# ---- ahb_cfg_master ----
**ahb_cfg_master: the clock network**

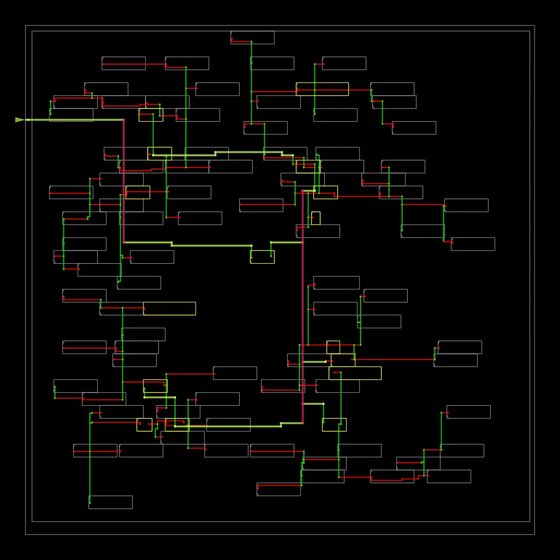
**ahb_cfg_master: close-up of the layout**

Scale bar: 5 µm. Window x 44 to 64, y 65 to 85 µm. Cells in gray, sequential cells in the stronger gray; small squares are vias.
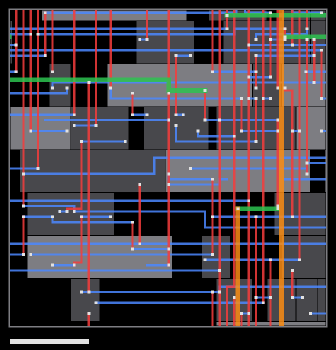
<file path="src/rtl/ahb_cfg_master.sv">
// rtl/ahb_cfg_master.sv - AHB initiator programming the RC4/edge-detect slave (optional CFG_TIMEOUT_EN watchdog)
module ahb_cfg_master #(
    parameter logic [3:0]  SLAVE_SEL   = 4'b1010,
    parameter int unsigned TIMEOUT_CYC = 1_000_000
) (
    input  logic        clk,
    input  logic        n_rst,
    input  logic        cfg_start,
    input  logic [19:0] cfg_img_addr,
    input  logic [31:0] cfg_key,
    input  logic [11:0] cfg_width,
    input  logic [11:0] cfg_height,
    input  logic        proc_done,
    input  logic        proc_error,
    output logic [31:0] HADDR,
    output logic [1:0]  HSIZE,
    output logic        HWRITE,
    output logic [31:0] HWDATA,
    input  logic        HRESP,
    input  logic [31:0] HRDATA,
    output logic        busy,
    output logic        done,
    output logic [1:0]  err_code,
    output logic        err_rd
);

    typedef enum logic [2:0] {
        S_IDLE, S_WR_ADDR, S_WR_DATA, S_WAIT_PROC, S_RD_ADDR, S_RD_DATA, S_FINISH
    } state_t;

    state_t      state_q, state_d;
    logic [1:0]  idx_q, idx_d;
    logic [19:0] img_addr_q, img_addr_d;
    logic [31:0] key_q, key_d;
    logic [11:0] width_q, width_d;
    logic [11:0] height_q, height_d;
    logic [1:0]  err_code_q, err_code_d;
    logic        err_rd_q, err_rd_d;
    logic [3:0]  wr_off;

`ifdef CFG_TIMEOUT_EN
    logic [31:0] wdog_q, wdog_d;
`else
    logic [31:0] timeout_unused;
    assign timeout_unused = 32'(TIMEOUT_CYC);
`endif

    // Only bit 0 of the error register carries information.
    logic [30:0] hrdata_unused;
    assign hrdata_unused = HRDATA[31:1];

    assign wr_off   = 4'b0001 << idx_q;
    assign busy     = (state_q != S_IDLE);
    assign err_code = err_code_q;
    assign err_rd   = err_rd_q;

    always_comb begin
        state_d    = state_q;
        idx_d      = idx_q;
        img_addr_d = img_addr_q;
        key_d      = key_q;
        width_d    = width_q;
        height_d   = height_q;
        err_code_d = err_code_q;
        err_rd_d   = err_rd_q;
`ifdef CFG_TIMEOUT_EN
        wdog_d     = wdog_q;
`endif
        HADDR      = 32'h0;
        HSIZE      = 2'b00;
        HWRITE     = 1'b0;
        HWDATA     = 32'h0;
        done       = 1'b0;
        case (state_q)
            S_IDLE: begin
                if (cfg_start) begin
                    img_addr_d = cfg_img_addr;
                    key_d      = cfg_key;
                    width_d    = cfg_width;
                    height_d   = cfg_height;
                    err_code_d = 2'b00;
                    err_rd_d   = 1'b0;
                    idx_d      = 2'd0;
                    state_d    = S_WR_ADDR;
                end
            end
            S_WR_ADDR: begin
                HADDR  = {SLAVE_SEL, 24'h0, wr_off};
                HWRITE = 1'b1;
                HSIZE  = 2'b10;
                if (HRESP) begin
                    err_code_d = 2'b10;
                    state_d    = S_FINISH;
                end else begin
                    state_d = S_WR_DATA;
                end
            end
            S_WR_DATA: begin
                case (idx_q)
                    2'd0:    HWDATA = {12'h0, img_addr_q};
                    2'd1:    HWDATA = key_q;
                    2'd2:    HWDATA = {20'h0, width_q};
                    default: HWDATA = {20'h0, height_q};
                endcase
                if (HRESP) begin
                    err_code_d = 2'b10;
                    state_d    = S_FINISH;
                end else if (idx_q == 2'd3) begin
                    state_d = S_WAIT_PROC;
`ifdef CFG_TIMEOUT_EN
                    wdog_d  = 32'h0;
`endif
                end else begin
                    idx_d   = idx_q + 2'd1;
                    state_d = S_WR_ADDR;
                end
            end
            S_WAIT_PROC: begin
                // Completion outranks error, and both outrank the watchdog.
                if (proc_done) begin
                    err_code_d = 2'b00;
                    state_d    = S_FINISH;
                end else if (proc_error) begin
                    state_d = S_RD_ADDR;
                end
`ifdef CFG_TIMEOUT_EN
                else if (wdog_q == 32'(TIMEOUT_CYC - 1)) begin
                    err_code_d = 2'b11;
                    state_d    = S_FINISH;
                end else begin
                    wdog_d = wdog_q + 32'd1;
                end
`endif
            end
            S_RD_ADDR: begin
                HADDR = {SLAVE_SEL, 24'h0, 4'hF};
                HSIZE = 2'b10;
                if (HRESP) begin
                    err_code_d = 2'b10;
                    state_d    = S_FINISH;
                end else begin
                    state_d = S_RD_DATA;
                end
            end
            S_RD_DATA: begin
                if (HRESP) begin
                    err_code_d = 2'b10;
                end else begin
                    err_rd_d   = HRDATA[0];
                    err_code_d = 2'b01;
                end
                state_d = S_FINISH;
            end
            S_FINISH: begin
                done    = 1'b1;
                state_d = S_IDLE;
            end
            default: state_d = S_IDLE;
        endcase
    end

    always_ff @(posedge clk or negedge n_rst) begin
        if (!n_rst) begin
            state_q    <= S_IDLE;
            idx_q      <= 2'd0;
            img_addr_q <= 20'h0;
            key_q      <= 32'h0;
            width_q    <= 12'h0;
            height_q   <= 12'h0;
            err_code_q <= 2'b00;
            err_rd_q   <= 1'b0;
`ifdef CFG_TIMEOUT_EN
            wdog_q     <= 32'h0;
`endif
        end else begin
            state_q    <= state_d;
            idx_q      <= idx_d;
            img_addr_q <= img_addr_d;
            key_q      <= key_d;
            width_q    <= width_d;
            height_q   <= height_d;
            err_code_q <= err_code_d;
            err_rd_q   <= err_rd_d;
`ifdef CFG_TIMEOUT_EN
            wdog_q     <= wdog_d;
`endif
        end
    end

endmodule

</file>
<file path="config.mk">
export PLATFORM = sky130hd
export DESIGN_NAME = ahb_cfg_master
export DESIGN_NICKNAME = d
export VERILOG_FILES = /design/src/rtl/ahb_cfg_master.sv
export SDC_FILE = /design/constraint.sdc
export NUM_CORES = 1
export LEC_CHECK = 0
export CAP_MARGIN = 20
export CORE_UTILIZATION = 38
export DETAILED_ROUTE_END_ITERATION = 8
export GPL_TIMING_DRIVEN = 0
export PLACE_DENSITY = 0.77
export SKIP_CTS_REPAIR_TIMING = 1
export SYNTH_ARGS = -nofsm -noshare
export SYNTH_HDL_FRONTEND = slang
export SYNTH_SLANG_ARGS = --single-unit
</file>
<file path="constraint.sdc">
create_clock -name clk -period 2 [get_ports clk]
set_input_delay 0.3 -clock clk [delete_from_list [all_inputs] [get_ports clk]]
set_output_delay 0.3 -clock clk [all_outputs]
set_load 0.01 [all_outputs]
</file>
==> run summary <==
impl run done, here's what came out: Max Cap Viol=0, combinational share of power=between 50% and 60%, DPL Wire Length=approximately 7600 µm, Power Internal=around 0.0062 W, worst setup path startpoint=state_q[0], reg2reg start=state_q[0], Die Y=between 100 and 150 µm, fin worst setup slack=-535.5 ps, Final Total Pwr=0.009354 W, area fraction in xor and xnor cells=0%, TNS Setup=-15520 ps, Place WS=-657.1 ps, post-synthesis cell type count=36, dpl cells=~660, Synth mux share=21.37%, outcome=finished, violations left, violated checks=negative setup slack, Placer Congestion=0.8292, number of well taps=140, # nets final=a little under 700, Max clock buf depth=2, Max Fanout on Critical Path=6, die area=roughly 0.012 mm², Non-clk bufs=208, largest delay contributor family on the critical path=simple AND/OR/NAND/NOR gates, P_comb=just under 0.005 W, I/O Pins=between 150 and 200, logic share of the area=between 30 and 40%, commonest cells in the netlist=dfrtp_1 (84), mux2_1 (76), nor2_1 (41), buf_4 (30), a21oi_1 (21), Finish-stage setup viols=between 70 and 80, met1 usage in global routing=24.83%, WP data required=1700 ps, worst hold-check slack=between 400 and 500 ps
About 'the clock network' of ahb_cfg_master:
Flop Count: 84
worst skew pair latency: 350 ps
CTS buffer count: 9
clk pwr: 0.00148 W

About 'close-up of the layout' of ahb_cfg_master:
| layer | color |
|---|---|
| met3 | green |
| met1 | blue |
| met4 | orange |
| met2 | red |
most frequent: dfrtp_1 (3)
cells with their middle in the window: 19
netlist names of flops here include: `width_q` (2), `key_q` (1)
sequential cells in the window: 3


# ---- risc32_mem_responder_flat ----
==> src/rtl/risc32_mem_responder_if.sv <==
// Request/acknowledge bus between the risc32 pipeline and its word memory:
// one read-only fetch port and one load/store data port.
interface risc32_mem_responder_if;
  logic        if_req;
  logic [31:0] if_addr;
  logic        if_ack;
  logic [31:0] if_rdata;
  logic        if_err;
  logic        d_req;
  logic        d_we;
  logic [31:0] d_addr;
  logic [31:0] d_wdata;
  logic        d_ack;
  logic [31:0] d_rdata;
  logic        d_err;

  modport master (
    output if_req, if_addr, d_req, d_we, d_addr, d_wdata,
    input  if_ack, if_rdata, if_err, d_ack, d_rdata, d_err
  );

  modport slave (
    input  if_req, if_addr, d_req, d_we, d_addr, d_wdata,
    output if_ack, if_rdata, if_err, d_ack, d_rdata, d_err
  );
endinterface

==> src/rtl/risc32_mem_responder.sv <==
// Word memory serving fetch and data ports with round-robin arbitration and
// a configurable number of wait states between accept and acknowledge.
module risc32_mem_responder #(
  parameter int DEPTH       = 32,
  parameter int WAIT_STATES = 0
) (
  input  logic                  clk1,
  input  logic                  rst,
  risc32_mem_responder_if.slave bus,
  output logic                  busy
);

  localparam int AW = (DEPTH > 1) ? $clog2(DEPTH) : 1;

  typedef enum logic [1:0] {S_IDLE, S_WAIT, S_RESP} state_e;
  typedef enum logic {P_FETCH = 1'b0, P_DATA = 1'b1} port_e;

  state_e      state_q, state_d;
  logic [3:0]  cnt_q, cnt_d;
  port_e       last_q, last_d;
  port_e       port_q, port_d;
  logic [31:0] addr_q, addr_d;
  logic        we_q, we_d;
  logic [31:0] wdata_q, wdata_d;

  logic        if_ack_q, if_ack_d, if_err_q, if_err_d;
  logic [31:0] if_rdata_q, if_rdata_d;
  logic        d_ack_q, d_ack_d, d_err_q, d_err_d;
  logic [31:0] d_rdata_q, d_rdata_d;

  port_e       grant;
  logic        enter_resp;
  logic        in_range;
  logic        mem_we;
  logic [31:0] rd_word;
  logic [31:0] mem_q [DEPTH];

  always_comb begin
    // NOTE: every always_comb target gets a default first so no latch is inferred.
    state_d  = state_q;
    cnt_d    = cnt_q;
    last_d   = last_q;
    port_d   = port_q;
    addr_d   = addr_q;
    we_d     = we_q;
    wdata_d  = wdata_q;
    grant    = P_FETCH;

    if (bus.if_req && bus.d_req) grant = (last_q == P_FETCH) ? P_DATA : P_FETCH;
    else if (bus.d_req)          grant = P_DATA;

    unique case (state_q)
      S_IDLE: begin
        if (bus.if_req || bus.d_req) begin
          port_d  = grant;
          last_d  = grant;
          addr_d  = (grant == P_DATA) ? bus.d_addr : bus.if_addr;
          we_d    = (grant == P_DATA) && bus.d_we;
          wdata_d = bus.d_wdata;
          cnt_d   = '0;
          state_d = (WAIT_STATES > 0) ? S_WAIT : S_RESP;
        end
      end
      S_WAIT: begin
        if (cnt_q == 4'(WAIT_STATES - 1)) state_d = S_RESP;
        else                              cnt_d   = cnt_q + 4'd1;
      end
      S_RESP:  state_d = S_IDLE;
      default: state_d = S_IDLE;
    endcase

    // The access happens on the edge that enters RESP, using the values being
    // latched that same edge when there are no wait states.
    enter_resp = (state_d == S_RESP) && (state_q != S_RESP);
    in_range   = addr_d < 32'(DEPTH);
    rd_word    = mem_q[addr_d[AW-1:0]];
    mem_we     = enter_resp && we_d && in_range && !rst;

    if_ack_d   = enter_resp && (port_d == P_FETCH);
    if_err_d   = if_ack_d && !in_range;
    if_rdata_d = (if_ack_d && in_range) ? rd_word : '0;
    d_ack_d    = enter_resp && (port_d == P_DATA);
    d_err_d    = d_ack_d && !in_range;
    d_rdata_d  = (d_ack_d && in_range && !we_d) ? rd_word : '0;
  end

  always_ff @(posedge clk1) begin
    // NOTE: sequential state uses non-blocking assignments only.
    if (rst) begin
      state_q    <= S_IDLE;
      cnt_q      <= '0;
      last_q     <= P_FETCH;
      port_q     <= P_FETCH;
      addr_q     <= '0;
      we_q       <= 1'b0;
      wdata_q    <= '0;
      if_ack_q   <= 1'b0;
      if_err_q   <= 1'b0;
      if_rdata_q <= '0;
      d_ack_q    <= 1'b0;
      d_err_q    <= 1'b0;
      d_rdata_q  <= '0;
    end else begin
      state_q    <= state_d;
      cnt_q      <= cnt_d;
      last_q     <= last_d;
      port_q     <= port_d;
      addr_q     <= addr_d;
      we_q       <= we_d;
      wdata_q    <= wdata_d;
      if_ack_q   <= if_ack_d;
      if_err_q   <= if_err_d;
      if_rdata_q <= if_rdata_d;
      d_ack_q    <= d_ack_d;
      d_err_q    <= d_err_d;
      d_rdata_q  <= d_rdata_d;
    end
  end

  // NOTE: the storage array has no reset; its contents survive rst by design.
  always_ff @(posedge clk1) begin
    if (mem_we) mem_q[addr_d[AW-1:0]] <= wdata_d;
  end

  assign bus.if_ack   = if_ack_q;
  assign bus.if_err   = if_err_q;
  assign bus.if_rdata = if_rdata_q;
  assign bus.d_ack    = d_ack_q;
  assign bus.d_err    = d_err_q;
  assign bus.d_rdata  = d_rdata_q;
  assign busy         = (state_q != S_IDLE);

endmodule

==> src/flat_wrapper.sv <==
// flat-port wrapper written by rule: the top's interface ports become plain ports
module risc32_mem_responder_flat 
#(
  parameter int DEPTH       = 32,
  parameter int WAIT_STATES = 0
)
  (clk1, rst, busy, bus_if_req, bus_if_addr, bus_d_req, bus_d_we, bus_d_addr, bus_d_wdata, bus_if_ack, bus_if_rdata, bus_if_err, bus_d_ack, bus_d_rdata, bus_d_err);
  risc32_mem_responder_if bus_i ();
  input  logic clk1;
  input  logic rst;
  output logic busy;
  input wire logic [$bits(bus_i.if_req)-1:0] bus_if_req;
  input wire logic [$bits(bus_i.if_addr)-1:0] bus_if_addr;
  input wire logic [$bits(bus_i.d_req)-1:0] bus_d_req;
  input wire logic [$bits(bus_i.d_we)-1:0] bus_d_we;
  input wire logic [$bits(bus_i.d_addr)-1:0] bus_d_addr;
  input wire logic [$bits(bus_i.d_wdata)-1:0] bus_d_wdata;
  output wire logic [$bits(bus_i.if_ack)-1:0] bus_if_ack;
  output wire logic [$bits(bus_i.if_rdata)-1:0] bus_if_rdata;
  output wire logic [$bits(bus_i.if_err)-1:0] bus_if_err;
  output wire logic [$bits(bus_i.d_ack)-1:0] bus_d_ack;
  output wire logic [$bits(bus_i.d_rdata)-1:0] bus_d_rdata;
  output wire logic [$bits(bus_i.d_err)-1:0] bus_d_err;
  assign bus_i.if_req = bus_if_req;
  assign bus_i.if_addr = bus_if_addr;
  assign bus_i.d_req = bus_d_req;
  assign bus_i.d_we = bus_d_we;
  assign bus_i.d_addr = bus_d_addr;
  assign bus_i.d_wdata = bus_d_wdata;
  assign bus_if_ack = bus_i.if_ack;
  assign bus_if_rdata = bus_i.if_rdata;
  assign bus_if_err = bus_i.if_err;
  assign bus_d_ack = bus_i.d_ack;
  assign bus_d_rdata = bus_i.d_rdata;
  assign bus_d_err = bus_i.d_err;
  risc32_mem_responder #(.DEPTH(DEPTH), .WAIT_STATES(WAIT_STATES)) u_core (.clk1(clk1), .rst(rst), .bus(bus_i), .busy(busy));
endmodule
==> config.mk <==
export PLATFORM = sky130hd
export DESIGN_NAME = risc32_mem_responder_flat
export DESIGN_NICKNAME = d
export VERILOG_FILES = /design/src/rtl/risc32_mem_responder_if.sv /design/src/rtl/risc32_mem_responder.sv /design/src/flat_wrapper.sv
export SDC_FILE = /design/constraint.sdc
export NUM_CORES = 1
export LEC_CHECK = 0
export CAP_MARGIN = 30
export CORE_MARGIN = 1
export CORE_UTILIZATION = 55
export DETAILED_ROUTE_END_ITERATION = 6
export PLACE_DENSITY = 0.73
export SETUP_SLACK_MARGIN = 0.1
export SYNTH_ARGS = -nofsm -noshare
export SYNTH_HDL_FRONTEND = slang
export SYNTH_SLANG_ARGS = --single-unit
==> constraint.sdc <==
create_clock -name clk1 -period 15.79 [get_ports clk1]
set_clock_uncertainty 0.1 [all_clocks]
set_input_delay 3.9475 -clock clk1 [delete_from_list [all_inputs] [get_ports clk1]]
set_output_delay 3.9475 -clock clk1 [all_outputs]
set_load 0.01 [all_outputs]
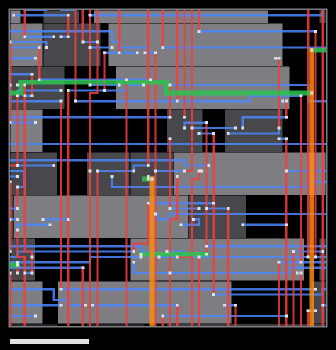
**Above:** risc32_mem_responder_flat (close-up of the layout).
Scale bar: 5 µm. Window x 135 to 155, y 193 to 213 µm. Cells in gray, sequential cells in the stronger gray; small squares are vias.
| layer | color |
|---|---|
| met1 | blue |
| met2 | red |
| met4 | orange |
| met3 | green |
netlist names of flops here include: `u_core.mem_q` (6)
sequential cells in the window: 6
most frequent: edfxtp_1 (6), mux2i_1 (5)
cells with their middle in the window: 15

==> run summary <==
impl run done, here's what came out: register share of total power=49.4%, #MultiIn Comb=between 1.5k and 2k, Max Cap Viol=0, Layout clock area frac=under 10%, Place WS=roughly 6200 ps, dpl cells=approximately 4.0k, clk pwr=between 0.002 and 0.003 W, violated checks=design-rule violations, seq pwr=approximately 0.0034 W, Final ANT Viol Nets=0, DRC Markers=2, max reg flops=slightly above 1k, biggest area cells=edfxtp_1 (68%), mux2i_1 (8.4%), dfxtp_1 (6.2%), FF+latch count, synth=1165, share of layout cells above drive strength 1=14.18%, number of enable flip-flop cells=about 1.0k, reg-to-reg slack, setup=between 10000 and 15000 ps, NonClk Buf Share=between 6 and 7%, Worst Tran Pin Value=~1400 ps, fin worst setup slack=just under 7000 ps, peak supply drop=roughly 0.095 mV, Leading cell kind=registers, Combinational Area=approximately 0.011 mm², I/O Pins=about 170, Rows=approximately 110, Netlist Area Pre-Place=around 0.046 mm², met1 usage in global routing=38.14%, area fraction in xor and xnor cells=0.05770%, DR WL met3=about 12000 µm, largest delay contributor family on the critical path=simple AND/OR/NAND/NOR gates, starting density of the core=between 50% and 60%, Synth mux share=10.79%, most area-hungry cell type in the Yosys netlist=edfxtp_1, Hold Path Sink=u_core.wdata_q[23], Post-CTS Resized=0, Tot GR Track Use=roughly 28%, most instantiated logic cells after routing=edfxtp_1 (1024), mux2i_1 (383), nand2_1 (204), highest metal used=met4, Slew headroom=a little under a tenth, WL final=around 120000 µm, Period minus WS final=about 8800 ps, DPL Wire Length=70270 µm, Leakage=approximately 18 nW, simple share=5.713%, Synth top cell by count=edfxtp_1, met2 Use GR=a little under half, clock buffer count=151, met2 wire length=about 57000 µm, tool warnings=33, Pre-antenna DRT Iters=7, Crit path buffers/inverters=4, number of well taps=1070, outcome=finished, violations left, Critical Path AT=approximately 9100 ps, Top FF cell, synth=edfxtp_1, pwr/cell area=roughly 130 mW/mm², critical path class=in2reg, Clock power frac=approximately 38%, Area Overhead vs Synth=16.67%
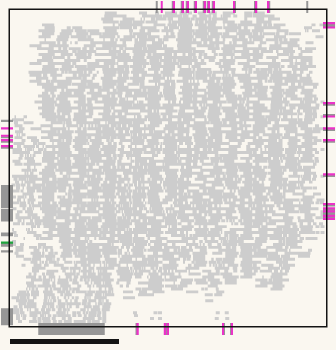
**Above:** risc32_mem_responder_flat (I/O pins on the die edge).
Scale bar: 100 µm. Pins as bars across the die edge, other pins in gray.
| port | color | pins | direction | edge |
|---|---|---|---|---|
| `bus_if_err` | green | 1 | output | west |
| `bus_d_rdata` | magenta | 32 | output | 12 east, 11 north, 5 south, 4 west |
DIE WIDTH: 289.7 µm
Die Y: 289.7 µm
number of I/O port buffers: 169


# ---- serial_operand_feeder ----
`src/rtl/serial_operand_feeder.sv`:
```
// Parallel-to-serial operand feeder: one active and one pending {A,B} slot, LSB-first shift, one GAP cycle per word.
// Optional macro SERIAL_FEEDER_SUB_EN adds in_sub, which stores B negated so the downstream adder produces A-B.
module serial_operand_feeder #(
  parameter int W = 6
) (
  input  logic         clk,
  input  logic         rst,
  input  logic         in_valid,
  output logic         in_ready,
  input  logic [W-1:0] in_a,
  input  logic [W-1:0] in_b,
`ifdef SERIAL_FEEDER_SUB_EN
  input  logic         in_sub,
`endif
  output logic         start,
  output logic         a,
  output logic         b,
  output logic         busy
);
  localparam int CW = $clog2(W);
  localparam logic [CW-1:0] LAST = CW'(W - 1);

  typedef enum logic [1:0] {IDLE, SHIFT, GAP} state_t;

  state_t        state_reg, state_next;
  logic [CW-1:0] cnt_reg;
  logic [W-1:0]  act_a_reg, act_b_reg;
  logic [W-1:0]  pend_a_reg, pend_b_reg;
  logic          pend_valid_reg;
  logic [W-1:0]  b_eff;
  logic          xfer, load_act, load_pend, pend_fill;

`ifdef SERIAL_FEEDER_SUB_EN
  // Two's-complement negate; the most negative value wraps onto itself.
  assign b_eff = in_sub ? (~in_b + W'(1)) : in_b;
`else
  assign b_eff = in_b;
`endif

  assign in_ready  = !pend_valid_reg;
  assign xfer      = in_valid && in_ready && !rst;
  // A pair goes straight to active only when it is loaded on this very edge.
  assign pend_fill = xfer && !load_act;

  always_ff @(posedge clk) begin
    if (rst) state_reg <= IDLE;
    else     state_reg <= state_next;
  end

  always_comb begin
    state_next = state_reg;
    load_act   = 1'b0;
    load_pend  = 1'b0;
    unique case (state_reg)
      IDLE, GAP: begin
        if (pend_valid_reg) begin
          state_next = SHIFT;
          load_act   = 1'b1;
          load_pend  = 1'b1;
        end else if (xfer) begin
          state_next = SHIFT;
          load_act   = 1'b1;
        end else begin
          state_next = IDLE;
        end
      end
      SHIFT: begin
        if (cnt_reg == LAST) state_next = GAP;
      end
      default: state_next = IDLE;
    endcase
  end

  always_comb begin
    start = 1'b0;
    a     = 1'b0;
    b     = 1'b0;
    busy  = 1'b0;
    unique case (state_reg)
      SHIFT: begin
        start = (cnt_reg == '0);
        a     = act_a_reg[cnt_reg];
        b     = act_b_reg[cnt_reg];
        busy  = 1'b1;
      end
      GAP:     busy = 1'b1;
      default: busy = 1'b0;
    endcase
  end

  always_ff @(posedge clk) begin
    if (rst) begin
      cnt_reg        <= '0;
      pend_valid_reg <= 1'b0;
    end else begin
      if (load_act)
        cnt_reg <= '0;
      else if (state_reg == SHIFT)
        cnt_reg <= (cnt_reg == LAST) ? '0 : cnt_reg + CW'(1);
      if (load_pend)
        pend_valid_reg <= 1'b0;
      else if (pend_fill)
        pend_valid_reg <= 1'b1;
    end
  end

  // Operand storage only changes on load edges, so the word is frozen through GAP.
  always_ff @(posedge clk) begin
    if (load_act) begin
      act_a_reg <= load_pend ? pend_a_reg : in_a;
      act_b_reg <= load_pend ? pend_b_reg : b_eff;
    end
    if (pend_fill) begin
      pend_a_reg <= in_a;
      pend_b_reg <= b_eff;
    end
  end

endmodule

```
`config.mk`:
```
export PLATFORM = sky130hd
export DESIGN_NAME = serial_operand_feeder
export DESIGN_NICKNAME = d
export VERILOG_FILES = /design/src/rtl/serial_operand_feeder.sv
export SDC_FILE = /design/constraint.sdc
export NUM_CORES = 1
export LEC_CHECK = 0
export CORE_UTILIZATION = 40
export CTS_BUF_LIST = sky130_fd_sc_hd__clkbuf_16
export DETAILED_ROUTE_END_ITERATION = 12
export SYNTH_ARGS = -nofsm -noshare
export SYNTH_HDL_FRONTEND = slang
export SYNTH_SLANG_ARGS = --single-unit
export TNS_END_PERCENT = 50
```
`constraint.sdc`:
```
create_clock -name clk -period 5 [get_ports clk]
set_input_delay 1 -clock clk [delete_from_list [all_inputs] [get_ports clk]]
set_output_delay 1 -clock clk [all_outputs]
set_load 0.005 [all_outputs]
```
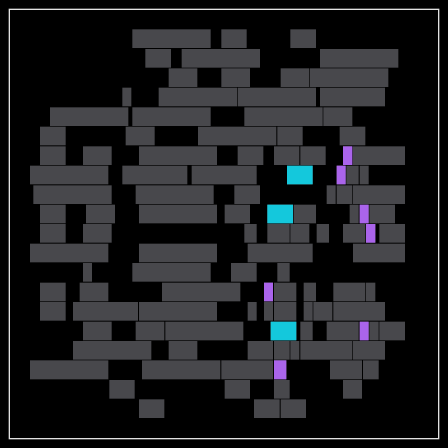
**Above:** serial_operand_feeder (logic cells by family).
| family | color | cells |
|---|---|---|
| AND-OR and OR-AND gates | cyan | 3 |
| NOR gates | purple | 7 |

==> run summary <==
impl run done, here's what came out: first-pass GRT wire length=~3400 µm, worst hold-check slack=about 530 ps, critical path class=reg2out, FILL cells=~300, Net Count, Synth=111, vias per inst=between 4 and 5, reg2reg start=state_reg[1], Synth Area in Compound Gates=5.623%, NonClk Buf Share=a little under an eighth, Top logic family=multiplexers, biggest area cells=edfxtp_1 (54%), dfxtp_1 (9.0%), mux2_1 (8.4%), Syn Area/Cell=14.51 µm², # nets final=about 130, hold path depth=1, clk pwr=between 0.0002 and 0.0003 W, CTS root buffer=clkbuf_16, asr flop ratio synth=0%, Non-clk bufs=19, DR iter-0 viols=37, outcome=completed, Clock power frac=a little under half, number of I/O port buffers=19, DIE WIDTH=approximately 60 µm

# ---- task2_fill ----
**task2_fill: close-up of the layout**

Scale bar: 5 µm. Window x 26 to 46, y 41 to 61 µm. Cells in gray, sequential cells in the stronger gray; small squares are vias.
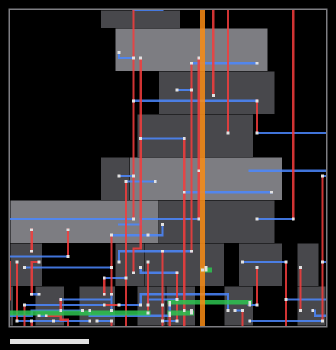
**task2_fill: the clock network**

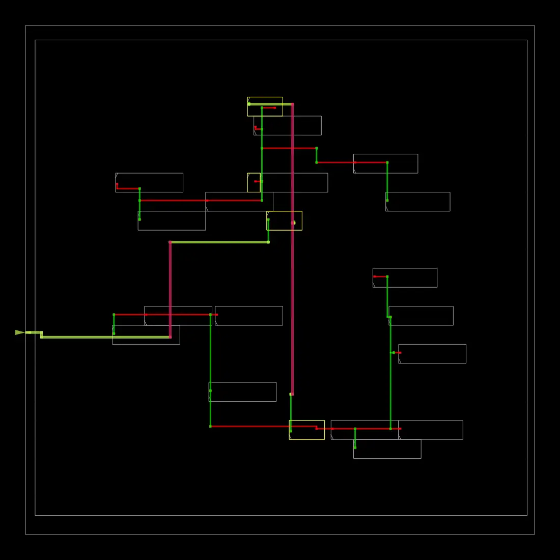
**task2_fill: I/O pins on the die edge**

Scale bar: 20 µm. Pins as bars across the die edge, other pins in gray.
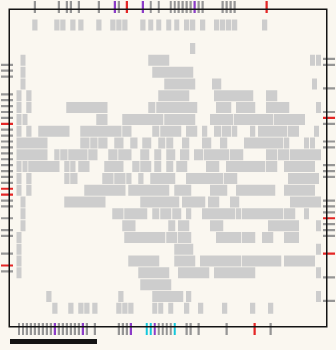
===== config.mk =====
export PLATFORM = sky130hd
export DESIGN_NAME = task2_fill
export DESIGN_NICKNAME = d
export VERILOG_FILES = /design/src/rtl/task2_pkg.sv /design/src/rtl/task2_fill_fillscreen_core.sv /design/src/rtl/task2_fill.sv
export SDC_FILE = /design/constraint.sdc
export NUM_CORES = 1
export LEC_CHECK = 0
export CORE_UTILIZATION = 32
export DETAILED_ROUTE_END_ITERATION = 6
export PLACE_DENSITY = 0.78
export SETUP_SLACK_MARGIN = 0.1
export SLEW_MARGIN = 20
export SYNTH_ARGS = -nofsm -noshare
export SYNTH_HDL_FRONTEND = slang
export SYNTH_HIERARCHICAL = 1
export SYNTH_SLANG_ARGS = --single-unit

===== constraint.sdc =====
create_clock -name CLOCK_50 -period 1.6 [get_ports CLOCK_50]
set_input_delay 0.4 -clock CLOCK_50 [delete_from_list [all_inputs] [get_ports CLOCK_50]]
set_output_delay 0.4 -clock CLOCK_50 [all_outputs]
set_load 0.05 [all_outputs]

===== src/rtl/task2_pkg.sv =====
// Shared constants and types for the task2 framebuffer fill.
package task2_pkg;

  localparam int unsigned SCREEN_W = 160;
  localparam int unsigned SCREEN_H = 120;
  localparam int unsigned COLOUR_W = 3;
  localparam int unsigned X_W      = $clog2(SCREEN_W);
  localparam int unsigned Y_W      = $clog2(SCREEN_H);

  localparam logic [X_W-1:0] X_LAST = X_W'(SCREEN_W - 1);
  localparam logic [Y_W-1:0] Y_LAST = Y_W'(SCREEN_H - 1);

  typedef enum logic [1:0] {
    IDLE = 2'd0,
    FILL = 2'd1,
    DONE = 2'd2
  } fill_state_t;

endpackage


===== src/rtl/task2_fill_fillscreen_core.sv =====
// Fill FSM and column-major pixel counters; plots one pixel per cycle.
module fillscreen_core
  import task2_pkg::*;
(
  input  logic                clk,
  input  logic                rst_n,
  input  logic                start,
  output logic                done,
  output logic [X_W-1:0]      vga_x,
  output logic [Y_W-1:0]      vga_y,
  output logic [COLOUR_W-1:0] vga_colour,
  output logic                vga_plot
);

  fill_state_t    state_q, state_d;
  logic [X_W-1:0] x_q, x_d;
  logic [Y_W-1:0] y_q, y_d;

  // State and counter registers, cleared asynchronously.
  always_ff @(posedge clk or negedge rst_n) begin
    if (!rst_n) begin
      state_q <= IDLE;
      x_q     <= '0;
      y_q     <= '0;
    end else begin
      state_q <= state_d;
      x_q     <= x_d;
      y_q     <= y_d;
    end
  end

  // Next state: rows advance fastest, column steps when a row scan wraps.
  always_comb begin
    state_d = state_q;
    x_d     = x_q;
    y_d     = y_q;
    unique case (state_q)
      IDLE: if (start) state_d = FILL;
      FILL: begin
        if (y_q < Y_LAST) begin
          y_d = y_q + 1'b1;
        end else begin
          y_d = '0;
          if (x_q < X_LAST) x_d = x_q + 1'b1;
          else              state_d = DONE;
        end
      end
      DONE: state_d = DONE;
      default: state_d = IDLE;
    endcase
  end

  // Plot interface is combinational from the registers so reset kills the strobe at once.
  always_comb begin
    vga_plot   = (state_q == FILL);
    done       = (state_q == DONE);
    vga_x      = x_q;
    vga_y      = y_q;
    vga_colour = x_q[COLOUR_W-1:0];
  end

endmodule


===== src/rtl/task2_fill.sv =====
// Board top: maps pins to the fill core and blanks HEX displays.
// Define VGA_ADAPTER_EN to drive the VGA DAC pins from a vga_adapter instance.
module task2_fill
  import task2_pkg::*;
(
  input  logic       CLOCK_50,
  input  logic [3:0] KEY,
  input  logic [9:0] SW,
  output logic [9:0] LEDR,
  output logic [6:0] HEX0,
  output logic [6:0] HEX1,
  output logic [6:0] HEX2,
  output logic [6:0] HEX3,
  output logic [6:0] HEX4,
  output logic [6:0] HEX5,
  output logic [7:0] VGA_R,
  output logic [7:0] VGA_G,
  output logic [7:0] VGA_B,
  output logic       VGA_HS,
  output logic       VGA_VS,
  output logic       VGA_CLK,
  output logic [7:0] VGA_X,
  output logic [6:0] VGA_Y,
  output logic [2:0] VGA_COLOUR,
  output logic       VGA_PLOT
);

  logic done;
  logic unused_inputs;

  assign unused_inputs = &{1'b0, SW, KEY[2:0]};

  fillscreen_core u_core (
    .clk        (CLOCK_50),
    .rst_n      (KEY[3]),
    .start      (1'b1),
    .done       (done),
    .vga_x      (VGA_X),
    .vga_y      (VGA_Y),
    .vga_colour (VGA_COLOUR),
    .vga_plot   (VGA_PLOT)
  );

  // Status LEDs and blank (active-low) seven-segment displays.
  always_comb begin
    LEDR = {9'd0, done};
    HEX0 = '1;
    HEX1 = '1;
    HEX2 = '1;
    HEX3 = '1;
    HEX4 = '1;
    HEX5 = '1;
  end

`ifdef VGA_ADAPTER_EN
  vga_adapter #(
    .RESOLUTION              ("160x120"),
    .MONOCHROME              ("FALSE"),
    .BITS_PER_COLOUR_CHANNEL (1)
  ) u_vga (
    .resetn  (KEY[3]),
    .clock   (CLOCK_50),
    .colour  (VGA_COLOUR),
    .x       (VGA_X),
    .y       (VGA_Y),
    .plot    (VGA_PLOT),
    .VGA_R   (VGA_R),
    .VGA_G   (VGA_G),
    .VGA_B   (VGA_B),
    .VGA_HS  (VGA_HS),
    .VGA_VS  (VGA_VS),
    .VGA_CLK (VGA_CLK)
  );
`else
  // No adapter: DAC and sync pins held low.
  always_comb begin
    VGA_R   = '0;
    VGA_G   = '0;
    VGA_B   = '0;
    VGA_HS  = 1'b0;
    VGA_VS  = 1'b0;
    VGA_CLK = 1'b0;
  end
`endif

endmodule


==> run summary <==
impl run done, here's what came out: fin worst setup slack=-6.658 ps, Finish-stage setup viols=1, Non-Filler Instances=approximately 280, violated checks=negative setup slack, commonest cells in the netlist=buf_4 (83), dfrtp_1 (17), nand2_1 (7), o21ai_1 (6), xor2_1 (6), DRC Markers=0, most numerous logic cell after layout=conb_1, seq pwr=~0.00062 W, Clock power frac=about an eighth, area fraction in xor and xnor cells=between 3 and 4%, outcome=finished, violations left, I/O Pins=about 110, WL final=roughly 2500 µm, post-synthesis cell count from yosys=approximately 180, Crit path depth=6, number of enable flip-flop cells=0, wl on met1=roughly 1000 µm, first-pass GRT wire length=~4200 µm, Syn Area/Cell=between 9 and 10 µm²
Notes on 'close-up of the layout' of task2_fill above:
| layer | color |
|---|---|
| met2 | red |
| met3 | green |
| met1 | blue |
| met4 | orange |
cells with their middle in the window: 18
netlist names of flops here include: `u_core/vga_y` (3)
most frequent: buf_12 (3), dfrtp_2 (3), o21ai_1 (2)
sequential cells in the window: 3

Notes on 'the clock network' of task2_fill above:
CTS buffer count: 3
clock buffer count: 3
Num Clock Sinks: 17
worst skew pair latency: 260 ps

Notes on 'I/O pins on the die edge' of task2_fill above:
| port | color | pins | direction | edge |
|---|---|---|---|---|
| `HEX3` | purple | 7 | output | 4 south, 3 north |
| `VGA_COLOUR` | cyan | 3 | output | south |
| `LEDR` | red | 10 | output | 4 west, 3 east, 2 north, 1 south |
number of I/O port buffers: 21
Die Y: 72.80 µm
DIE WIDTH: 72.80 µm


# ---- serial_subtractor ----
**src/rtl/serial_subtractor.sv**
```systemverilog
// Bit-serial two's-complement subtractor: D = A - B - BI, one bit per clock, LSB first.
// Result and flags are registered and only updated at the completion edge.
module serial_subtractor #(
   parameter int WIDTH = 8
) (
   input  logic             CLK,
   input  logic             RST,
   input  logic             START,
   input  logic [WIDTH-1:0] A,
   input  logic [WIDTH-1:0] B,
   input  logic             BI,
   output logic             BUSY,
   output logic             DONE,
   output logic [WIDTH-1:0] D,
   output logic             BO,
   output logic             Z,
   output logic             OVF
);

   localparam int CW = $clog2(WIDTH) + 1;
   localparam logic IDLE  = 1'b0;
   localparam logic SHIFT = 1'b1;
   localparam logic [CW-1:0] LAST_BIT = CW'(WIDTH - 1);

   // Full-subtractor cell: returns {borrow_out, difference}.
   function automatic logic [1:0] fs_cell(input logic a, input logic b, input logic bin);
      logic diff;
      logic bout;
      diff = a ^ b ^ bin;
      bout = (~a & b) | (~(a ^ b) & bin);
      return {bout, diff};
   endfunction

   logic             state_r;
   logic [WIDTH-1:0] sa_r;
   logic [WIDTH-1:0] sb_r;
   logic [WIDTH-1:0] res_r;
   logic             br_r;
   logic [CW-1:0]    cnt_r;
   logic             a_msb_r;
   logic             b_msb_r;
   logic             busy_r;
   logic             done_r;
   logic [WIDTH-1:0] d_r;
   logic             bo_r;
   logic             z_r;
   logic             ovf_r;

   logic [1:0]       cell_s;
   logic [WIDTH-1:0] res_next_s;
   logic             ovf_next_s;

   // Datapath for the current bit and the would-be final result.
   always_comb begin
      cell_s     = fs_cell(sa_r[0], sb_r[0], br_r);
      res_next_s = {cell_s[0], res_r[WIDTH-1:1]};
      ovf_next_s = (a_msb_r != b_msb_r) && (res_next_s[WIDTH-1] != a_msb_r);
   end

   // Control FSM, shift registers and registered result/flags.
   always_ff @(posedge CLK) begin
      if (RST) begin
         state_r <= IDLE;
         sa_r    <= {WIDTH{1'b0}};
         sb_r    <= {WIDTH{1'b0}};
         res_r   <= {WIDTH{1'b0}};
         br_r    <= 1'b0;
         cnt_r   <= {CW{1'b0}};
         a_msb_r <= 1'b0;
         b_msb_r <= 1'b0;
         busy_r  <= 1'b0;
         done_r  <= 1'b0;
         d_r     <= {WIDTH{1'b0}};
         bo_r    <= 1'b0;
         z_r     <= 1'b0;
         ovf_r   <= 1'b0;
      end else begin
         done_r <= 1'b0;
         case (state_r)
            IDLE: begin
               if (START) begin
                  sa_r    <= A;
                  sb_r    <= B;
                  br_r    <= BI;
                  res_r   <= {WIDTH{1'b0}};
                  cnt_r   <= {CW{1'b0}};
                  a_msb_r <= A[WIDTH-1];
                  b_msb_r <= B[WIDTH-1];
                  busy_r  <= 1'b1;
                  state_r <= SHIFT;
               end
            end
            SHIFT: begin
               sa_r  <= {1'b0, sa_r[WIDTH-1:1]};
               sb_r  <= {1'b0, sb_r[WIDTH-1:1]};
               res_r <= res_next_s;
               br_r  <= cell_s[1];
               cnt_r <= cnt_r + CW'(1);
               if (cnt_r == LAST_BIT) begin
                  d_r     <= res_next_s;
                  bo_r    <= cell_s[1];
                  z_r     <= (res_next_s == {WIDTH{1'b0}});
                  ovf_r   <= ovf_next_s;
                  done_r  <= 1'b1;
                  busy_r  <= 1'b0;
                  state_r <= IDLE;
               end
            end
            default: begin
               state_r <= IDLE;
               busy_r  <= 1'b0;
            end
         endcase
      end
   end

   assign BUSY = busy_r;
   assign DONE = done_r;
   assign D    = d_r;
   assign BO   = bo_r;
   assign Z    = z_r;
   assign OVF  = ovf_r;

endmodule

```
**config.mk**
```make
export PLATFORM = sky130hd
export DESIGN_NAME = serial_subtractor
export DESIGN_NICKNAME = d
export VERILOG_FILES = /design/src/rtl/serial_subtractor.sv
export SDC_FILE = /design/constraint.sdc
export NUM_CORES = 1
export LEC_CHECK = 0
export CAP_MARGIN = 5
export CORE_MARGIN = 4
export CORE_UTILIZATION = 50
export CTS_CLUSTER_SIZE = 25
export DETAILED_ROUTE_END_ITERATION = 16
export PLACE_DENSITY = 0.82
export SYNTH_ARGS = -nofsm -noshare
export SYNTH_HDL_FRONTEND = slang
export SYNTH_SLANG_ARGS = --single-unit
```
**constraint.sdc**
```tcl
create_clock -name CLK -period 1.7 [get_ports CLK]
set_input_delay 0.17 -clock CLK [delete_from_list [all_inputs] [get_ports CLK]]
set_output_delay 0.17 -clock CLK [all_outputs]
set_load 0.05 [all_outputs]
```
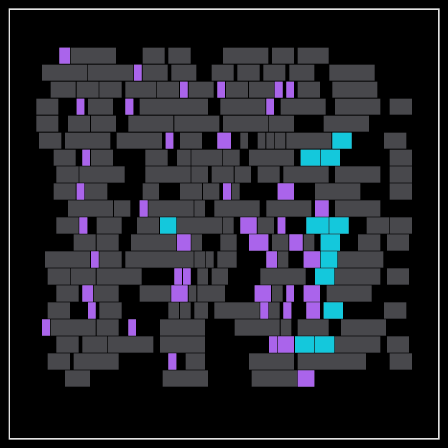
**Above:** serial_subtractor (logic cells by family).
| family | color | cells |
|---|---|---|
| NOR gates | purple | 43 |
| AND-OR and OR-AND gates | cyan | 12 |
logic share of the area: 36.51%
most numerous logic cell after layout: dfxtp_1
Non-Filler Instances: 254

==> run summary <==
impl run done, here's what came out: Crit path depth=1, Netlist Area Pre-Place=0.001831 mm², CTS root buffer=clkbuf_8, Combinational Area=~850 µm², RSZ-0062 raised after global routing=false, number of enable flip-flop cells=0, peak supply drop=roughly 0.53 mV, worst skew pair latency=~300 ps, maximum number of pins on one net before global-route repair=32, Net Count, Synth=a little under 200, Setup crit end=D[3], asr flop ratio synth=0%, H-tree Lvls=2, Placer Congestion=between 0.7 and 0.8, Worst Tran Pin Value=about 500 ps, #MultiIn Comb=roughly 110, Max Cap Viol=0, NonClk Buf Share=between 10% and 20%, vias in the first global route=~1.4k, Die Y=~70 µm, flop share of the area=between 30% and 40%, Clock power frac=about 45%, reg2reg start=sa_r[0], register share of total power=between 40% and 50%, seq pwr=between 0.001 and 0.0015 W, number of well taps=around 46, clock buffer count=5, design area=0.002337 mm², Tot GR Track Use=approximately 17%, # nets final=230, Area leader share=roughly 48%, Max Fanout on Critical Path=2, outcome=completed, CP Cell Sequence=clkdlybuf4s50_1, Ant. Diodes=0, wl on met1=~1500 µm, Place WS=124.9 ps, Final Total Pwr=about 0.0024 W, Logic inverters=5, vias per inst=between 5 and 6, cells after synthesis=176, Crit path buffers/inverters=1
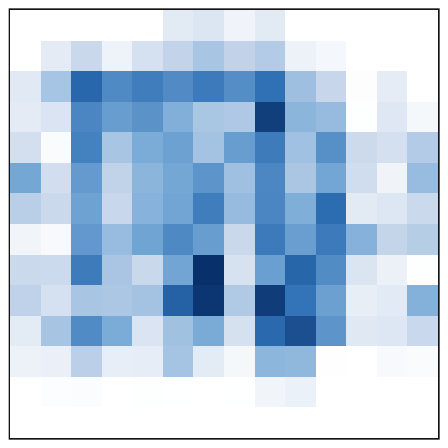
**Above:** serial_subtractor (wiring heat map).
The die is cut into 14 by 14 equal tiles; white is low, dark blue is high, scaled to the fullest tile. Values are wire area over tile area, all layers added.
densest ninth of the die: center
tiles over half the peak: 25%
emptiest ninth of the die: north-east
fullest tile: 0.42
nearly empty tiles: 23%
mean over tiles: 0.12


# ---- param_word_ram_flat ----
**param_word_ram_flat: close-up of the layout**

Scale bar: 5 µm. Window x 90 to 110, y 96 to 116 µm. Cells in gray, sequential cells in the stronger gray; small squares are vias.
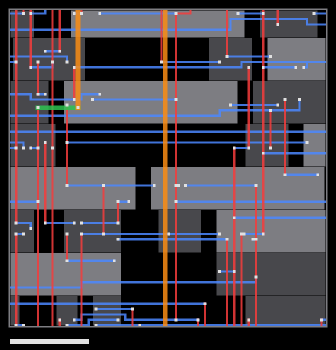
<file path="config.mk">
export PLATFORM = sky130hd
export DESIGN_NAME = param_word_ram_flat
export DESIGN_NICKNAME = d
export VERILOG_FILES = /design/src/rtl/param_word_ram_pkg.sv /design/src/rtl/param_word_ram_if.sv /design/src/rtl/param_word_store.sv /design/src/rtl/param_word_ram.sv /design/src/flat_wrapper.sv
export SDC_FILE = /design/constraint.sdc
export NUM_CORES = 1
export LEC_CHECK = 0
export CAP_MARGIN = 20
export CELL_PAD_IN_SITES_DETAIL_PLACEMENT = 1
export CELL_PAD_IN_SITES_GLOBAL_PLACEMENT = 1
export CORE_ASPECT_RATIO = 0.75
export CORE_UTILIZATION = 49
export CTS_BUF_LIST = sky130_fd_sc_hd__clkbuf_4 sky130_fd_sc_hd__clkbuf_8
export DETAILED_ROUTE_END_ITERATION = 10
export PLACE_DENSITY_LB_ADDON = 0.3
export SLEW_MARGIN = 40
export SYNTH_ARGS = -nofsm -noshare
export SYNTH_HDL_FRONTEND = slang
export SYNTH_SLANG_ARGS = --single-unit
</file>
<file path="constraint.sdc">
create_clock -name clk -period 3 [get_ports clk]
set_input_delay 0.45 -clock clk [delete_from_list [all_inputs] [get_ports clk]]
set_output_delay 0.45 -clock clk [all_outputs]
set_load 0.02 [all_outputs]
</file>
<file path="src/rtl/param_word_ram_pkg.sv">
// Shared types and constants for the byte-stream-loaded word RAM.
package param_word_ram_pkg;

  localparam int unsigned BYTE_W = 8;

  typedef enum logic [1:0] {
    ST_IDLE = 2'd0,
    ST_LOAD = 2'd1,
    ST_DONE = 2'd2,
    ST_ERR  = 2'd3
  } state_e;

  // Address/counter width that never collapses to zero bits.
  function automatic int unsigned clog2_min1(input int unsigned n);
    return (n <= 2) ? 1 : $clog2(n);
  endfunction

endpackage

</file>
<file path="src/rtl/param_word_ram_if.sv">
// Load stream, read port and status bundle for param_word_ram.
interface param_word_ram_if
  import param_word_ram_pkg::*;
#(
  parameter int unsigned DATA_W = 32,
  parameter int unsigned DEPTH  = 10
);
  localparam int unsigned ADDR_W = clog2_min1(DEPTH);

  logic                load_start;
  logic                in_valid;
  logic [BYTE_W-1:0]   in_byte;
  logic                in_ready;
  logic [ADDR_W-1:0]   rd_addr;
  logic [DATA_W-1:0]   rd_data;
  logic                load_done;
  logic                load_error;
  logic [ADDR_W:0]     words_loaded;

  modport master (
    output load_start, in_valid, in_byte, rd_addr,
    input  in_ready, rd_data, load_done, load_error, words_loaded
  );

  modport slave (
    input  load_start, in_valid, in_byte, rd_addr,
    output in_ready, rd_data, load_done, load_error, words_loaded
  );
endinterface

</file>
<file path="src/rtl/param_word_store.sv">
// DEPTH x DATA_W distributed RAM: synchronous write, asynchronous read, zero beyond DEPTH.
module param_word_store #(
  parameter int unsigned DATA_W = 32,
  parameter int unsigned DEPTH  = 10,
  parameter int unsigned ADDR_W = 4
) (
  input  logic              clk,
  input  logic              we,
  input  logic [ADDR_W-1:0] waddr,
  input  logic [DATA_W-1:0] wdata,
  input  logic [ADDR_W-1:0] raddr,
  output logic [DATA_W-1:0] rdata
);

  logic [DATA_W-1:0] mem [DEPTH];

  // Contents are deliberately not reset.
  always_ff @(posedge clk) begin
    if (we) mem[waddr] <= wdata;
  end

  always_comb begin
    rdata = '0;
    if (32'(raddr) < DEPTH) rdata = mem[raddr];
  end

endmodule

</file>
<file path="src/rtl/param_word_ram.sv">
// Assembles a little-endian byte stream into words and loads them into a word RAM.
module param_word_ram
  import param_word_ram_pkg::*;
#(
  parameter int unsigned DATA_W = 32,
  parameter int unsigned DEPTH  = 10
) (
  input  logic            clk,
  input  logic            rst_n,
  param_word_ram_if.slave bus
);

  localparam int unsigned ADDR_W = clog2_min1(DEPTH);
  localparam int unsigned BYTES  = DATA_W / BYTE_W;
  localparam int unsigned CNT_W  = clog2_min1(BYTES);

  state_e            state_q, state_d;
  logic [CNT_W-1:0]  byte_cnt_q, byte_cnt_d;
  logic [ADDR_W-1:0] addr_q, addr_d;
  logic [ADDR_W:0]   words_q, words_d;
  logic [DATA_W-1:0] asm_q, asm_d;
  logic              in_ready_q, in_ready_d;
  logic              load_done_q, load_done_d;
  logic              load_error_q, load_error_d;

  logic              accept_c;
  logic              last_byte_c;
  logic              we_c;
  logic [DATA_W-1:0] wdata_c;

  always_ff @(posedge clk) begin
    if (!rst_n) begin
      state_q      <= ST_IDLE;
      byte_cnt_q   <= '0;
      addr_q       <= '0;
      words_q      <= '0;
      asm_q        <= '0;
      in_ready_q   <= 1'b0;
      load_done_q  <= 1'b0;
      load_error_q <= 1'b0;
    end else begin
      state_q      <= state_d;
      byte_cnt_q   <= byte_cnt_d;
      addr_q       <= addr_d;
      words_q      <= words_d;
      asm_q        <= asm_d;
      in_ready_q   <= in_ready_d;
      load_done_q  <= load_done_d;
      load_error_q <= load_error_d;
    end
  end

  always_comb begin
    state_d      = state_q;
    byte_cnt_d   = byte_cnt_q;
    addr_d       = addr_q;
    words_d      = words_q;
    asm_d        = asm_q;
    load_done_d  = load_done_q;
    load_error_d = load_error_q;
    we_c         = 1'b0;

    accept_c    = bus.in_valid && in_ready_q;
    last_byte_c = (byte_cnt_q == CNT_W'(BYTES - 1));

    // The closing byte goes straight into the top lane of the written word.
    wdata_c = asm_q;
    wdata_c[(BYTES-1)*BYTE_W +: BYTE_W] = bus.in_byte;

    if (bus.load_start) begin
      state_d      = ST_LOAD;
      byte_cnt_d   = '0;
      addr_d       = '0;
      words_d      = '0;
      asm_d        = '0;
      load_done_d  = 1'b0;
      load_error_d = 1'b0;
    end else if (accept_c) begin
      unique case (state_q)
        ST_LOAD: begin
          for (int unsigned i = 0; i < BYTES; i++) begin
            if (byte_cnt_q == CNT_W'(i)) asm_d[i*BYTE_W +: BYTE_W] = bus.in_byte;
          end
          if (last_byte_c) begin
            we_c       = 1'b1;
            byte_cnt_d = '0;
            words_d    = words_q + (ADDR_W+1)'(1);
            if (addr_q == ADDR_W'(DEPTH - 1)) begin
              state_d     = ST_DONE;
              load_done_d = 1'b1;
            end else begin
              addr_d = addr_q + ADDR_W'(1);
            end
          end else begin
            byte_cnt_d = byte_cnt_q + CNT_W'(1);
          end
        end
        ST_DONE: begin
          state_d      = ST_ERR;
          load_error_d = 1'b1;
        end
        default: ;
      endcase
    end

    in_ready_d = (state_d != ST_IDLE);
  end

  // Write is suppressed in a reset cycle so an abandoned load leaves no trace.
  param_word_store #(
    .DATA_W (DATA_W),
    .DEPTH  (DEPTH),
    .ADDR_W (ADDR_W)
  ) u_store (
    .clk   (clk),
    .we    (we_c && rst_n),
    .waddr (addr_q),
    .wdata (wdata_c),
    .raddr (bus.rd_addr),
    .rdata (bus.rd_data)
  );

  assign bus.in_ready     = in_ready_q;
  assign bus.load_done    = load_done_q;
  assign bus.load_error   = load_error_q;
  assign bus.words_loaded = words_q;

endmodule

</file>
<file path="src/flat_wrapper.sv">
// flat-port wrapper written by rule: the top's interface ports become plain ports
module param_word_ram_flat import param_word_ram_pkg::*;
#(
  parameter int unsigned DATA_W = 32,
  parameter int unsigned DEPTH  = 10
)
  (clk, rst_n, bus_load_start, bus_in_valid, bus_in_byte, bus_rd_addr, bus_in_ready, bus_rd_data, bus_load_done, bus_load_error, bus_words_loaded);
  param_word_ram_if #(.DATA_W(DATA_W), .DEPTH(DEPTH)) bus_i ();
  input  logic clk;
  input  logic rst_n;
  input wire logic [$bits(bus_i.load_start)-1:0] bus_load_start;
  input wire logic [$bits(bus_i.in_valid)-1:0] bus_in_valid;
  input wire logic [$bits(bus_i.in_byte)-1:0] bus_in_byte;
  input wire logic [$bits(bus_i.rd_addr)-1:0] bus_rd_addr;
  output wire logic [$bits(bus_i.in_ready)-1:0] bus_in_ready;
  output wire logic [$bits(bus_i.rd_data)-1:0] bus_rd_data;
  output wire logic [$bits(bus_i.load_done)-1:0] bus_load_done;
  output wire logic [$bits(bus_i.load_error)-1:0] bus_load_error;
  output wire logic [$bits(bus_i.words_loaded)-1:0] bus_words_loaded;
  assign bus_i.load_start = bus_load_start;
  assign bus_i.in_valid = bus_in_valid;
  assign bus_i.in_byte = bus_in_byte;
  assign bus_i.rd_addr = bus_rd_addr;
  assign bus_in_ready = bus_i.in_ready;
  assign bus_rd_data = bus_i.rd_data;
  assign bus_load_done = bus_i.load_done;
  assign bus_load_error = bus_i.load_error;
  assign bus_words_loaded = bus_i.words_loaded;
  param_word_ram #(.DATA_W(DATA_W), .DEPTH(DEPTH)) u_core (.clk(clk), .rst_n(rst_n), .bus(bus_i));
endmodule
</file>
==> run summary <==
impl run done, here's what came out: outcome=completed, tool warnings=33, Clock power frac=40.5%, logic share of the area=21.98%, FMAX=approximately 360 MHz, share of layout cells above drive strength 1=between 20% and 30%, vias in the first global route=between 8k and 9k, Hold Path Sink=u_core.bus.load_error, Net Sw Power=0.002168 W, worst setup path startpoint=u_core.u_store.mem[9][0], Leakage=5.596 nW, most instantiated logic cells after routing=edfxtp_1 (320), mux2i_1 (97), o221ai_1 (64), Crit path buffers/inverters=1, routed wire length per instance=between 20 and 25 µm, Syn Area/Cell=16.63 µm², yosys adder share=less than 1%, Clock Skew=23.70 ps, Non-Filler Instances=around 1.4k, reg-to-reg slack, setup=510 ps, CTS root buffer=clkbuf_8, Synth mux share=under 10%, vias per inst=between 5 and 6, Synth top cell by count=edfxtp_1, wl on met1=14960 µm, CTS tree=done, Layout clock area frac=6.698%, DR iter-0 viols=around 410, DIE WIDTH=between 200 and 250 µm, met2 Use GR=39.08%, Final ANT Viol Nets=0, flop share of the area=61.85%, Worst path max stage delay=~550 ps, Critical Path AT=about 2400 ps, Tot GR Track Use=22.62%, Die Y=between 150 and 200 µm, total gr overflow=0, asr flop ratio synth=0%, met3 usage=around 3.8%, Place WS=roughly 70 ps, Pre-antenna DRT Iters=5, WL final=about 33000 µm, Netlist Area Pre-Place=~0.014 mm², Max Cap Viol=0, FF+latch count, synth=~360, pwr/cell area=between 500 and 600 mW/mm², hold buffers post-CTS=0, RSZ-0062 raised after global routing=false, final max-slew violation count=0, Hold Fails Final Rpt=0, area fraction in xor and xnor cells=less than 1%
## Picture notes: 'close-up of the layout' of param_word_ram_flat
| layer | color |
|---|---|
| met3 | green |
| met4 | orange |
| met2 | red |
| met1 | blue |
netlist names of flops here include: `u_core.u_store.mem` (6)
most frequent: edfxtp_1 (6)
cells with their middle in the window: 19
sequential cells in the window: 6


# ---- imm_decode_stage_flat ----
$ cat src/rtl/imm_decode_stage_if.sv
// Fetch-side and issue-side handshake bundle for imm_decode_stage.
// The slave modport is the stage; the master modport is whatever drives it.
interface imm_decode_stage_if #(
    parameter int XLEN  = 32,
    parameter int DEPTH = 2
);
    localparam int CW = $clog2(DEPTH) + 1;

    logic            in_valid_i;
    logic            in_ready_o;
    logic [31:0]     in_instr_i;
    logic [XLEN-1:0] in_pc_i;
    logic            out_valid_o;
    logic            out_ready_i;
    logic [XLEN-1:0] out_imm_o;
    logic [2:0]      out_fmt_o;
    logic [XLEN-1:0] out_pc_o;
    logic [31:0]     out_instr_o;
    logic            out_unknown_o;
    logic [CW-1:0]   count_o;

    modport master (
        output in_valid_i, in_instr_i, in_pc_i, out_ready_i,
        input  in_ready_o, out_valid_o, out_imm_o, out_fmt_o, out_pc_o,
               out_instr_o, out_unknown_o, count_o
    );

    modport slave (
        input  in_valid_i, in_instr_i, in_pc_i, out_ready_i,
        output in_ready_o, out_valid_o, out_imm_o, out_fmt_o, out_pc_o,
               out_instr_o, out_unknown_o, count_o
    );
endinterface

$ cat src/rtl/imm_decode_stage.sv
// Registered RV immediate-decode stage with a DEPTH-entry output buffer.
// Define IMM_CSR_EN to decode CSR immediate forms (CSRRWI/CSRRSI/CSRRCI).
module imm_decode_stage #(
    parameter int XLEN  = 32,
    parameter int DEPTH = 2
) (
    input logic              clk_i,
    input logic              rst_i,
    imm_decode_stage_if.slave bus
);
    // Handshake: a transfer happens on a rising edge where valid && ready;
    // valid never waits on ready, and in_ready_o is a flop with no path from out_ready_i.
    localparam int AW = $clog2(DEPTH);
    localparam int CW = AW + 1;

    typedef enum logic [2:0] {
        FMT_NONE = 3'd0,
        FMT_I    = 3'd1,
        FMT_S    = 3'd2,
        FMT_B    = 3'd3,
        FMT_U    = 3'd4,
        FMT_J    = 3'd5,
        FMT_CSR  = 3'd6
    } fmt_e;

    logic [31:0]     w_instr;
    logic [31:0]     w_imm32;
    logic [XLEN-1:0] w_imm;
    fmt_e            w_fmt;
    logic            w_unknown;

    assign w_instr = bus.in_instr_i;

    always_comb begin
        w_imm32   = '0;
        w_fmt     = FMT_NONE;
        w_unknown = 1'b0;
        case (w_instr[6:0])
            7'b0110111, 7'b0010111: begin
                w_fmt   = FMT_U;
                w_imm32 = {w_instr[31:12], 12'b0};
            end
            7'b0010011, 7'b0000011, 7'b1100111: begin
                w_fmt   = FMT_I;
                w_imm32 = {{20{w_instr[31]}}, w_instr[31:20]};
            end
            7'b0100011: begin
                w_fmt   = FMT_S;
                w_imm32 = {{20{w_instr[31]}}, w_instr[31:25], w_instr[11:7]};
            end
            7'b1100011: begin
                w_fmt   = FMT_B;
                w_imm32 = {{19{w_instr[31]}}, w_instr[31], w_instr[7],
                           w_instr[30:25], w_instr[11:8], 1'b0};
            end
            7'b1101111: begin
                w_fmt   = FMT_J;
                w_imm32 = {{11{w_instr[31]}}, w_instr[31], w_instr[19:12],
                           w_instr[20], w_instr[30:21], 1'b0};
            end
            7'b0110011: begin
                w_fmt = FMT_NONE;
            end
            7'b1110011: begin
`ifdef IMM_CSR_EN
                // funct3[2] selects the zimm forms; rs1 field carries the immediate
                if (w_instr[14]) begin
                    w_fmt   = FMT_CSR;
                    w_imm32 = {27'b0, w_instr[19:15]};
                end
`else
                w_fmt = FMT_NONE;
`endif
            end
            default: w_unknown = 1'b1;
        endcase
    end

    // Bit 31 of the 32-bit result already carries the sign (0 for zimm)
    generate
        if (XLEN == 32) begin : g_ext32
            assign w_imm = w_imm32;
        end else begin : g_extw
            assign w_imm = {{(XLEN-32){w_imm32[31]}}, w_imm32};
        end
    endgenerate

    logic [XLEN-1:0] r_imm   [DEPTH];
    logic [2:0]      r_fmt   [DEPTH];
    logic [XLEN-1:0] r_pc    [DEPTH];
    logic [31:0]     r_instr [DEPTH];
    logic            r_unk   [DEPTH];
    logic [AW-1:0]   r_wr_ptr;
    logic [AW-1:0]   r_rd_ptr;
    logic [CW-1:0]   r_count;
    logic            r_in_ready;

    logic            w_out_valid;
    logic            w_push;
    logic            w_pop;
    logic [CW-1:0]   w_count_nxt;

    assign w_out_valid = (r_count != '0);
    assign w_push      = bus.in_valid_i && r_in_ready;
    assign w_pop       = w_out_valid && bus.out_ready_i;

    always_comb begin
        w_count_nxt = r_count;
        if (w_push && !w_pop) begin
            w_count_nxt = r_count + CW'(1);
        end else if (!w_push && w_pop) begin
            w_count_nxt = r_count - CW'(1);
        end
    end

    always_ff @(posedge clk_i or posedge rst_i) begin
        if (rst_i) begin
            r_wr_ptr   <= '0;
            r_rd_ptr   <= '0;
            r_count    <= '0;
            r_in_ready <= 1'b1;
            for (int k = 0; k < DEPTH; k++) begin
                r_imm[k]   <= '0;
                r_fmt[k]   <= FMT_NONE;
                r_pc[k]    <= '0;
                r_instr[k] <= '0;
                r_unk[k]   <= 1'b0;
            end
        end else begin
            if (w_push) begin
                r_imm[r_wr_ptr]   <= w_imm;
                r_fmt[r_wr_ptr]   <= w_fmt;
                r_pc[r_wr_ptr]    <= bus.in_pc_i;
                r_instr[r_wr_ptr] <= w_instr;
                r_unk[r_wr_ptr]   <= w_unknown;
                r_wr_ptr          <= r_wr_ptr + AW'(1);
            end
            if (w_pop) begin
                r_rd_ptr <= r_rd_ptr + AW'(1);
            end
            r_count    <= w_count_nxt;
            r_in_ready <= (w_count_nxt != CW'(DEPTH));
        end
    end

    assign bus.in_ready_o    = r_in_ready;
    assign bus.out_valid_o   = w_out_valid;
    assign bus.out_imm_o     = r_imm[r_rd_ptr];
    assign bus.out_fmt_o     = r_fmt[r_rd_ptr];
    assign bus.out_pc_o      = r_pc[r_rd_ptr];
    assign bus.out_instr_o   = r_instr[r_rd_ptr];
    assign bus.out_unknown_o = r_unk[r_rd_ptr];
    assign bus.count_o       = r_count;
endmodule

$ cat src/flat_wrapper.sv
// flat-port wrapper written by rule: the top's interface ports become plain ports
module imm_decode_stage_flat 
#(
    parameter int XLEN  = 32,
    parameter int DEPTH = 2
)
  (clk_i, rst_i, bus_in_valid_i, bus_in_instr_i, bus_in_pc_i, bus_out_ready_i, bus_in_ready_o, bus_out_valid_o, bus_out_imm_o, bus_out_fmt_o, bus_out_pc_o, bus_out_instr_o, bus_out_unknown_o, bus_count_o);
  imm_decode_stage_if #(.XLEN(XLEN), .DEPTH(DEPTH)) bus_i ();
  input logic clk_i;
  input logic rst_i;
  input wire logic [$bits(bus_i.in_valid_i)-1:0] bus_in_valid_i;
  input wire logic [$bits(bus_i.in_instr_i)-1:0] bus_in_instr_i;
  input wire logic [$bits(bus_i.in_pc_i)-1:0] bus_in_pc_i;
  input wire logic [$bits(bus_i.out_ready_i)-1:0] bus_out_ready_i;
  output wire logic [$bits(bus_i.in_ready_o)-1:0] bus_in_ready_o;
  output wire logic [$bits(bus_i.out_valid_o)-1:0] bus_out_valid_o;
  output wire logic [$bits(bus_i.out_imm_o)-1:0] bus_out_imm_o;
  output wire logic [$bits(bus_i.out_fmt_o)-1:0] bus_out_fmt_o;
  output wire logic [$bits(bus_i.out_pc_o)-1:0] bus_out_pc_o;
  output wire logic [$bits(bus_i.out_instr_o)-1:0] bus_out_instr_o;
  output wire logic [$bits(bus_i.out_unknown_o)-1:0] bus_out_unknown_o;
  output wire logic [$bits(bus_i.count_o)-1:0] bus_count_o;
  assign bus_i.in_valid_i = bus_in_valid_i;
  assign bus_i.in_instr_i = bus_in_instr_i;
  assign bus_i.in_pc_i = bus_in_pc_i;
  assign bus_i.out_ready_i = bus_out_ready_i;
  assign bus_in_ready_o = bus_i.in_ready_o;
  assign bus_out_valid_o = bus_i.out_valid_o;
  assign bus_out_imm_o = bus_i.out_imm_o;
  assign bus_out_fmt_o = bus_i.out_fmt_o;
  assign bus_out_pc_o = bus_i.out_pc_o;
  assign bus_out_instr_o = bus_i.out_instr_o;
  assign bus_out_unknown_o = bus_i.out_unknown_o;
  assign bus_count_o = bus_i.count_o;
  imm_decode_stage #(.XLEN(XLEN), .DEPTH(DEPTH)) u_core (.clk_i(clk_i), .rst_i(rst_i), .bus(bus_i));
endmodule
$ cat config.mk
export PLATFORM = sky130hd
export DESIGN_NAME = imm_decode_stage_flat
export DESIGN_NICKNAME = d
export VERILOG_FILES = /design/src/rtl/imm_decode_stage_if.sv /design/src/rtl/imm_decode_stage.sv /design/src/flat_wrapper.sv
export SDC_FILE = /design/constraint.sdc
export NUM_CORES = 1
export LEC_CHECK = 0
export ABC_AREA = 1
export CORE_MARGIN = 2
export CORE_UTILIZATION = 56
export DETAILED_ROUTE_END_ITERATION = 12
export PLACE_DENSITY = 0.87
export SYNTH_ARGS = -nofsm -noshare
export SYNTH_HDL_FRONTEND = slang
export SYNTH_SLANG_ARGS = --single-unit
$ cat constraint.sdc
create_clock -name clk_i -period 18.7 [get_ports clk_i]
set_clock_uncertainty 0.1 [all_clocks]
set_input_delay 3.74 -clock clk_i [delete_from_list [all_inputs] [get_ports clk_i]]
set_output_delay 3.74 -clock clk_i [all_outputs]
set_load 0.02 [all_outputs]
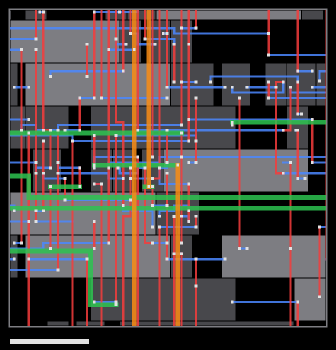
**Above:** imm_decode_stage_flat (close-up of the layout).
Scale bar: 5 µm. Window x 57 to 77, y 84 to 104 µm. Cells in gray, sequential cells in the stronger gray; small squares are vias.
| layer | color |
|---|---|
| met3 | green |
| met1 | blue |
| met4 | orange |
| met2 | red |
most frequent: nand2_1 (7), dfrtp_1 (6)
sequential cells in the window: 6
netlist names of flops here include: `u_core.r_instr` (4), `u_core.r_imm` (2)
cells with their middle in the window: 25

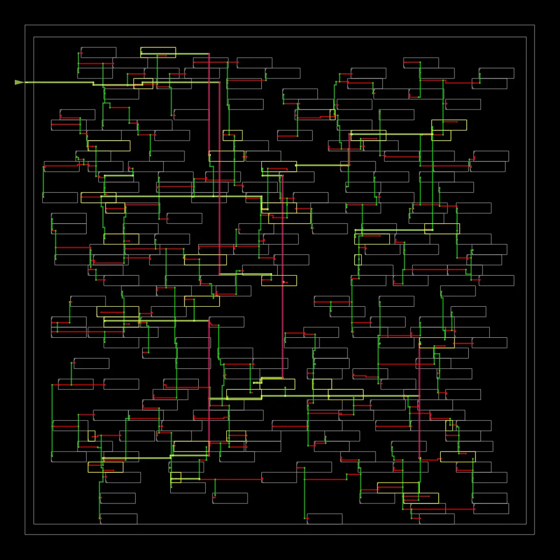
**Above:** imm_decode_stage_flat (the clock network).
worst skew pair latency: 490 ps
CTS buffer count: 21
Num Clock Sinks: 205
Flop Count: 205
clk pwr: 0.000467 W

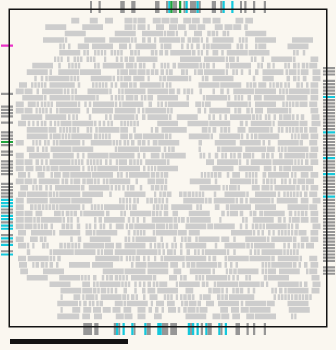
**Above:** imm_decode_stage_flat (I/O pins on the die edge).
Scale bar: 50 µm. Pins as bars across the die edge, other pins in gray.
| port | color | pins | direction | edge |
|---|---|---|---|---|
| `bus_out_fmt_o` | green | 3 | output | 2 north, 1 west |
| `bus_out_instr_o` | cyan | 32 | output | 12 south, 10 west, 5 east, 5 north |
| `clk_i` | magenta | 1 | input | west |
all pins by edge: 63 east, 40 west, 39 south, 30 north
number of I/O port buffers: 171
DIE WIDTH: 133.7 µm
Die Y: 133.7 µm

==> run summary <==
impl run done, here's what came out: Place WS=approximately 12000 ps, area fraction in xor and xnor cells=less than 1%, NonClk Buf Share=14.73%, sw frac=between 30% and 40%, Synth top cell by count=nand2_1, post-CTS setup buffers=0, Critical R2R Capture=u_core.r_imm[12], met1 usage in global routing=between 30% and 40%, Period minus WS final=roughly 7000 ps, yosys adder share=less than 1%, tool warnings=28, YS warnings=0, I/O Pins=172, clk slew on worst S/H paths=60 ps, total gr overflow=0, #MultiIn Comb=just over 800, post-synthesis cell type count=27, most numerous logic cell after layout=nand2_1, largest delay contributor family on the critical path=buffers and inverters, TNS Setup=0 ps, wl on met1=slightly above 10000 µm, period utilisation layout=37.50%, flop share of the area=43.06%, reg2reg start=u_core.bus.in_ready_o, Leakage=~6.1 nW, Pre-antenna DRT Iters=6, outcome=completed, Final Util=between 70 and 80%, met2 Use GR=44.56%, Placement Cell Area=between 0.01 and 0.015 mm², Max Fanout on Critical Path=~96, first-pass GRT wire length=39330 µm, Layout clock area frac=under 10%, Worst Tran Pin Value=1050 ps, pwr/cell area=165.9 mW/mm², Clock power frac=23.6%, share of layout cells above drive strength 1=about 6.3%, worst hold-check slack=around 380 ps, Top logic family=simple AND/OR/NAND/NOR gates, cells after synthesis=1200, CP Cell Sequence=buf_4 -> nand2_1 -> o21ai_0 -> clkdlybuf4s50_1, hold path depth=2, WL final=roughly 24000 µm, starting density of the core=between 50% and 60%, Setup crit end=bus_out_unknown_o, Area Overhead vs Synth=26.59%, FMAX=between 100 and 150 MHz, biggest area cells=dfrtp_1 (54%), nand2_1 (22%), o21ai_0 (8.6%), Core Region=~0.017 mm²

# ---- tohost_monitor ----
--- src/rtl/tohost_monitor.sv ---
// Snoops data-memory stores to the tohost word and reports pass/fail/timeout to the sim top.
// Define TOHOST_WATCHDOG_EN to enable the TIMEOUT_CYCLES watchdog; otherwise TIMEOUT is unreachable.
//
// state     | meaning
// ----------|-----------------------------------------------------------
// S_RUN     | program running, cycles counting, waiting for a tohost report
// S_PASS    | tohost written with 1; sticky until clear
// S_FAIL    | tohost written with odd value != 1; test_num latched; sticky
// S_TIMEOUT | watchdog expired with no report; sticky until clear
module tohost_monitor #(
    parameter logic [31:0] TOHOST_ADDR    = 32'h0000_1000,
    parameter int unsigned TIMEOUT_CYCLES = 5000
) (
    input  logic        clk,
    input  logic        rst,
    input  logic        mem_we,
    input  logic [31:0] mem_addr,
    input  logic [3:0]  mem_wstrb,
    input  logic [31:0] mem_wdata,
    input  logic        clear,
    output logic        halt,
    output logic        done,
    output logic        pass,
    output logic        fail,
    output logic        timeout,
    output logic [30:0] test_num,
    output logic [31:0] cycles
);

    typedef enum logic [1:0] {
        S_RUN,
        S_PASS,
        S_FAIL,
        S_TIMEOUT
    } state_t;

    state_t      state, state_nxt;
    logic [31:0] cycles_q, cycles_nxt;
    logic [30:0] test_num_q, test_num_nxt;
    logic        done_q, done_nxt;
    logic        hit;
    logic        wd_expire;
    logic        unused_addr_lsbs;

    // Configuration sanity: watchdog needs a nonzero limit, tohost must be word aligned.
    generate
        if (TIMEOUT_CYCLES < 1 || TOHOST_ADDR[1:0] != 2'b00) begin : g_bad_cfg
            $error("tohost_monitor: invalid TIMEOUT_CYCLES or unaligned TOHOST_ADDR");
        end
    endgenerate

    assign unused_addr_lsbs = ^mem_addr[1:0];

    assign hit = mem_we && (mem_addr[31:2] == TOHOST_ADDR[31:2]) && (mem_wstrb == 4'hf);

`ifdef TOHOST_WATCHDOG_EN
    localparam logic [31:0] TC_LAST = 32'(TIMEOUT_CYCLES - 1);
    assign wd_expire = (cycles_q == TC_LAST);
`else
    assign wd_expire = 1'b0;
`endif

    always_ff @(posedge clk or posedge rst) begin
        if (rst) begin
            state      <= S_RUN;
            cycles_q   <= '0;
            test_num_q <= '0;
            done_q     <= 1'b0;
        end else begin
            state      <= state_nxt;
            cycles_q   <= cycles_nxt;
            test_num_q <= test_num_nxt;
            done_q     <= done_nxt;
        end
    end

    always_comb begin
        state_nxt    = state;
        cycles_nxt   = cycles_q;
        test_num_nxt = test_num_q;
        done_nxt     = 1'b0;
        if (clear) begin
            state_nxt    = S_RUN;
            cycles_nxt   = '0;
            test_num_nxt = '0;
        end else begin
            case (state)
                S_RUN: begin
                    // A report beats watchdog expiry; even values are not reports.
                    if (hit && mem_wdata[0]) begin
                        done_nxt = 1'b1;
                        if (mem_wdata == 32'd1) begin
                            state_nxt = S_PASS;
                        end else begin
                            state_nxt    = S_FAIL;
                            test_num_nxt = mem_wdata[31:1];
                        end
                    end else if (wd_expire) begin
                        state_nxt = S_TIMEOUT;
                        done_nxt  = 1'b1;
                    end else if (cycles_q != 32'hffff_ffff) begin
                        cycles_nxt = cycles_q + 32'd1;
                    end
                end
                default: begin
                end
            endcase
        end
    end

    assign halt     = (state != S_RUN);
    assign pass     = (state == S_PASS);
    assign fail     = (state == S_FAIL);
`ifdef TOHOST_WATCHDOG_EN
    assign timeout  = (state == S_TIMEOUT);
`else
    assign timeout  = 1'b0;
`endif
    assign done     = done_q;
    assign test_num = test_num_q;
    assign cycles   = cycles_q;

endmodule

--- config.mk ---
export PLATFORM = sky130hd
export DESIGN_NAME = tohost_monitor
export DESIGN_NICKNAME = d
export VERILOG_FILES = /design/src/rtl/tohost_monitor.sv
export SDC_FILE = /design/constraint.sdc
export NUM_CORES = 1
export LEC_CHECK = 0
export ABC_AREA = 1
export CORE_ASPECT_RATIO = 1.1
export CORE_UTILIZATION = 30
export CTS_CLUSTER_DIAMETER = 200
export DETAILED_ROUTE_END_ITERATION = 12
export SYNTH_ARGS = -nofsm -noshare
export SYNTH_HDL_FRONTEND = slang
export SYNTH_SLANG_ARGS = --single-unit
--- constraint.sdc ---
create_clock -name clk -period 4.7 [get_ports clk]
set_input_delay 1.41 -clock clk [delete_from_list [all_inputs] [get_ports clk]]
set_output_delay 1.41 -clock clk [all_outputs]
set_load 0.05 [all_outputs]
==> run summary <==
impl run done, here's what came out: outcome=completed, reg2reg start=cycles[0], Layout clock area frac=about 5.7%, post-CTS setup buffers=0, max reg flops=32, YS warnings=0, Max Cap Viol=0, DIE WIDTH=roughly 120 µm, Die Y=roughly 130 µm, Max clock buf depth=2, WP data required=approximately 3300 ps, H-tree Lvls=3, I/O Pins=140, Placement Cell Area=approximately 0.0058 mm², Seq share, synth=~39%, Place WS=roughly 1300 ps, Top power group=clock, Slew headroom=between 60% and 70%, post-synthesis cell count from yosys=between 600 and 700, met1 usage in global routing=about 22%, most area-hungry cell type in the Yosys netlist=dfrtp_1, die area=around 0.015 mm², DRC Markers=0, FILL cells=between 1k and 1.5k, Critical Path AT=around 1800 ps, seq pwr=0.000575 W, largest delay contributor family on the critical path=buffers and inverters, pwr/cell area=245.7 mW/mm², Core Region=roughly 0.014 mm², Crit path buffers/inverters=2, Top logic family=simple AND/OR/NAND/NOR gates, routed wire length per instance=~13 µm, Synth top cell by count=nand2_1, final max-slew violation count=0, Worst Tran Pin Value=roughly 560 ps, number of I/O port buffers=136, met2 wire length=between 5000 and 6000 µm, flop share of the area=a little over a quarter, Finish-stage setup viols=0, Final Total Pwr=0.001499 W, Tot GR Track Use=18.05%, Syn Area/Cell=6.521 µm²
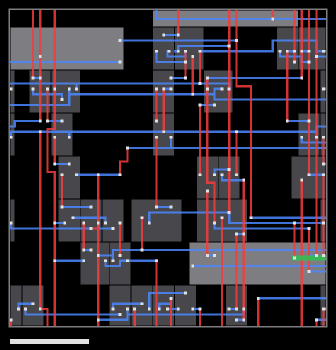
**Above:** tohost_monitor (close-up of the layout).
Scale bar: 5 µm. Window x 48 to 68, y 79 to 99 µm. Cells in gray, sequential cells in the stronger gray; small squares are vias.
| layer | color |
|---|---|
| met2 | red |
| met1 | blue |
| met3 | green |
sequential cells in the window: 2
cells with their middle in the window: 31
netlist names of flops here include: `cycles` (2)
most frequent: nand2_1 (15), nand3_1 (5), nor2_1 (4)

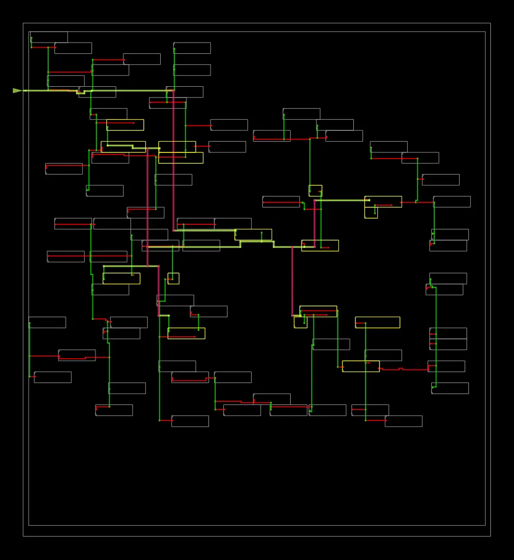
**Above:** tohost_monitor (the clock network).
clock buffer count: 9
CTS buffer count: 9
Flop Count: 66

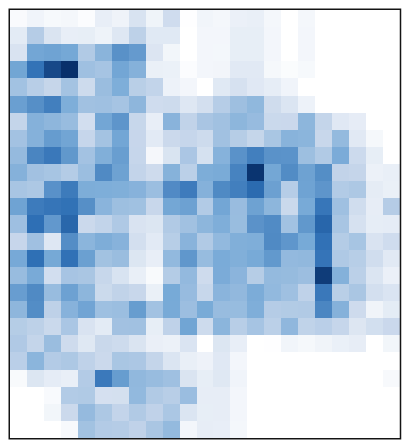
**Above:** tohost_monitor (wiring heat map).
The die is cut into 23 by 25 equal tiles; white is low, dark blue is high, scaled to the fullest tile. Values are wire area over tile area, all layers added.
mean over tiles: 0.14
nearly empty tiles: 17%
emptiest ninth of the die: north-east
WL final: 12690 µm
DR vias: 4553


# ---- reg_tree_param ----
[src/rtl/reg_tree_param.sv]
// Register fan-out tree: replicates one data word (plus valid) to NUM_OUT leaves through DEPTH stages.
// Define REG_TREE_PARAM_CE_EN to add the en (clock-enable / stall) input.
module reg_tree_param #(
    parameter int DATA_WIDTH = 16,
    parameter int NUM_OUT    = 4,
    parameter int FANOUT     = 4,
    parameter int DEPTH      = 4
) (
    input  logic                          clk,
    input  logic                          rst,
    input  logic [DATA_WIDTH-1:0]         in,
    input  logic                          in_valid,
`ifdef REG_TREE_PARAM_CE_EN
    input  logic                          en,
`endif
    output logic [NUM_OUT*DATA_WIDTH-1:0] out,
    output logic [NUM_OUT-1:0]            out_valid,
    output logic                          primed
);

    // Number of register nodes in stage s.
    function automatic int nodes_at(input int s);
        int n;
        n = 1;
        for (int i = 1; i <= s; i++) begin
            n = (n * FANOUT > NUM_OUT) ? NUM_OUT : n * FANOUT;
        end
        return n;
    endfunction

    // Index of the first node of stage s in the flattened node arrays.
    function automatic int offset_of(input int s);
        int o;
        o = 0;
        for (int i = 0; i < s; i++) begin
            o += nodes_at(i);
        end
        return o;
    endfunction

    function automatic int min_depth();
        int d;
        int n;
        d = 1;
        n = 1;
        while (n < NUM_OUT) begin
            n = n * FANOUT;
            d++;
        end
        return d;
    endfunction

    localparam int TOTAL    = offset_of(DEPTH);
    localparam int LAST_OFF = offset_of(DEPTH - 1);
    localparam int CNT_W    = $clog2(DEPTH + 1);

    if (NUM_OUT < 1 || FANOUT < 2 || DEPTH < min_depth()) begin : g_bad_shape
        $error("reg_tree_param: illegal shape NUM_OUT=%0d FANOUT=%0d DEPTH=%0d (min DEPTH %0d)",
               NUM_OUT, FANOUT, DEPTH, min_depth());
    end

    logic adv;
`ifdef REG_TREE_PARAM_CE_EN
    assign adv = en;
`else
    assign adv = 1'b1;
`endif

    logic [DATA_WIDTH-1:0] node_data  [TOTAL];
    logic                  node_valid [TOTAL];

    for (genvar s = 0; s < DEPTH; s++) begin : g_stage
        localparam int N   = nodes_at(s);
        localparam int OFF = offset_of(s);
        for (genvar j = 0; j < N; j++) begin : g_node
            if (s == 0) begin : g_root
                // NOTE: non-blocking so every stage samples its parent's pre-edge value.
                always_ff @(posedge clk or posedge rst) begin
                    if (rst) begin
                        node_data[0]  <= '0;
                        node_valid[0] <= 1'b0;
                    end else if (adv) begin
                        node_data[0]  <= in;
                        node_valid[0] <= in_valid;
                    end
                end
            end else begin : g_child
                // Balanced split: child j of N takes parent floor(j*PN/N).
                localparam int PN  = nodes_at(s - 1);
                localparam int PAR = offset_of(s - 1) + (j * PN) / N;
                always_ff @(posedge clk or posedge rst) begin
                    if (rst) begin
                        node_data[OFF+j]  <= '0;
                        node_valid[OFF+j] <= 1'b0;
                    end else if (adv) begin
                        node_data[OFF+j]  <= node_data[PAR];
                        node_valid[OFF+j] <= node_valid[PAR];
                    end
                end
            end
        end
    end

    for (genvar k = 0; k < NUM_OUT; k++) begin : g_leaf
        assign out[k*DATA_WIDTH +: DATA_WIDTH] = node_data[LAST_OFF+k];
        assign out_valid[k]                    = node_valid[LAST_OFF+k];
    end

    // Fill counter saturates at DEPTH, so primed is sticky until reset.
    logic [CNT_W-1:0] count;

    always_ff @(posedge clk or posedge rst) begin
        if (rst) begin
            count  <= '0;
            primed <= 1'b0;
        end else if (adv && count != CNT_W'(DEPTH)) begin
            count  <= count + 1'b1;
            primed <= (count == CNT_W'(DEPTH - 1));
        end
    end

endmodule

[config.mk]
export PLATFORM = sky130hd
export DESIGN_NAME = reg_tree_param
export DESIGN_NICKNAME = d
export VERILOG_FILES = /design/src/rtl/reg_tree_param.sv
export SDC_FILE = /design/constraint.sdc
export NUM_CORES = 1
export LEC_CHECK = 0
export CAP_MARGIN = 10
export CORE_MARGIN = 5
export CORE_UTILIZATION = 30
export CTS_BUF_LIST = sky130_fd_sc_hd__clkbuf_8 sky130_fd_sc_hd__clkbuf_16
export CTS_CLUSTER_SIZE = 16
export DETAILED_ROUTE_END_ITERATION = 6
export SLEW_MARGIN = 20
export SYNTH_ARGS = -nofsm -noshare
export SYNTH_HDL_FRONTEND = slang
export SYNTH_SLANG_ARGS = --single-unit
[constraint.sdc]
create_clock -name clk -period 8.67 [get_ports clk]
set_clock_uncertainty 0.2 [all_clocks]
set_input_delay 2.601 -clock clk [delete_from_list [all_inputs] [get_ports clk]]
set_output_delay 2.601 -clock clk [all_outputs]
set_load 0.005 [all_outputs]
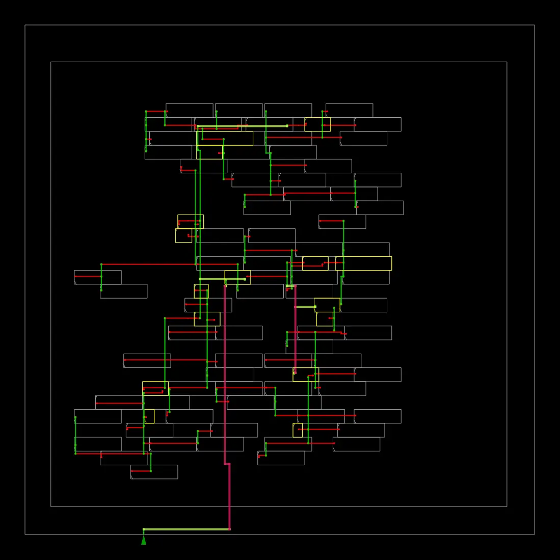
**Above:** reg_tree_param (the clock network).
clock buffer count: 9
worst skew pair latency: 320 ps
clk pwr: 0.000278 W

==> run summary <==
impl run done, here's what came out: CP Capture Type=output port, Max clock buf depth=2, # nets final=205, highest metal used=met4, Area leader share=74.65%, DR vias=~980, Non-Filler Instances=just under 300, Yosys Chip Area=0.002414 mm², outcome=completed, commonest cells in the netlist=dfrtp_1 (72), buf_4 (68), inv_1 (4), ha_1 (3), mux2_4 (2), cells after synthesis=around 150, flop share of the area=57.60%, hold_sp=node_data[192], Num Clock Sinks=72, met3 usage=under 10%, area fraction in xor and xnor cells=0.3629%, DIE WIDTH=~100 µm, post-synthesis cell type count=8, tool warnings=27, vias per inst=roughly 3.4, maximum number of pins on one net before global-route repair=73, Placement Cell Area=about 0.0029 mm², Core Region=0.007767 mm², CTS buffer count=9, Syn Area/Cell=15.88 µm², most numerous logic cell after layout=clkdlybuf4s50_1, Top power group=sequential cells, simple share=less than 1%, routed wire length per instance=around 11 µm, Worst Tran Pin Value=between 800 and 900 ps

# ---- baudrate_gen_frac ----
## config.mk

```make
export PLATFORM = sky130hd
export DESIGN_NAME = baudrate_gen_frac
export DESIGN_NICKNAME = d
export VERILOG_FILES = /design/src/rtl/baudrate_gen_frac.sv
export SDC_FILE = /design/constraint.sdc
export NUM_CORES = 1
export LEC_CHECK = 0
export ABC_AREA = 1
export CAP_MARGIN = 20
export CORE_MARGIN = 1
export CORE_UTILIZATION = 55
export CTS_CLUSTER_SIZE = 8
export DETAILED_ROUTE_END_ITERATION = 16
export GPL_TIMING_DRIVEN = 0
export PLACE_DENSITY_LB_ADDON = 0.05
export SLEW_MARGIN = 40
export SYNTH_ARGS = -nofsm -noshare
export SYNTH_HDL_FRONTEND = slang
export SYNTH_SLANG_ARGS = --single-unit
export TNS_END_PERCENT = 20
```

## constraint.sdc

```tcl
create_clock -name clk -period 10.25 [get_ports clk]
set_input_delay 2.05 -clock clk [delete_from_list [all_inputs] [get_ports clk]]
set_output_delay 2.05 -clock clk [all_outputs]
set_load 0.01 [all_outputs]
```

## src/rtl/baudrate_gen_frac.sv

```systemverilog
// UART baud-rate generator: integer+fractional divider per channel, RX tick at OVS x baud,
// TX tick at baud, with shadowed runtime configuration and RX phase restart.
module baudrate_gen_frac #(
    parameter int unsigned DIV_W        = 16,
    parameter int unsigned FRAC_W       = 8,
    parameter int unsigned OVS          = 16,
    parameter int unsigned DEF_DIV_INT  = 27,
    parameter int unsigned DEF_DIV_FRAC = 0
) (
    input  logic              clk,
    input  logic              rst,
    input  logic              I_baudrate_tx_clk_en,
    input  logic              I_baudrate_rx_clk_en,
    input  logic              I_rx_restart,
    input  logic              I_cfg_we,
    input  logic [DIV_W-1:0]  I_div_int,
    input  logic [FRAC_W-1:0] I_div_frac,
    output logic              O_baudrate_tx_clk,
    output logic              O_baudrate_rx_clk,
    output logic              O_cfg_pending
);

    localparam int unsigned CNT_W = DIV_W + 1;
    localparam int unsigned OVS_W = (OVS > 1) ? $clog2(OVS) : 1;
    localparam int unsigned CH_TX = 0;
    localparam int unsigned CH_RX = 1;

    logic [1:0]                    run_q, run_d;
    logic [1:0]                    base_q, base_d;
    logic [1:0]                    upd_q, upd_d;
    logic [1:0][CNT_W-1:0]         cnt_q, cnt_d;
    logic [1:0][FRAC_W-1:0]        acc_q, acc_d;
    logic [1:0][DIV_W-1:0]         act_int_q, act_int_d;
    logic [1:0][FRAC_W-1:0]        act_frac_q, act_frac_d;
    logic [DIV_W-1:0]              shd_int_q, shd_int_d;
    logic [FRAC_W-1:0]             shd_frac_q, shd_frac_d;
    logic [OVS_W-1:0]              ovs_q, ovs_d;
    logic                          tx_q, tx_d;
    logic                          pend_q, pend_d;
    logic [1:0]                    en;

    assign en = {I_baudrate_rx_clk_en, I_baudrate_tx_clk_en};

    // Reload value D-1+carry, with divisors below 2 clamped to 2.
    function automatic logic [CNT_W-1:0] reload_val(input logic [DIV_W-1:0] div, input logic carry);
        logic [CNT_W-1:0] d;
        d = (div < DIV_W'(2)) ? CNT_W'(2) : {1'b0, div};
        return d - CNT_W'(1) + CNT_W'(carry);
    endfunction

    always_comb begin
        run_d      = run_q;
        base_d     = '0;
        upd_d      = upd_q;
        cnt_d      = cnt_q;
        acc_d      = acc_q;
        act_int_d  = act_int_q;
        act_frac_d = act_frac_q;
        shd_int_d  = I_cfg_we ? I_div_int  : shd_int_q;
        shd_frac_d = I_cfg_we ? I_div_frac : shd_frac_q;
        ovs_d      = ovs_q;
        tx_d       = 1'b0;

        for (int c = 0; c < 2; c++) begin
            logic [DIV_W-1:0] src_int;
            logic [FRAC_W:0]  sum;
            logic             load;
            logic             apply;
            apply   = 1'b0;
            src_int = upd_q[c] ? shd_int_q : act_int_q[c];
            load    = !run_q[c] || ((c == int'(CH_RX)) && I_rx_restart);
            sum     = {1'b0, acc_q[c]} + {1'b0, act_frac_q[c]};

            if (!en[c]) begin
                run_d[c] = 1'b0;
                cnt_d[c] = '0;
                acc_d[c] = '0;
                apply    = upd_q[c];
            end else if (load) begin
                run_d[c] = 1'b1;
                cnt_d[c] = reload_val(src_int, 1'b0);
                acc_d[c] = '0;
                apply    = upd_q[c];
            end else if (cnt_q[c] != '0) begin
                cnt_d[c] = cnt_q[c] - CNT_W'(1);
            end else begin
                base_d[c] = 1'b1;
                if (upd_q[c]) begin
                    cnt_d[c] = reload_val(shd_int_q, 1'b0);
                    acc_d[c] = '0;
                    apply    = 1'b1;
                end else begin
                    cnt_d[c] = reload_val(act_int_q[c], sum[FRAC_W]);
                    acc_d[c] = sum[FRAC_W-1:0];
                end
            end

            if (apply) begin
                act_int_d[c]  = shd_int_q;
                act_frac_d[c] = shd_frac_q;
                upd_d[c]      = 1'b0;
            end
            // A new write invalidates any earlier apply, so both channels take it again.
            if (I_cfg_we) begin
                upd_d[c] = 1'b1;
            end
        end

        if (!I_baudrate_tx_clk_en) begin
            ovs_d = '0;
        end else if (base_d[CH_TX]) begin
            if (ovs_q == OVS_W'(OVS - 1)) begin
                tx_d  = 1'b1;
                ovs_d = '0;
            end else begin
                ovs_d = ovs_q + OVS_W'(1);
            end
        end

        pend_d = |upd_d;
    end

    always_ff @(posedge clk or posedge rst) begin
        if (rst) begin
            run_q      <= '0;
            base_q     <= '0;
            upd_q      <= '0;
            cnt_q      <= '0;
            acc_q      <= '0;
            act_int_q  <= {DIV_W'(DEF_DIV_INT), DIV_W'(DEF_DIV_INT)};
            act_frac_q <= {FRAC_W'(DEF_DIV_FRAC), FRAC_W'(DEF_DIV_FRAC)};
            shd_int_q  <= DIV_W'(DEF_DIV_INT);
            shd_frac_q <= FRAC_W'(DEF_DIV_FRAC);
            ovs_q      <= '0;
            tx_q       <= 1'b0;
            pend_q     <= 1'b0;
        end else begin
            run_q      <= run_d;
            base_q     <= base_d;
            upd_q      <= upd_d;
            cnt_q      <= cnt_d;
            acc_q      <= acc_d;
            act_int_q  <= act_int_d;
            act_frac_q <= act_frac_d;
            shd_int_q  <= shd_int_d;
            shd_frac_q <= shd_frac_d;
            ovs_q      <= ovs_d;
            tx_q       <= tx_d;
            pend_q     <= pend_d;
        end
    end

    assign O_baudrate_tx_clk = tx_q;
    assign O_baudrate_rx_clk = base_q[CH_RX];
    assign O_cfg_pending     = pend_q;

endmodule

```

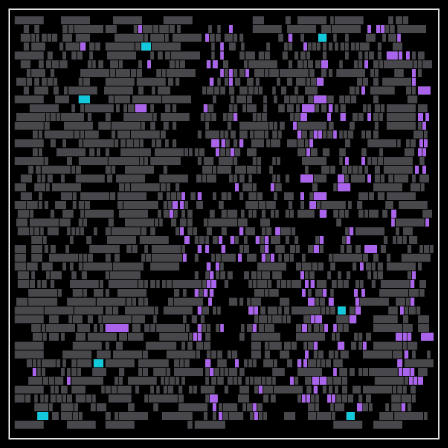
**Above:** baudrate_gen_frac (logic cells by family).
| family | color | cells |
|---|---|---|
| AND-OR and OR-AND gates | cyan | 7 |
| NOR gates | purple | 182 |
logic share of the area: 49.80%
Non-Filler Instances: 1576
most numerous logic cell after layout: nand2_1

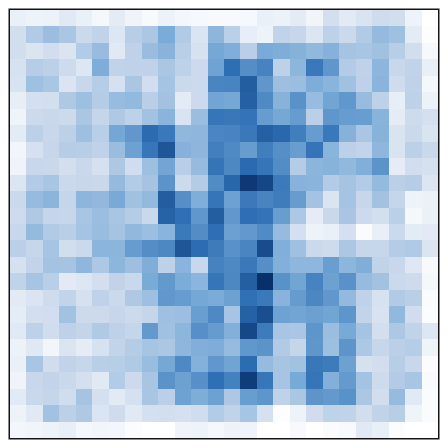
**Above:** baudrate_gen_frac (wiring heat map).
The die is cut into 26 by 26 equal tiles; white is low, dark blue is high, scaled to the fullest tile. Values are wire area over tile area, all layers added.
tiles over half the peak: 24%
fullest tile: 0.74
nearly empty tiles: 2.1%
densest ninth of the die: center

==> run summary <==
impl run done, here's what came out: hold path depth=2, clock buffer count=21, Num Clock Sinks=roughly 130, largest delay contributor family on the critical path=simple AND/OR/NAND/NOR gates, DIE WIDTH=approximately 130 µm, met2 wire length=between 10000 and 15000 µm, vias per inst=approximately 5.7, die area=about 0.018 mm², Core Region=about 0.017 mm², Hold Path Class=reg2reg, maximum number of pins on one net before global-route repair=roughly 81, Top FF cell, synth=dfrtp_1, Most common cell on crit path=inv_1, cells after synthesis=1291, RSZ-0062 raised after global routing=false, Yosys Chip Area=between 0.009 and 0.01 mm², P_comb=about 0.00047 W, peak supply drop=~0.12 mV, DRC Markers=0, TNS Setup=0 ps, Syn Area/Cell=~7.2 µm², period utilisation layout=37.90%, CTS tree=done, Leading cell kind=multi-input combinational cells, # nets final=roughly 1.4k, asr flop ratio synth=100.0%, CTS buffer count=17, Die Y=around 130 µm, DR vias=slightly below 9k, register share of total power=37.8%, Max Cap Viol=0, share of layout cells above drive strength 1=approximately 10%, combinational share of power=between 20% and 30%, outcome=completed, hold_sp=act_frac_q[0], Slew headroom=62.66%, first-pass GRT wire length=roughly 45000 µm, Area leader share=around a third, Crit path depth=10, DPL Wire Length=between 20000 and 25000 µm, WP data required=around 11000 ps, NonClk Buf Share=around 5.6%, Synth top cell by count=nand2_1, number of I/O port buffers=32, Pre-antenna DRT Iters=5, Synth mux share=less than 1%, clk pwr=0.000592 W, simple share=30.08%, Hold Fails Final Rpt=0, Max Fanout on Critical Path=9, DR WL met3=roughly 1900 µm, met1 usage in global routing=a little under half, WL final=roughly 28000 µm, Clock Skew=slightly below 9 ps, flop share of the area=approximately a third, Reg2Reg Depth=21, Critical R2R Capture=cnt_q[12]

# ---- cpu_run_ctrl ----
**cpu_run_ctrl: close-up of the layout**

Scale bar: 5 µm. Window x 54 to 74, y 79 to 99 µm. Cells in gray, sequential cells in the stronger gray; small squares are vias.
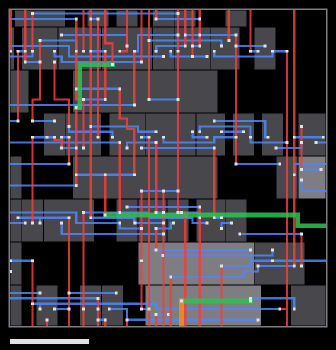
**cpu_run_ctrl: logic cells by family**

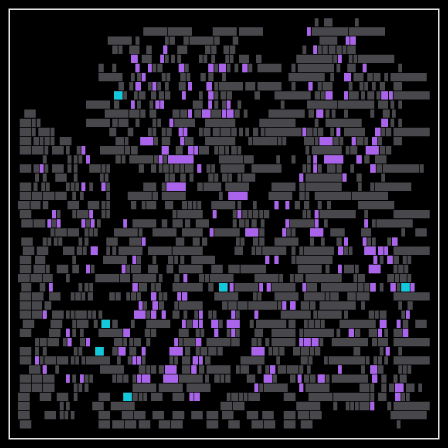
**cpu_run_ctrl: wiring heat map**

The die is cut into 25 by 25 equal tiles; white is low, dark blue is high, scaled to the fullest tile. Values are wire area over tile area, all layers added.
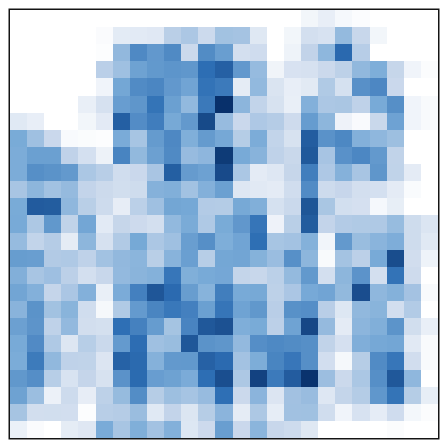
--- src/rtl/cpu_run_ctrl.sv ---
// Run/step/breakpoint controller: debounces the run and step buttons and issues
// one-cycle CPU enable pulses in free-run (every DIV clocks) or single-step mode.
module cpu_run_ctrl #(
    parameter int unsigned DIV       = 2500000,
    parameter int unsigned DB_CYCLES = 500000
) (
    input  logic        clk,
    input  logic        rst,
    input  logic        stop,
    input  logic        run_btn,
    input  logic        step_btn,
    input  logic        bp_en,
    input  logic [31:0] bp_addr,
    input  logic [31:0] pc,
    output logic        cpu_en,
    output logic [1:0]  state,
    output logic [31:0] cycle_cnt
);

    localparam int unsigned DivW = (DIV > 1) ? $clog2(DIV) : 1;
    localparam int unsigned DbW  = $clog2(DB_CYCLES + 1);
    localparam logic [DivW-1:0] DivLast = DivW'(DIV - 1);
    localparam logic [DbW-1:0]  DbLast  = DbW'(DB_CYCLES - 1);

    // StBrkStep is the forced pulse when resuming from a breakpoint; it reports as STEP.
    typedef enum logic [2:0] {StHalt, StRun, StStep, StBrk, StBrkStep} state_e;

    // Bit 0 is the run button, bit 1 the step button.
    logic [1:0]     btn_raw;
    logic [1:0]     sync1_q, sync2_q;
    logic [1:0]     db_q, db_prev_q;
    logic [DbW-1:0] db_cnt_q [2];
    logic           run_ev, step_ev;

    state_e          state_q, state_d;
    logic [DivW-1:0] div_cnt_q, div_cnt_d;
    logic            cpu_en_q, cpu_en_d;
    logic [1:0]      state_out_q, state_out_d;
    logic [31:0]     cycle_cnt_q;
    logic            tick;

    assign btn_raw = {step_btn, run_btn};

    always_ff @(posedge clk) begin
        if (rst) begin
            sync1_q   <= '0;
            sync2_q   <= '0;
            db_q      <= '0;
            db_prev_q <= '0;
            for (int i = 0; i < 2; i++) begin
                db_cnt_q[i] <= '0;
            end
        end else begin
            sync1_q   <= btn_raw;
            sync2_q   <= sync1_q;
            db_prev_q <= db_q;
            for (int i = 0; i < 2; i++) begin
                if (sync2_q[i] == db_q[i]) begin
                    db_cnt_q[i] <= '0;
                end else if (db_cnt_q[i] == DbLast) begin
                    db_q[i]     <= sync2_q[i];
                    db_cnt_q[i] <= '0;
                end else begin
                    db_cnt_q[i] <= db_cnt_q[i] + 1'b1;
                end
            end
        end
    end

    // Events fire only on the debounced press, never on release.
    assign run_ev  = db_q[0] & ~db_prev_q[0];
    assign step_ev = db_q[1] & ~db_prev_q[1];

    always_comb begin
        state_d     = state_q;
        div_cnt_d   = div_cnt_q;
        cpu_en_d    = 1'b0;
        state_out_d = 2'b00;
        tick        = (state_q == StRun) && (div_cnt_q == DivLast);

        if (state_q == StRun) begin
            div_cnt_d = tick ? '0 : div_cnt_q + 1'b1;
        end

        if (stop) begin
            state_d = StHalt;
        end else begin
            unique case (state_q)
                StHalt: begin
                    if (run_ev) begin
                        state_d = StRun;
                    end else if (step_ev) begin
                        state_d  = StStep;
                        cpu_en_d = 1'b1;
                    end
                end
                StRun: begin
                    if (tick) begin
                        if (bp_en && (pc == bp_addr)) begin
                            state_d = StBrk;
                        end else begin
                            cpu_en_d = 1'b1;
                        end
                    end
                end
                StStep:    state_d = StHalt;
                StBrk: begin
                    if (run_ev) begin
                        state_d  = StBrkStep;
                        cpu_en_d = 1'b1;
                    end else if (step_ev) begin
                        state_d  = StStep;
                        cpu_en_d = 1'b1;
                    end
                end
                StBrkStep: state_d = StRun;
                default:   state_d = StHalt;
            endcase
        end

        if ((state_d == StRun) && (state_q != StRun)) begin
            div_cnt_d = '0;
        end

        case (state_d)
            StHalt:            state_out_d = 2'b00;
            StRun:             state_out_d = 2'b01;
            StStep, StBrkStep: state_out_d = 2'b10;
            StBrk:             state_out_d = 2'b11;
            default:           state_out_d = 2'b00;
        endcase
    end

    always_ff @(posedge clk) begin
        if (rst) begin
            state_q     <= StHalt;
            state_out_q <= 2'b00;
            div_cnt_q   <= '0;
            cpu_en_q    <= 1'b0;
            cycle_cnt_q <= '0;
        end else begin
            state_q     <= state_d;
            state_out_q <= state_out_d;
            div_cnt_q   <= div_cnt_d;
            cpu_en_q    <= cpu_en_d;
            cycle_cnt_q <= cycle_cnt_q + {31'b0, cpu_en_q};
        end
    end

    assign cpu_en    = cpu_en_q;
    assign state     = state_out_q;
    assign cycle_cnt = cycle_cnt_q;

endmodule

--- config.mk ---
export PLATFORM = sky130hd
export DESIGN_NAME = cpu_run_ctrl
export DESIGN_NICKNAME = d
export VERILOG_FILES = /design/src/rtl/cpu_run_ctrl.sv
export SDC_FILE = /design/constraint.sdc
export NUM_CORES = 1
export LEC_CHECK = 0
export ABC_AREA = 1
export CORE_MARGIN = 2
export CORE_UTILIZATION = 40
export CTS_CLUSTER_SIZE = 28
export DETAILED_ROUTE_END_ITERATION = 10
export GPL_ROUTABILITY_DRIVEN = 0
export GPL_TIMING_DRIVEN = 0
export SLEW_MARGIN = 20
export SYNTH_ARGS = -nofsm -noshare
export SYNTH_HDL_FRONTEND = slang
export SYNTH_SLANG_ARGS = --single-unit
--- constraint.sdc ---
create_clock -name clk -period 2 [get_ports clk]
set_input_delay 0.4 -clock clk [delete_from_list [all_inputs] [get_ports clk]]
set_output_delay 0.4 -clock clk [all_outputs]
set_load 0.01 [all_outputs]
==> run summary <==
impl run done, here's what came out: outcome=completed, share of layout cells above drive strength 1=10.86%, sw frac=21.85%, DPL Wire Length=about 11000 µm, initial antenna violation count=0, seq pwr=0.00230 W, WP data required=~2100 ps, Crit path depth=9, Core Region=between 0.015 and 0.02 mm², vias per inst=about 4.6, worst setup path startpoint=db_cnt_q[0][0], Ant. Diodes=0, Top logic family=simple AND/OR/NAND/NOR gates, first-pass GRT wire length=between 20000 and 25000 µm, flop share of the area=between 30% and 40%, design area=~0.008 mm², Hold Path Class=reg2reg, Place WS=-345.3 ps, Final Total Pwr=0.004562 W, TNS Setup=0 ps, Area leader share=between 20% and 30%, Yosys Chip Area=a little over 0.006 mm², met3 usage=approximately 3.8%, starting density of the core=approximately two fifths, Reg2Reg Depth=9, register share of total power=slightly above 50%, CTS buffer count=9, number of I/O port buffers=between 100 and 150, clk slew on worst S/H paths=70 ps, Worst path slowest cell=edfxtp_1, Die Y=between 100 and 150 µm, combinational share of power=a little under 8%, Final ANT Viol Nets=0, reg-to-reg slack, setup=roughly 130 ps, CTS tree=done, P_comb=0.000353 W, Non-clk bufs=~140, H-tree Lvls=3, cells after synthesis=871, yosys adder share=under 10%, global route hottest layer=met2, Sequential Area=~0.0025 mm², Layout clock area frac=under 10%, CP Cell Sequence=nand3_1 -> nor2_2 -> nand4_1 -> nor2_2 -> nand3_2 -> nor3_4 -> nand3_1 -> nand2_1 -> nor2_1, Num Clock Sinks=between 100 and 150, met1 usage in global routing=21.81%, total gr overflow=0, Max clock buf depth=2, most instantiated logic cells after routing=nand2_1 (169), inv_1 (153), nor2_1 (113)
About 'close-up of the layout' of cpu_run_ctrl:
| layer | color |
|---|---|
| met1 | blue |
| met2 | red |
| met3 | green |
| met4 | orange |
netlist names of flops here include: `div_cnt_q` (2)
most frequent: nand2_1 (5), inv_1 (4)
cells with their middle in the window: 31
sequential cells in the window: 2

About 'logic cells by family' of cpu_run_ctrl:
| family | color | cells |
|---|---|---|
| NOR gates | purple | 186 |
| AND-OR and OR-AND gates | cyan | 6 |
most numerous logic cell after layout: nand2_1
logic share of the area: 39.85%
Non-Filler Instances: 1238

About 'wiring heat map' of cpu_run_ctrl:
tiles over half the peak: 28%
mean over tiles: 0.14
fullest tile: 0.40
routed wire length per instance: 11.64 µm
Tot GR Track Use: 17.87%
WL final: 14410 µm


# ---- watch_time_set ----
## config.mk

```make
export PLATFORM = sky130hd
export DESIGN_NAME = watch_time_set
export DESIGN_NICKNAME = d
export VERILOG_FILES = /design/src/rtl/watch_pkg.sv /design/src/rtl/watch_days_in_month.sv /design/src/rtl/watch_time_set.sv
export SDC_FILE = /design/constraint.sdc
export NUM_CORES = 1
export LEC_CHECK = 0
export ABC_AREA = 1
export CORE_ASPECT_RATIO = 1.1
export CORE_MARGIN = 5
export CORE_UTILIZATION = 45
export DETAILED_ROUTE_END_ITERATION = 7
export GPL_ROUTABILITY_DRIVEN = 0
export PLACE_DENSITY_LB_ADDON = 0.25
export SLEW_MARGIN = 30
export SYNTH_ARGS = -nofsm -noshare
export SYNTH_HDL_FRONTEND = slang
export SYNTH_SLANG_ARGS = --single-unit
```

## constraint.sdc

```tcl
create_clock -name clk -period 6.71 [get_ports clk]
set_input_delay 1.342 -clock clk [delete_from_list [all_inputs] [get_ports clk]]
set_output_delay 1.342 -clock clk [all_outputs]
set_load 0.005 [all_outputs]
```

## src/rtl/watch_pkg.sv

```systemverilog
// Shared definitions for the watch time-setting logic: field widths, the
// bit layout of the packed time word, FSM state encoding and field_sel codes.
package watch_pkg;

    // Field widths of the packed time word
    localparam int YEAR_W  = 12;
    localparam int MONTH_W = 4;
    localparam int DAY_W   = 5;
    localparam int HOUR_W  = 5;
    localparam int MIN_W   = 6;
    localparam int SEC_W   = 6;

    // Bit offsets inside cur_time / bin_time (second occupies the LSBs)
    localparam int SEC_LSB   = 0;
    localparam int MIN_LSB   = SEC_LSB + SEC_W;
    localparam int HOUR_LSB  = MIN_LSB + MIN_W;
    localparam int DAY_LSB   = HOUR_LSB + HOUR_W;
    localparam int MONTH_LSB = DAY_LSB + DAY_W;
    localparam int YEAR_LSB  = MONTH_LSB + MONTH_W;
    localparam int TIME_W    = YEAR_LSB + YEAR_W;

    // Field range limits
    localparam logic [MONTH_W-1:0] MONTH_MIN = 4'd1;
    localparam logic [MONTH_W-1:0] MONTH_MAX = 4'd12;
    localparam logic [DAY_W-1:0]   DAY_MIN   = 5'd1;
    localparam logic [HOUR_W-1:0]  HOUR_MAX  = 5'd23;
    localparam logic [MIN_W-1:0]   MIN_MAX   = 6'd59;
    localparam logic [SEC_W-1:0]   SEC_MAX   = 6'd59;

    // Packed time word; member order reproduces the cur_time/bin_time layout
    typedef struct packed {
        logic [YEAR_W-1:0]  year;
        logic [MONTH_W-1:0] month;
        logic [DAY_W-1:0]   day;
        logic [HOUR_W-1:0]  hour;
        logic [MIN_W-1:0]   minute;
        logic [SEC_W-1:0]   second;
    } watch_time_t;

    // field_sel output codes
    localparam logic [2:0] FSEL_IDLE   = 3'd0;
    localparam logic [2:0] FSEL_YEAR   = 3'd1;
    localparam logic [2:0] FSEL_MONTH  = 3'd2;
    localparam logic [2:0] FSEL_DAY    = 3'd3;
    localparam logic [2:0] FSEL_HOUR   = 3'd4;
    localparam logic [2:0] FSEL_MIN    = 3'd5;
    localparam logic [2:0] FSEL_SEC    = 3'd6;
    localparam logic [2:0] FSEL_COMMIT = 3'd7;

    // Editor FSM states
    typedef enum logic [2:0] {
        ST_IDLE       = 3'd0,
        ST_EDIT_YEAR  = 3'd1,
        ST_EDIT_MONTH = 3'd2,
        ST_EDIT_DAY   = 3'd3,
        ST_EDIT_HOUR  = 3'd4,
        ST_EDIT_MIN   = 3'd5,
        ST_EDIT_SEC   = 3'd6,
        ST_COMMIT     = 3'd7
    } state_e;

    // Field selected in a given state
    function automatic logic [2:0] fsel_of(input state_e st);
        logic [2:0] code;
        code = FSEL_IDLE;
        case (st)
            ST_EDIT_YEAR:  code = FSEL_YEAR;
            ST_EDIT_MONTH: code = FSEL_MONTH;
            ST_EDIT_DAY:   code = FSEL_DAY;
            ST_EDIT_HOUR:  code = FSEL_HOUR;
            ST_EDIT_MIN:   code = FSEL_MIN;
            ST_EDIT_SEC:   code = FSEL_SEC;
            ST_COMMIT:     code = FSEL_COMMIT;
            default:       code = FSEL_IDLE;
        endcase
        return code;
    endfunction

    // Field order walked by btn_next; the last field leads to COMMIT
    function automatic state_e next_edit_state(input state_e st);
        state_e nxt;
        nxt = ST_IDLE;
        case (st)
            ST_EDIT_YEAR:  nxt = ST_EDIT_MONTH;
            ST_EDIT_MONTH: nxt = ST_EDIT_DAY;
            ST_EDIT_DAY:   nxt = ST_EDIT_HOUR;
            ST_EDIT_HOUR:  nxt = ST_EDIT_MIN;
            ST_EDIT_MIN:   nxt = ST_EDIT_SEC;
            ST_EDIT_SEC:   nxt = ST_COMMIT;
            default:       nxt = ST_IDLE;
        endcase
        return nxt;
    endfunction

endpackage

```

## src/rtl/watch_days_in_month.sv

```systemverilog
// Number of days in a month. Purely combinational so the watch counter can
// reuse it. Build option: WATCH_LEAP_YEAR_EN gives February 29 days in years
// with year[1:0]==0; without it February always has 28 days.
// Out-of-range month codes report 31 so callers never see a zero day count.
module watch_days_in_month
    import watch_pkg::*;
(
    input  logic [MONTH_W-1:0] month,
    input  logic [YEAR_W-1:0]  year,
    output logic [DAY_W-1:0]   days
);

`ifdef WATCH_LEAP_YEAR_EN
    // Only the low two year bits decide a leap year
    logic unused_year_bits;
    assign unused_year_bits = ^year[YEAR_W-1:2];
`else
    logic unused_year_bits;
    assign unused_year_bits = ^year;
`endif

    // Month-length lookup
    always_comb begin
        days = 5'd31;
        case (month)
            4'd4, 4'd6, 4'd9, 4'd11: days = 5'd30;
`ifdef WATCH_LEAP_YEAR_EN
            4'd2:                    days = (year[1:0] == 2'd0) ? 5'd29 : 5'd28;
`else
            4'd2:                    days = 5'd28;
`endif
            default:                 days = 5'd31;
        endcase
    end

endmodule

```

## src/rtl/watch_time_set.sv

```systemverilog
// Time-setting editor for the watch. btn_mode captures the live time into a
// shadow register, the user walks the fields with btn_next and adjusts them
// with btn_inc/btn_dec, and the final btn_next produces a one-cycle set_time
// strobe while bin_time holds the value to load.
// Build option: WATCH_LEAP_YEAR_EN (February length, see watch_days_in_month).
module watch_time_set
    import watch_pkg::*;
#(
    parameter logic [YEAR_W-1:0] DEFAULT_YEAR = 12'd2000
) (
    input  logic              clk,
    input  logic              rst,
    input  logic              btn_mode,
    input  logic              btn_next,
    input  logic              btn_inc,
    input  logic              btn_dec,
    input  logic [TIME_W-1:0] cur_time,
    output logic              editing,
    output logic [2:0]        field_sel,
    output logic              set_time,
    output logic [TIME_W-1:0] bin_time
);

    localparam watch_time_t SHADOW_RST = '{
        year:   DEFAULT_YEAR,
        month:  MONTH_MIN,
        day:    DAY_MIN,
        hour:   '0,
        minute: '0,
        second: '0
    };

    state_e      state_q,  state_d;
    watch_time_t shadow_q, shadow_d;

    watch_time_t         cur;
    watch_time_t         cap_time;
    logic [MONTH_W-1:0]  cap_month;
    logic [DAY_W-1:0]    cap_max_day;

    logic [YEAR_W-1:0]   cand_year;
    logic [MONTH_W-1:0]  cand_month;
    logic [DAY_W-1:0]    cand_max_day;

    logic                in_edit;
    logic                act_inc;
    logic                act_dec;

    assign cur = cur_time;

    assign in_edit = (state_q != ST_IDLE) && (state_q != ST_COMMIT);

    // Buttons resolved by priority: inc/dec only act when nothing higher is pressed
    assign act_inc = in_edit & ~btn_mode & ~btn_next & btn_inc;
    assign act_dec = in_edit & ~btn_mode & ~btn_next & ~btn_inc & btn_dec;

    // Month is sanitised first because the day limit of the capture depends on it
    assign cap_month = ((cur.month == '0) || (cur.month > MONTH_MAX)) ? MONTH_MIN : cur.month;

    watch_days_in_month u_cap_days (
        .month (cap_month),
        .year  (cur.year),
        .days  (cap_max_day)
    );

    // Sanitised copy of the live time, loaded into the shadow when editing starts
    always_comb begin
        cap_time        = cur;
        cap_time.month  = cap_month;
        cap_time.day    = ((cur.day == '0) || (cur.day > cap_max_day)) ? DAY_MIN : cur.day;
        cap_time.hour   = (cur.hour   > HOUR_MAX) ? '0 : cur.hour;
        cap_time.minute = (cur.minute > MIN_MAX)  ? '0 : cur.minute;
        cap_time.second = (cur.second > SEC_MAX)  ? '0 : cur.second;
    end

    // Candidate year/month after this cycle's inc/dec; kept apart from the day
    // so the day limit can be derived from them without a combinational loop
    always_comb begin
        cand_year  = shadow_q.year;
        cand_month = shadow_q.month;
        if (state_q == ST_EDIT_YEAR) begin
            if (act_inc) begin
                cand_year = shadow_q.year + 12'd1;
            end else if (act_dec) begin
                cand_year = shadow_q.year - 12'd1;
            end
        end
        if (state_q == ST_EDIT_MONTH) begin
            if (act_inc) begin
                cand_month = (shadow_q.month >= MONTH_MAX) ? MONTH_MIN : shadow_q.month + 4'd1;
            end else if (act_dec) begin
                cand_month = (shadow_q.month <= MONTH_MIN) ? MONTH_MAX : shadow_q.month - 4'd1;
            end
        end
    end

    // Day limit for the candidate date; equals the current limit while editing the day
    watch_days_in_month u_cand_days (
        .month (cand_month),
        .year  (cand_year),
        .days  (cand_max_day)
    );

    // Next state and next shadow value
    always_comb begin
        state_d        = state_q;
        shadow_d       = shadow_q;
        shadow_d.year  = cand_year;
        shadow_d.month = cand_month;
        // A month/year change that shortens the month pulls the day down with it
        shadow_d.day   = (shadow_q.day > cand_max_day) ? cand_max_day : shadow_q.day;

        case (state_q)
            ST_IDLE: begin
                if (btn_mode) begin
                    state_d  = ST_EDIT_YEAR;
                    shadow_d = cap_time;
                end
            end

            ST_COMMIT: begin
                // Strobe lasts one cycle; any button pressed now is dropped
                state_d = ST_IDLE;
            end

            default: begin
                if (btn_mode) begin
                    state_d = ST_IDLE;
                end else if (btn_next) begin
                    state_d = next_edit_state(state_q);
                end else if (act_inc) begin
                    case (state_q)
                        ST_EDIT_DAY:
                            shadow_d.day = (shadow_q.day >= cand_max_day) ? DAY_MIN : shadow_q.day + 5'd1;
                        ST_EDIT_HOUR:
                            shadow_d.hour = (shadow_q.hour >= HOUR_MAX) ? '0 : shadow_q.hour + 5'd1;
                        ST_EDIT_MIN:
                            shadow_d.minute = (shadow_q.minute >= MIN_MAX) ? '0 : shadow_q.minute + 6'd1;
                        ST_EDIT_SEC:
                            shadow_d.second = (shadow_q.second >= SEC_MAX) ? '0 : shadow_q.second + 6'd1;
                        default: ;
                    endcase
                end else if (act_dec) begin
                    case (state_q)
                        ST_EDIT_DAY:
                            shadow_d.day = (shadow_q.day <= DAY_MIN) ? cand_max_day : shadow_q.day - 5'd1;
                        ST_EDIT_HOUR:
                            shadow_d.hour = (shadow_q.hour == '0) ? HOUR_MAX : shadow_q.hour - 5'd1;
                        ST_EDIT_MIN:
                            shadow_d.minute = (shadow_q.minute == '0) ? MIN_MAX : shadow_q.minute - 6'd1;
                        ST_EDIT_SEC:
                            shadow_d.second = (shadow_q.second == '0) ? SEC_MAX : shadow_q.second - 6'd1;
                        default: ;
                    endcase
                end
            end
        endcase
    end

    // State and shadow registers; reset abandons any edit in progress
    always_ff @(posedge clk or negedge rst) begin
        if (!rst) begin
            state_q  <= ST_IDLE;
            shadow_q <= SHADOW_RST;
        end else begin
            state_q  <= state_d;
            shadow_q <= shadow_d;
        end
    end

    assign editing   = in_edit;
    assign field_sel = fsel_of(state_q);
    assign set_time  = (state_q == ST_COMMIT);
    assign bin_time  = shadow_q;

endmodule

```

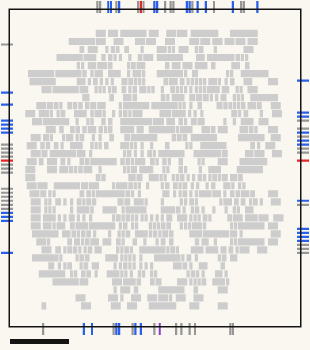
**Above:** watch_time_set (I/O pins on the die edge).
Scale bar: 20 µm. Pins as bars across the die edge, other pins in gray.
| port | color | pins | direction | edge |
|---|---|---|---|---|
| `field_sel` | red | 3 | output | 1 west, 1 north, 1 east |
| `bin_time` | blue | 38 | output | 11 north, 11 east, 10 west, 6 south |
| `btn_next` | purple | 1 | input | south |

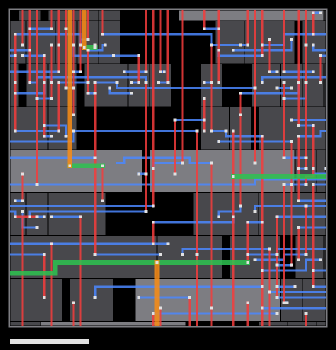
**Above:** watch_time_set (close-up of the layout).
Scale bar: 5 µm. Window x 39 to 59, y 65 to 85 µm. Cells in gray, sequential cells in the stronger gray; small squares are vias.
| layer | color |
|---|---|
| met1 | blue |
| met3 | green |
| met2 | red |
| met4 | orange |
netlist names of flops here include: `bin_time` (2), `state_q` (1)
most frequent: o21ai_0 (5), nand2_1 (5), nor2_1 (4)
cells with their middle in the window: 37
sequential cells in the window: 3

==> run summary <==
impl run done, here's what came out: outcome=completed, initial antenna violation count=0, CP Capture Type=flip-flop, Clock Skew=approximately 7.7 ps, reg2reg start=bin_time[22], Num Clock Sinks=around 41, CTS buffer count=5, Final Total Pwr=roughly 0.0020 W, most numerous logic cell after layout=nand2_1, DR WL met3=between 600 and 700 µm, Ant. Diodes=0, reg-to-reg slack, setup=3350 ps, Core Region=about 0.0084 mm², flop share of the area=between 20% and 30%, Setup crit end=bin_time[21], FILL cells=836, Layout clock area frac=~2.3%, global route hottest layer=met2, Place WS=between 2000 and 2500 ps, Non-clk bufs=slightly below 90, worst skew pair latency=roughly 300 ps, yosys adder share=just over 6%, vias per inst=5.499, CTS root buffer=clkbuf_8, largest delay contributor family on the critical path=simple AND/OR/NAND/NOR gates, vias in the first global route=between 4k and 5k, first-pass GRT wire length=17970 µm, commonest cells in the netlist=nand2_1 (129), inv_1 (79), nor2_1 (62), o21ai_0 (51), Leading cell kind=multi-input combinational cells, Worst Tran Pin Value=approximately 680 ps, met2 wire length=roughly 5400 µm, Most common cell on crit path=nand2_1, hold_sp=bin_time[37], P_comb=between 0.001 and 0.0015 W, post-CTS setup buffers=0, YS warnings=0, total gr overflow=0, fin worst setup slack=approximately 2400 ps, Post-CTS Resized=0, seq pwr=approximately 0.00056 W, Max Fanout on Critical Path=18, hold buffers post-CTS=0, Area Overhead vs Synth=28.27%, post-synthesis cell count from yosys=slightly below 600, Critical Path AT=4510 ps, Flop Count=slightly above 40

# ---- nibble_mult_seq_flat ----
**nibble_mult_seq_flat: I/O pins on the die edge**

Scale bar: 50 µm. Pins as bars across the die edge, other pins in gray.
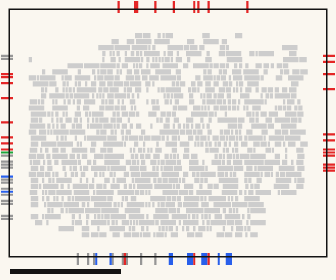
**nibble_mult_seq_flat: close-up of the layout**

Scale bar: 5 µm. Window x 61 to 81, y 68 to 88 µm. Cells in gray, sequential cells in the stronger gray; small squares are vias.
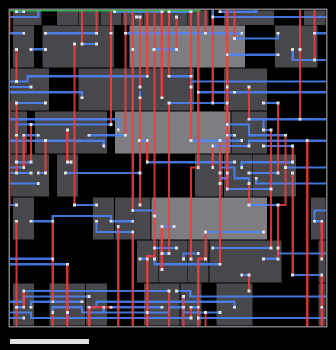
$ cat src/rtl/nibble_mult_if.sv
// nibble_mult_if: operand/product handshake bundle for nibble_mult_seq
interface nibble_mult_if #(parameter int WIDTH = 16);
  logic             in_valid;
  logic             in_ready;
  logic [WIDTH-1:0] a;
  logic [WIDTH-1:0] b;
  logic             out_valid;
  logic             out_ready;
  logic [2*WIDTH-1:0] p;
  logic             busy;
  modport master (output in_valid, a, b, out_ready, input in_ready, out_valid, p, busy);
  modport slave  (input in_valid, a, b, out_ready, output in_ready, out_valid, p, busy);
endinterface

$ cat src/rtl/nibble_mult_seq.sv
// nibble_mult_seq: WIDTH x WIDTH multiplier time-sharing one 4x4 Wallace core
module wallace_mult_4bit (
  input  logic [3:0] x,
  input  logic [3:0] y,
  output logic [7:0] z
);
  logic [7:0] pp0, pp1, pp2, pp3, s1, c1, s2, c2;
  // two 3:2 carry-save levels, one final carry-propagate add
  always_comb begin
    pp0 = y[0] ? {4'b0, x}       : 8'd0;
    pp1 = y[1] ? {3'b0, x, 1'b0} : 8'd0;
    pp2 = y[2] ? {2'b0, x, 2'b0} : 8'd0;
    pp3 = y[3] ? {1'b0, x, 3'b0} : 8'd0;
    s1  = pp0 ^ pp1 ^ pp2;
    c1  = ((pp0 & pp1) | (pp0 & pp2) | (pp1 & pp2)) << 1;
    s2  = s1 ^ c1 ^ pp3;
    c2  = ((s1 & c1) | (s1 & pp3) | (c1 & pp3)) << 1;
    z   = s2 + c2;
  end
endmodule

module nibble_mult_seq #(
  parameter int WIDTH = 16
) (
  input logic clk,
  input logic rst,
  nibble_mult_if.slave bus
);
  localparam int N  = WIDTH / 4;
  localparam int IW = $clog2(N);
  localparam logic [IW-1:0] LAST = IW'(N - 1);
  typedef enum logic [1:0] {IDLE, RUN, DONE} state_t;
  state_t state, state_n;
  logic [WIDTH-1:0]   a_reg, b_reg;
  logic [2*WIDTH-1:0] acc, acc_n, p_reg;
  logic [IW-1:0]      i, j;
  logic [3:0]         a_nib, b_nib;
  logic [7:0]         pp;
  logic               last;
  always_comb begin
    a_nib = a_reg[{i, 2'b00} +: 4];
    b_nib = b_reg[{j, 2'b00} +: 4];
    last  = (i == LAST) && (j == LAST);
    acc_n = acc + ((2*WIDTH)'(pp) << {({1'b0, i} + {1'b0, j}), 2'b00});
  end
  wallace_mult_4bit core (.x(a_nib), .y(b_nib), .z(pp));
  always_ff @(posedge clk) begin
    if (rst) state <= IDLE;
    else     state <= state_n;
  end
  always_comb begin
    state_n = state == IDLE ? (bus.in_valid  ? RUN  : IDLE) :
              state == RUN  ? (last          ? DONE : RUN)  :
                              (bus.out_ready ? IDLE : DONE);
  end
  always_comb begin
    bus.in_ready  = state == IDLE;
    bus.out_valid = state == DONE;
    bus.busy      = state != IDLE;
    bus.p         = p_reg;
  end
  // p is loaded with the final sum on the edge that enters DONE and held afterwards
  always_ff @(posedge clk) begin
    if (rst) begin
      a_reg <= '0;
      b_reg <= '0;
      acc   <= '0;
      p_reg <= '0;
      i     <= '0;
      j     <= '0;
    end else if (state == IDLE && bus.in_valid) begin
      a_reg <= bus.a;
      b_reg <= bus.b;
      acc   <= '0;
      i     <= '0;
      j     <= '0;
    end else if (state == RUN) begin
      acc   <= acc_n;
      j     <= j == LAST ? '0 : j + 1'b1;
      i     <= j == LAST ? i + 1'b1 : i;
      if (last) p_reg <= acc_n;
    end
  end
endmodule

$ cat src/flat_wrapper.sv
// flat-port wrapper written by rule: the top's interface ports become plain ports
module nibble_mult_seq_flat 
#(
  parameter int WIDTH = 16
)
  (clk, rst, bus_in_valid, bus_a, bus_b, bus_out_ready, bus_in_ready, bus_out_valid, bus_p, bus_busy);
  nibble_mult_if #(.WIDTH(WIDTH)) bus_i ();
  input logic clk;
  input logic rst;
  input wire logic [$bits(bus_i.in_valid)-1:0] bus_in_valid;
  input wire logic [$bits(bus_i.a)-1:0] bus_a;
  input wire logic [$bits(bus_i.b)-1:0] bus_b;
  input wire logic [$bits(bus_i.out_ready)-1:0] bus_out_ready;
  output wire logic [$bits(bus_i.in_ready)-1:0] bus_in_ready;
  output wire logic [$bits(bus_i.out_valid)-1:0] bus_out_valid;
  output wire logic [$bits(bus_i.p)-1:0] bus_p;
  output wire logic [$bits(bus_i.busy)-1:0] bus_busy;
  assign bus_i.in_valid = bus_in_valid;
  assign bus_i.a = bus_a;
  assign bus_i.b = bus_b;
  assign bus_i.out_ready = bus_out_ready;
  assign bus_in_ready = bus_i.in_ready;
  assign bus_out_valid = bus_i.out_valid;
  assign bus_p = bus_i.p;
  assign bus_busy = bus_i.busy;
  nibble_mult_seq #(.WIDTH(WIDTH)) u_core (.clk(clk), .rst(rst), .bus(bus_i));
endmodule
$ cat config.mk
export PLATFORM = sky130hd
export DESIGN_NAME = nibble_mult_seq_flat
export DESIGN_NICKNAME = d
export VERILOG_FILES = /design/src/rtl/nibble_mult_if.sv /design/src/rtl/nibble_mult_seq.sv /design/src/flat_wrapper.sv
export SDC_FILE = /design/constraint.sdc
export NUM_CORES = 1
export LEC_CHECK = 0
export CORE_ASPECT_RATIO = 0.75
export CORE_MARGIN = 8
export CORE_UTILIZATION = 52
export DETAILED_ROUTE_END_ITERATION = 8
export PLACE_DENSITY = 0.85
export REMOVE_ABC_BUFFERS = 1
export SLEW_MARGIN = 0
export SYNTH_ARGS = -nofsm -noshare
export SYNTH_HDL_FRONTEND = slang
export SYNTH_SLANG_ARGS = --single-unit
export TNS_END_PERCENT = 50
$ cat constraint.sdc
create_clock -name clk -period 5.5 [get_ports clk]
set_input_delay 1.1 -clock clk [delete_from_list [all_inputs] [get_ports clk]]
set_output_delay 1.1 -clock clk [all_outputs]
set_load 0.05 [all_outputs]
==> run summary <==
impl run done, here's what came out: Placer Congestion=~0.95, Final Util=roughly two thirds, Place WS=-136.7 ps, logic share of the area=about 53%, final max-slew violation count=0, vias in the first global route=between 5k and 6k, yosys adder share=10.80%, Net Sw Power=approximately 0.00040 W, DR WL met3=about 1400 µm, largest delay contributor family on the critical path=adder cells, dpl cells=around 1.0k, Area leader share=32.77%, Power Internal=between 0.001 and 0.0015 W, Worst path slowest cell=mux4_2, CTS tree=done, most instantiated logic cells after routing=nand2_1 (169), dfxtp_1 (101), a21oi_1 (97), met3 usage=5.981%, Critical R2R Capture=u_core.acc[18], FILL cells=between 1k and 1.5k, worst setup path startpoint=u_core.i[0], outcome=completed, clock buffer count=10, Yosys Chip Area=around 0.0062 mm²
About 'I/O pins on the die edge' of nibble_mult_seq_flat:
| port | color | pins | direction | edge |
|---|---|---|---|---|
| `bus_out_ready` | green | 1 | input | west |
| `bus_p` | red | 32 | output | 12 east, 9 north, 8 west, 3 south |
| `bus_b` | blue | 16 | input | 14 south, 2 west |
all pins by edge: 25 west, 25 south, 12 east, 9 north
number of I/O port buffers: 70
DIE WIDTH: 142.4 µm
Die Y: 110.8 µm

About 'close-up of the layout' of nibble_mult_seq_flat:
| layer | color |
|---|---|
| met2 | red |
| met3 | green |
| met1 | blue |
netlist names of flops here include: `u_core.acc` (3)
sequential cells in the window: 3
cells with their middle in the window: 30
most frequent: nand2_1 (4), nor2_1 (4), ha_1 (4)


# ---- reduce_tree_pipe ----
**reduce_tree_pipe: I/O pins on the die edge**

Scale bar: 10 µm. Pins as bars across the die edge, other pins in gray.
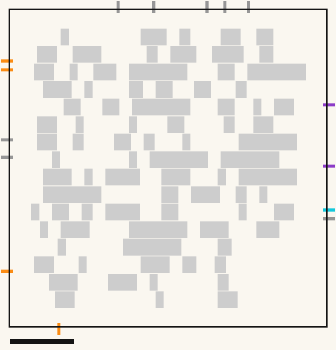
**reduce_tree_pipe: wiring heat map**

The die is cut into 10 by 10 equal tiles; white is low, dark blue is high, scaled to the fullest tile. Values are wire area over tile area, all layers added.
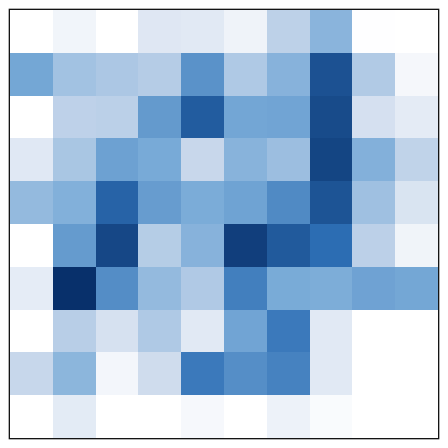
[src/rtl/reduce_tree_pipe.sv]
// reduce_tree_pipe
//   Pipelined N-input reduction tree. Folds in_data to one bit with the
//   per-transaction operation in_op (00 AND, 01 OR, 10 XOR, 11 NAND).
//   A register stage sits after every LEVELS_PER_STAGE gate levels, so the
//   latency is DEPTH = ceil(ceil(log2(N_INPUTS)) / LEVELS_PER_STAGE) cycles.
//
// Ports
//   clk, rst_n             clock, asynchronous active-low reset
//   in_data/in_op          operand vector (bit 0 = leftmost leaf) and op
//   in_valid/in_ready      upstream handshake
//   out_result/out_op      reduced bit and the op that produced it
//   out_valid/out_ready    downstream handshake
module reduce_tree_pipe #(
  parameter int N_INPUTS         = 4,
  parameter int LEVELS_PER_STAGE = 1
) (
  input  logic                clk,
  input  logic                rst_n,
  input  logic [N_INPUTS-1:0] in_data,
  input  logic [1:0]          in_op,
  input  logic                in_valid,
  output logic                in_ready,
  output logic                out_result,
  output logic [1:0]          out_op,
  output logic                out_valid,
  input  logic                out_ready
);

  localparam int LEVELS = $clog2(N_INPUTS);
  localparam int DEPTH  = (LEVELS + LEVELS_PER_STAGE - 1) / LEVELS_PER_STAGE;
  localparam int PAD_W  = 1 << LEVELS;

  localparam logic [1:0] OP_AND  = 2'b00;
  localparam logic [1:0] OP_OR   = 2'b01;
  localparam logic [1:0] OP_XOR  = 2'b10;
  localparam logic [1:0] OP_NAND = 2'b11;

  // Base 2-input gate for one tree node; NAND nodes are plain AND nodes.
  function automatic logic node_gate(input logic a, input logic b,
                                     input logic [1:0] op);
    logic r;
    case (op)
      OP_OR:   r = a | b;
      OP_XOR:  r = a ^ b;
      default: r = a & b;
    endcase
    return r;
  endfunction

  // Unused leaves take the identity element of the base op so they never
  // influence the result.
  function automatic logic [PAD_W-1:0] pad_leaves(input logic [N_INPUTS-1:0] d,
                                                  input logic [1:0] op);
    logic [PAD_W-1:0] v;
    v = {PAD_W{(op == OP_AND) || (op == OP_NAND)}};
    v[N_INPUTS-1:0] = d;
    return v;
  endfunction

  // Apply nlev tree levels. Each level pairs (2k, 2k+1) into k; the live part
  // of the vector halves per level and everything above it is zeroed.
  function automatic logic [PAD_W-1:0] fold_levels(input logic [PAD_W-1:0] v,
                                                   input logic [1:0] op,
                                                   input int nlev);
    logic [PAD_W-1:0] cur;
    logic [PAD_W-1:0] nxt;
    cur = v;
    for (int l = 0; l < LEVELS; l++) begin
      if (l < nlev) begin
        nxt = '0;
        for (int k = 0; k < PAD_W / 2; k++) begin
          nxt[k] = node_gate(cur[2*k], cur[2*k+1], op);
        end
        cur = nxt;
      end
    end
    return cur;
  endfunction

  logic [DEPTH-1:0]            ld;
  logic [DEPTH-1:0]            vld_d;
  logic [DEPTH-1:0]            vld_q;
  logic [DEPTH-1:0][PAD_W-1:0] data_d;
  logic [DEPTH-1:0][PAD_W-1:0] data_q;
  logic [DEPTH-1:0][1:0]       op_d;
  logic [DEPTH-1:0][1:0]       op_q;

  // Stage k may load when it is empty or its successor loads this cycle.
  // Walking from the output back gives the whole ready chain in one pass.
  always_comb begin : ready_chain
    logic rdy;
    rdy = out_ready;
    ld  = '0;
    for (int k = DEPTH - 1; k >= 0; k--) begin
      rdy   = !vld_q[k] || rdy;
      ld[k] = rdy;
    end
  end

  assign in_ready = ld[0];

  always_comb begin : stage_next
    logic [DEPTH-1:0]            up_vld;
    logic [DEPTH-1:0][PAD_W-1:0] up_data;
    logic [DEPTH-1:0][1:0]       up_op;
    logic [PAD_W-1:0]            nxt;
    int                          nlev;

    vld_d  = vld_q;
    data_d = data_q;
    op_d   = op_q;
    nxt    = '0;
    nlev   = 0;

    up_vld[0]  = in_valid;
    up_data[0] = pad_leaves(in_data, in_op);
    up_op[0]   = in_op;
    for (int k = 1; k < DEPTH; k++) begin
      up_vld[k]  = vld_q[k-1];
      up_data[k] = data_q[k-1];
      up_op[k]   = op_q[k-1];
    end

    for (int k = 0; k < DEPTH; k++) begin
      // The last stage may own fewer levels than LEVELS_PER_STAGE.
      nlev = LEVELS - k * LEVELS_PER_STAGE;
      if (nlev > LEVELS_PER_STAGE) begin
        nlev = LEVELS_PER_STAGE;
      end
      if (ld[k]) begin
        nxt = fold_levels(up_data[k], up_op[k], nlev);
        // NAND inverts only the root, once the whole tree has been folded.
        if ((k == DEPTH - 1) && (up_op[k] == OP_NAND)) begin
          nxt[0] = !nxt[0];
        end
        // Loading from an empty upstream stage clears valid (a bubble).
        vld_d[k]  = up_vld[k];
        data_d[k] = nxt;
        op_d[k]   = up_op[k];
      end
    end
  end

  // Pipeline registers, stages 0..DEPTH-1
  always_ff @(posedge clk or negedge rst_n) begin
    if (!rst_n) begin
      vld_q  <= '0;
      data_q <= '0;
      op_q   <= '0;
    end else begin
      vld_q  <= vld_d;
      data_q <= data_d;
      op_q   <= op_d;
    end
  end

  assign out_valid  = vld_q[DEPTH-1];
  assign out_result = data_q[DEPTH-1][0];
  assign out_op     = op_q[DEPTH-1];

endmodule

[config.mk]
export PLATFORM = sky130hd
export DESIGN_NAME = reduce_tree_pipe
export DESIGN_NICKNAME = d
export VERILOG_FILES = /design/src/rtl/reduce_tree_pipe.sv
export SDC_FILE = /design/constraint.sdc
export NUM_CORES = 1
export LEC_CHECK = 0
export ABC_CLOCK_PERIOD_IN_PS = 1600
export CELL_PAD_IN_SITES_DETAIL_PLACEMENT = 2
export CELL_PAD_IN_SITES_GLOBAL_PLACEMENT = 2
export CORE_MARGIN = 2
export CORE_UTILIZATION = 30
export CTS_BUF_LIST = sky130_fd_sc_hd__clkbuf_4
export CTS_CLUSTER_SIZE = 40
export DETAILED_ROUTE_END_ITERATION = 8
export GPL_ROUTABILITY_DRIVEN = 0
export PLACE_DENSITY_LB_ADDON = 0.1
export SYNTH_ARGS = -nofsm -noshare
export SYNTH_HDL_FRONTEND = slang
export SYNTH_SLANG_ARGS = --single-unit
[constraint.sdc]
create_clock -name clk -period 1.6 [get_ports clk]
set_clock_uncertainty 0.1 [all_clocks]
set_input_delay 0.48 -clock clk [delete_from_list [all_inputs] [get_ports clk]]
set_output_delay 0.48 -clock clk [all_outputs]
set_load 0.01 [all_outputs]
==> run summary <==
impl run done, here's what came out: outcome=completed, # nets final=~110, Final Total Pwr=0.0006691 W, DRC Markers=0, CTS tree=done, post-CTS setup buffers=1, wl on met1=roughly 470 µm, Top FF cell, synth=dfrtp_1, DPL Wire Length=roughly 960 µm, Leading cell kind=multi-input combinational cells, Final ANT Viol Nets=0, Leakage=0.4416 nW, critical path class=reg2out, routed wire length per instance=~11 µm, Net Count, Synth=between 80 and 90, Sequential Area=225.2 µm², Slew headroom=between 70% and 80%, FILL cells=approximately 230, peak supply drop=0.2591 mV, combinational share of power=29.7%, Non-Filler Instances=110, Num Clock Sinks=9, Max Cap Viol=0
About 'I/O pins on the die edge' of reduce_tree_pipe:
| port | color | pins | direction | edge |
|---|---|---|---|---|
| `rst_n` | cyan | 1 | input | east |
| `in_data` | orange | 4 | input | 3 west, 1 south |
| `out_op` | purple | 2 | output | east |
Die Y: 49.07 µm
number of I/O port buffers: 14
DIE WIDTH: 49.07 µm

About 'wiring heat map' of reduce_tree_pipe:
mean over tiles: 0.073
nearly empty tiles: 17%
tiles over half the peak: 30%
WL final: 1161 µm
Tot GR Track Use: 10.47%


# ---- ascon_perm_ctrl ----
[config.mk]
export PLATFORM = sky130hd
export DESIGN_NAME = ascon_perm_ctrl
export DESIGN_NICKNAME = d
export VERILOG_FILES = /design/src/rtl/ascon_pkg.sv /design/src/rtl/ascon_round.sv /design/src/rtl/ascon_perm_ctrl.sv
export SDC_FILE = /design/constraint.sdc
export NUM_CORES = 2
export LEC_CHECK = 0
export CAP_MARGIN = 20
export CORE_MARGIN = 2
export CORE_UTILIZATION = 40
export CTS_CLUSTER_SIZE = 14
export DETAILED_ROUTE_END_ITERATION = 12
export PLACE_DENSITY = 0.76
export SETUP_SLACK_MARGIN = 0.15
export SYNTH_ARGS = -nofsm -noshare
export SYNTH_HDL_FRONTEND = slang
export SYNTH_HIERARCHICAL = 1
export SYNTH_SLANG_ARGS = --single-unit
[constraint.sdc]
create_clock -name clk -period 3.6 [get_ports clk]
set_clock_uncertainty 0.05 [all_clocks]
set_input_delay 0.72 -clock clk [delete_from_list [all_inputs] [get_ports clk]]
set_output_delay 0.72 -clock clk [all_outputs]
set_load 0.005 [all_outputs]
[src/rtl/ascon_pkg.sv]
// Shared constants, state layout and helpers for the Ascon permutation controller.
package ascon_pkg;

    localparam int unsigned WORD_W   = 64;
    localparam int unsigned STATE_W  = 5 * WORD_W;
    localparam int unsigned BLK_W    = 128;
    localparam int unsigned MODE_W   = 3;
    localparam int unsigned RND_W    = 4;
    localparam int unsigned FSM_W    = 3;
    localparam int unsigned SEL_W    = 3;
    localparam int unsigned WB_SEL_W = 2;

    localparam logic [MODE_W-1:0] MODE_NOP      = 3'b000;
    localparam logic [MODE_W-1:0] MODE_INIT     = 3'b001;
    localparam logic [MODE_W-1:0] MODE_ABSORB   = 3'b010;
    localparam logic [MODE_W-1:0] MODE_DOMSEP   = 3'b011;
    localparam logic [MODE_W-1:0] MODE_ENCRYPT  = 3'b100;
    localparam logic [MODE_W-1:0] MODE_ENC_LAST = 3'b101;
    localparam logic [MODE_W-1:0] MODE_FINAL    = 3'b110;
    localparam logic [MODE_W-1:0] MODE_PERM12   = 3'b111;

    localparam logic [WORD_W-1:0] ASCON_IV = 64'h80400c0600000000;

    localparam logic [RND_W-1:0] ROUNDS_FULL  = 4'd12;
    localparam logic [RND_W-1:0] ROUNDS_HALF  = 4'd6;
    localparam logic [RND_W-1:0] LAST_RND_IDX = 4'd11;

    localparam logic [FSM_W-1:0] ST_IDLE  = 3'd0;
    localparam logic [FSM_W-1:0] ST_PRE   = 3'd1;
    localparam logic [FSM_W-1:0] ST_ROUND = 3'd2;
    localparam logic [FSM_W-1:0] ST_POST  = 3'd3;
    localparam logic [FSM_W-1:0] ST_DONE  = 3'd4;

    localparam logic [WB_SEL_W-1:0] WB_SEL_NONE = 2'b00;
    localparam logic [WB_SEL_W-1:0] WB_SEL_REG2 = 2'b10;

    // x0 occupies the most significant word of the packed 320-bit state
    typedef struct packed {
        logic [WORD_W-1:0] x0;
        logic [WORD_W-1:0] x1;
        logic [WORD_W-1:0] x2;
        logic [WORD_W-1:0] x3;
        logic [WORD_W-1:0] x4;
    } ascon_state_t;

    function automatic logic [RND_W-1:0] mode_rounds(input logic [MODE_W-1:0] mode);
        logic [RND_W-1:0] r;
        case (mode)
            MODE_INIT, MODE_FINAL, MODE_PERM12:     r = ROUNDS_FULL;
            MODE_ABSORB, MODE_ENCRYPT:              r = ROUNDS_HALF;
            MODE_NOP, MODE_DOMSEP, MODE_ENC_LAST:   r = '0;
            default:                                r = '0;
        endcase
        return r;
    endfunction

    function automatic logic [WORD_W-1:0] ror64(input logic [WORD_W-1:0] x, input int unsigned n);
        return (x >> n) | (x << (WORD_W - n));
    endfunction

endpackage

[src/rtl/ascon_round.sv]
// One combinational Ascon round: constant addition, bitsliced S-box, linear diffusion.
module ascon_round
    import ascon_pkg::*;
(
    input  logic [STATE_W-1:0] state_in,
    input  logic [RND_W-1:0]   rnd_idx,
    output logic [STATE_W-1:0] state_out
);

    ascon_state_t      s_in;
    logic [7:0]        rc;
    logic [WORD_W-1:0] a0, a1, a2, a3, a4;
    logic [WORD_W-1:0] t0, t1, t2, t3, t4;
    logic [WORD_W-1:0] b0, b1, b2, b3, b4;
    logic [WORD_W-1:0] c0, c1, c2, c3, c4;
    logic [WORD_W-1:0] d0, d1, d2, d3, d4;

    assign s_in = ascon_state_t'(state_in);
    assign rc   = {4'(4'd15 - rnd_idx), rnd_idx};

    // Round constant folded into the S-box input xor stage
    assign a0 = s_in.x0 ^ s_in.x4;
    assign a1 = s_in.x1;
    assign a2 = s_in.x2 ^ WORD_W'(rc) ^ s_in.x1;
    assign a3 = s_in.x3;
    assign a4 = s_in.x4 ^ s_in.x3;

    assign t0 = ~a0 & a1;
    assign t1 = ~a1 & a2;
    assign t2 = ~a2 & a3;
    assign t3 = ~a3 & a4;
    assign t4 = ~a4 & a0;

    assign b0 = a0 ^ t1;
    assign b1 = a1 ^ t2;
    assign b2 = a2 ^ t3;
    assign b3 = a3 ^ t4;
    assign b4 = a4 ^ t0;

    assign c0 = b0 ^ b4;
    assign c1 = b1 ^ b0;
    assign c2 = ~b2;
    assign c3 = b3 ^ b2;
    assign c4 = b4;

    assign d0 = c0 ^ ror64(c0, 19) ^ ror64(c0, 28);
    assign d1 = c1 ^ ror64(c1, 61) ^ ror64(c1, 39);
    assign d2 = c2 ^ ror64(c2, 1)  ^ ror64(c2, 6);
    assign d3 = c3 ^ ror64(c3, 10) ^ ror64(c3, 17);
    assign d4 = c4 ^ ror64(c4, 7)  ^ ror64(c4, 41);

    assign state_out = {d0, d1, d2, d3, d4};

endmodule

[src/rtl/ascon_perm_ctrl.sv]
// Ascon permutation controller: mode pre/post actions around an iterated round,
// serial state load from the SPI subnode, and writeback of ciphertext/tag.
module ascon_perm_ctrl
    import ascon_pkg::*;
(
    input  logic                clk,
    input  logic                rst,
    input  logic [BLK_W-1:0]    reg0_128b,
    input  logic [BLK_W-1:0]    reg1_128b,
    input  logic [BLK_W-1:0]    reg2_128b,
    input  logic [MODE_W-1:0]   operation_mode,
    input  logic                operation_ready,
    input  logic                state_shift_en,
    input  logic [SEL_W-1:0]    state_shift_sel,
    input  logic                state_shift_lsb,
    output logic                operation_done,
    output logic                busy,
    output logic                reg_128b_wrback_en,
    output logic [WB_SEL_W-1:0] reg_128b_wrback_sel,
    output logic [BLK_W-1:0]    reg_128b_wrback_val,
    output logic [WORD_W-1:0]   S_0_reg,
    output logic [WORD_W-1:0]   S_1_reg,
    output logic [WORD_W-1:0]   S_2_reg,
    output logic [WORD_W-1:0]   S_3_reg,
    output logic [WORD_W-1:0]   S_4_reg
);

    logic [FSM_W-1:0]    state_q,   state_nxt;
    logic [MODE_W-1:0]   mode_q,    mode_nxt;
    logic [RND_W-1:0]    rnd_q,     rnd_nxt;
    logic                armed_q,   armed_nxt;
    ascon_state_t        s_q,       s_nxt;
    logic                done_q,    done_nxt;
    logic                busy_q,    busy_nxt;
    logic                wb_en_q,   wb_en_nxt;
    logic [WB_SEL_W-1:0] wb_sel_q,  wb_sel_nxt;
    logic [BLK_W-1:0]    wb_val_q,  wb_val_nxt;
    logic [STATE_W-1:0]  round_out;
    logic [RND_W-1:0]    n_rounds;

    ascon_round u_round (
        .state_in  (s_q),
        .rnd_idx   (rnd_q),
        .state_out (round_out)
    );

    assign n_rounds = mode_rounds(mode_q);

    // Next-state and datapath update
    always_comb begin
        state_nxt  = state_q;
        mode_nxt   = mode_q;
        rnd_nxt    = rnd_q;
        s_nxt      = s_q;
        done_nxt   = 1'b0;
        wb_en_nxt  = 1'b0;
        wb_sel_nxt = wb_sel_q;
        wb_val_nxt = wb_val_q;
        // A request is re-armed only after ready has been seen low, so a level
        // left high after completion or across reset never starts a new run.
        armed_nxt  = armed_q | ~operation_ready;

        case (state_q)
            ST_IDLE: begin
                if (state_shift_en) begin
                    case (state_shift_sel)
                        3'd0:    s_nxt.x0 = {s_q.x0[WORD_W-2:0], state_shift_lsb};
                        3'd1:    s_nxt.x1 = {s_q.x1[WORD_W-2:0], state_shift_lsb};
                        3'd2:    s_nxt.x2 = {s_q.x2[WORD_W-2:0], state_shift_lsb};
                        3'd3:    s_nxt.x3 = {s_q.x3[WORD_W-2:0], state_shift_lsb};
                        3'd4:    s_nxt.x4 = {s_q.x4[WORD_W-2:0], state_shift_lsb};
                        default: ;
                    endcase
                end
                if (operation_ready && armed_q) begin
                    mode_nxt  = operation_mode;
                    armed_nxt = 1'b0;
                    state_nxt = ST_PRE;
                end
            end

            ST_PRE: begin
                case (mode_q)
                    MODE_INIT: begin
                        s_nxt.x0 = ASCON_IV;
                        s_nxt.x1 = reg0_128b[BLK_W-1:WORD_W];
                        s_nxt.x2 = reg0_128b[WORD_W-1:0];
                        s_nxt.x3 = reg1_128b[BLK_W-1:WORD_W];
                        s_nxt.x4 = reg1_128b[WORD_W-1:0];
                    end
                    MODE_ABSORB, MODE_ENCRYPT, MODE_ENC_LAST:
                        s_nxt.x0 = s_q.x0 ^ reg2_128b[BLK_W-1:WORD_W];
                    MODE_DOMSEP:
                        s_nxt.x4 = s_q.x4 ^ WORD_W'(1);
                    MODE_FINAL: begin
                        s_nxt.x1 = s_q.x1 ^ reg0_128b[BLK_W-1:WORD_W];
                        s_nxt.x2 = s_q.x2 ^ reg0_128b[WORD_W-1:0];
                    end
                    default: ;
                endcase
                rnd_nxt   = RND_W'(ROUNDS_FULL - n_rounds);
                state_nxt = (n_rounds != '0) ? ST_ROUND : ST_POST;
            end

            ST_ROUND: begin
                s_nxt = ascon_state_t'(round_out);
                if (rnd_q == LAST_RND_IDX) begin
                    state_nxt = ST_POST;
                end else begin
                    rnd_nxt = RND_W'(rnd_q + 4'd1);
                end
            end

            ST_POST: begin
                case (mode_q)
                    MODE_INIT: begin
                        s_nxt.x3 = s_q.x3 ^ reg0_128b[BLK_W-1:WORD_W];
                        s_nxt.x4 = s_q.x4 ^ reg0_128b[WORD_W-1:0];
                    end
                    MODE_ENCRYPT, MODE_ENC_LAST: begin
                        wb_en_nxt  = 1'b1;
                        wb_sel_nxt = WB_SEL_REG2;
                        wb_val_nxt = {s_q.x0, reg2_128b[WORD_W-1:0]};
                    end
                    MODE_FINAL: begin
                        s_nxt.x3   = s_q.x3 ^ reg0_128b[BLK_W-1:WORD_W];
                        s_nxt.x4   = s_q.x4 ^ reg0_128b[WORD_W-1:0];
                        wb_en_nxt  = 1'b1;
                        wb_sel_nxt = WB_SEL_REG2;
                        wb_val_nxt = {s_nxt.x3, s_nxt.x4};
                    end
                    default: ;
                endcase
                done_nxt  = 1'b1;
                state_nxt = ST_DONE;
            end

            ST_DONE: state_nxt = ST_IDLE;

            default: state_nxt = ST_IDLE;
        endcase

        busy_nxt = (state_nxt != ST_IDLE);
    end

    always_ff @(posedge clk) begin
        if (rst) begin
            state_q  <= ST_IDLE;
            mode_q   <= '0;
            rnd_q    <= '0;
            armed_q  <= 1'b0;
            s_q      <= '0;
            done_q   <= 1'b0;
            busy_q   <= 1'b0;
            wb_en_q  <= 1'b0;
            wb_sel_q <= WB_SEL_NONE;
            wb_val_q <= '0;
        end else begin
            state_q  <= state_nxt;
            mode_q   <= mode_nxt;
            rnd_q    <= rnd_nxt;
            armed_q  <= armed_nxt;
            s_q      <= s_nxt;
            done_q   <= done_nxt;
            busy_q   <= busy_nxt;
            wb_en_q  <= wb_en_nxt;
            wb_sel_q <= wb_sel_nxt;
            wb_val_q <= wb_val_nxt;
        end
    end

    assign operation_done      = done_q;
    assign busy                = busy_q;
    assign reg_128b_wrback_en  = wb_en_q;
    assign reg_128b_wrback_sel = wb_sel_q;
    assign reg_128b_wrback_val = wb_val_q;
    assign S_0_reg             = s_q.x0;
    assign S_1_reg             = s_q.x1;
    assign S_2_reg             = s_q.x2;
    assign S_3_reg             = s_q.x3;
    assign S_4_reg             = s_q.x4;

endmodule

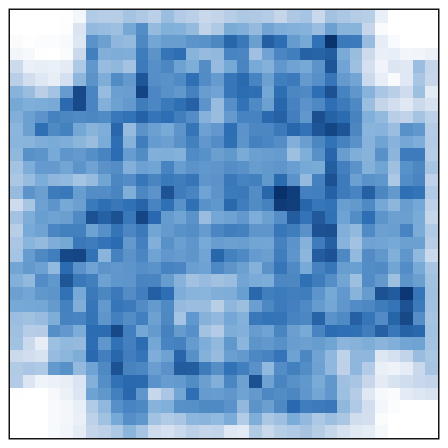
**Above:** ascon_perm_ctrl (wiring heat map).
The die is cut into 34 by 34 equal tiles; white is low, dark blue is high, scaled to the fullest tile. Values are wire area over tile area, all layers added.
nearly empty tiles: 4.3%
mean over tiles: 0.41
tiles over half the peak: 60%
fullest tile: 0.80

==> run summary <==
impl run done, here's what came out: outcome=completed, highest metal used=met5, Final ANT Viol Nets=0, die area=between 0.1 and 0.15 mm², DR vias=49.88k, biggest area cells=dfxtp_1 (21%), xnor3_1 (11%), xnor2_1 (9.4%), CTS tree=done, Num Clock Sinks=about 470, hold buffers post-CTS=0, # nets final=~6.7k, TNS Setup=0 ps, commonest cells in the netlist=xnor2_1 (478), dfxtp_1 (466), a21oi_1 (443), nand2_1 (387), nor2_1 (308), maximum number of pins on one net before global-route repair=~140, number of enable flip-flop cells=0, number of I/O port buffers=846, largest delay contributor family on the critical path=XOR/XNOR gates, Max clock buf depth=3, Net Sw Power=0.02149 W, met1 usage in global routing=54.67%, Reg2Reg Depth=9, I/O Pins=approximately 850, Top logic family=XOR/XNOR gates, critical path class=reg2reg, CP Capture Type=flip-flop, Critical R2R Capture=S_3_reg[6], P_comb=0.0320 W, reg2reg start=S_2_reg[16], first-pass GRT wire length=around 360000 µm, WP data required=4050 ps, FF+latch count, synth=around 470, vias per inst=roughly 6.5, tool warnings=45, Syn Area/Cell=8.692 µm², Tot GR Track Use=a little over two fifths, Finish-stage setup viols=0, Top FF cell, synth=dfxtp_1, Pre-antenna DRT Iters=13, Non-clk bufs=around 1.4k, most numerous logic cell after layout=clkdlybuf4s50_1, Place WS=204.5 ps, Core Region=0.1104 mm², DRC Markers=0, post-synthesis cell type count=between 60 and 70, CTS root buffer=clkbuf_16, hold path depth=2, Power Internal=roughly 0.024 W, asr flop ratio synth=0%, Final Util=a little over half, Leakage=around 23 nW, Hold Path Sink=reg_128b_wrback_val[50], Area leader share=about a fifth, starting density of the core=40.24%, fin worst setup slack=around 160 ps, most instantiated logic cells after routing=clkdlybuf4s50_1 (845), buf_4 (480), xnor2_1 (478), global route hottest layer=met2, yosys adder share=approximately 4.7%, Top power group=combinational logic, Synth Area in Compound Gates=25.62%, Non-Filler Instances=7690, NonClk Buf Share=between 20% and 30%, sw frac=a little under half, peak supply drop=roughly 0.34 mV, Net Count, Synth=5639, Sequential Area=approximately 0.0093 mm², Leading cell kind=multi-input combinational cells
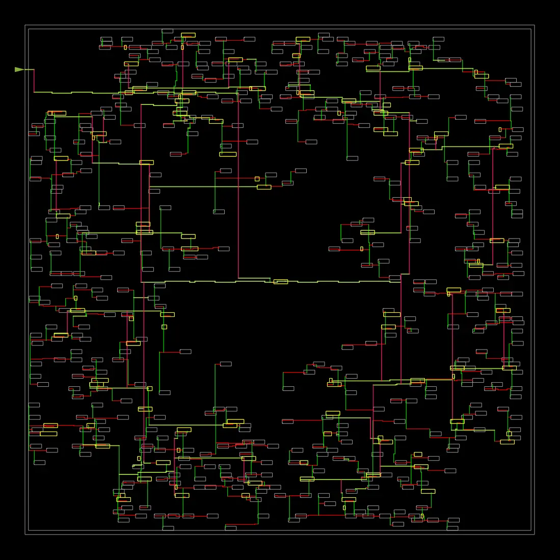
**Above:** ascon_perm_ctrl (the clock network).
worst skew pair latency: 690 ps
CTS buffer count: 66
clk pwr: 0.00707 W
Flop Count: 466


# ---- config_memory ----
**config_memory: I/O pins on the die edge**

Scale bar: 100 µm. Pins as bars across the die edge, other pins in gray.
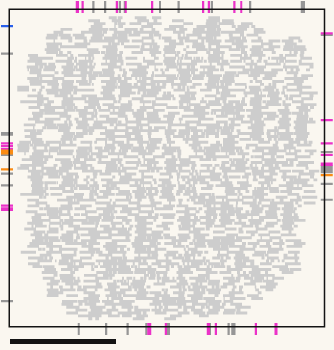
**config_memory: logic cells by family**

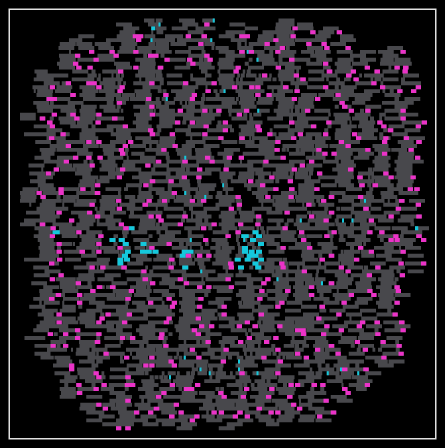
**config_memory: wiring heat map**

The die is cut into 30 by 30 equal tiles; white is low, dark blue is high, scaled to the fullest tile. Values are wire area over tile area, all layers added.
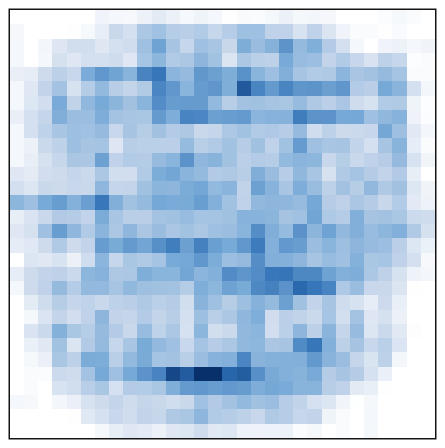
`config.mk`:
```
export PLATFORM = sky130hd
export DESIGN_NAME = config_memory
export DESIGN_NICKNAME = d
export VERILOG_FILES = /design/src/rtl/config_memory_pkg.sv /design/src/rtl/config_memory_array.sv /design/src/rtl/config_memory.sv
export SDC_FILE = /design/constraint.sdc
export NUM_CORES = 1
export LEC_CHECK = 0
export CAP_MARGIN = 20
export CORE_AREA = 4 4 291 293
export CTS_CLUSTER_SIZE = 28
export DETAILED_ROUTE_END_ITERATION = 6
export DIE_AREA = 0 0 295 297
export DONT_BUFFER_PORTS = 1
export MAX_ROUTING_LAYER = met4
export PLACE_DENSITY_LB_ADDON = 0.15
export SYNTH_ARGS = -nofsm -noshare
export SYNTH_HDL_FRONTEND = slang
export SYNTH_HIERARCHICAL = 1
export SYNTH_SLANG_ARGS = --single-unit
```
`constraint.sdc`:
```
create_clock -name clk_i -period 4.6 [get_ports clk_i]
set_input_delay 0.92 -clock clk_i [delete_from_list [all_inputs] [get_ports clk_i]]
set_output_delay 0.92 -clock clk_i [all_outputs]
set_load 0.005 [all_outputs]
```
`src/rtl/config_memory_pkg.sv`:
```
// Shared defaults and request encoding for config_memory.
package config_memory_pkg;

  localparam int MEM_WIDTH_DEF = 32;
  localparam int MEM_DEPTH_DEF = 32;

  localparam logic MEM_OP_READ  = 1'b0;
  localparam logic MEM_OP_WRITE = 1'b1;

endpackage : config_memory_pkg

```
`src/rtl/config_memory_array.sv`:
```
// Single-port storage with a registered read port; MEM_RESET_CLEAR_EN makes
// reset also clear every word.
module config_memory_array
  import config_memory_pkg::*;
#(
  parameter  int WIDTH      = MEM_WIDTH_DEF,
  parameter  int DEPTH      = MEM_DEPTH_DEF,
  localparam int ADDR_WIDTH = $clog2(DEPTH)
) (
  input  logic                  clk_i,
  input  logic                  rst_i,
  input  logic                  we_i,
  input  logic [ADDR_WIDTH-1:0] waddr_i,
  input  logic [WIDTH-1:0]      wdata_i,
  input  logic                  re_i,
  input  logic [ADDR_WIDTH-1:0] raddr_i,
  output logic [WIDTH-1:0]      rdata_o
);

  logic [WIDTH-1:0] mem_q [DEPTH];
  logic [WIDTH-1:0] rdata_d, rdata_q;

  // NOTE: the default assignment first keeps this block free of latches.
  always_comb begin
    rdata_d = rdata_q;
    if (re_i) rdata_d = mem_q[raddr_i];
  end

  // NOTE: non-blocking assignments so every flop samples pre-edge values.
  always_ff @(posedge clk_i) begin
    if (rst_i) rdata_q <= '0;
    else       rdata_q <= rdata_d;
  end

`ifdef MEM_RESET_CLEAR_EN
  // NOTE: clearing a memory on reset forbids RAM-macro inference; only
  // pay for it when the build asks for cleared contents.
  always_ff @(posedge clk_i) begin
    if (rst_i) begin
      for (int i = 0; i < DEPTH; i++) mem_q[i] <= '0;
    end else if (we_i) begin
      mem_q[waddr_i] <= wdata_i;
    end
  end
`else
  always_ff @(posedge clk_i) begin
    if (!rst_i && we_i) mem_q[waddr_i] <= wdata_i;
  end
`endif

  assign rdata_o = rdata_q;

endmodule : config_memory_array

```
`src/rtl/config_memory.sv`:
```
// Single-port memory with valid/ready handshake and 1-cycle registered read.
// Define MEM_RESET_CLEAR_EN to have reset clear the whole array.
module config_memory
  import config_memory_pkg::*;
#(
  parameter  int WIDTH      = MEM_WIDTH_DEF,
  parameter  int DEPTH      = MEM_DEPTH_DEF,
  localparam int ADDR_WIDTH = $clog2(DEPTH)
) (
  input  logic                  clk_i,
  input  logic                  rst_i,
  input  logic [ADDR_WIDTH-1:0] addr_i,
  input  logic                  wr_rd_i,
  input  logic [WIDTH-1:0]      wdata_i,
  output logic [WIDTH-1:0]      rdata_o,
  input  logic                  valid_i,
  output logic                  ready_o
);

  logic ready_d, ready_q;
  logic we, re;

  // Requests are never stalled: every sampled valid is acknowledged next cycle.
  always_comb begin
    ready_d = valid_i;
    we      = valid_i && (wr_rd_i == MEM_OP_WRITE);
    re      = valid_i && (wr_rd_i == MEM_OP_READ);
  end

  always_ff @(posedge clk_i) begin
    if (rst_i) ready_q <= 1'b0;
    else       ready_q <= ready_d;
  end

  config_memory_array #(
    .WIDTH (WIDTH),
    .DEPTH (DEPTH)
  ) u_array (
    .clk_i   (clk_i),
    .rst_i   (rst_i),
    .we_i    (we),
    .waddr_i (addr_i),
    .wdata_i (wdata_i),
    .re_i    (re),
    .raddr_i (addr_i),
    .rdata_o (rdata_o)
  );

  assign ready_o = ready_q;

endmodule : config_memory

```
==> run summary <==
impl run done, here's what came out: outcome=finished, violations left, violated checks=max-slew violations, negative setup slack, worst setup path startpoint=addr_i[0], Final Total Pwr=0.01962 W, flop share of the area=68.89%, CTS buffer count=between 100 and 150, Clock Skew=29.74 ps, Seq share, synth=between 70% and 80%, Pre-antenna DRT Iters=6, post-CTS setup buffers=0, FMAX=approximately 200 MHz, CTS tree=done, Critical Path AT=5280 ps, final max-slew violation count=~420, Max Fanout on Critical Path=around 520, fin worst setup slack=-320.2 ps, Finish-stage setup viols=about 330
## Picture notes: 'I/O pins on the die edge' of config_memory
| port | color | pins | direction | edge |
|---|---|---|---|---|
| `clk_i` | blue | 1 | input | west |
| `addr_i` | orange | 5 | input | 4 west, 1 east |
| `rdata_o` | magenta | 32 | output | 10 north, 10 south, 6 east, 6 west |
all pins by edge: 20 north, 20 south, 18 west, 16 east

## Picture notes: 'logic cells by family' of config_memory
| family | color | cells |
|---|---|---|
| NOR gates | cyan | 70 |
| multiplexers | magenta | 512 |

## Picture notes: 'wiring heat map' of config_memory
fullest tile: 0.61
mean over tiles: 0.19
densest ninth of the die: center
emptiest ninth of the die: south-east
nearly empty tiles: 9.2%
tiles over half the peak: 12%
WL final: 99690 µm
routed wire length per instance: 28.99 µm
Tot GR Track Use: 23.13%


# ---- seg7_scan_mux ----
**seg7_scan_mux: I/O pins on the die edge**

Scale bar: 20 µm. Pins as bars across the die edge, other pins in gray.
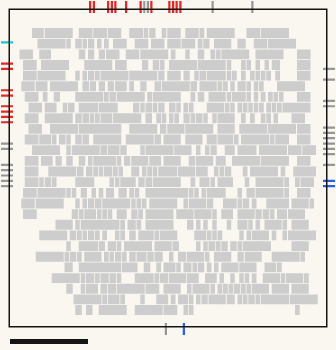
### config.mk
export PLATFORM = sky130hd
export DESIGN_NAME = seg7_scan_mux
export DESIGN_NICKNAME = d
export VERILOG_FILES = /design/src/rtl/seg7_pkg.sv /design/src/rtl/seg7_decode.sv /design/src/rtl/seg7_scan_mux.sv
export SDC_FILE = /design/constraint.sdc
export NUM_CORES = 1
export LEC_CHECK = 0
export ABC_AREA = 1
export CAP_MARGIN = 40
export CORE_MARGIN = 2
export CORE_UTILIZATION = 60
export DETAILED_ROUTE_END_ITERATION = 10
export PLACE_DENSITY = 0.86
export SLEW_MARGIN = 15
export SYNTH_ARGS = -nofsm -noshare
export SYNTH_HDL_FRONTEND = slang
export SYNTH_HIERARCHICAL = 1
export SYNTH_SLANG_ARGS = --single-unit
### constraint.sdc
create_clock -name Clock -period 14.3 [get_ports Clock]
set_input_delay 2.86 -clock Clock [delete_from_list [all_inputs] [get_ports Clock]]
set_output_delay 2.86 -clock Clock [all_outputs]
set_load 0.01 [all_outputs]
### src/rtl/seg7_pkg.sv
// Shared constants for the seven-segment scan driver: segment patterns
// (bit order GFEDCBA, 1 = lit), ground polarity and brightness width.
package seg7_pkg;

  localparam logic [6:0] SEG_0   = 7'b0111111;
  localparam logic [6:0] SEG_1   = 7'b0000110;
  localparam logic [6:0] SEG_2   = 7'b1011011;
  localparam logic [6:0] SEG_3   = 7'b1001111;
  localparam logic [6:0] SEG_4   = 7'b1100110;
  localparam logic [6:0] SEG_5   = 7'b1101101;
  localparam logic [6:0] SEG_6   = 7'b1111101;
  localparam logic [6:0] SEG_7   = 7'b0000111;
  localparam logic [6:0] SEG_8   = 7'b1111111;
  localparam logic [6:0] SEG_9   = 7'b1101111;
  localparam logic [6:0] SEG_A   = 7'b1110111;
  localparam logic [6:0] SEG_B   = 7'b1111100;
  localparam logic [6:0] SEG_C   = 7'b0111001;
  localparam logic [6:0] SEG_D   = 7'b1011110;
  localparam logic [6:0] SEG_E   = 7'b1111001;
  localparam logic [6:0] SEG_F   = 7'b1110001;
  localparam logic [6:0] SEG_OFF = 7'b0000000;

  // Grounds are active-low: a released ground is driven high.
  localparam logic GND_OFF = 1'b1;

  localparam int BRIGHT_W = 3;

endpackage

### src/rtl/seg7_decode.sv
// Combinational 4-bit code to 7-segment pattern decoder.
// Build option SEG7_HEX_DECODE_EN: when defined, codes 10-15 show A b C d E F;
// otherwise they decode to all segments off so a bad code is visibly blank.
module seg7_decode
  import seg7_pkg::*;
(
  input  logic [3:0] code,
  output logic [6:0] seg
);

  // Table lookup; unlisted codes fall through to dark.
  always_comb begin
    seg = SEG_OFF;
    case (code)
      4'h0: seg = SEG_0;
      4'h1: seg = SEG_1;
      4'h2: seg = SEG_2;
      4'h3: seg = SEG_3;
      4'h4: seg = SEG_4;
      4'h5: seg = SEG_5;
      4'h6: seg = SEG_6;
      4'h7: seg = SEG_7;
      4'h8: seg = SEG_8;
      4'h9: seg = SEG_9;
`ifdef SEG7_HEX_DECODE_EN
      4'hA: seg = SEG_A;
      4'hB: seg = SEG_B;
      4'hC: seg = SEG_C;
      4'hD: seg = SEG_D;
      4'hE: seg = SEG_E;
      4'hF: seg = SEG_F;
`endif
      default: seg = SEG_OFF;
    endcase
  end

endmodule

### src/rtl/seg7_scan_mux.sv
// Time-multiplexed common-cathode 7-segment driver: prescaled slot scan,
// frame-wide input snapshot, guard interval and 8-level brightness PWM.
// Hex glyphs for codes 10-15 are enabled by SEG7_HEX_DECODE_EN (see seg7_decode).
module seg7_scan_mux
  import seg7_pkg::*;
#(
  parameter  int NUM_DIGITS = 5,
  parameter  int CLK_DIV    = 8000,
  parameter  int GUARD      = 4,
  localparam int SLOT_W     = $clog2(NUM_DIGITS),
  localparam int CNT_W      = $clog2(CLK_DIV)
) (
  input  logic                    Clock,
  input  logic                    Reset,
  input  logic                    enable,
  input  logic [4*NUM_DIGITS-1:0] digits,
  input  logic [NUM_DIGITS-1:0]   blank,
  input  logic [BRIGHT_W-1:0]     brightness,
  output logic [NUM_DIGITS-1:0]   DisplayGround,
  output logic [6:0]              inputDisplay,
  output logic [SLOT_W-1:0]       slot_idx,
  output logic                    frame_tick
);

  localparam logic [NUM_DIGITS-1:0] GND_ALL_OFF = {NUM_DIGITS{GND_OFF}};
  localparam logic [NUM_DIGITS-1:0] ONE_HOT0    = {{(NUM_DIGITS-1){1'b0}}, 1'b1};

  logic [CNT_W-1:0]        cnt_q, cnt_d;
  logic [SLOT_W-1:0]       slot_q, slot_d;
  logic                    tick_q, tick_d;
  logic [4*NUM_DIGITS-1:0] snap_digits_q, snap_digits_d;
  logic [NUM_DIGITS-1:0]   snap_blank_q, snap_blank_d;
  logic [BRIGHT_W-1:0]     bright_q, bright_d;
  logic [NUM_DIGITS-1:0]   gnd_q, gnd_d;
  logic [6:0]              seg_q, seg_d;

  logic                    cnt_last, slot_last, lit;
  logic [31:0]             on_len, cnt_ext;
  logic [3:0]              code;
  logic [6:0]              seg_dec;

  seg7_decode u_decode (
    .code (code),
    .seg  (seg_dec)
  );

  // Next-state: prescaler, slot advance, snapshots and the registered pin image.
  always_comb begin
    cnt_last  = (cnt_q == CNT_W'(CLK_DIV - 1));
    slot_last = (slot_q == SLOT_W'(NUM_DIGITS - 1));

    // At cnt 0 the live brightness input is the value being captured, so it
    // already governs this slot even when the guard is zero cycles long.
    bright_d = (cnt_q == '0) ? brightness : bright_q;
    on_len   = (32'(CLK_DIV - GUARD) * (32'(bright_d) + 32'd1)) >> 3;
    cnt_ext  = 32'(cnt_q);

    code = snap_digits_q[{slot_q, 2'b00} +: 4];
    lit  = enable
         && (cnt_ext >= 32'(GUARD))
         && (cnt_ext < (32'(GUARD) + on_len))
         && !snap_blank_q[slot_q];

    gnd_d = lit ? ~(ONE_HOT0 << slot_q) : GND_ALL_OFF;
    seg_d = lit ? seg_dec : SEG_OFF;

    cnt_d         = cnt_q;
    slot_d        = slot_q;
    tick_d        = 1'b0;
    snap_digits_d = snap_digits_q;
    snap_blank_d  = snap_blank_q;
    if (enable) begin
      if (cnt_last) begin
        cnt_d = '0;
        if (slot_last) begin
          // Entering slot 0: latch a whole frame's worth of data at once.
          slot_d        = '0;
          tick_d        = 1'b1;
          snap_digits_d = digits;
          snap_blank_d  = blank;
        end else begin
          slot_d = slot_q + SLOT_W'(1);
        end
      end else begin
        cnt_d = cnt_q + CNT_W'(1);
      end
    end
  end

  // State registers with synchronous reset; reset drops any slot in progress.
  always_ff @(posedge Clock) begin
    if (Reset) begin
      cnt_q         <= '0;
      slot_q        <= '0;
      tick_q        <= 1'b0;
      snap_digits_q <= '0;
      snap_blank_q  <= '1;
      bright_q      <= '0;
      gnd_q         <= GND_ALL_OFF;
      seg_q         <= SEG_OFF;
    end else begin
      cnt_q         <= cnt_d;
      slot_q        <= slot_d;
      tick_q        <= tick_d;
      snap_digits_q <= snap_digits_d;
      snap_blank_q  <= snap_blank_d;
      bright_q      <= bright_d;
      gnd_q         <= gnd_d;
      seg_q         <= seg_d;
    end
  end

  assign DisplayGround = gnd_q;
  assign inputDisplay  = seg_q;
  assign slot_idx      = slot_q;
  assign frame_tick    = tick_q;

endmodule

==> run summary <==
impl run done, here's what came out: P_comb=slightly below 0.0002 W, Rows=27, met3 usage=between 4 and 5%, flop share of the area=between 20% and 30%, H-tree Lvls=3, simple share=between 20% and 30%, Top power group=combinational logic, total gr overflow=0, die area=0.006508 mm², WP data required=around 15000 ps, Largest Register=snap_digits_q, vias in the first global route=about 3k, post-CTS setup buffers=0, TNS Setup=0 ps, CTS tree=done, Net Count, Synth=approximately 540, CTS root buffer=clkbuf_8, Ant. Diodes=0, Hold Fails Final Rpt=0, Flop Count=roughly 57, Max Fanout on Critical Path=12, Netlist Area Pre-Place=around 0.0035 mm², hold path depth=2, Reg2Reg Depth=31, period utilisation layout=53.91%, Leading cell kind=multi-input combinational cells, largest delay contributor family on the critical path=adder cells, Place WS=~6300 ps, Tot GR Track Use=26.62%, Critical R2R Capture=inputDisplay[1], Crit path depth=27, Crit path buffers/inverters=4, Power Internal=around 0.00035 W, Die Y=roughly 80 µm, DRC Markers=0, FILL cells=440, Period minus WS final=a little under 8000 ps, Final Total Pwr=around 0.00053 W, share of layout cells above drive strength 1=between 7 and 8%, CP Capture Type=flip-flop, met2 Use GR=45.50%, outcome=completed, yosys adder share=approximately 17%, most instantiated logic cells after routing=nand2_1 (99), inv_1 (69), dfxtp_1 (57), global route hottest layer=met2, asr flop ratio synth=0%, Synth mux share=0%, RSZ-0062 raised after global routing=false, Sequential Area=around 0.0011 mm², CTS buffer count=9, DR iter-0 viols=between 150 and 200, Combinational Area=0.002078 mm², FMAX=between 100 and 150 MHz, Area Overhead vs Synth=21.39%, vias per inst=between 5 and 6, Critical Path AT=7980 ps, reg-to-reg slack, setup=8630 ps, dpl cells=around 580, Finish-stage setup viols=0, area fraction in xor and xnor cells=~2.5%, # nets final=slightly below 600, Non-Filler Instances=591, pwr/cell area=roughly 120 mW/mm², combinational share of power=about 36%, Synth Area in Compound Gates=~15%, Clock power frac=33.9%, most area-hungry cell type in the Yosys netlist=dfxtp_1, DIE WIDTH=a little over 80 µm
## Picture notes: 'I/O pins on the die edge' of seg7_scan_mux
| port | color | pins | direction | edge |
|---|---|---|---|---|
| `brightness` | blue | 3 | input | 2 east, 1 south |
| `digits` | red | 20 | input | 12 north, 8 west |
| `Clock` | cyan | 1 | input | west |


# ---- prog_mem ----
**prog_mem: logic cells by family**

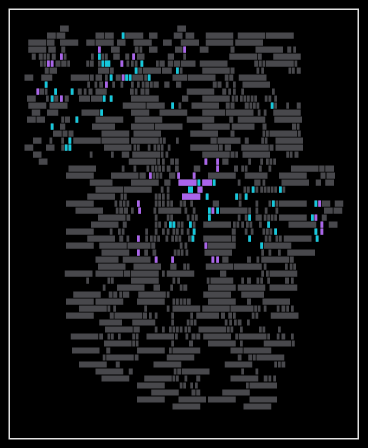
===== config.mk =====
export PLATFORM = sky130hd
export DESIGN_NAME = prog_mem
export DESIGN_NICKNAME = d
export VERILOG_FILES = /design/src/rtl/minicpu_pkg.sv /design/src/rtl/prog_mem_array.sv /design/src/rtl/prog_mem.sv
export SDC_FILE = /design/constraint.sdc
export NUM_CORES = 1
export LEC_CHECK = 0
export ABC_AREA = 1
export CAP_MARGIN = 20
export CORE_ASPECT_RATIO = 1.25
export CORE_MARGIN = 5
export CORE_UTILIZATION = 35
export DETAILED_ROUTE_END_ITERATION = 6
export PLACE_DENSITY = 0.52
export SLEW_MARGIN = 40
export SYNTH_ARGS = -nofsm -noshare
export SYNTH_HDL_FRONTEND = slang
export SYNTH_SLANG_ARGS = --single-unit

===== constraint.sdc =====
create_clock -name clk -period 3.35 [get_ports clk]
set_input_delay 0.67 -clock clk [delete_from_list [all_inputs] [get_ports clk]]
set_output_delay 0.67 -clock clk [all_outputs]
set_load 0.05 [all_outputs]

===== src/rtl/minicpu_pkg.sv =====
// ============================================================================
// Module   : minicpu_pkg
// Brief    : Shared widths, opcodes and program-memory state encoding.
// Revision : 1.0 - initial release
// ============================================================================
`default_nettype none

package minicpu_pkg;

    localparam int         DEF_PROG_W      = 8;
    localparam int         DEF_ADDR_W      = 4;
    localparam logic [7:0] PM_DEFAULT_WORD = 8'hF0;

    // Opcodes live in the upper nibble; the lower nibble is the immediate.
    localparam logic [3:0] ADD_A_IM = 4'h0;
    localparam logic [3:0] MOV_A_B  = 4'h1;
    localparam logic [3:0] IN_A     = 4'h2;
    localparam logic [3:0] MOV_A_IM = 4'h3;
    localparam logic [3:0] MOV_B_A  = 4'h4;
    localparam logic [3:0] ADD_B_IM = 4'h5;
    localparam logic [3:0] IN_B     = 4'h6;
    localparam logic [3:0] MOV_B_IM = 4'h7;
    localparam logic [3:0] OUT_B    = 4'h9;
    localparam logic [3:0] OUT_IM   = 4'hB;
    localparam logic [3:0] JNC      = 4'hE;
    localparam logic [3:0] JMP      = 4'hF;

    typedef enum logic [1:0] {
        CLEAR = 2'd0,
        RUN   = 2'd1,
        LOAD  = 2'd2
    } pm_state_t;

endpackage

`default_nettype wire


===== src/rtl/prog_mem_array.sv =====
// ============================================================================
// Module   : prog_mem_array
// Brief    : Single-port word array, synchronous write and registered read.
// Revision : 1.0 - initial release
// ============================================================================
`default_nettype none

module prog_mem_array
    import minicpu_pkg::*;
#(
    parameter int PROG_W = DEF_PROG_W,
    parameter int DEPTH  = 16,
    parameter int ADDR_W = $clog2(DEPTH)
) (
    input  logic              clk,
    input  logic              i_we,
    input  logic              i_re,
    input  logic [ADDR_W-1:0] i_addr,
    input  logic [PROG_W-1:0] i_wdata,
    output logic [PROG_W-1:0] o_rdata
);

    logic [PROG_W-1:0] r_mem [DEPTH];
    logic [PROG_W-1:0] r_rdata;

    // Read data only updates on a read so the last fetch is held.
    always_ff @(posedge clk) begin
        if (i_we) begin
            r_mem[i_addr] <= i_wdata;
        end
        if (i_re) begin
            r_rdata <= r_mem[i_addr];
        end
    end

    assign o_rdata = r_rdata;

endmodule

`default_nettype wire


===== src/rtl/prog_mem.sv =====
// ============================================================================
// Module   : prog_mem
// Brief    : Loadable, self-clearing program memory for the minicpu.
// Revision : 1.0 - initial release
// ============================================================================
`default_nettype none

module prog_mem
    import minicpu_pkg::*;
#(
    parameter int                PROG_W       = DEF_PROG_W,
    parameter int                ADDR_W       = DEF_ADDR_W,
    parameter int                DEPTH        = 2**ADDR_W,
    parameter logic [PROG_W-1:0] DEFAULT_WORD = PROG_W'(PM_DEFAULT_WORD)
) (
    input  logic              clk,
    input  logic              rst,
    input  logic [ADDR_W-1:0] fetch_addr,
    input  logic              fetch_en,
    output logic [PROG_W-1:0] fetch_data,
    output logic              fetch_valid,
    output logic              cpu_hold,
    input  logic              load_start,
    input  logic              load_valid,
    input  logic [PROG_W-1:0] load_data,
    input  logic              load_last,
    output logic              load_ready,
    output logic              load_done,
    output logic [ADDR_W:0]   load_count
);

    localparam logic [ADDR_W-1:0] c_last_wp = ADDR_W'(DEPTH - 1);
    localparam logic [ADDR_W:0]   c_depth   = (ADDR_W + 1)'(DEPTH);

    pm_state_t         r_state;
    pm_state_t         w_state_nxt;
    logic [ADDR_W-1:0] r_wp;
    logic [ADDR_W:0]   r_load_count;
    logic              r_fetch_valid;
    logic              r_use_dflt;
    logic              r_load_done;

    logic              w_oob;
    logic              w_load_fin;
    logic              w_mem_we;
    logic              w_mem_re;
    logic [ADDR_W-1:0] w_mem_addr;
    logic [PROG_W-1:0] w_mem_wdata;
    logic [PROG_W-1:0] w_mem_rdata;

    assign w_oob      = {1'b0, fetch_addr} >= c_depth;
    assign w_load_fin = (r_state == LOAD) && load_valid && (load_last || (r_wp == c_last_wp));

    always_ff @(posedge clk) begin
        if (rst) begin
            r_state <= CLEAR;
        end else begin
            r_state <= w_state_nxt;
        end
    end

    always_comb begin
        w_state_nxt = r_state;
        case (r_state)
            CLEAR: if (r_wp == c_last_wp) w_state_nxt = RUN;
            RUN:   if (load_start)        w_state_nxt = LOAD;
            LOAD:  if (w_load_fin)        w_state_nxt = RUN;
            default:                      w_state_nxt = CLEAR;
        endcase
    end

    always_comb begin
        cpu_hold    = (r_state != RUN);
        load_ready  = (r_state == LOAD);
        w_mem_we    = 1'b0;
        w_mem_re    = 1'b0;
        w_mem_addr  = r_wp;
        w_mem_wdata = DEFAULT_WORD;
        case (r_state)
            CLEAR: w_mem_we = 1'b1;
            RUN: begin
                w_mem_addr = fetch_addr;
                w_mem_re   = fetch_en && !w_oob;
            end
            LOAD: begin
                w_mem_we    = load_valid;
                w_mem_wdata = load_data;
            end
            default: ;
        endcase
    end

    // r_use_dflt masks the array output while held or after an out-of-range fetch.
    always_ff @(posedge clk) begin
        if (rst) begin
            r_wp          <= '0;
            r_load_count  <= '0;
            r_fetch_valid <= 1'b0;
            r_use_dflt    <= 1'b1;
            r_load_done   <= 1'b0;
        end else begin
            r_load_done   <= w_load_fin;
            r_fetch_valid <= (r_state == RUN) && fetch_en;
            case (r_state)
                CLEAR: begin
                    r_use_dflt <= 1'b1;
                    r_wp       <= (r_wp == c_last_wp) ? '0 : r_wp + 1'b1;
                end
                RUN: begin
                    if (fetch_en) begin
                        r_use_dflt <= w_oob;
                    end
                    if (load_start) begin
                        r_wp         <= '0;
                        r_load_count <= '0;
                    end
                end
                LOAD: begin
                    r_use_dflt <= 1'b1;
                    if (load_valid) begin
                        r_wp <= w_load_fin ? '0 : r_wp + 1'b1;
                        if (r_load_count != c_depth) begin
                            r_load_count <= r_load_count + 1'b1;
                        end
                    end
                end
                default: ;
            endcase
        end
    end

    prog_mem_array #(
        .PROG_W (PROG_W),
        .DEPTH  (DEPTH),
        .ADDR_W (ADDR_W)
    ) u_array (
        .clk     (clk),
        .i_we    (w_mem_we),
        .i_re    (w_mem_re),
        .i_addr  (w_mem_addr),
        .i_wdata (w_mem_wdata),
        .o_rdata (w_mem_rdata)
    );

    assign fetch_data  = r_use_dflt ? DEFAULT_WORD : w_mem_rdata;
    assign fetch_valid = r_fetch_valid;
    assign load_done   = r_load_done;
    assign load_count  = r_load_count;

endmodule

`default_nettype wire


==> run summary <==
impl run done, here's what came out: CP Cell Sequence=inv_1 -> ha_1 -> inv_4 -> clkdlybuf4s50_1, register share of total power=about 37%, post-CTS setup buffers=0, seq pwr=0.00232 W, CP Launch Type=flip-flop, post-synthesis cell type count=28, cells after synthesis=just over 700, Synth top cell by count=nand2_1, Crit path buffers/inverters=3, Finish-stage setup viols=0, number of well taps=between 200 and 300, DR WL met3=between 600 and 700 µm, met2 Use GR=24.71%, die area=0.02247 mm², peak supply drop=between 0.3 and 0.4 mV, P_comb=0.00199 W, Power Internal=about 0.0040 W, Clock power frac=30.4%, worst hold-check slack=502.3 ps, vias per inst=4.583, Hold Fails Final Rpt=0, Placer Congestion=about 0.86, hold path depth=2, total gr overflow=0, Sequential Area=around 0.0044 mm², Slew headroom=approximately 54%, Area Overhead vs Synth=17.73%, outcome=completed, number of enable flip-flop cells=136, I/O Pins=35, DR vias=4698, # nets final=772, reg-to-reg slack, setup=580 ps, WP data required=2680 ps, H-tree Lvls=4, routed wire length per instance=between 15 and 20 µm, met3 usage=~3.1%, final max-slew violation count=0, Net Sw Power=0.002134 W, Synth mux share=0%, Hold Path Sink=r_state[1], worst skew pair latency=approximately 420 ps, Max clock buf depth=2
Notes on 'logic cells by family' of prog_mem above:
| family | color | cells |
|---|---|---|
| inverters | cyan | 51 |
| NOR gates | purple | 35 |
logic share of the area: 26.10%
Non-Filler Instances: 1025
most numerous logic cell after layout: nand2_1


# ---- irq_request_ctrl ----
**irq_request_ctrl: close-up of the layout**

Scale bar: 5 µm. Window x 10 to 30, y 20 to 40 µm. Cells in gray, sequential cells in the stronger gray; small squares are vias.
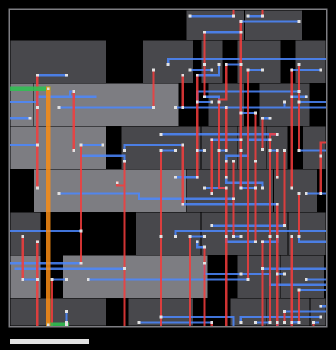
**irq_request_ctrl: logic cells by family**

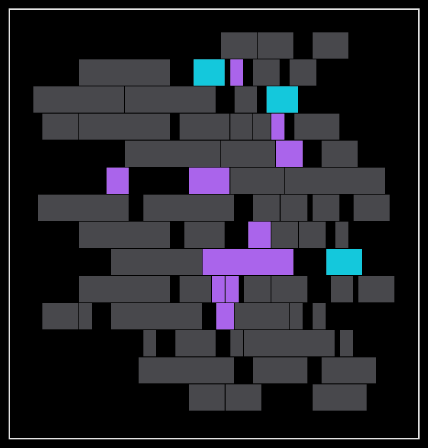
<file path="src/rtl/irq_request_ctrl.sv">
// irq_request_ctrl
//   External-interrupt front end for the pipelined MIPS core. A raw, bouncing
//   push-button is synchronized and debounced, and each press becomes a pending
//   request. ir_out stays high until the core acknowledges entry to the handler.
//   Further requests are then held back until the handler returns via ERET.
//
//   Build option: define IRQ_DEBOUNCE_EN to enable the debounce counter.
//   Without it the synchronized button drives the debounced level directly,
//   which suits simulation and clean sources such as a timer strobe.
//
// Ports:
//   clk         main clock
//   rst         asynchronous, active-high reset; clears all state
//   btn_irq     raw asynchronous button, active-high
//   irq_mask    1 = hold ir_out low (presses are still counted)
//   irq_ack     one-cycle pulse from the core when the interrupt jump is taken
//   irq_ret     one-cycle pulse from the core when ERET retires
//   ir_out      registered interrupt request to the core's ir_in
//   in_service  registered, high while the handler runs
//   pending     registered count of unserviced presses (saturating)
module irq_request_ctrl #(
  parameter int DB_WIDTH   = 20,
  parameter int DB_CYCLES  = 1000000,
  parameter int PEND_WIDTH = 3
) (
  input  logic                  clk,
  input  logic                  rst,
  input  logic                  btn_irq,
  input  logic                  irq_mask,
  input  logic                  irq_ack,
  input  logic                  irq_ret,
  output logic                  ir_out,
  output logic                  in_service,
  output logic [PEND_WIDTH-1:0] pending
);

  // Encoding puts REQ and SERVICE on their own bits so both outputs come
  // straight from state flops with no decode logic.
  typedef enum logic [1:0] {
    IDLE    = 2'b00,
    REQ     = 2'b01,
    SERVICE = 2'b10
  } state_t;

  localparam logic [PEND_WIDTH-1:0] PEND_MAX = '1;

  state_t                state;
  state_t                state_next;
  logic                  sync_meta;
  logic                  btn_s;
  logic                  db_lvl;
  logic                  db_prev;
  logic                  press;
  logic                  ack_taken;
  logic [PEND_WIDTH-1:0] pend_next;

  if (DB_CYCLES < 1 || DB_CYCLES > (2 ** DB_WIDTH) - 1) begin : g_bad_cfg
    $error("irq_request_ctrl: DB_CYCLES does not fit in DB_WIDTH");
  end

  // Two-flop synchronizer for the asynchronous button.
  always_ff @(posedge clk or posedge rst) begin
    if (rst) begin
      sync_meta <= 1'b0;
      btn_s     <= 1'b0;
    end else begin
      sync_meta <= btn_irq;
      btn_s     <= sync_meta;
    end
  end

`ifdef IRQ_DEBOUNCE_EN
  localparam logic [DB_WIDTH-1:0] DB_LAST = DB_WIDTH'(DB_CYCLES - 1);

  logic [DB_WIDTH-1:0] db_cnt;

  // The level only flips after DB_CYCLES consecutive samples that disagree
  // with it; any sample that agrees restarts the count.
  always_ff @(posedge clk or posedge rst) begin
    if (rst) begin
      db_lvl <= 1'b0;
      db_cnt <= '0;
    end else if (btn_s == db_lvl) begin
      db_cnt <= '0;
    end else if (db_cnt == DB_LAST) begin
      db_lvl <= ~db_lvl;
      db_cnt <= '0;
    end else begin
      db_cnt <= db_cnt + DB_WIDTH'(1);
    end
  end
`else
  assign db_lvl = btn_s;
`endif

  // One-cycle press pulse on the rising edge of the debounced level only.
  always_ff @(posedge clk or posedge rst) begin
    if (rst) begin
      db_prev <= 1'b0;
      press   <= 1'b0;
    end else begin
      db_prev <= db_lvl;
      press   <= db_lvl & ~db_prev;
    end
  end

  // An ack only counts while a request is actually being presented. A press
  // and an accepted ack in the same cycle cancel out.
  always_comb begin
    ack_taken = (state == REQ) && irq_ack;
    pend_next = pending;
    if (press && !ack_taken && (pending != PEND_MAX)) begin
      pend_next = pending + PEND_WIDTH'(1);
    end else if (ack_taken && !press && (pending != '0)) begin
      pend_next = pending - PEND_WIDTH'(1);
    end
  end

  always_ff @(posedge clk or posedge rst) begin
    if (rst) begin
      state   <= IDLE;
      pending <= '0;
    end else begin
      state   <= state_next;
      pending <= pend_next;
    end
  end

  // Ack wins over a mask rising in the same cycle: the core has already
  // taken the jump. ERET with more work queued goes straight back to REQ.
  always_comb begin
    state_next = state;
    case (state)
      IDLE: begin
        if ((pend_next != '0) && !irq_mask) begin
          state_next = REQ;
        end
      end
      REQ: begin
        if (irq_ack) begin
          state_next = SERVICE;
        end else if (irq_mask) begin
          state_next = IDLE;
        end
      end
      SERVICE: begin
        if (irq_ret) begin
          if ((pend_next != '0) && !irq_mask) begin
            state_next = REQ;
          end else begin
            state_next = IDLE;
          end
        end
      end
      default: state_next = IDLE;
    endcase
  end

  assign ir_out     = state[0];
  assign in_service = state[1];

endmodule

</file>
<file path="config.mk">
export PLATFORM = sky130hd
export DESIGN_NAME = irq_request_ctrl
export DESIGN_NICKNAME = d
export VERILOG_FILES = /design/src/rtl/irq_request_ctrl.sv
export SDC_FILE = /design/constraint.sdc
export NUM_CORES = 1
export LEC_CHECK = 0
export ABC_CLOCK_PERIOD_IN_PS = 1600
export CAP_MARGIN = 20
export CORE_AREA = 2 2 39 41
export CTS_BUF_LIST = sky130_fd_sc_hd__clkbuf_16
export DETAILED_ROUTE_END_ITERATION = 10
export DIE_AREA = 0 0 41 43
export SETUP_SLACK_MARGIN = 0.02
export SLEW_MARGIN = 20
export SYNTH_ARGS = -nofsm -noshare
export SYNTH_HDL_FRONTEND = slang
export SYNTH_SLANG_ARGS = --single-unit
</file>
<file path="constraint.sdc">
create_clock -name clk -period 1.6 [get_ports clk]
set_input_delay 0.32 -clock clk [delete_from_list [all_inputs] [get_ports clk]]
set_output_delay 0.32 -clock clk [all_outputs]
set_load 0.005 [all_outputs]
</file>
==> run summary <==
impl run done, here's what came out: CP Launch Type=flip-flop, Area leader share=about 45%, starting density of the core=between 30 and 40%, peak supply drop=roughly 1.1 mV, met2 Use GR=between 20 and 25%, critical path class=reg2out, fin worst setup slack=around 45 ps, outcome=completed, combinational share of power=between 50% and 60%, cells after synthesis=approximately 46, period utilisation layout=97.16%, Flop Count=9, P_comb=0.000883 W, Net Count, Synth=around 56, Hold Fails Final Rpt=0, Net Sw Power=approximately 0.00053 W, Area Overhead vs Synth=70.53%, NonClk Buf Share=19.79%, CP Capture Type=output port, CTS buffer count=3, dpl cells=about 78, commonest cells in the netlist=dfrtp_1 (9), nor2_1 (6), inv_1 (5), ha_1 (4), tool warnings=29
## Picture notes: 'close-up of the layout' of irq_request_ctrl
| layer | color |
|---|---|
| met2 | red |
| met3 | green |
| met4 | orange |
| met1 | blue |
netlist names of flops here include: `state` (2)
most frequent: buf_4 (4), dfrtp_1 (3)
cells with their middle in the window: 28
sequential cells in the window: 4

## Picture notes: 'logic cells by family' of irq_request_ctrl
| family | color | cells |
|---|---|---|
| NOR gates | purple | 10 |
| AND-OR and OR-AND gates | cyan | 3 |
logic share of the area: 39.44%
most numerous logic cell after layout: clkdlybuf4s50_1
Non-Filler Instances: 84


# ---- systolic_result_drain ----
--- config.mk ---
export PLATFORM = sky130hd
export DESIGN_NAME = systolic_result_drain
export DESIGN_NICKNAME = d
export VERILOG_FILES = /design/src/rtl/systolic_result_drain.sv
export SDC_FILE = /design/constraint.sdc
export NUM_CORES = 1
export LEC_CHECK = 0
export CAP_MARGIN = 15
export CORE_MARGIN = 2
export CORE_UTILIZATION = 43
export CTS_BUF_LIST = sky130_fd_sc_hd__clkbuf_8
export CTS_CLUSTER_SIZE = 10
export DETAILED_ROUTE_END_ITERATION = 16
export GPL_TIMING_DRIVEN = 0
export PLACE_DENSITY = 0.76
export SLEW_MARGIN = 25
export SYNTH_ARGS = -nofsm -noshare
export SYNTH_HDL_FRONTEND = slang
export SYNTH_SLANG_ARGS = --single-unit
--- constraint.sdc ---
create_clock -name clk_i -period 1.9 [get_ports clk_i]
set_input_delay 0.285 -clock clk_i [delete_from_list [all_inputs] [get_ports clk_i]]
set_output_delay 0.285 -clock clk_i [all_outputs]
set_load 0.02 [all_outputs]
--- src/rtl/systolic_result_drain.sv ---
// ---------------------------------------------------------------------------
// systolic_result_drain
//
// Collects the result stream of a systolic array into a small row-major
// result buffer. A drain begins with start_i. The block then pulses flush_o
// for one cycle so the array pushes its results out. It accepts
// array_width_p*array_height_p words over the valid_i/yumi_o handshake and
// finishes in DONE, or in ERR if the array goes quiet for too long. A
// registered read port lets a host fetch the captured matrix at any time.
//
// Ports
//   clk_i      clock, all state changes on the rising edge
//   reset_i    asynchronous, active-low reset
//   start_i    one-cycle drain request (honoured in IDLE, DONE, ERR)
//   flush_o    one-cycle flush request to the array
//   valid_i    array presents a result word on data_i
//   data_i     result word
//   yumi_o     word consumed this cycle (combinational from valid_i)
//   busy_o     drain in progress (FLUSH or DRAIN)
//   done_o     all words captured, held until the next start_i
//   error_o    drain timed out, held until the next start_i
//   count_o    words captured in the current drain (saturates at N)
//   rd_addr_i  buffer read index, r*array_width_p + c
//   rd_data_o  buffer word at last cycle's rd_addr_i, 0 when out of range
// ---------------------------------------------------------------------------
module systolic_result_drain #(
  parameter int width_p        = 8,
  parameter int array_width_p  = 2,
  parameter int array_height_p = 2,
  parameter int timeout_p      = 16,
  localparam int N             = array_width_p * array_height_p,
  localparam int CNT_W         = $clog2(N + 1),
  localparam int ADDR_W        = (N > 1) ? $clog2(N) : 1,
  localparam int IDLE_W        = (timeout_p > 2) ? $clog2(timeout_p) : 1
) (
  input  logic               clk_i,
  input  logic               reset_i,
  input  logic               start_i,
  output logic               flush_o,
  input  logic               valid_i,
  input  logic [width_p-1:0] data_i,
  output logic               yumi_o,
  output logic               busy_o,
  output logic               done_o,
  output logic               error_o,
  output logic [CNT_W-1:0]   count_o,
  input  logic [ADDR_W-1:0]  rd_addr_i,
  output logic [width_p-1:0] rd_data_o
);

  typedef enum logic [2:0] {
    S_IDLE,
    S_FLUSH,
    S_DRAIN,
    S_DONE,
    S_ERR
  } state_e;

  state_e             state_q, state_d;
  logic [CNT_W-1:0]   count_q, count_d;
  logic [IDLE_W-1:0]  idle_q, idle_d;
  logic [width_p-1:0] rd_data_q, rd_data_d;
  logic [width_p-1:0] mem_q [N];

  logic accept;
  logic in_drain;

  // The array may hand back word 0 during the flush cycle itself, so both
  // FLUSH and DRAIN accept beats.
  assign in_drain = (state_q == S_FLUSH) || (state_q == S_DRAIN);
  assign accept   = valid_i && in_drain;

  // -------------------------------------------------------------------------
  // Next-state logic
  // -------------------------------------------------------------------------
  always_comb begin
    state_d = state_q;
    count_d = count_q;
    idle_d  = idle_q;

    case (state_q)
      S_IDLE, S_DONE, S_ERR: begin
        if (start_i) begin
          state_d = S_FLUSH;
          count_d = '0;
          idle_d  = '0;
        end
      end

      S_FLUSH, S_DRAIN: begin
        if (accept) begin
          // A beat always resets the quiet-time counter, even on the cycle
          // the counter would otherwise have expired.
          idle_d = '0;
          if (count_q != CNT_W'(N)) begin
            count_d = count_q + 1'b1;
          end
          if (count_q == CNT_W'(N - 1)) begin
            state_d = S_DONE;
          end else begin
            state_d = S_DRAIN;
          end
        end else if (state_q == S_FLUSH) begin
          // Quiet time is only measured once the flush request has gone out.
          state_d = S_DRAIN;
        end else if (idle_q == IDLE_W'(timeout_p - 1)) begin
          state_d = S_ERR;
        end else begin
          idle_d = idle_q + 1'b1;
        end
      end

      default: begin
        state_d = S_IDLE;
      end
    endcase
  end

  // -------------------------------------------------------------------------
  // Read port mux; addresses at or beyond N read as zero
  // -------------------------------------------------------------------------
  always_comb begin
    rd_data_d = '0;
    for (int i = 0; i < N; i++) begin
      if (rd_addr_i == ADDR_W'(i)) begin
        rd_data_d = mem_q[i];
      end
    end
  end

  // -------------------------------------------------------------------------
  // Control and read-data registers
  // -------------------------------------------------------------------------
  always_ff @(posedge clk_i or negedge reset_i) begin
    if (!reset_i) begin
      state_q   <= S_IDLE;
      count_q   <= '0;
      idle_q    <= '0;
      rd_data_q <= '0;
    end else begin
      state_q   <= state_d;
      count_q   <= count_d;
      idle_q    <= idle_d;
      rd_data_q <= rd_data_d;
    end
  end

  // -------------------------------------------------------------------------
  // Result buffer: no reset. The read above samples mem_q before this edge's
  // write lands, so a same-cycle read of the written slot returns the old word.
  // -------------------------------------------------------------------------
  always_ff @(posedge clk_i) begin
    for (int i = 0; i < N; i++) begin
      if (accept && (count_q == CNT_W'(i))) begin
        mem_q[i] <= data_i;
      end
    end
  end

  // -------------------------------------------------------------------------
  // Outputs
  // -------------------------------------------------------------------------
  assign flush_o   = (state_q == S_FLUSH);
  assign yumi_o    = accept;
  assign busy_o    = in_drain;
  assign done_o    = (state_q == S_DONE);
  assign error_o   = (state_q == S_ERR);
  assign count_o   = count_q;
  assign rd_data_o = rd_data_q;

endmodule

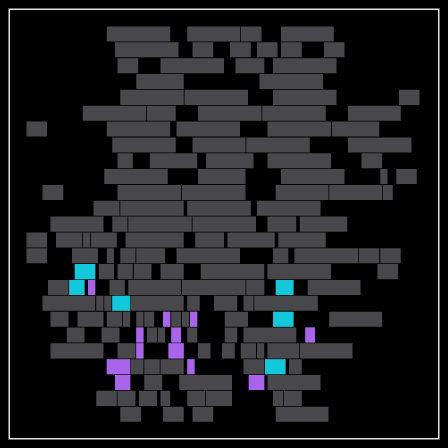
**Above:** systolic_result_drain (logic cells by family).
| family | color | cells |
|---|---|---|
| AND-OR and OR-AND gates | cyan | 6 |
| NOR gates | purple | 12 |

==> run summary <==
impl run done, here's what came out: Largest Register=mem_q, number of I/O port buffers=27, Non-clk bufs=32, Setup crit end=idle_q[2], Post-CTS Resized=11, Worst path max stage delay=between 600 and 700 ps, largest delay contributor family on the critical path=simple AND/OR/NAND/NOR gates, DPL Wire Length=around 2600 µm, starting density of the core=between 40% and 50%, Yosys Chip Area=a little over 0.002 mm², Flop Count=roughly 50, Net Count, Synth=147, Clock power frac=roughly 22%, met2 Use GR=about 25%, CP Launch Type=input port, CTS root buffer=clkbuf_8, cells after synthesis=127, most numerous logic cell after layout=edfxtp_1, Period minus WS final=1826 ps, combinational share of power=between 30% and 40%, post-synthesis cell count from yosys=roughly 130, design area=between 0.002 and 0.003 mm², global route hottest layer=met2, Top FF cell, synth=edfxtp_1, H-tree Lvls=2, FILL cells=between 300 and 400, Non-Filler Instances=between 200 and 250, YS warnings=0, Rows=25, highest metal used=met4, Ant. Diodes=0, CP Cell Sequence=clkdlybuf4s50_1 -> and4b_1 -> or3_1 -> and3_4 -> a221o_1, DR iter-0 viols=between 70 and 80, reg-to-reg slack, setup=70 ps, most area-hungry cell type in the Yosys netlist=edfxtp_1, Final Total Pwr=0.003405 W, dpl cells=208, total gr overflow=0, Clock Skew=about 7.8 ps, Final Util=about 55%, final max-slew violation count=0, number of enable flip-flop cells=32, Slew headroom=approximately two fifths, DR WL met3=between 100 and 150 µm, Top logic family=simple AND/OR/NAND/NOR gates, wl on met1=~1500 µm, Num Clock Sinks=50, Seq share, synth=between 60% and 70%, CTS tree=done, met3 usage=between 3 and 4%, outcome=completed, hold buffers post-CTS=0

# ---- mem_arbiter ----
**mem_arbiter: I/O pins on the die edge**

Scale bar: 20 µm. Pins as bars across the die edge, other pins in gray.
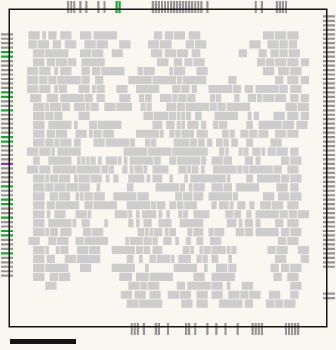
`src/rtl/mem_arbiter.sv`:
```
// Two-port arbiter sharing one single-cycle-latency memory between instruction fetch and
// load/store traffic. The data port wins by default; a starved fetch port is forced through.
module mem_arbiter #(
    parameter int unsigned AW           = 16,
    parameter int unsigned DW           = 16,
    parameter int unsigned STARVE_LIMIT = 3,
    parameter int unsigned CW           = 16
) (
    input  logic          clk,
    input  logic          rst,
    // Instruction fetch port
    input  logic          i_req,
    input  logic [AW-1:0] i_addr,
    output logic          i_gnt,
    output logic          i_rvalid,
    output logic [DW-1:0] i_rdata,
    // Load/store port
    input  logic          d_req,
    input  logic          d_wen,
    input  logic [AW-1:0] d_addr,
    input  logic [DW-1:0] d_wdata,
    output logic          d_gnt,
    output logic          d_rvalid,
    output logic [DW-1:0] d_rdata,
    // Shared memory
    output logic          mem_wen,
    output logic [AW-1:0] mem_addr,
    output logic [DW-1:0] mem_wdata,
    input  logic [DW-1:0] mem_rdata,
    // Stall statistics
    output logic [CW-1:0] i_stall_cnt,
    output logic [CW-1:0] d_stall_cnt
);

    localparam int unsigned SW = (STARVE_LIMIT < 1) ? 1 : $clog2(STARVE_LIMIT + 1);
    localparam logic [SW-1:0] StarveMax = SW'(STARVE_LIMIT);
    localparam logic [CW-1:0] StallMax  = '1;

    typedef enum logic [0:0] {
        StNormal,
        StForceI
    } state_e;

    state_e        state_q, state_d;
    logic [SW-1:0] starve_q, starve_d;
    logic [CW-1:0] i_stall_q, i_stall_d;
    logic [CW-1:0] d_stall_q, d_stall_d;
    logic [AW-1:0] addr_q;
    logic [1:0]    owner_q, owner_d;
    logic          force_i;

    // Grant decode and memory-side muxing; nothing here is registered.
    always_comb begin
        force_i   = (state_q == StForceI) & i_req;
        d_gnt     = ~rst & d_req & ~force_i;
        i_gnt     = ~rst & i_req & ~(d_req & ~force_i);
        mem_wen   = d_gnt & d_wen;
        mem_wdata = d_wdata;
        mem_addr  = addr_q;
        if (rst) begin
            mem_addr = '0;
        end else if (i_gnt) begin
            mem_addr = i_addr;
        end else if (d_gnt) begin
            mem_addr = d_addr;
        end
        i_rvalid = owner_q[1] & ~rst;
        d_rvalid = owner_q[0] & ~rst;
        i_rdata  = mem_rdata;
        d_rdata  = mem_rdata;
    end

    always_comb begin
        starve_d  = '0;
        state_d   = StNormal;
        i_stall_d = i_stall_q;
        d_stall_d = d_stall_q;
        owner_d   = {i_gnt, d_gnt & ~d_wen};

        if (i_req && !i_gnt) begin
            starve_d = (starve_q == StarveMax) ? starve_q : starve_q + SW'(1);
        end
        unique case (starve_d == StarveMax)
            1'b1:    state_d = StForceI;
            default: state_d = StNormal;
        endcase

        if (i_req && !i_gnt && (i_stall_q != StallMax)) begin
            i_stall_d = i_stall_q + CW'(1);
        end
        if (d_req && !d_gnt && (d_stall_q != StallMax)) begin
            d_stall_d = d_stall_q + CW'(1);
        end
    end

    always_ff @(posedge clk) begin
        if (rst) begin
            state_q   <= StNormal;
            starve_q  <= '0;
            i_stall_q <= '0;
            d_stall_q <= '0;
            addr_q    <= '0;
            owner_q   <= '0;
        end else begin
            state_q   <= state_d;
            starve_q  <= starve_d;
            i_stall_q <= i_stall_d;
            d_stall_q <= d_stall_d;
            addr_q    <= mem_addr;
            owner_q   <= owner_d;
        end
    end

    assign i_stall_cnt = i_stall_q;
    assign d_stall_cnt = d_stall_q;

    a_one_grant: assert property (@(posedge clk) !(i_gnt && d_gnt));
    a_wen_only_on_store: assert property (@(posedge clk) mem_wen |-> (d_gnt && d_wen));

endmodule

```
`config.mk`:
```
export PLATFORM = sky130hd
export DESIGN_NAME = mem_arbiter
export DESIGN_NICKNAME = d
export VERILOG_FILES = /design/src/rtl/mem_arbiter.sv
export SDC_FILE = /design/constraint.sdc
export NUM_CORES = 1
export LEC_CHECK = 0
export CAP_MARGIN = 20
export CORE_MARGIN = 5
export CORE_UTILIZATION = 42
export DETAILED_ROUTE_END_ITERATION = 10
export GPL_TIMING_DRIVEN = 0
export PLACE_DENSITY = 0.84
export SLEW_MARGIN = 30
export SYNTH_ARGS = -nofsm -noshare
export SYNTH_HDL_FRONTEND = slang
export SYNTH_SLANG_ARGS = --single-unit
```
`constraint.sdc`:
```
create_clock -name clk -period 4.65 [get_ports clk]
set_clock_uncertainty 0.05 [all_clocks]
set_input_delay 0.93 -clock clk [delete_from_list [all_inputs] [get_ports clk]]
set_output_delay 0.93 -clock clk [all_outputs]
set_load 0.01 [all_outputs]
```
==> run summary <==
impl run done, here's what came out: CTS root buffer=clkbuf_8, outcome=completed, fin worst setup slack=approximately 380 ps, routed wire length per instance=approximately 16 µm, Worst path max stage delay=roughly 610 ps, worst setup path startpoint=i_req, Hold Fails Final Rpt=0, most numerous logic cell after layout=clkdlybuf4s50_1, Placement Cell Area=~0.0046 mm², Post-CTS Resized=0, wl on met1=approximately 3700 µm, asr flop ratio synth=0%, FF+latch count, synth=between 50 and 60, clk pwr=roughly 0.00037 W, post-synthesis cell type count=39, total gr overflow=0, Hold Path Sink=starve_q[0], seq pwr=around 0.00048 W, Final ANT Viol Nets=0, first-pass GRT wire length=around 15000 µm, Syn Area/Cell=between 8 and 9 µm², Top power group=sequential cells, vias in the first global route=~3.3k, yosys adder share=less than 1%, Ant. Diodes=0, met1 usage in global routing=22.40%, Area leader share=between 30 and 40%, reg2reg start=d_stall_cnt[0], Leakage=between 1.5 and 2 nW, Top logic family=simple AND/OR/NAND/NOR gates, Slew headroom=roughly 47%, met3 usage=8.522%, biggest area cells=dfxtp_1 (34%), buf_4 (12%), a211oi_1 (9.2%), Worst path slowest cell=clkdlybuf4s50_1, CP Capture Type=output port, Non-Filler Instances=about 610, WP data required=roughly 3700 ps, DR vias=between 3k and 4k, Non-clk bufs=slightly above 200, CTS tree=done, CP Cell Sequence=clkbuf_1 -> buf_2 -> nand2_1 -> nand2_1 -> clkbuf_1 -> nor2_1 -> a211oi_1 -> clkdlybuf4s50_1, worst skew pair latency=around 310 ps, Hold Path Class=reg2reg
Notes on 'I/O pins on the die edge' of mem_arbiter above:
| port | color | pins | direction | edge |
|---|---|---|---|---|
| `i_addr` | green | 16 | input | 14 west, 2 north |
| `mem_wen` | purple | 1 | output | west |
DIE WIDTH: 96.13 µm
number of I/O port buffers: 135


# ---- rob_commit_unit ----
**rob_commit_unit: the clock network**

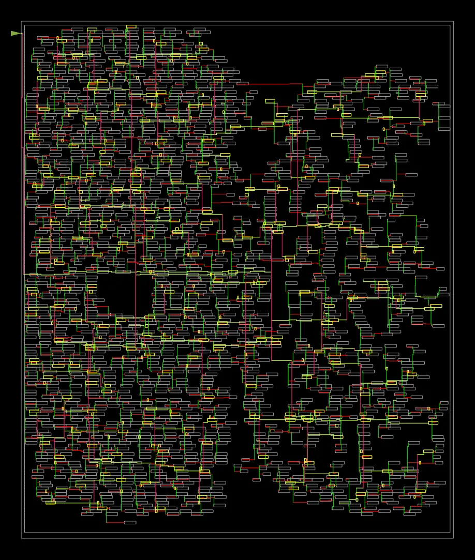
**rob_commit_unit: wiring heat map**

The die is cut into 21 by 25 equal tiles; white is low, dark blue is high, scaled to the fullest tile. Values are wire area over tile area, all layers added.
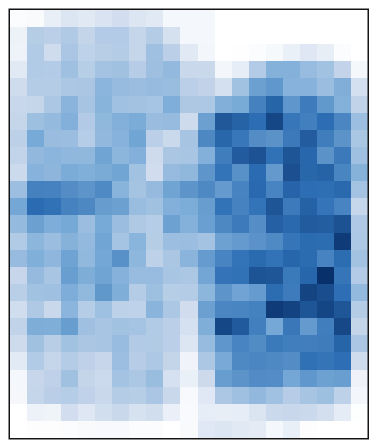
--- src/rtl/rob_commit_unit.sv ---
// rob_commit_unit: reorder buffer with tag allocation, result capture, operand lookup and in-order retire.
// Mispredicted branches flush the whole buffer at their retire edge and pulse rollback for one cycle.
module rob_commit_unit #(
    parameter int ROB_SIZE = 16,
    parameter int POS_W    = 4
) (
    input  logic             clk,
    input  logic             rst,
    input  logic             rdy,
    input  logic             issue,
    input  logic [4:0]       issue_rd,
    input  logic             issue_is_branch,
    input  logic             issue_is_store,
    input  logic             issue_pred_jump,
    input  logic [31:0]      issue_pc,
    output logic [POS_W-1:0] issue_rob_pos,
    output logic             rob_nxt_full,
    input  logic [POS_W-1:0] rs1_pos,
    output logic             rs1_ready,
    output logic [31:0]      rs1_val,
    input  logic [POS_W-1:0] rs2_pos,
    output logic             rs2_ready,
    output logic [31:0]      rs2_val,
    input  logic             alu_result,
    input  logic [POS_W-1:0] alu_result_rob_pos,
    input  logic [31:0]      alu_result_val,
    input  logic             alu_result_jump,
    input  logic [31:0]      alu_result_pc,
    input  logic             lsb_result,
    input  logic [POS_W-1:0] lsb_result_rob_pos,
    input  logic [31:0]      lsb_result_val,
    output logic             commit_reg,
    output logic [4:0]       commit_rd,
    output logic [31:0]      commit_val,
    output logic [POS_W-1:0] commit_rob_pos,
    output logic             commit_store,
    output logic             rollback,
    output logic [31:0]      rollback_pc
);
    logic [POS_W-1:0]    head, tail;
    logic [POS_W:0]      count;
    logic [ROB_SIZE-1:0] busy, ready, is_branch, is_store, pred_jump, real_jump;
    logic [4:0]          rd     [ROB_SIZE];
    logic [31:0]         val    [ROB_SIZE];
    logic [31:0]         pc     [ROB_SIZE];
    logic [31:0]         target [ROB_SIZE];
    logic                live, retire, mispredict, issue_ok, alu_ok, lsb_ok;
    logic                alu_hit1, lsb_hit1, alu_hit2, lsb_hit2;
    logic [POS_W+1:0]    nxt_count;

    always_comb begin
        live          = rdy && !rollback;
        retire        = rdy && busy[head] && ready[head];
        mispredict    = retire && is_branch[head] && (real_jump[head] != pred_jump[head]);
        issue_ok      = live && issue;
        alu_ok        = live && alu_result && busy[alu_result_rob_pos];
        lsb_ok        = live && lsb_result && busy[lsb_result_rob_pos];
        nxt_count     = {1'b0, count} + (POS_W+2)'(issue) - (POS_W+2)'(retire);
        rob_nxt_full  = nxt_count == (POS_W+2)'(ROB_SIZE);
        issue_rob_pos = tail;
        // same-cycle broadcasts bypass the entry storage
        alu_hit1      = alu_result && alu_result_rob_pos == rs1_pos;
        lsb_hit1      = lsb_result && lsb_result_rob_pos == rs1_pos;
        alu_hit2      = alu_result && alu_result_rob_pos == rs2_pos;
        lsb_hit2      = lsb_result && lsb_result_rob_pos == rs2_pos;
        rs1_ready     = !rollback && (ready[rs1_pos] || alu_hit1 || lsb_hit1);
        rs2_ready     = !rollback && (ready[rs2_pos] || alu_hit2 || lsb_hit2);
        rs1_val       = alu_hit1 ? alu_result_val : lsb_hit1 ? lsb_result_val : val[rs1_pos];
        rs2_val       = alu_hit2 ? alu_result_val : lsb_hit2 ? lsb_result_val : val[rs2_pos];
    end

    always_ff @(posedge clk) begin
        if (rst) begin
            head           <= '0;
            tail           <= '0;
            count          <= '0;
            busy           <= '0;
            ready          <= '0;
            commit_reg     <= 1'b0;
            commit_rd      <= '0;
            commit_val     <= '0;
            commit_rob_pos <= '0;
            commit_store   <= 1'b0;
            rollback       <= 1'b0;
            rollback_pc    <= '0;
        end else begin
            commit_reg   <= 1'b0;
            commit_store <= 1'b0;
            rollback     <= 1'b0;
            if (alu_ok) ready[alu_result_rob_pos] <= 1'b1;
            if (lsb_ok) ready[lsb_result_rob_pos] <= 1'b1;
            if (retire) begin
                busy[head]     <= 1'b0;
                head           <= head + 1'b1;
                commit_rob_pos <= head;
                commit_rd      <= rd[head];
                commit_val     <= val[head];
                commit_reg     <= !is_branch[head] && !is_store[head] && rd[head] != 5'd0;
                commit_store   <= !is_branch[head] && is_store[head];
            end
            if (issue_ok) begin
                busy[tail]  <= 1'b1;
                ready[tail] <= issue_is_store;
                tail        <= tail + 1'b1;
            end
            if (rdy) count <= count + (POS_W+1)'(issue_ok) - (POS_W+1)'(retire);
            // a wrong-path branch discards everything younger, including this cycle's issue
            if (mispredict) begin
                head        <= '0;
                tail        <= '0;
                count       <= '0;
                busy        <= '0;
                rollback    <= 1'b1;
                rollback_pc <= real_jump[head] ? target[head] : pc[head] + 32'd4;
            end
        end
    end

    always_ff @(posedge clk) begin
        if (alu_ok) begin
            val[alu_result_rob_pos]       <= alu_result_val;
            real_jump[alu_result_rob_pos] <= alu_result_jump;
            target[alu_result_rob_pos]    <= alu_result_pc;
        end
        if (lsb_ok) val[lsb_result_rob_pos] <= lsb_result_val;
        if (issue_ok) begin
            rd[tail]        <= issue_rd;
            is_branch[tail] <= issue_is_branch;
            is_store[tail]  <= issue_is_store;
            pred_jump[tail] <= issue_pred_jump;
            pc[tail]        <= issue_pc;
        end
    end

    issue_not_full: assert property (@(posedge clk) disable iff (rst)
        !(rdy && issue && !rollback && count == (POS_W+1)'(ROB_SIZE)));
endmodule
--- config.mk ---
export PLATFORM = sky130hd
export DESIGN_NAME = rob_commit_unit
export DESIGN_NICKNAME = d
export VERILOG_FILES = /design/src/rtl/rob_commit_unit.sv
export SDC_FILE = /design/constraint.sdc
export NUM_CORES = 2
export LEC_CHECK = 0
export ABC_AREA = 1
export ABC_CLOCK_PERIOD_IN_PS = 11850
export CAP_MARGIN = 10
export CORE_ASPECT_RATIO = 1.2
export CORE_MARGIN = 3
export CORE_UTILIZATION = 45
export DETAILED_ROUTE_END_ITERATION = 10
export PLACE_DENSITY_LB_ADDON = 0.15
export SYNTH_ARGS = -nofsm -noshare
export SYNTH_HDL_FRONTEND = slang
export SYNTH_SLANG_ARGS = --single-unit
--- constraint.sdc ---
create_clock -name clk -period 11.85 [get_ports clk]
set_clock_uncertainty 0.15 [all_clocks]
set_input_delay 2.37 -clock clk [delete_from_list [all_inputs] [get_ports clk]]
set_output_delay 2.37 -clock clk [all_outputs]
set_load 0.03 [all_outputs]
==> run summary <==
impl run done, here's what came out: outcome=completed, wl on met1=125700 µm, Netlist Area Pre-Place=0.08908 mm², Leakage=roughly 36 nW, most area-hungry cell type in the Yosys netlist=edfxtp_1, FMAX=between 100 and 150 MHz, Worst Tran Pin Value=around 1300 ps, post-CTS setup buffers=0, dpl cells=around 12k, vias in the first global route=about 69k, number of I/O port buffers=a little over 300, total gr overflow=0, P_comb=around 0.0010 W, asr flop ratio synth=0%, fin worst setup slack=slightly below 3000 ps, Die Y=between 400 and 500 µm, Slew headroom=between 10% and 20%, Placement Cell Area=0.09349 mm², Net Sw Power=between 0.003 and 0.004 W, Top power group=sequential cells, peak supply drop=around 0.15 mV
Notes on 'the clock network' of rob_commit_unit above:
clock buffer count: 245
Num Clock Sinks: 1805

Notes on 'wiring heat map' of rob_commit_unit above:
fullest tile: 0.70
emptiest ninth of the die: south-west
densest ninth of the die: east
nearly empty tiles: 6.7%
DR vias: 74.82k
WL final: 334700 µm
Tot GR Track Use: 31.98%
routed wire length per instance: 27.56 µm


# ---- ps2_matrix_ctrl ----
--- config.mk ---
export PLATFORM = sky130hd
export DESIGN_NAME = ps2_matrix_ctrl
export DESIGN_NICKNAME = d
export VERILOG_FILES = /design/src/rtl/ps2_kbd_pkg.sv /design/src/rtl/ps2_keymap.sv /design/src/rtl/ps2_matrix_ctrl.sv
export SDC_FILE = /design/constraint.sdc
export NUM_CORES = 1
export LEC_CHECK = 0
export CAP_MARGIN = 10
export CORE_MARGIN = 2
export CORE_UTILIZATION = 50
export CTS_BUF_LIST = sky130_fd_sc_hd__clkbuf_16
export CTS_CLUSTER_SIZE = 14
export DETAILED_ROUTE_END_ITERATION = 7
export PLACE_DENSITY_LB_ADDON = 0.12
export SYNTH_ARGS = -nofsm -noshare
export SYNTH_HDL_FRONTEND = slang
export SYNTH_SLANG_ARGS = --single-unit
export TNS_END_PERCENT = 50
--- constraint.sdc ---
create_clock -name clk -period 8 [get_ports clk]
set_clock_uncertainty 0.15 [all_clocks]
set_input_delay 1.6 -clock clk [delete_from_list [all_inputs] [get_ports clk]]
set_output_delay 1.6 -clock clk [all_outputs]
set_load 0.05 [all_outputs]
--- src/rtl/ps2_kbd_pkg.sv ---
// Shared constants, FSM states and key-location payload for the PS/2 to
// ZX Spectrum matrix converter.
package ps2_kbd_pkg;

    localparam int unsigned ROW_W  = 5;
    localparam int unsigned N_ROWS = 8;
    localparam int unsigned N_KEYS = ROW_W * N_ROWS;
    localparam int unsigned N_COMP = 5;

    localparam logic [7:0] C_E0 = 8'hE0;
    localparam logic [7:0] C_F0 = 8'hF0;
    localparam logic [7:0] C_E1 = 8'hE1;
    localparam logic [7:0] C_AA = 8'hAA;
    localparam logic [7:0] C_FA = 8'hFA;
    localparam logic [7:0] C_EE = 8'hEE;
    localparam logic [7:0] C_FE = 8'hFE;
    localparam logic [7:0] C_00 = 8'h00;
    localparam logic [7:0] C_FF = 8'hFF;

    localparam logic [2:0] COMP_BS    = 3'd0;
    localparam logic [2:0] COMP_UP    = 3'd1;
    localparam logic [2:0] COMP_DOWN  = 3'd2;
    localparam logic [2:0] COMP_LEFT  = 3'd3;
    localparam logic [2:0] COMP_RIGHT = 3'd4;

    localparam logic [5:0] IDX_CS = 6'd0;

    typedef enum logic [2:0] {
        ST_IDLE,
        ST_EXT,
        ST_BRK,
        ST_EXT_BRK,
        ST_SKIP
    } state_t;

    typedef struct packed {
        logic       hit;
        logic       is_comp;
        logic [5:0] idx;
    } key_loc_t;

    // Matrix index of the digit a compound key pairs with Caps Shift.
    function automatic logic [5:0] comp_digit(input logic [2:0] c);
        case (c)
            COMP_BS:    return 6'd20;
            COMP_UP:    return 6'd23;
            COMP_DOWN:  return 6'd24;
            COMP_LEFT:  return 6'd19;
            COMP_RIGHT: return 6'd22;
            default:    return 6'd0;
        endcase
    endfunction

endpackage

--- src/rtl/ps2_keymap.sv ---
// Combinational Set-2 scancode to matrix-location lookup, shared by the
// make and break paths.
module ps2_keymap
    import ps2_kbd_pkg::*;
(
    input  logic       i_ext,
    input  logic [7:0] i_code,
    output key_loc_t   o_loc_c
);

    function automatic key_loc_t k(input logic [5:0] idx);
        return '{hit: 1'b1, is_comp: 1'b0, idx: idx};
    endfunction

    function automatic key_loc_t kc(input logic [2:0] c);
        return '{hit: 1'b1, is_comp: 1'b1, idx: 6'(c)};
    endfunction

    always_comb begin
        o_loc_c = '0;
        if (!i_ext) begin
            case (i_code)
                8'h12: o_loc_c = k(6'd0);
                8'h1A: o_loc_c = k(6'd1);
                8'h22: o_loc_c = k(6'd2);
                8'h21: o_loc_c = k(6'd3);
                8'h2A: o_loc_c = k(6'd4);
                8'h1C: o_loc_c = k(6'd5);
                8'h1B: o_loc_c = k(6'd6);
                8'h23: o_loc_c = k(6'd7);
                8'h2B: o_loc_c = k(6'd8);
                8'h34: o_loc_c = k(6'd9);
                8'h15: o_loc_c = k(6'd10);
                8'h1D: o_loc_c = k(6'd11);
                8'h24: o_loc_c = k(6'd12);
                8'h2D: o_loc_c = k(6'd13);
                8'h2C: o_loc_c = k(6'd14);
                8'h16: o_loc_c = k(6'd15);
                8'h1E: o_loc_c = k(6'd16);
                8'h26: o_loc_c = k(6'd17);
                8'h25: o_loc_c = k(6'd18);
                8'h2E: o_loc_c = k(6'd19);
                8'h45: o_loc_c = k(6'd20);
                8'h46: o_loc_c = k(6'd21);
                8'h3E: o_loc_c = k(6'd22);
                8'h3D: o_loc_c = k(6'd23);
                8'h36: o_loc_c = k(6'd24);
                8'h4D: o_loc_c = k(6'd25);
                8'h44: o_loc_c = k(6'd26);
                8'h43: o_loc_c = k(6'd27);
                8'h3C: o_loc_c = k(6'd28);
                8'h35: o_loc_c = k(6'd29);
                8'h5A: o_loc_c = k(6'd30);
                8'h4B: o_loc_c = k(6'd31);
                8'h42: o_loc_c = k(6'd32);
                8'h3B: o_loc_c = k(6'd33);
                8'h33: o_loc_c = k(6'd34);
                8'h29: o_loc_c = k(6'd35);
                8'h59: o_loc_c = k(6'd36);
                8'h14: o_loc_c = k(6'd36);
                8'h3A: o_loc_c = k(6'd37);
                8'h31: o_loc_c = k(6'd38);
                8'h32: o_loc_c = k(6'd39);
                8'h66: o_loc_c = kc(COMP_BS);
                default: o_loc_c = '0;
            endcase
        end else begin
            // E0 12 / E0 59 are fake shifts and deliberately absent here
            case (i_code)
                8'h75: o_loc_c = kc(COMP_UP);
                8'h72: o_loc_c = kc(COMP_DOWN);
                8'h6B: o_loc_c = kc(COMP_LEFT);
                8'h74: o_loc_c = kc(COMP_RIGHT);
                8'h5A: o_loc_c = k(6'd30);
                8'h14: o_loc_c = k(6'd36);
                default: o_loc_c = '0;
            endcase
        end
    end

endmodule

--- src/rtl/ps2_matrix_ctrl.sv ---
// PS/2 Set-2 byte stream to 8x5 ZX Spectrum key matrix, with prefix
// tracking, prefix timeout, Pause swallowing and compound-key synthesis.
module ps2_matrix_ctrl
    import ps2_kbd_pkg::*;
#(
    parameter int unsigned PREFIX_TIMEOUT = 200000,
    parameter int unsigned E1_SKIP        = 7
) (
    input  logic       clk,
    input  logic       reset,
    input  logic       scan_strobe,
    input  logic [7:0] scan_data,
    output logic [4:0] row_0,
    output logic [4:0] row_1,
    output logic [4:0] row_2,
    output logic [4:0] row_3,
    output logic [4:0] row_4,
    output logic [4:0] row_5,
    output logic [4:0] row_6,
    output logic [4:0] row_7,
    output logic       any_key,
    output logic       overrun
);

    localparam int unsigned TO_W = $clog2(PREFIX_TIMEOUT + 1);
    localparam int unsigned SK_W = (E1_SKIP < 1) ? 1 : $clog2(E1_SKIP + 1);

    state_t              r_state, w_state_nxt;
    logic [TO_W-1:0]     r_to_cnt, w_to_nxt;
    logic [SK_W-1:0]     r_skip, w_skip_nxt;
    logic [N_KEYS-1:0]   r_phys, w_phys_nxt;
    logic [N_COMP-1:0]   r_comp, w_comp_nxt;
    logic [N_KEYS-1:0]   r_rows_n;
    logic                r_any;
    logic                r_ovr;
    logic                w_ovr_nxt;
    logic                w_apply;
    logic                w_make;
    logic                w_ext;
    key_loc_t            w_loc;
    logic [N_KEYS-1:0]   w_pressed;

    assign w_ext = (r_state == ST_EXT) || (r_state == ST_EXT_BRK);

    ps2_keymap u_keymap (
        .i_ext   (w_ext),
        .i_code  (scan_data),
        .o_loc_c (w_loc)
    );

    always_ff @(posedge clk) begin
        if (reset) begin
            r_state  <= ST_IDLE;
            r_to_cnt <= '0;
            r_skip   <= '0;
            r_phys   <= '0;
            r_comp   <= '0;
            r_rows_n <= '1;
            r_any    <= 1'b0;
            r_ovr    <= 1'b0;
        end else begin
            r_state  <= w_state_nxt;
            r_to_cnt <= w_to_nxt;
            r_skip   <= w_skip_nxt;
            r_phys   <= w_phys_nxt;
            r_comp   <= w_comp_nxt;
            r_rows_n <= ~w_pressed;
            r_any    <= |w_pressed;
            r_ovr    <= w_ovr_nxt;
        end
    end

    always_comb begin
        w_state_nxt = r_state;
        w_to_nxt    = r_to_cnt;
        w_skip_nxt  = r_skip;
        w_phys_nxt  = r_phys;
        w_comp_nxt  = r_comp;
        w_ovr_nxt   = 1'b0;
        w_apply     = 1'b0;
        w_make      = 1'b0;

        if (scan_strobe) begin
            w_to_nxt = '0;
            case (r_state)
                ST_IDLE: begin
                    if (scan_data == C_E0) begin
                        w_state_nxt = ST_EXT;
                    end else if (scan_data == C_F0) begin
                        w_state_nxt = ST_BRK;
                    end else if (scan_data == C_E1) begin
                        w_state_nxt = ST_SKIP;
                        w_skip_nxt  = SK_W'(E1_SKIP);
                    end else if (scan_data == C_00 || scan_data == C_FF) begin
                        w_phys_nxt = '0;
                        w_comp_nxt = '0;
                        w_ovr_nxt  = 1'b1;
                    end else if (scan_data != C_AA && scan_data != C_FA &&
                                 scan_data != C_EE && scan_data != C_FE) begin
                        w_apply = 1'b1;
                        w_make  = 1'b1;
                    end
                end
                ST_EXT: begin
                    if (scan_data == C_F0) begin
                        w_state_nxt = ST_EXT_BRK;
                    end else begin
                        w_apply     = 1'b1;
                        w_make      = 1'b1;
                        w_state_nxt = ST_IDLE;
                    end
                end
                ST_BRK, ST_EXT_BRK: begin
                    w_apply     = 1'b1;
                    w_state_nxt = ST_IDLE;
                end
                ST_SKIP: begin
                    w_skip_nxt = r_skip - SK_W'(1);
                    if (r_skip <= SK_W'(1)) begin
                        w_skip_nxt  = '0;
                        w_state_nxt = ST_IDLE;
                    end
                end
                default: w_state_nxt = ST_IDLE;
            endcase
        end else if (r_state != ST_IDLE) begin
            // An abandoned prefix is dropped without touching the matrix
            if (r_to_cnt == TO_W'(PREFIX_TIMEOUT - 1)) begin
                w_state_nxt = ST_IDLE;
                w_to_nxt    = '0;
                w_skip_nxt  = '0;
            end else begin
                w_to_nxt = r_to_cnt + TO_W'(1);
            end
        end

        if (w_apply && w_loc.hit) begin
            if (w_loc.is_comp) begin
                w_comp_nxt[w_loc.idx[2:0]] = w_make;
            end else begin
                w_phys_nxt[w_loc.idx] = w_make;
            end
        end
    end

    // Merge physical keys with Caps Shift + digit for held compound keys
    always_comb begin
        w_pressed = w_phys_nxt;
        for (int unsigned c = 0; c < N_COMP; c++) begin
            if (w_comp_nxt[c]) begin
                w_pressed[comp_digit(3'(c))] = 1'b1;
            end
        end
        if (|w_comp_nxt) begin
            w_pressed[IDX_CS] = 1'b1;
        end
    end

    assign row_0   = r_rows_n[4:0];
    assign row_1   = r_rows_n[9:5];
    assign row_2   = r_rows_n[14:10];
    assign row_3   = r_rows_n[19:15];
    assign row_4   = r_rows_n[24:20];
    assign row_5   = r_rows_n[29:25];
    assign row_6   = r_rows_n[34:30];
    assign row_7   = r_rows_n[39:35];
    assign any_key = r_any;
    assign overrun = r_ovr;

endmodule

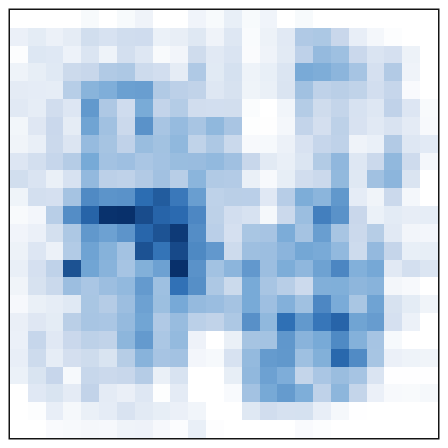
**Above:** ps2_matrix_ctrl (wiring heat map).
The die is cut into 24 by 24 equal tiles; white is low, dark blue is high, scaled to the fullest tile. Values are wire area over tile area, all layers added.
tiles over half the peak: 13%
nearly empty tiles: 11%
mean over tiles: 0.21
fullest tile: 0.80
densest ninth of the die: center
emptiest ninth of the die: north

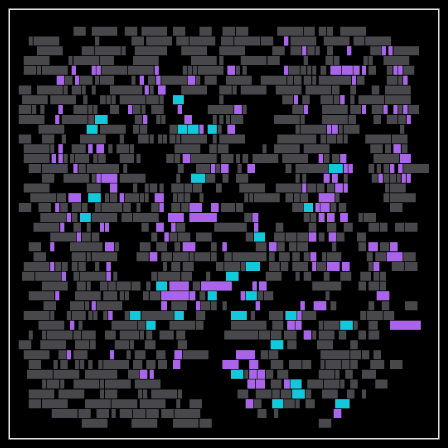
**Above:** ps2_matrix_ctrl (logic cells by family).
| family | color | cells |
|---|---|---|
| NOR gates | purple | 157 |
| AND-OR and OR-AND gates | cyan | 29 |
most numerous logic cell after layout: dfxtp_1
Non-Filler Instances: 977
logic share of the area: 52.48%

==> run summary <==
impl run done, here's what came out: Die Y=~120 µm, critical path class=in2reg, Final ANT Viol Nets=0, Hold Path Sink=r_to_cnt[1], CP Launch Type=input port, Layout clock area frac=about 4.1%, Reg2Reg Depth=10, Place WS=roughly 1600 ps, tool warnings=32, Top FF cell, synth=dfxtp_1, largest delay contributor family on the critical path=simple AND/OR/NAND/NOR gates, Synth top cell by count=dfxtp_1, Clock power frac=between 40% and 50%, clk pwr=0.000461 W, hold path depth=2, Non-clk bufs=roughly 57, hold_sp=r_to_cnt[1], Net Count, Synth=approximately 800, Core Region=between 0.01 and 0.015 mm², Logic inverters=50, CP Capture Type=flip-flop, leading registers by flop count=r_phys (40), r_rows_n (40), r_to_cnt (18), met3 usage=4.440%, Area Overhead vs Synth=11.25%, Hold Path Class=reg2reg, CP Cell Sequence=clkdlybuf4s50_1 -> buf_4 -> nand2_1 -> a2111o_1 -> a21oi_1 -> a21oi_1 -> nor3_1 -> nand2_1 -> mux2_2 -> nand4_1 -> nor4_1 -> a41oi_2, Period minus WS final=6087 ps, clk slew on worst S/H paths=80 ps, starting density of the core=between 50% and 60%, peak supply drop=roughly 0.13 mV, Max Cap Viol=0, Setup crit end=any_key, simple share=between 20% and 30%, #MultiIn Comb=approximately 570, Max clock buf depth=2, outcome=completed, Syn Area/Cell=approximately 8.4 µm², post-CTS setup buffers=0, number of well taps=~170, Leakage=2.541 nW, Slew headroom=a little under a quarter, Top logic family=simple AND/OR/NAND/NOR gates, clock buffer count=9, Top power group=sequential cells, area fraction in xor and xnor cells=roughly 2.1%, commonest cells in the netlist=dfxtp_1 (111), nand2_1 (97), nor2_1 (83), inv_1 (48), nor2b_1 (26), Tot GR Track Use=about a quarter, NonClk Buf Share=under 10%, pwr/cell area=156.3 mW/mm², Leading cell kind=multi-input combinational cells, Worst path slowest cell=clkdlybuf4s50_1, Crit path buffers/inverters=2, Synth Area in Compound Gates=between 10% and 20%

# ---- div_job_sequencer ----
**div_job_sequencer: wiring heat map**

The die is cut into 23 by 23 equal tiles; white is low, dark blue is high, scaled to the fullest tile. Values are wire area over tile area, all layers added.
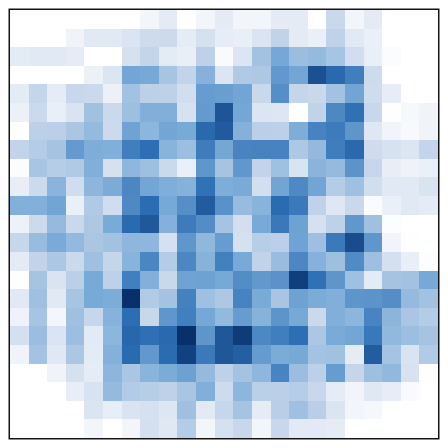
**div_job_sequencer: the clock network**

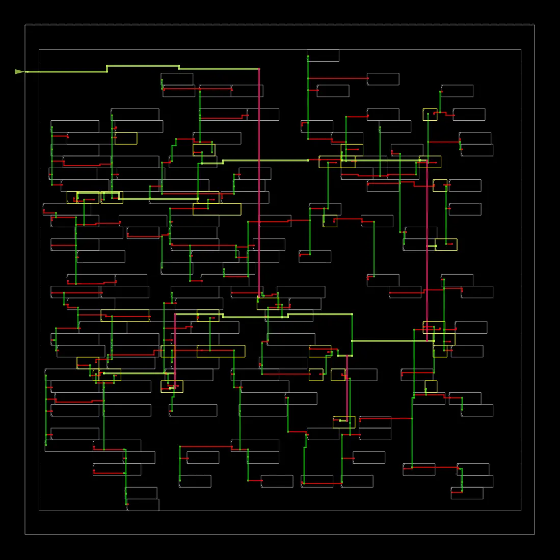
**div_job_sequencer: close-up of the layout**

Scale bar: 5 µm. Window x 49 to 69, y 72 to 92 µm. Cells in gray, sequential cells in the stronger gray; small squares are vias.
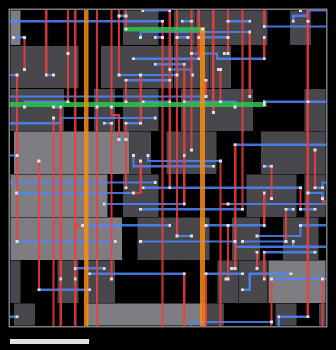
$ cat src/rtl/div_pkg.sv
// Shared state encoding and defaults for the divider job sequencer.
package div_pkg;

    localparam int DIV_WIDTH   = 8;
    localparam int DIV_TIMEOUT = 64;

    // Quotient reported for a zero divisor: all ones at any width.
    localparam logic [DIV_WIDTH-1:0] DIV0_Q = '1;

    typedef enum logic [1:0] {
        IDLE,
        ISSUE,
        WAIT,
        HOLD
    } div_state_t;

endpackage

$ cat src/rtl/sync_fifo.sv
// Small synchronous FIFO with a fall-through head; full/empty come from a registered count.
module sync_fifo #(
    parameter int WIDTH = 16,
    parameter int DEPTH = 4
) (
    input  logic                     i_clk,
    input  logic                     i_rst,
    input  logic                     i_push,
    input  logic                     i_pop,
    input  logic [WIDTH-1:0]         i_data,
    output logic [WIDTH-1:0]         o_data,
    output logic                     o_full,
    output logic                     o_empty,
    output logic [$clog2(DEPTH):0]   o_count
);

    localparam int AW = $clog2(DEPTH);

    logic [WIDTH-1:0] r_mem [DEPTH];
    logic [AW-1:0]    r_wr_ptr;
    logic [AW-1:0]    r_rd_ptr;
    logic [AW:0]      r_count;
    logic             w_do_push;
    logic             w_do_pop;

    assign o_full    = (r_count == (AW+1)'(DEPTH));
    assign o_empty   = (r_count == '0);
    assign o_count   = r_count;
    assign o_data    = r_mem[r_rd_ptr];
    assign w_do_push = i_push && !o_full;
    assign w_do_pop  = i_pop && !o_empty;

    always_ff @(posedge i_clk) begin
        if (w_do_push) begin
            r_mem[r_wr_ptr] <= i_data;
        end
    end

    // Power-of-two depth lets the pointers wrap naturally.
    always_ff @(posedge i_clk) begin
        if (i_rst) begin
            r_wr_ptr <= '0;
            r_rd_ptr <= '0;
            r_count  <= '0;
        end else begin
            if (w_do_push) begin
                r_wr_ptr <= r_wr_ptr + 1'b1;
            end
            if (w_do_pop) begin
                r_rd_ptr <= r_rd_ptr + 1'b1;
            end
            case ({w_do_push, w_do_pop})
                2'b10:   r_count <= r_count + 1'b1;
                2'b01:   r_count <= r_count - 1'b1;
                default: r_count <= r_count;
            endcase
        end
    end

endmodule

$ cat src/rtl/div_job_sequencer.sv
// Buffers operand pairs, issues them one at a time to the divider, and returns results
// on a valid/ready channel with local divide-by-zero handling and a completion timeout.
module div_job_sequencer
    import div_pkg::*;
#(
    parameter int WIDTH   = DIV_WIDTH,
    parameter int DEPTH   = 4,
    parameter int TIMEOUT = DIV_TIMEOUT
) (
    input  logic             i_clk,
    input  logic             i_rst,
    input  logic             i_in_valid,
    output logic             o_in_ready,
    input  logic [WIDTH-1:0] i_in_a,
    input  logic [WIDTH-1:0] i_in_b,
    output logic [WIDTH-1:0] o_div_a,
    output logic [WIDTH-1:0] o_div_b,
    output logic             o_div_start,
    input  logic             i_div_busy,
    input  logic             i_div_ready,
    input  logic [WIDTH-1:0] i_div_q,
    input  logic [WIDTH-1:0] i_div_r,
    output logic             o_out_valid,
    input  logic             i_out_ready,
    output logic [WIDTH-1:0] o_out_q,
    output logic [WIDTH-1:0] o_out_r,
    output logic             o_out_err,
    output logic [15:0]      o_jobs_done
);

    localparam int CW = (TIMEOUT > 1) ? $clog2(TIMEOUT) : 1;
    localparam logic [CW-1:0] TC      = CW'(TIMEOUT - 1);
    localparam logic [CW-1:0] CNT_MAX = '1;

    div_state_t           r_state;
    logic [CW-1:0]        r_tcnt;
    logic [WIDTH-1:0]     r_div_a;
    logic [WIDTH-1:0]     r_div_b;
    logic                 r_div_start;
    logic                 r_out_valid;
    logic [WIDTH-1:0]     r_out_q;
    logic [WIDTH-1:0]     r_out_r;
    logic                 r_out_err;
    logic [15:0]          r_jobs_done;

    logic                 w_push;
    logic                 w_pop;
    logic                 w_full;
    logic                 w_empty;
    logic [$clog2(DEPTH):0] w_count_unused;
    logic [2*WIDTH-1:0]   w_fifo_din;
    logic [2*WIDTH-1:0]   w_fifo_dout;
    logic [WIDTH-1:0]     w_head_a;
    logic [WIDTH-1:0]     w_head_b;

    assign o_in_ready = !w_full;
    assign w_push     = i_in_valid && !w_full;
    assign w_pop      = (r_state == IDLE) && !w_empty;
    assign w_fifo_din = {i_in_a, i_in_b};
    assign w_head_a   = w_fifo_dout[2*WIDTH-1:WIDTH];
    assign w_head_b   = w_fifo_dout[WIDTH-1:0];

    sync_fifo #(
        .WIDTH (2*WIDTH),
        .DEPTH (DEPTH)
    ) u_fifo (
        .i_clk   (i_clk),
        .i_rst   (i_rst),
        .i_push  (w_push),
        .i_pop   (w_pop),
        .i_data  (w_fifo_din),
        .o_data  (w_fifo_dout),
        .o_full  (w_full),
        .o_empty (w_empty),
        .o_count (w_count_unused)
    );

    always_ff @(posedge i_clk) begin
        if (i_rst) begin
            r_state     <= IDLE;
            r_tcnt      <= '0;
            r_div_a     <= '0;
            r_div_b     <= '0;
            r_div_start <= 1'b0;
            r_out_valid <= 1'b0;
            r_out_q     <= '0;
            r_out_r     <= '0;
            r_out_err   <= 1'b0;
            r_jobs_done <= '0;
        end else begin
            case (r_state)
                IDLE: begin
                    if (!w_empty) begin
                        r_div_a <= w_head_a;
                        r_div_b <= w_head_b;
                        // Zero divisor never reaches the divider.
                        if (w_head_b == '0) begin
                            r_out_q     <= {WIDTH{DIV0_Q[0]}};
                            r_out_r     <= w_head_a;
                            r_out_err   <= 1'b1;
                            r_out_valid <= 1'b1;
                            r_state     <= HOLD;
                        end else begin
                            r_div_start <= 1'b1;
                            r_state     <= ISSUE;
                        end
                    end
                end
                ISSUE: begin
                    r_div_start <= 1'b0;
                    r_tcnt      <= '0;
                    r_state     <= WAIT;
                end
                WAIT: begin
                    if (i_div_ready && !i_div_busy) begin
                        r_out_q     <= i_div_q;
                        r_out_r     <= i_div_r;
                        r_out_err   <= 1'b0;
                        r_out_valid <= 1'b1;
                        r_state     <= HOLD;
                    end else if (r_tcnt == TC) begin
                        r_out_q     <= '0;
                        r_out_r     <= '0;
                        r_out_err   <= 1'b1;
                        r_out_valid <= 1'b1;
                        r_state     <= HOLD;
                    end else if (r_tcnt != CNT_MAX) begin
                        r_tcnt <= r_tcnt + 1'b1;
                    end
                end
                HOLD: begin
                    if (i_out_ready) begin
                        r_out_valid <= 1'b0;
                        r_jobs_done <= r_jobs_done + 16'd1;
                        r_state     <= IDLE;
                    end
                end
                default: r_state <= IDLE;
            endcase
        end
    end

    assign o_div_a     = r_div_a;
    assign o_div_b     = r_div_b;
    assign o_div_start = r_div_start;
    assign o_out_valid = r_out_valid;
    assign o_out_q     = r_out_q;
    assign o_out_r     = r_out_r;
    assign o_out_err   = r_out_err;
    assign o_jobs_done = r_jobs_done;

endmodule

$ cat config.mk
export PLATFORM = sky130hd
export DESIGN_NAME = div_job_sequencer
export DESIGN_NICKNAME = d
export VERILOG_FILES = /design/src/rtl/div_pkg.sv /design/src/rtl/sync_fifo.sv /design/src/rtl/div_job_sequencer.sv
export SDC_FILE = /design/constraint.sdc
export NUM_CORES = 1
export LEC_CHECK = 0
export CAP_MARGIN = 25
export CORE_MARGIN = 3
export CORE_UTILIZATION = 45
export CTS_BUF_LIST = sky130_fd_sc_hd__clkbuf_8
export CTS_CLUSTER_DIAMETER = 120
export DETAILED_ROUTE_END_ITERATION = 6
export GPL_TIMING_DRIVEN = 0
export PLACE_DENSITY = 0.69
export RECOVER_POWER = 50
export SYNTH_ARGS = -nofsm -noshare
export SYNTH_HDL_FRONTEND = slang
export SYNTH_SLANG_ARGS = --single-unit
$ cat constraint.sdc
create_clock -name i_clk -period 4.32 [get_ports i_clk]
set_clock_uncertainty 0.1 [all_clocks]
set_input_delay 0.648 -clock i_clk [delete_from_list [all_inputs] [get_ports i_clk]]
set_output_delay 0.648 -clock i_clk [all_outputs]
set_load 0.01 [all_outputs]
==> run summary <==
impl run done, here's what came out: highest metal used=met4, WP data required=about 4600 ps, I/O Pins=roughly 90, Max clock buf depth=2, Core Region=around 0.012 mm², Synth Area in Compound Gates=about a tenth, met2 Use GR=approximately 30%, Placer Congestion=~0.85, area fraction in xor and xnor cells=between 3 and 4%, Worst path slowest cell=clkbuf_1, Post-CTS Resized=0, FILL cells=between 900 and 1k, Non-Filler Instances=~760, fin worst setup slack=~1000 ps, DR iter-0 viols=around 270, combinational share of power=approximately a third, Critical R2R Capture=u_fifo.o_count[2], commonest cells in the netlist=dfxtp_1 (68), edfxtp_1 (64), nand2_1 (52), nor2_1 (52), a21oi_1 (38), Pre-antenna DRT Iters=4, Top logic family=simple AND/OR/NAND/NOR gates, post-CTS setup buffers=0, DR WL met3=702 µm, asr flop ratio synth=0%, critical path class=reg2reg, seq pwr=0.00160 W, Hold Path Sink=o_div_b[1], # nets final=~630, Synth mux share=about 6.3%, simple share=between 10% and 20%, DR vias=roughly 3.9k, Final Util=between 60% and 70%, P_comb=around 0.0014 W, final max-slew violation count=0, CTS tree=done, Rows=39, total gr overflow=0, Sequential Area=around 0.0033 mm², first-pass GRT wire length=about 19000 µm, yosys adder share=3.060%, hold_sp=o_div_b[1], CP Cell Sequence=inv_1 -> ha_1 -> nand2b_1 -> clkbuf_1 -> inv_1 -> clkbuf_1 -> ha_1 -> inv_1 -> fa_1 -> xor2_1 -> or3_1 -> a21oi_1, reg2reg start=r_state[1], Netlist Area Pre-Place=0.005562 mm², most area-hungry cell type in the Yosys netlist=edfxtp_1, Period minus WS final=between 3000 and 4000 ps, Combinational Area=about 0.0021 mm², wl on met1=~5400 µm, register share of total power=around two fifths, most numerous logic cell after layout=clkdlybuf4s50_1, outcome=completed, starting density of the core=~47%, #MultiIn Comb=approximately 310, Finish-stage setup viols=0, vias in the first global route=between 3k and 4k, Syn Area/Cell=roughly 12 µm², Top FF cell, synth=dfxtp_1, Area leader share=34.56%, Synth top cell by count=dfxtp_1, worst hold-check slack=~360 ps, global route hottest layer=met2, Max Fanout on Critical Path=10, Worst Tran Pin Value=938.5 ps, initial antenna violation count=0, CTS root buffer=clkbuf_8, Place WS=around 970 ps
Notes on 'wiring heat map' of div_job_sequencer above:
fullest tile: 0.43
mean over tiles: 0.14
tiles over half the peak: 23%
nearly empty tiles: 13%

Notes on 'the clock network' of div_job_sequencer above:
clk pwr: 0.00110 W
clock buffer count: 18
CTS buffer count: 17

Notes on 'close-up of the layout' of div_job_sequencer above:
| layer | color |
|---|---|
| met3 | green |
| met1 | blue |
| met2 | red |
| met4 | orange |
most frequent: and3_1 (4), ha_1 (4)
cells with their middle in the window: 31
sequential cells in the window: 4


# ---- clk_gate_ctrl ----
**clk_gate_ctrl: I/O pins on the die edge**

Scale bar: 20 µm. Pins as bars across the die edge, other pins in gray.
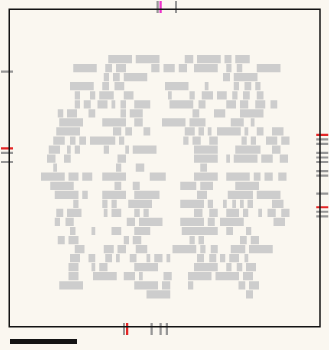
**clk_gate_ctrl: logic cells by family**

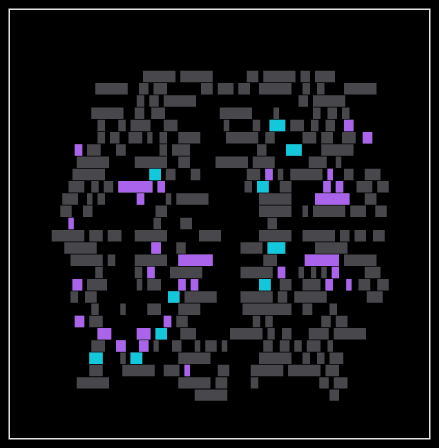
**config.mk**
```make
export PLATFORM = sky130hd
export DESIGN_NAME = clk_gate_ctrl
export DESIGN_NICKNAME = d
export VERILOG_FILES = /design/src/rtl/clk_gate_ctrl.sv
export SDC_FILE = /design/constraint.sdc
export NUM_CORES = 1
export LEC_CHECK = 0
export CELL_PAD_IN_SITES_DETAIL_PLACEMENT = 1
export CELL_PAD_IN_SITES_GLOBAL_PLACEMENT = 2
export CORE_AREA = 8 8 85 87
export CTS_CLUSTER_SIZE = 16
export DETAILED_ROUTE_END_ITERATION = 7
export DIE_AREA = 0 0 93 95
export PLACE_DENSITY_LB_ADDON = 0.1
export SLEW_MARGIN = 20
export SYNTH_ARGS = -nofsm -noshare
export SYNTH_HDL_FRONTEND = slang
export SYNTH_SLANG_ARGS = --single-unit
```
**constraint.sdc**
```tcl
create_clock -name clk -period 2.9 [get_ports clk]
set_input_delay 0.435 -clock clk [delete_from_list [all_inputs] [get_ports clk]]
set_output_delay 0.435 -clock clk [all_outputs]
set_load 0.1 [all_outputs]
```
**src/rtl/clk_gate_ctrl.sv**
```systemverilog
// Per-unit clock-gating controller: gates each unit's clock after a run of idle
// cycles and restores it on request, acknowledging once the clock has settled.
module clk_gate_ctrl #(
   parameter int N_UNITS     = 4,
   parameter int IDLE_CYCLES = 8,
   parameter int WAKE_CYCLES = 2
) (
   input  logic               clk,
   input  logic               rst,
   input  logic               force_on,
   input  logic [N_UNITS-1:0] busy,
   input  logic [N_UNITS-1:0] wake_req,
   output logic [N_UNITS-1:0] gate_en,
   output logic [N_UNITS-1:0] wake_ack,
   output logic [N_UNITS-1:0] err,
   output logic               any_gated
);

   localparam int IW = $clog2(IDLE_CYCLES + 1);
   localparam int WW = $clog2(WAKE_CYCLES + 1);

   localparam logic [IW-1:0] IDLE_LAST = IW'(IDLE_CYCLES - 1);
   localparam logic [WW-1:0] WAKE_LAST = WW'(WAKE_CYCLES - 1);

   localparam logic [1:0] ST_ON   = 2'd0;
   localparam logic [1:0] ST_OFF  = 2'd1;
   localparam logic [1:0] ST_WAKE = 2'd2;

   logic [N_UNITS-1:0] gate_next;

   for (genvar i = 0; i < N_UNITS; i++) begin : g_unit
      logic [1:0]    state;
      logic [1:0]    state_next;
      logic [IW-1:0] idle_cnt;
      logic [IW-1:0] idle_next;
      logic [WW-1:0] wake_cnt;
      logic [WW-1:0] wake_next;
      logic          active;
      logic          gate_q;
      logic          ack_q;
      logic          err_q;

      // The wake condition out of OFF is the same as "active", so wake always
      // takes priority there; busy in OFF additionally flags an error.
      assign active = busy[i] | wake_req[i] | force_on;

      always_comb begin
         state_next = state;
         idle_next  = idle_cnt;
         wake_next  = wake_cnt;
         case (state)
            ST_ON: begin
               if (active) begin
                  idle_next = '0;
               end else if (idle_cnt == IDLE_LAST) begin
                  state_next = ST_OFF;
                  idle_next  = '0;
               end else begin
                  idle_next = idle_cnt + IW'(1);
               end
            end
            ST_OFF: begin
               idle_next = '0;
               wake_next = '0;
               if (active) begin
                  state_next = ST_WAKE;
               end
            end
            ST_WAKE: begin
               if (wake_cnt == WAKE_LAST) begin
                  state_next = ST_ON;
                  idle_next  = '0;
                  wake_next  = '0;
               end else begin
                  wake_next = wake_cnt + WW'(1);
               end
            end
            default: begin
               state_next = ST_ON;
               idle_next  = '0;
               wake_next  = '0;
            end
         endcase
      end

      // Outputs are registered from the next state so they line up with it.
      always_ff @(posedge clk) begin
         if (!rst) begin
            state    <= ST_ON;
            idle_cnt <= '0;
            wake_cnt <= '0;
            gate_q   <= 1'b1;
            ack_q    <= 1'b1;
            err_q    <= 1'b0;
         end else begin
            state    <= state_next;
            idle_cnt <= idle_next;
            wake_cnt <= wake_next;
            gate_q   <= (state_next != ST_OFF);
            ack_q    <= (state_next == ST_ON);
            err_q    <= err_q | ((state == ST_OFF) & busy[i]);
         end
      end

      assign gate_next[i] = (state_next != ST_OFF);
      assign gate_en[i]   = gate_q;
      assign wake_ack[i]  = ack_q;
      assign err[i]       = err_q;
   end

   always_ff @(posedge clk) begin
      if (!rst) begin
         any_gated <= 1'b0;
      end else begin
         any_gated <= ~(&gate_next);
      end
   end

endmodule

```
==> run summary <==
impl run done, here's what came out: Syn Area/Cell=9.432 µm², Period minus WS final=between 1500 and 2000 ps, met2 wire length=2345 µm, Finish-stage setup viols=0, period utilisation layout=68.88%, Net Count, Synth=236, Top power group=sequential cells, critical path class=in2reg, Worst path max stage delay=approximately 710 ps, Sequential Area=~900 µm², Crit path depth=4, outcome=completed, fin worst setup slack=between 900 and 1000 ps, #MultiIn Comb=around 140, Yosys Chip Area=around 0.0021 mm², CP Cell Sequence=clkdlybuf4s50_1 -> nor4_4 -> nand3_1 -> a311oi_1, worst hold-check slack=approximately 450 ps, hold_sp=g_unit[0].wake_cnt[1], Placement Cell Area=0.002218 mm², post-synthesis cell type count=37, CTS tree=done, reg2reg start=g_unit[2].idle_cnt[0], Rows=28, Hold Path Class=reg2reg, reg-to-reg slack, setup=about 1400 ps, I/O Pins=24, FF+latch count, synth=around 45, Seq share, synth=43.22%, Worst path slowest cell=clkdlybuf4s50_1, Layout clock area frac=slightly below 5%, Final Total Pwr=0.001159 W, FMAX=500.6 MHz, Clock Skew=between 7 and 8 ps, Clock power frac=around two fifths, RSZ-0062 raised after global routing=false, Hold Path Sink=g_unit[0].wake_cnt[1], Top FF cell, synth=dfxtp_1, asr flop ratio synth=0%, Max clock buf depth=2, seq pwr=0.000621 W, worst skew pair latency=300 ps, Placer Congestion=between 0.7 and 0.8
## Picture notes: 'I/O pins on the die edge' of clk_gate_ctrl
| port | color | pins | direction | edge |
|---|---|---|---|---|
| `wake_req` | red | 4 | input | 2 east, 1 west, 1 south |
| `rst` | magenta | 1 | input | north |
all pins by edge: 12 east, 5 south, 4 west, 3 north
number of I/O port buffers: 23
DIE WIDTH: 93 µm

## Picture notes: 'logic cells by family' of clk_gate_ctrl
| family | color | cells |
|---|---|---|
| NOR gates | purple | 30 |
| AND-OR and OR-AND gates | cyan | 10 |
most numerous logic cell after layout: dfxtp_1
logic share of the area: 41.39%
Non-Filler Instances: 302


# ---- uart_receiver ----
--- config.mk ---
export PLATFORM = sky130hd
export DESIGN_NAME = uart_receiver
export DESIGN_NICKNAME = d
export VERILOG_FILES = /design/src/rtl/uart_receiver.sv
export SDC_FILE = /design/constraint.sdc
export NUM_CORES = 1
export LEC_CHECK = 0
export ABC_AREA = 1
export CORE_ASPECT_RATIO = 0.8
export CORE_UTILIZATION = 34
export DETAILED_ROUTE_END_ITERATION = 10
export PLACE_DENSITY = 0.58
export SLEW_MARGIN = 20
export SYNTH_ARGS = -nofsm -noshare
export SYNTH_HDL_FRONTEND = slang
export SYNTH_SLANG_ARGS = --single-unit
--- constraint.sdc ---
create_clock -name clk -period 4.2 [get_ports clk]
set_clock_uncertainty 0.05 [all_clocks]
set_input_delay 0.84 -clock clk [delete_from_list [all_inputs] [get_ports clk]]
set_output_delay 0.84 -clock clk [all_outputs]
set_load 0.1 [all_outputs]
--- src/rtl/uart_receiver.sv ---
// ============================================================================
// Module      : uart_receiver
// Description : 8N1 UART receiver with mid-bit sampling, ready/valid output,
//               frame-error and overrun pulses.
// Revision    : 1.0
// ============================================================================
`default_nettype none

module uart_receiver #(
    parameter int MSB_FIRST   = 1,
    parameter int SYNC_STAGES = 2
) (
    input  logic        clk,
    input  logic        rst_n,
    input  logic [23:0] divisor,
    input  logic        rx,
    output logic [7:0]  data_out,
    output logic        data_valid,
    input  logic        data_ready,
    output logic        frame_err,
    output logic        overrun,
    output logic        busy
);

    typedef enum logic [2:0] {
        IDLE      = 3'd0,
        START     = 3'd1,
        DATA      = 3'd2,
        STOP      = 3'd3,
        WAIT_HIGH = 3'd4
    } state_t;

    state_t                   state_q;
    logic [23:0]              cnt_q;
    logic [23:0]              div_q;
    logic [2:0]               bit_q;
    logic [7:0]               shift_q;
    logic [7:0]               shift_d;
    logic [SYNC_STAGES-1:0]   sync_q;
    logic                     rx_s;
    logic [23:0]              half_cnt;
    logic [7:0]               data_out_q;
    logic                     data_valid_q;
    logic                     frame_err_q;
    logic                     overrun_q;
    logic                     busy_q;

    // Flops reset to the idle line level so reset release never looks like a start bit.
    always_ff @(posedge clk or negedge rst_n) begin
        if (!rst_n) begin
            sync_q <= '1;
        end else begin
            sync_q <= {sync_q[SYNC_STAGES-2:0], rx};
        end
    end

    assign rx_s     = sync_q[SYNC_STAGES-1];
    assign half_cnt = div_q >> 1;

    generate
        if (MSB_FIRST != 0) begin : g_msb_first
            assign shift_d = {shift_q[6:0], rx_s};
        end else begin : g_lsb_first
            assign shift_d = {rx_s, shift_q[7:1]};
        end
    endgenerate

    always_ff @(posedge clk or negedge rst_n) begin
        if (!rst_n) begin
            state_q      <= IDLE;
            cnt_q        <= 24'd0;
            div_q        <= 24'd0;
            bit_q        <= 3'd0;
            shift_q      <= 8'd0;
            data_out_q   <= 8'd0;
            data_valid_q <= 1'b0;
            frame_err_q  <= 1'b0;
            overrun_q    <= 1'b0;
            busy_q       <= 1'b0;
        end else begin
            frame_err_q <= 1'b0;
            overrun_q   <= 1'b0;

            // Acceptance; a same-cycle delivery below overrides this clear.
            if (data_valid_q && data_ready) begin
                data_valid_q <= 1'b0;
            end

            case (state_q)
                IDLE: begin
                    if (!rx_s) begin
                        state_q <= START;
                        cnt_q   <= 24'd0;
                        div_q   <= divisor;
                        busy_q  <= 1'b1;
                    end
                end

                START: begin
                    if (cnt_q == half_cnt) begin
                        cnt_q <= 24'd0;
                        bit_q <= 3'd0;
                        if (!rx_s) begin
                            state_q <= DATA;
                        end else begin
                            state_q <= IDLE;
                            busy_q  <= 1'b0;
                        end
                    end else begin
                        cnt_q <= cnt_q + 24'd1;
                    end
                end

                DATA: begin
                    if (cnt_q == div_q) begin
                        shift_q <= shift_d;
                        cnt_q   <= 24'd0;
                        bit_q   <= bit_q + 3'd1;
                        if (bit_q == 3'd7) begin
                            state_q <= STOP;
                        end
                    end else begin
                        cnt_q <= cnt_q + 24'd1;
                    end
                end

                STOP: begin
                    if (cnt_q == div_q) begin
                        cnt_q <= 24'd0;
                        if (rx_s) begin
                            if (!data_valid_q || data_ready) begin
                                data_out_q   <= shift_q;
                                data_valid_q <= 1'b1;
                            end else begin
                                overrun_q <= 1'b1;
                            end
                            state_q <= IDLE;
                            busy_q  <= 1'b0;
                        end else begin
                            frame_err_q <= 1'b1;
                            state_q     <= WAIT_HIGH;
                        end
                    end else begin
                        cnt_q <= cnt_q + 24'd1;
                    end
                end

                WAIT_HIGH: begin
                    if (rx_s) begin
                        state_q <= IDLE;
                        busy_q  <= 1'b0;
                    end
                end

                default: begin
                    state_q <= IDLE;
                    busy_q  <= 1'b0;
                end
            endcase
        end
    end

    assign data_out   = data_out_q;
    assign data_valid = data_valid_q;
    assign frame_err  = frame_err_q;
    assign overrun    = overrun_q;
    assign busy       = busy_q;

endmodule

`default_nettype wire

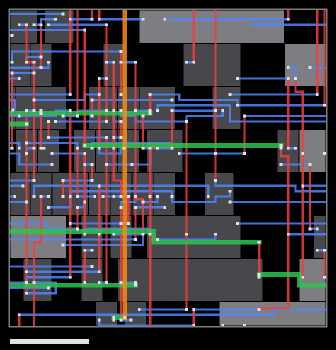
**Above:** uart_receiver (close-up of the layout).
Scale bar: 5 µm. Window x 53 to 73, y 61 to 81 µm. Cells in gray, sequential cells in the stronger gray; small squares are vias.
| layer | color |
|---|---|
| met3 | green |
| met4 | orange |
| met2 | red |
| met1 | blue |
cells with their middle in the window: 36
netlist names of flops here include: `cnt_q` (1), `data_out` (1)
most frequent: nand2_1 (8), nor2_1 (7), inv_1 (5)
sequential cells in the window: 2

==> run summary <==
impl run done, here's what came out: Critical R2R Capture=cnt_q[22], Netlist Area Pre-Place=between 0.004 and 0.005 mm², most instantiated logic cells after routing=nand2_1 (186), nor2_1 (88), dfrtp_1 (74), Die Y=between 100 and 150 µm, Logic inverters=just under 80, Worst path slowest cell=clkdlybuf4s50_1, outcome=finished, violations left, number of well taps=between 100 and 150, Tot GR Track Use=around 17%, Final Total Pwr=0.002657 W, Net Count, Synth=a little over 600, Leakage=approximately 2.3 nW, sw frac=about two fifths, Max Cap Viol=0, die area=between 0.01 and 0.015 mm², Reg2Reg Depth=11, post-CTS setup buffers=0, first-pass GRT wire length=17130 µm, RSZ-0062 raised after global routing=false, DR iter-0 viols=approximately 260, Worst Tran Pin Value=just under 1000 ps, Area Overhead vs Synth=20.34%, reg-to-reg slack, setup=around 1800 ps, flop share of the area=about two fifths, Finish-stage setup viols=0, Place WS=1615 ps, DRC Markers=4, Power Internal=approximately 0.0016 W, Placer Congestion=roughly 0.88, hold buffers post-CTS=0, DIE WIDTH=between 100 and 150 µm, violated checks=design-rule violations, WP data required=roughly 3300 ps, worst skew pair latency=roughly 340 ps


==> notes/layouts.md <==
Pictures saved along the way, in no particular order.

Logic cells by family.
picture 1
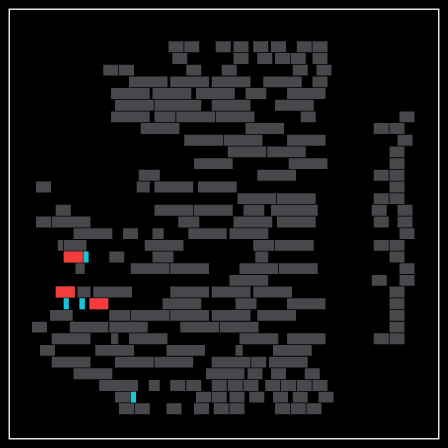
picture 2
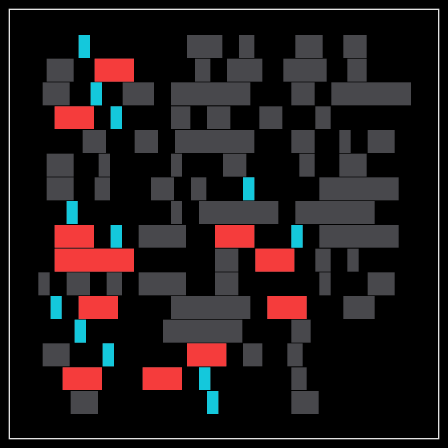
picture 3
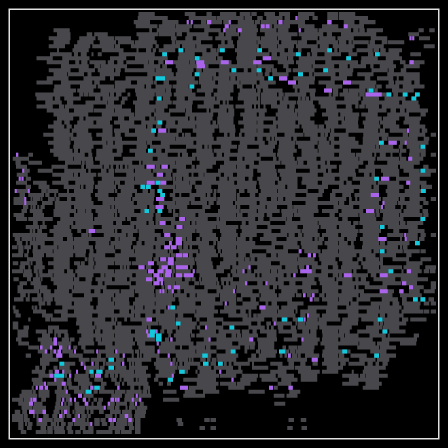
picture 4
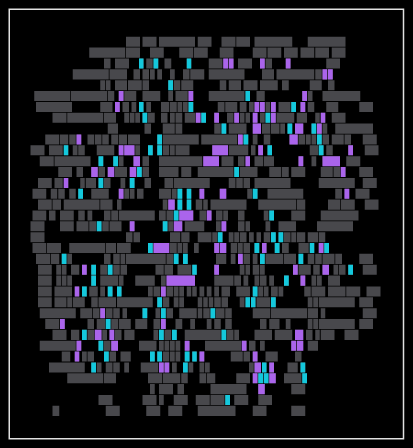
picture 5
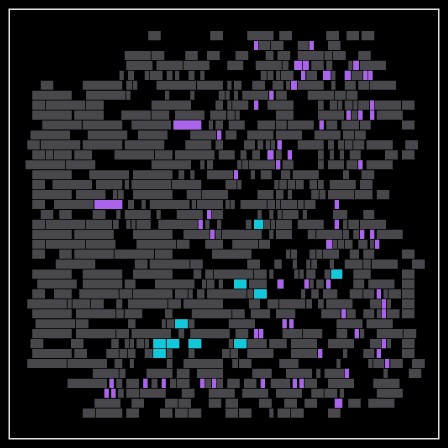
picture 6
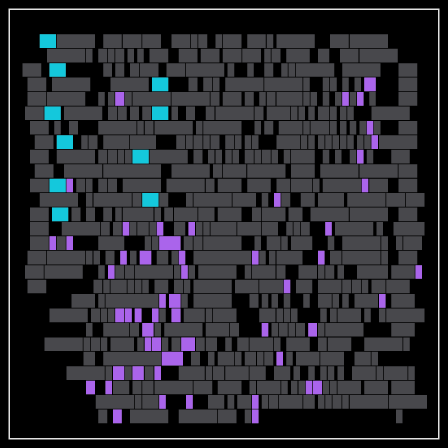
For seg7_scan_mux, see picture 6.
For div_job_sequencer, see picture 5.
For reg_tree_param, see picture 1.
For risc32_mem_responder_flat, see picture 3.
For watch_time_set, see picture 4.
For reduce_tree_pipe, see picture 2.
Of these, most cells: picture 3


==> layout pictures side by side <==
I/O pins on the die edge.
(a)
Scale bar: 20 µm. Pins as bars across the die edge, other pins in gray.
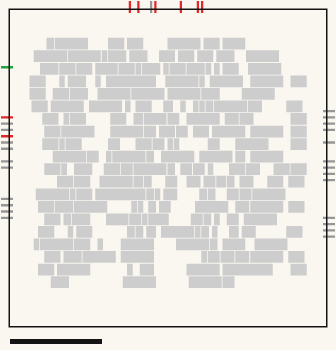
(b)
Scale bar: 100 µm. Pins as bars across the die edge, other pins in gray.
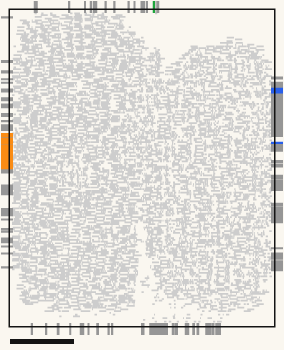
(c)
Scale bar: 10 µm. Pins as bars across the die edge, other pins in gray.
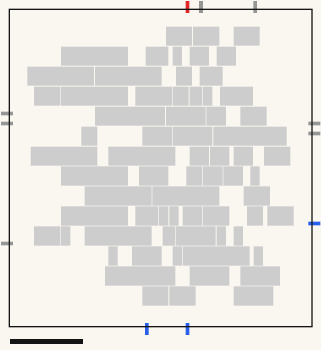
(d)
Scale bar: 100 µm. Pins as bars across the die edge, other pins in gray.
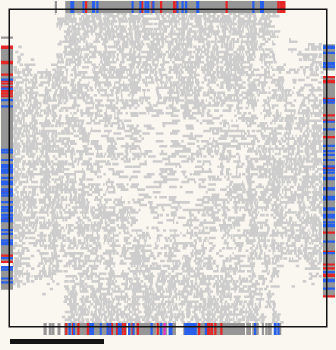
(e)
Scale bar: 20 µm. Pins as bars across the die edge, other pins in gray.
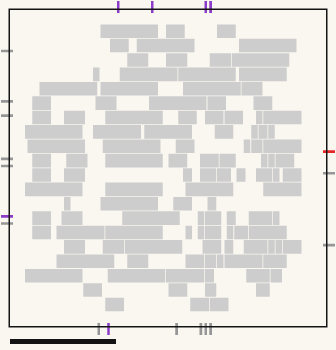
(f)
Scale bar: 50 µm. Pins as bars across the die edge, other pins in gray.
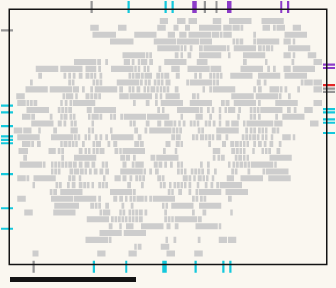
The one with the fewest pins is (c).
rob_commit_unit -> (b)
serial_subtractor -> (a)
ascon_perm_ctrl -> (d)
irq_request_ctrl -> (c)
serial_operand_feeder -> (e)
uart_receiver -> (f)

Power figures rest on the tool's default switching activity, not on a simulated workload.
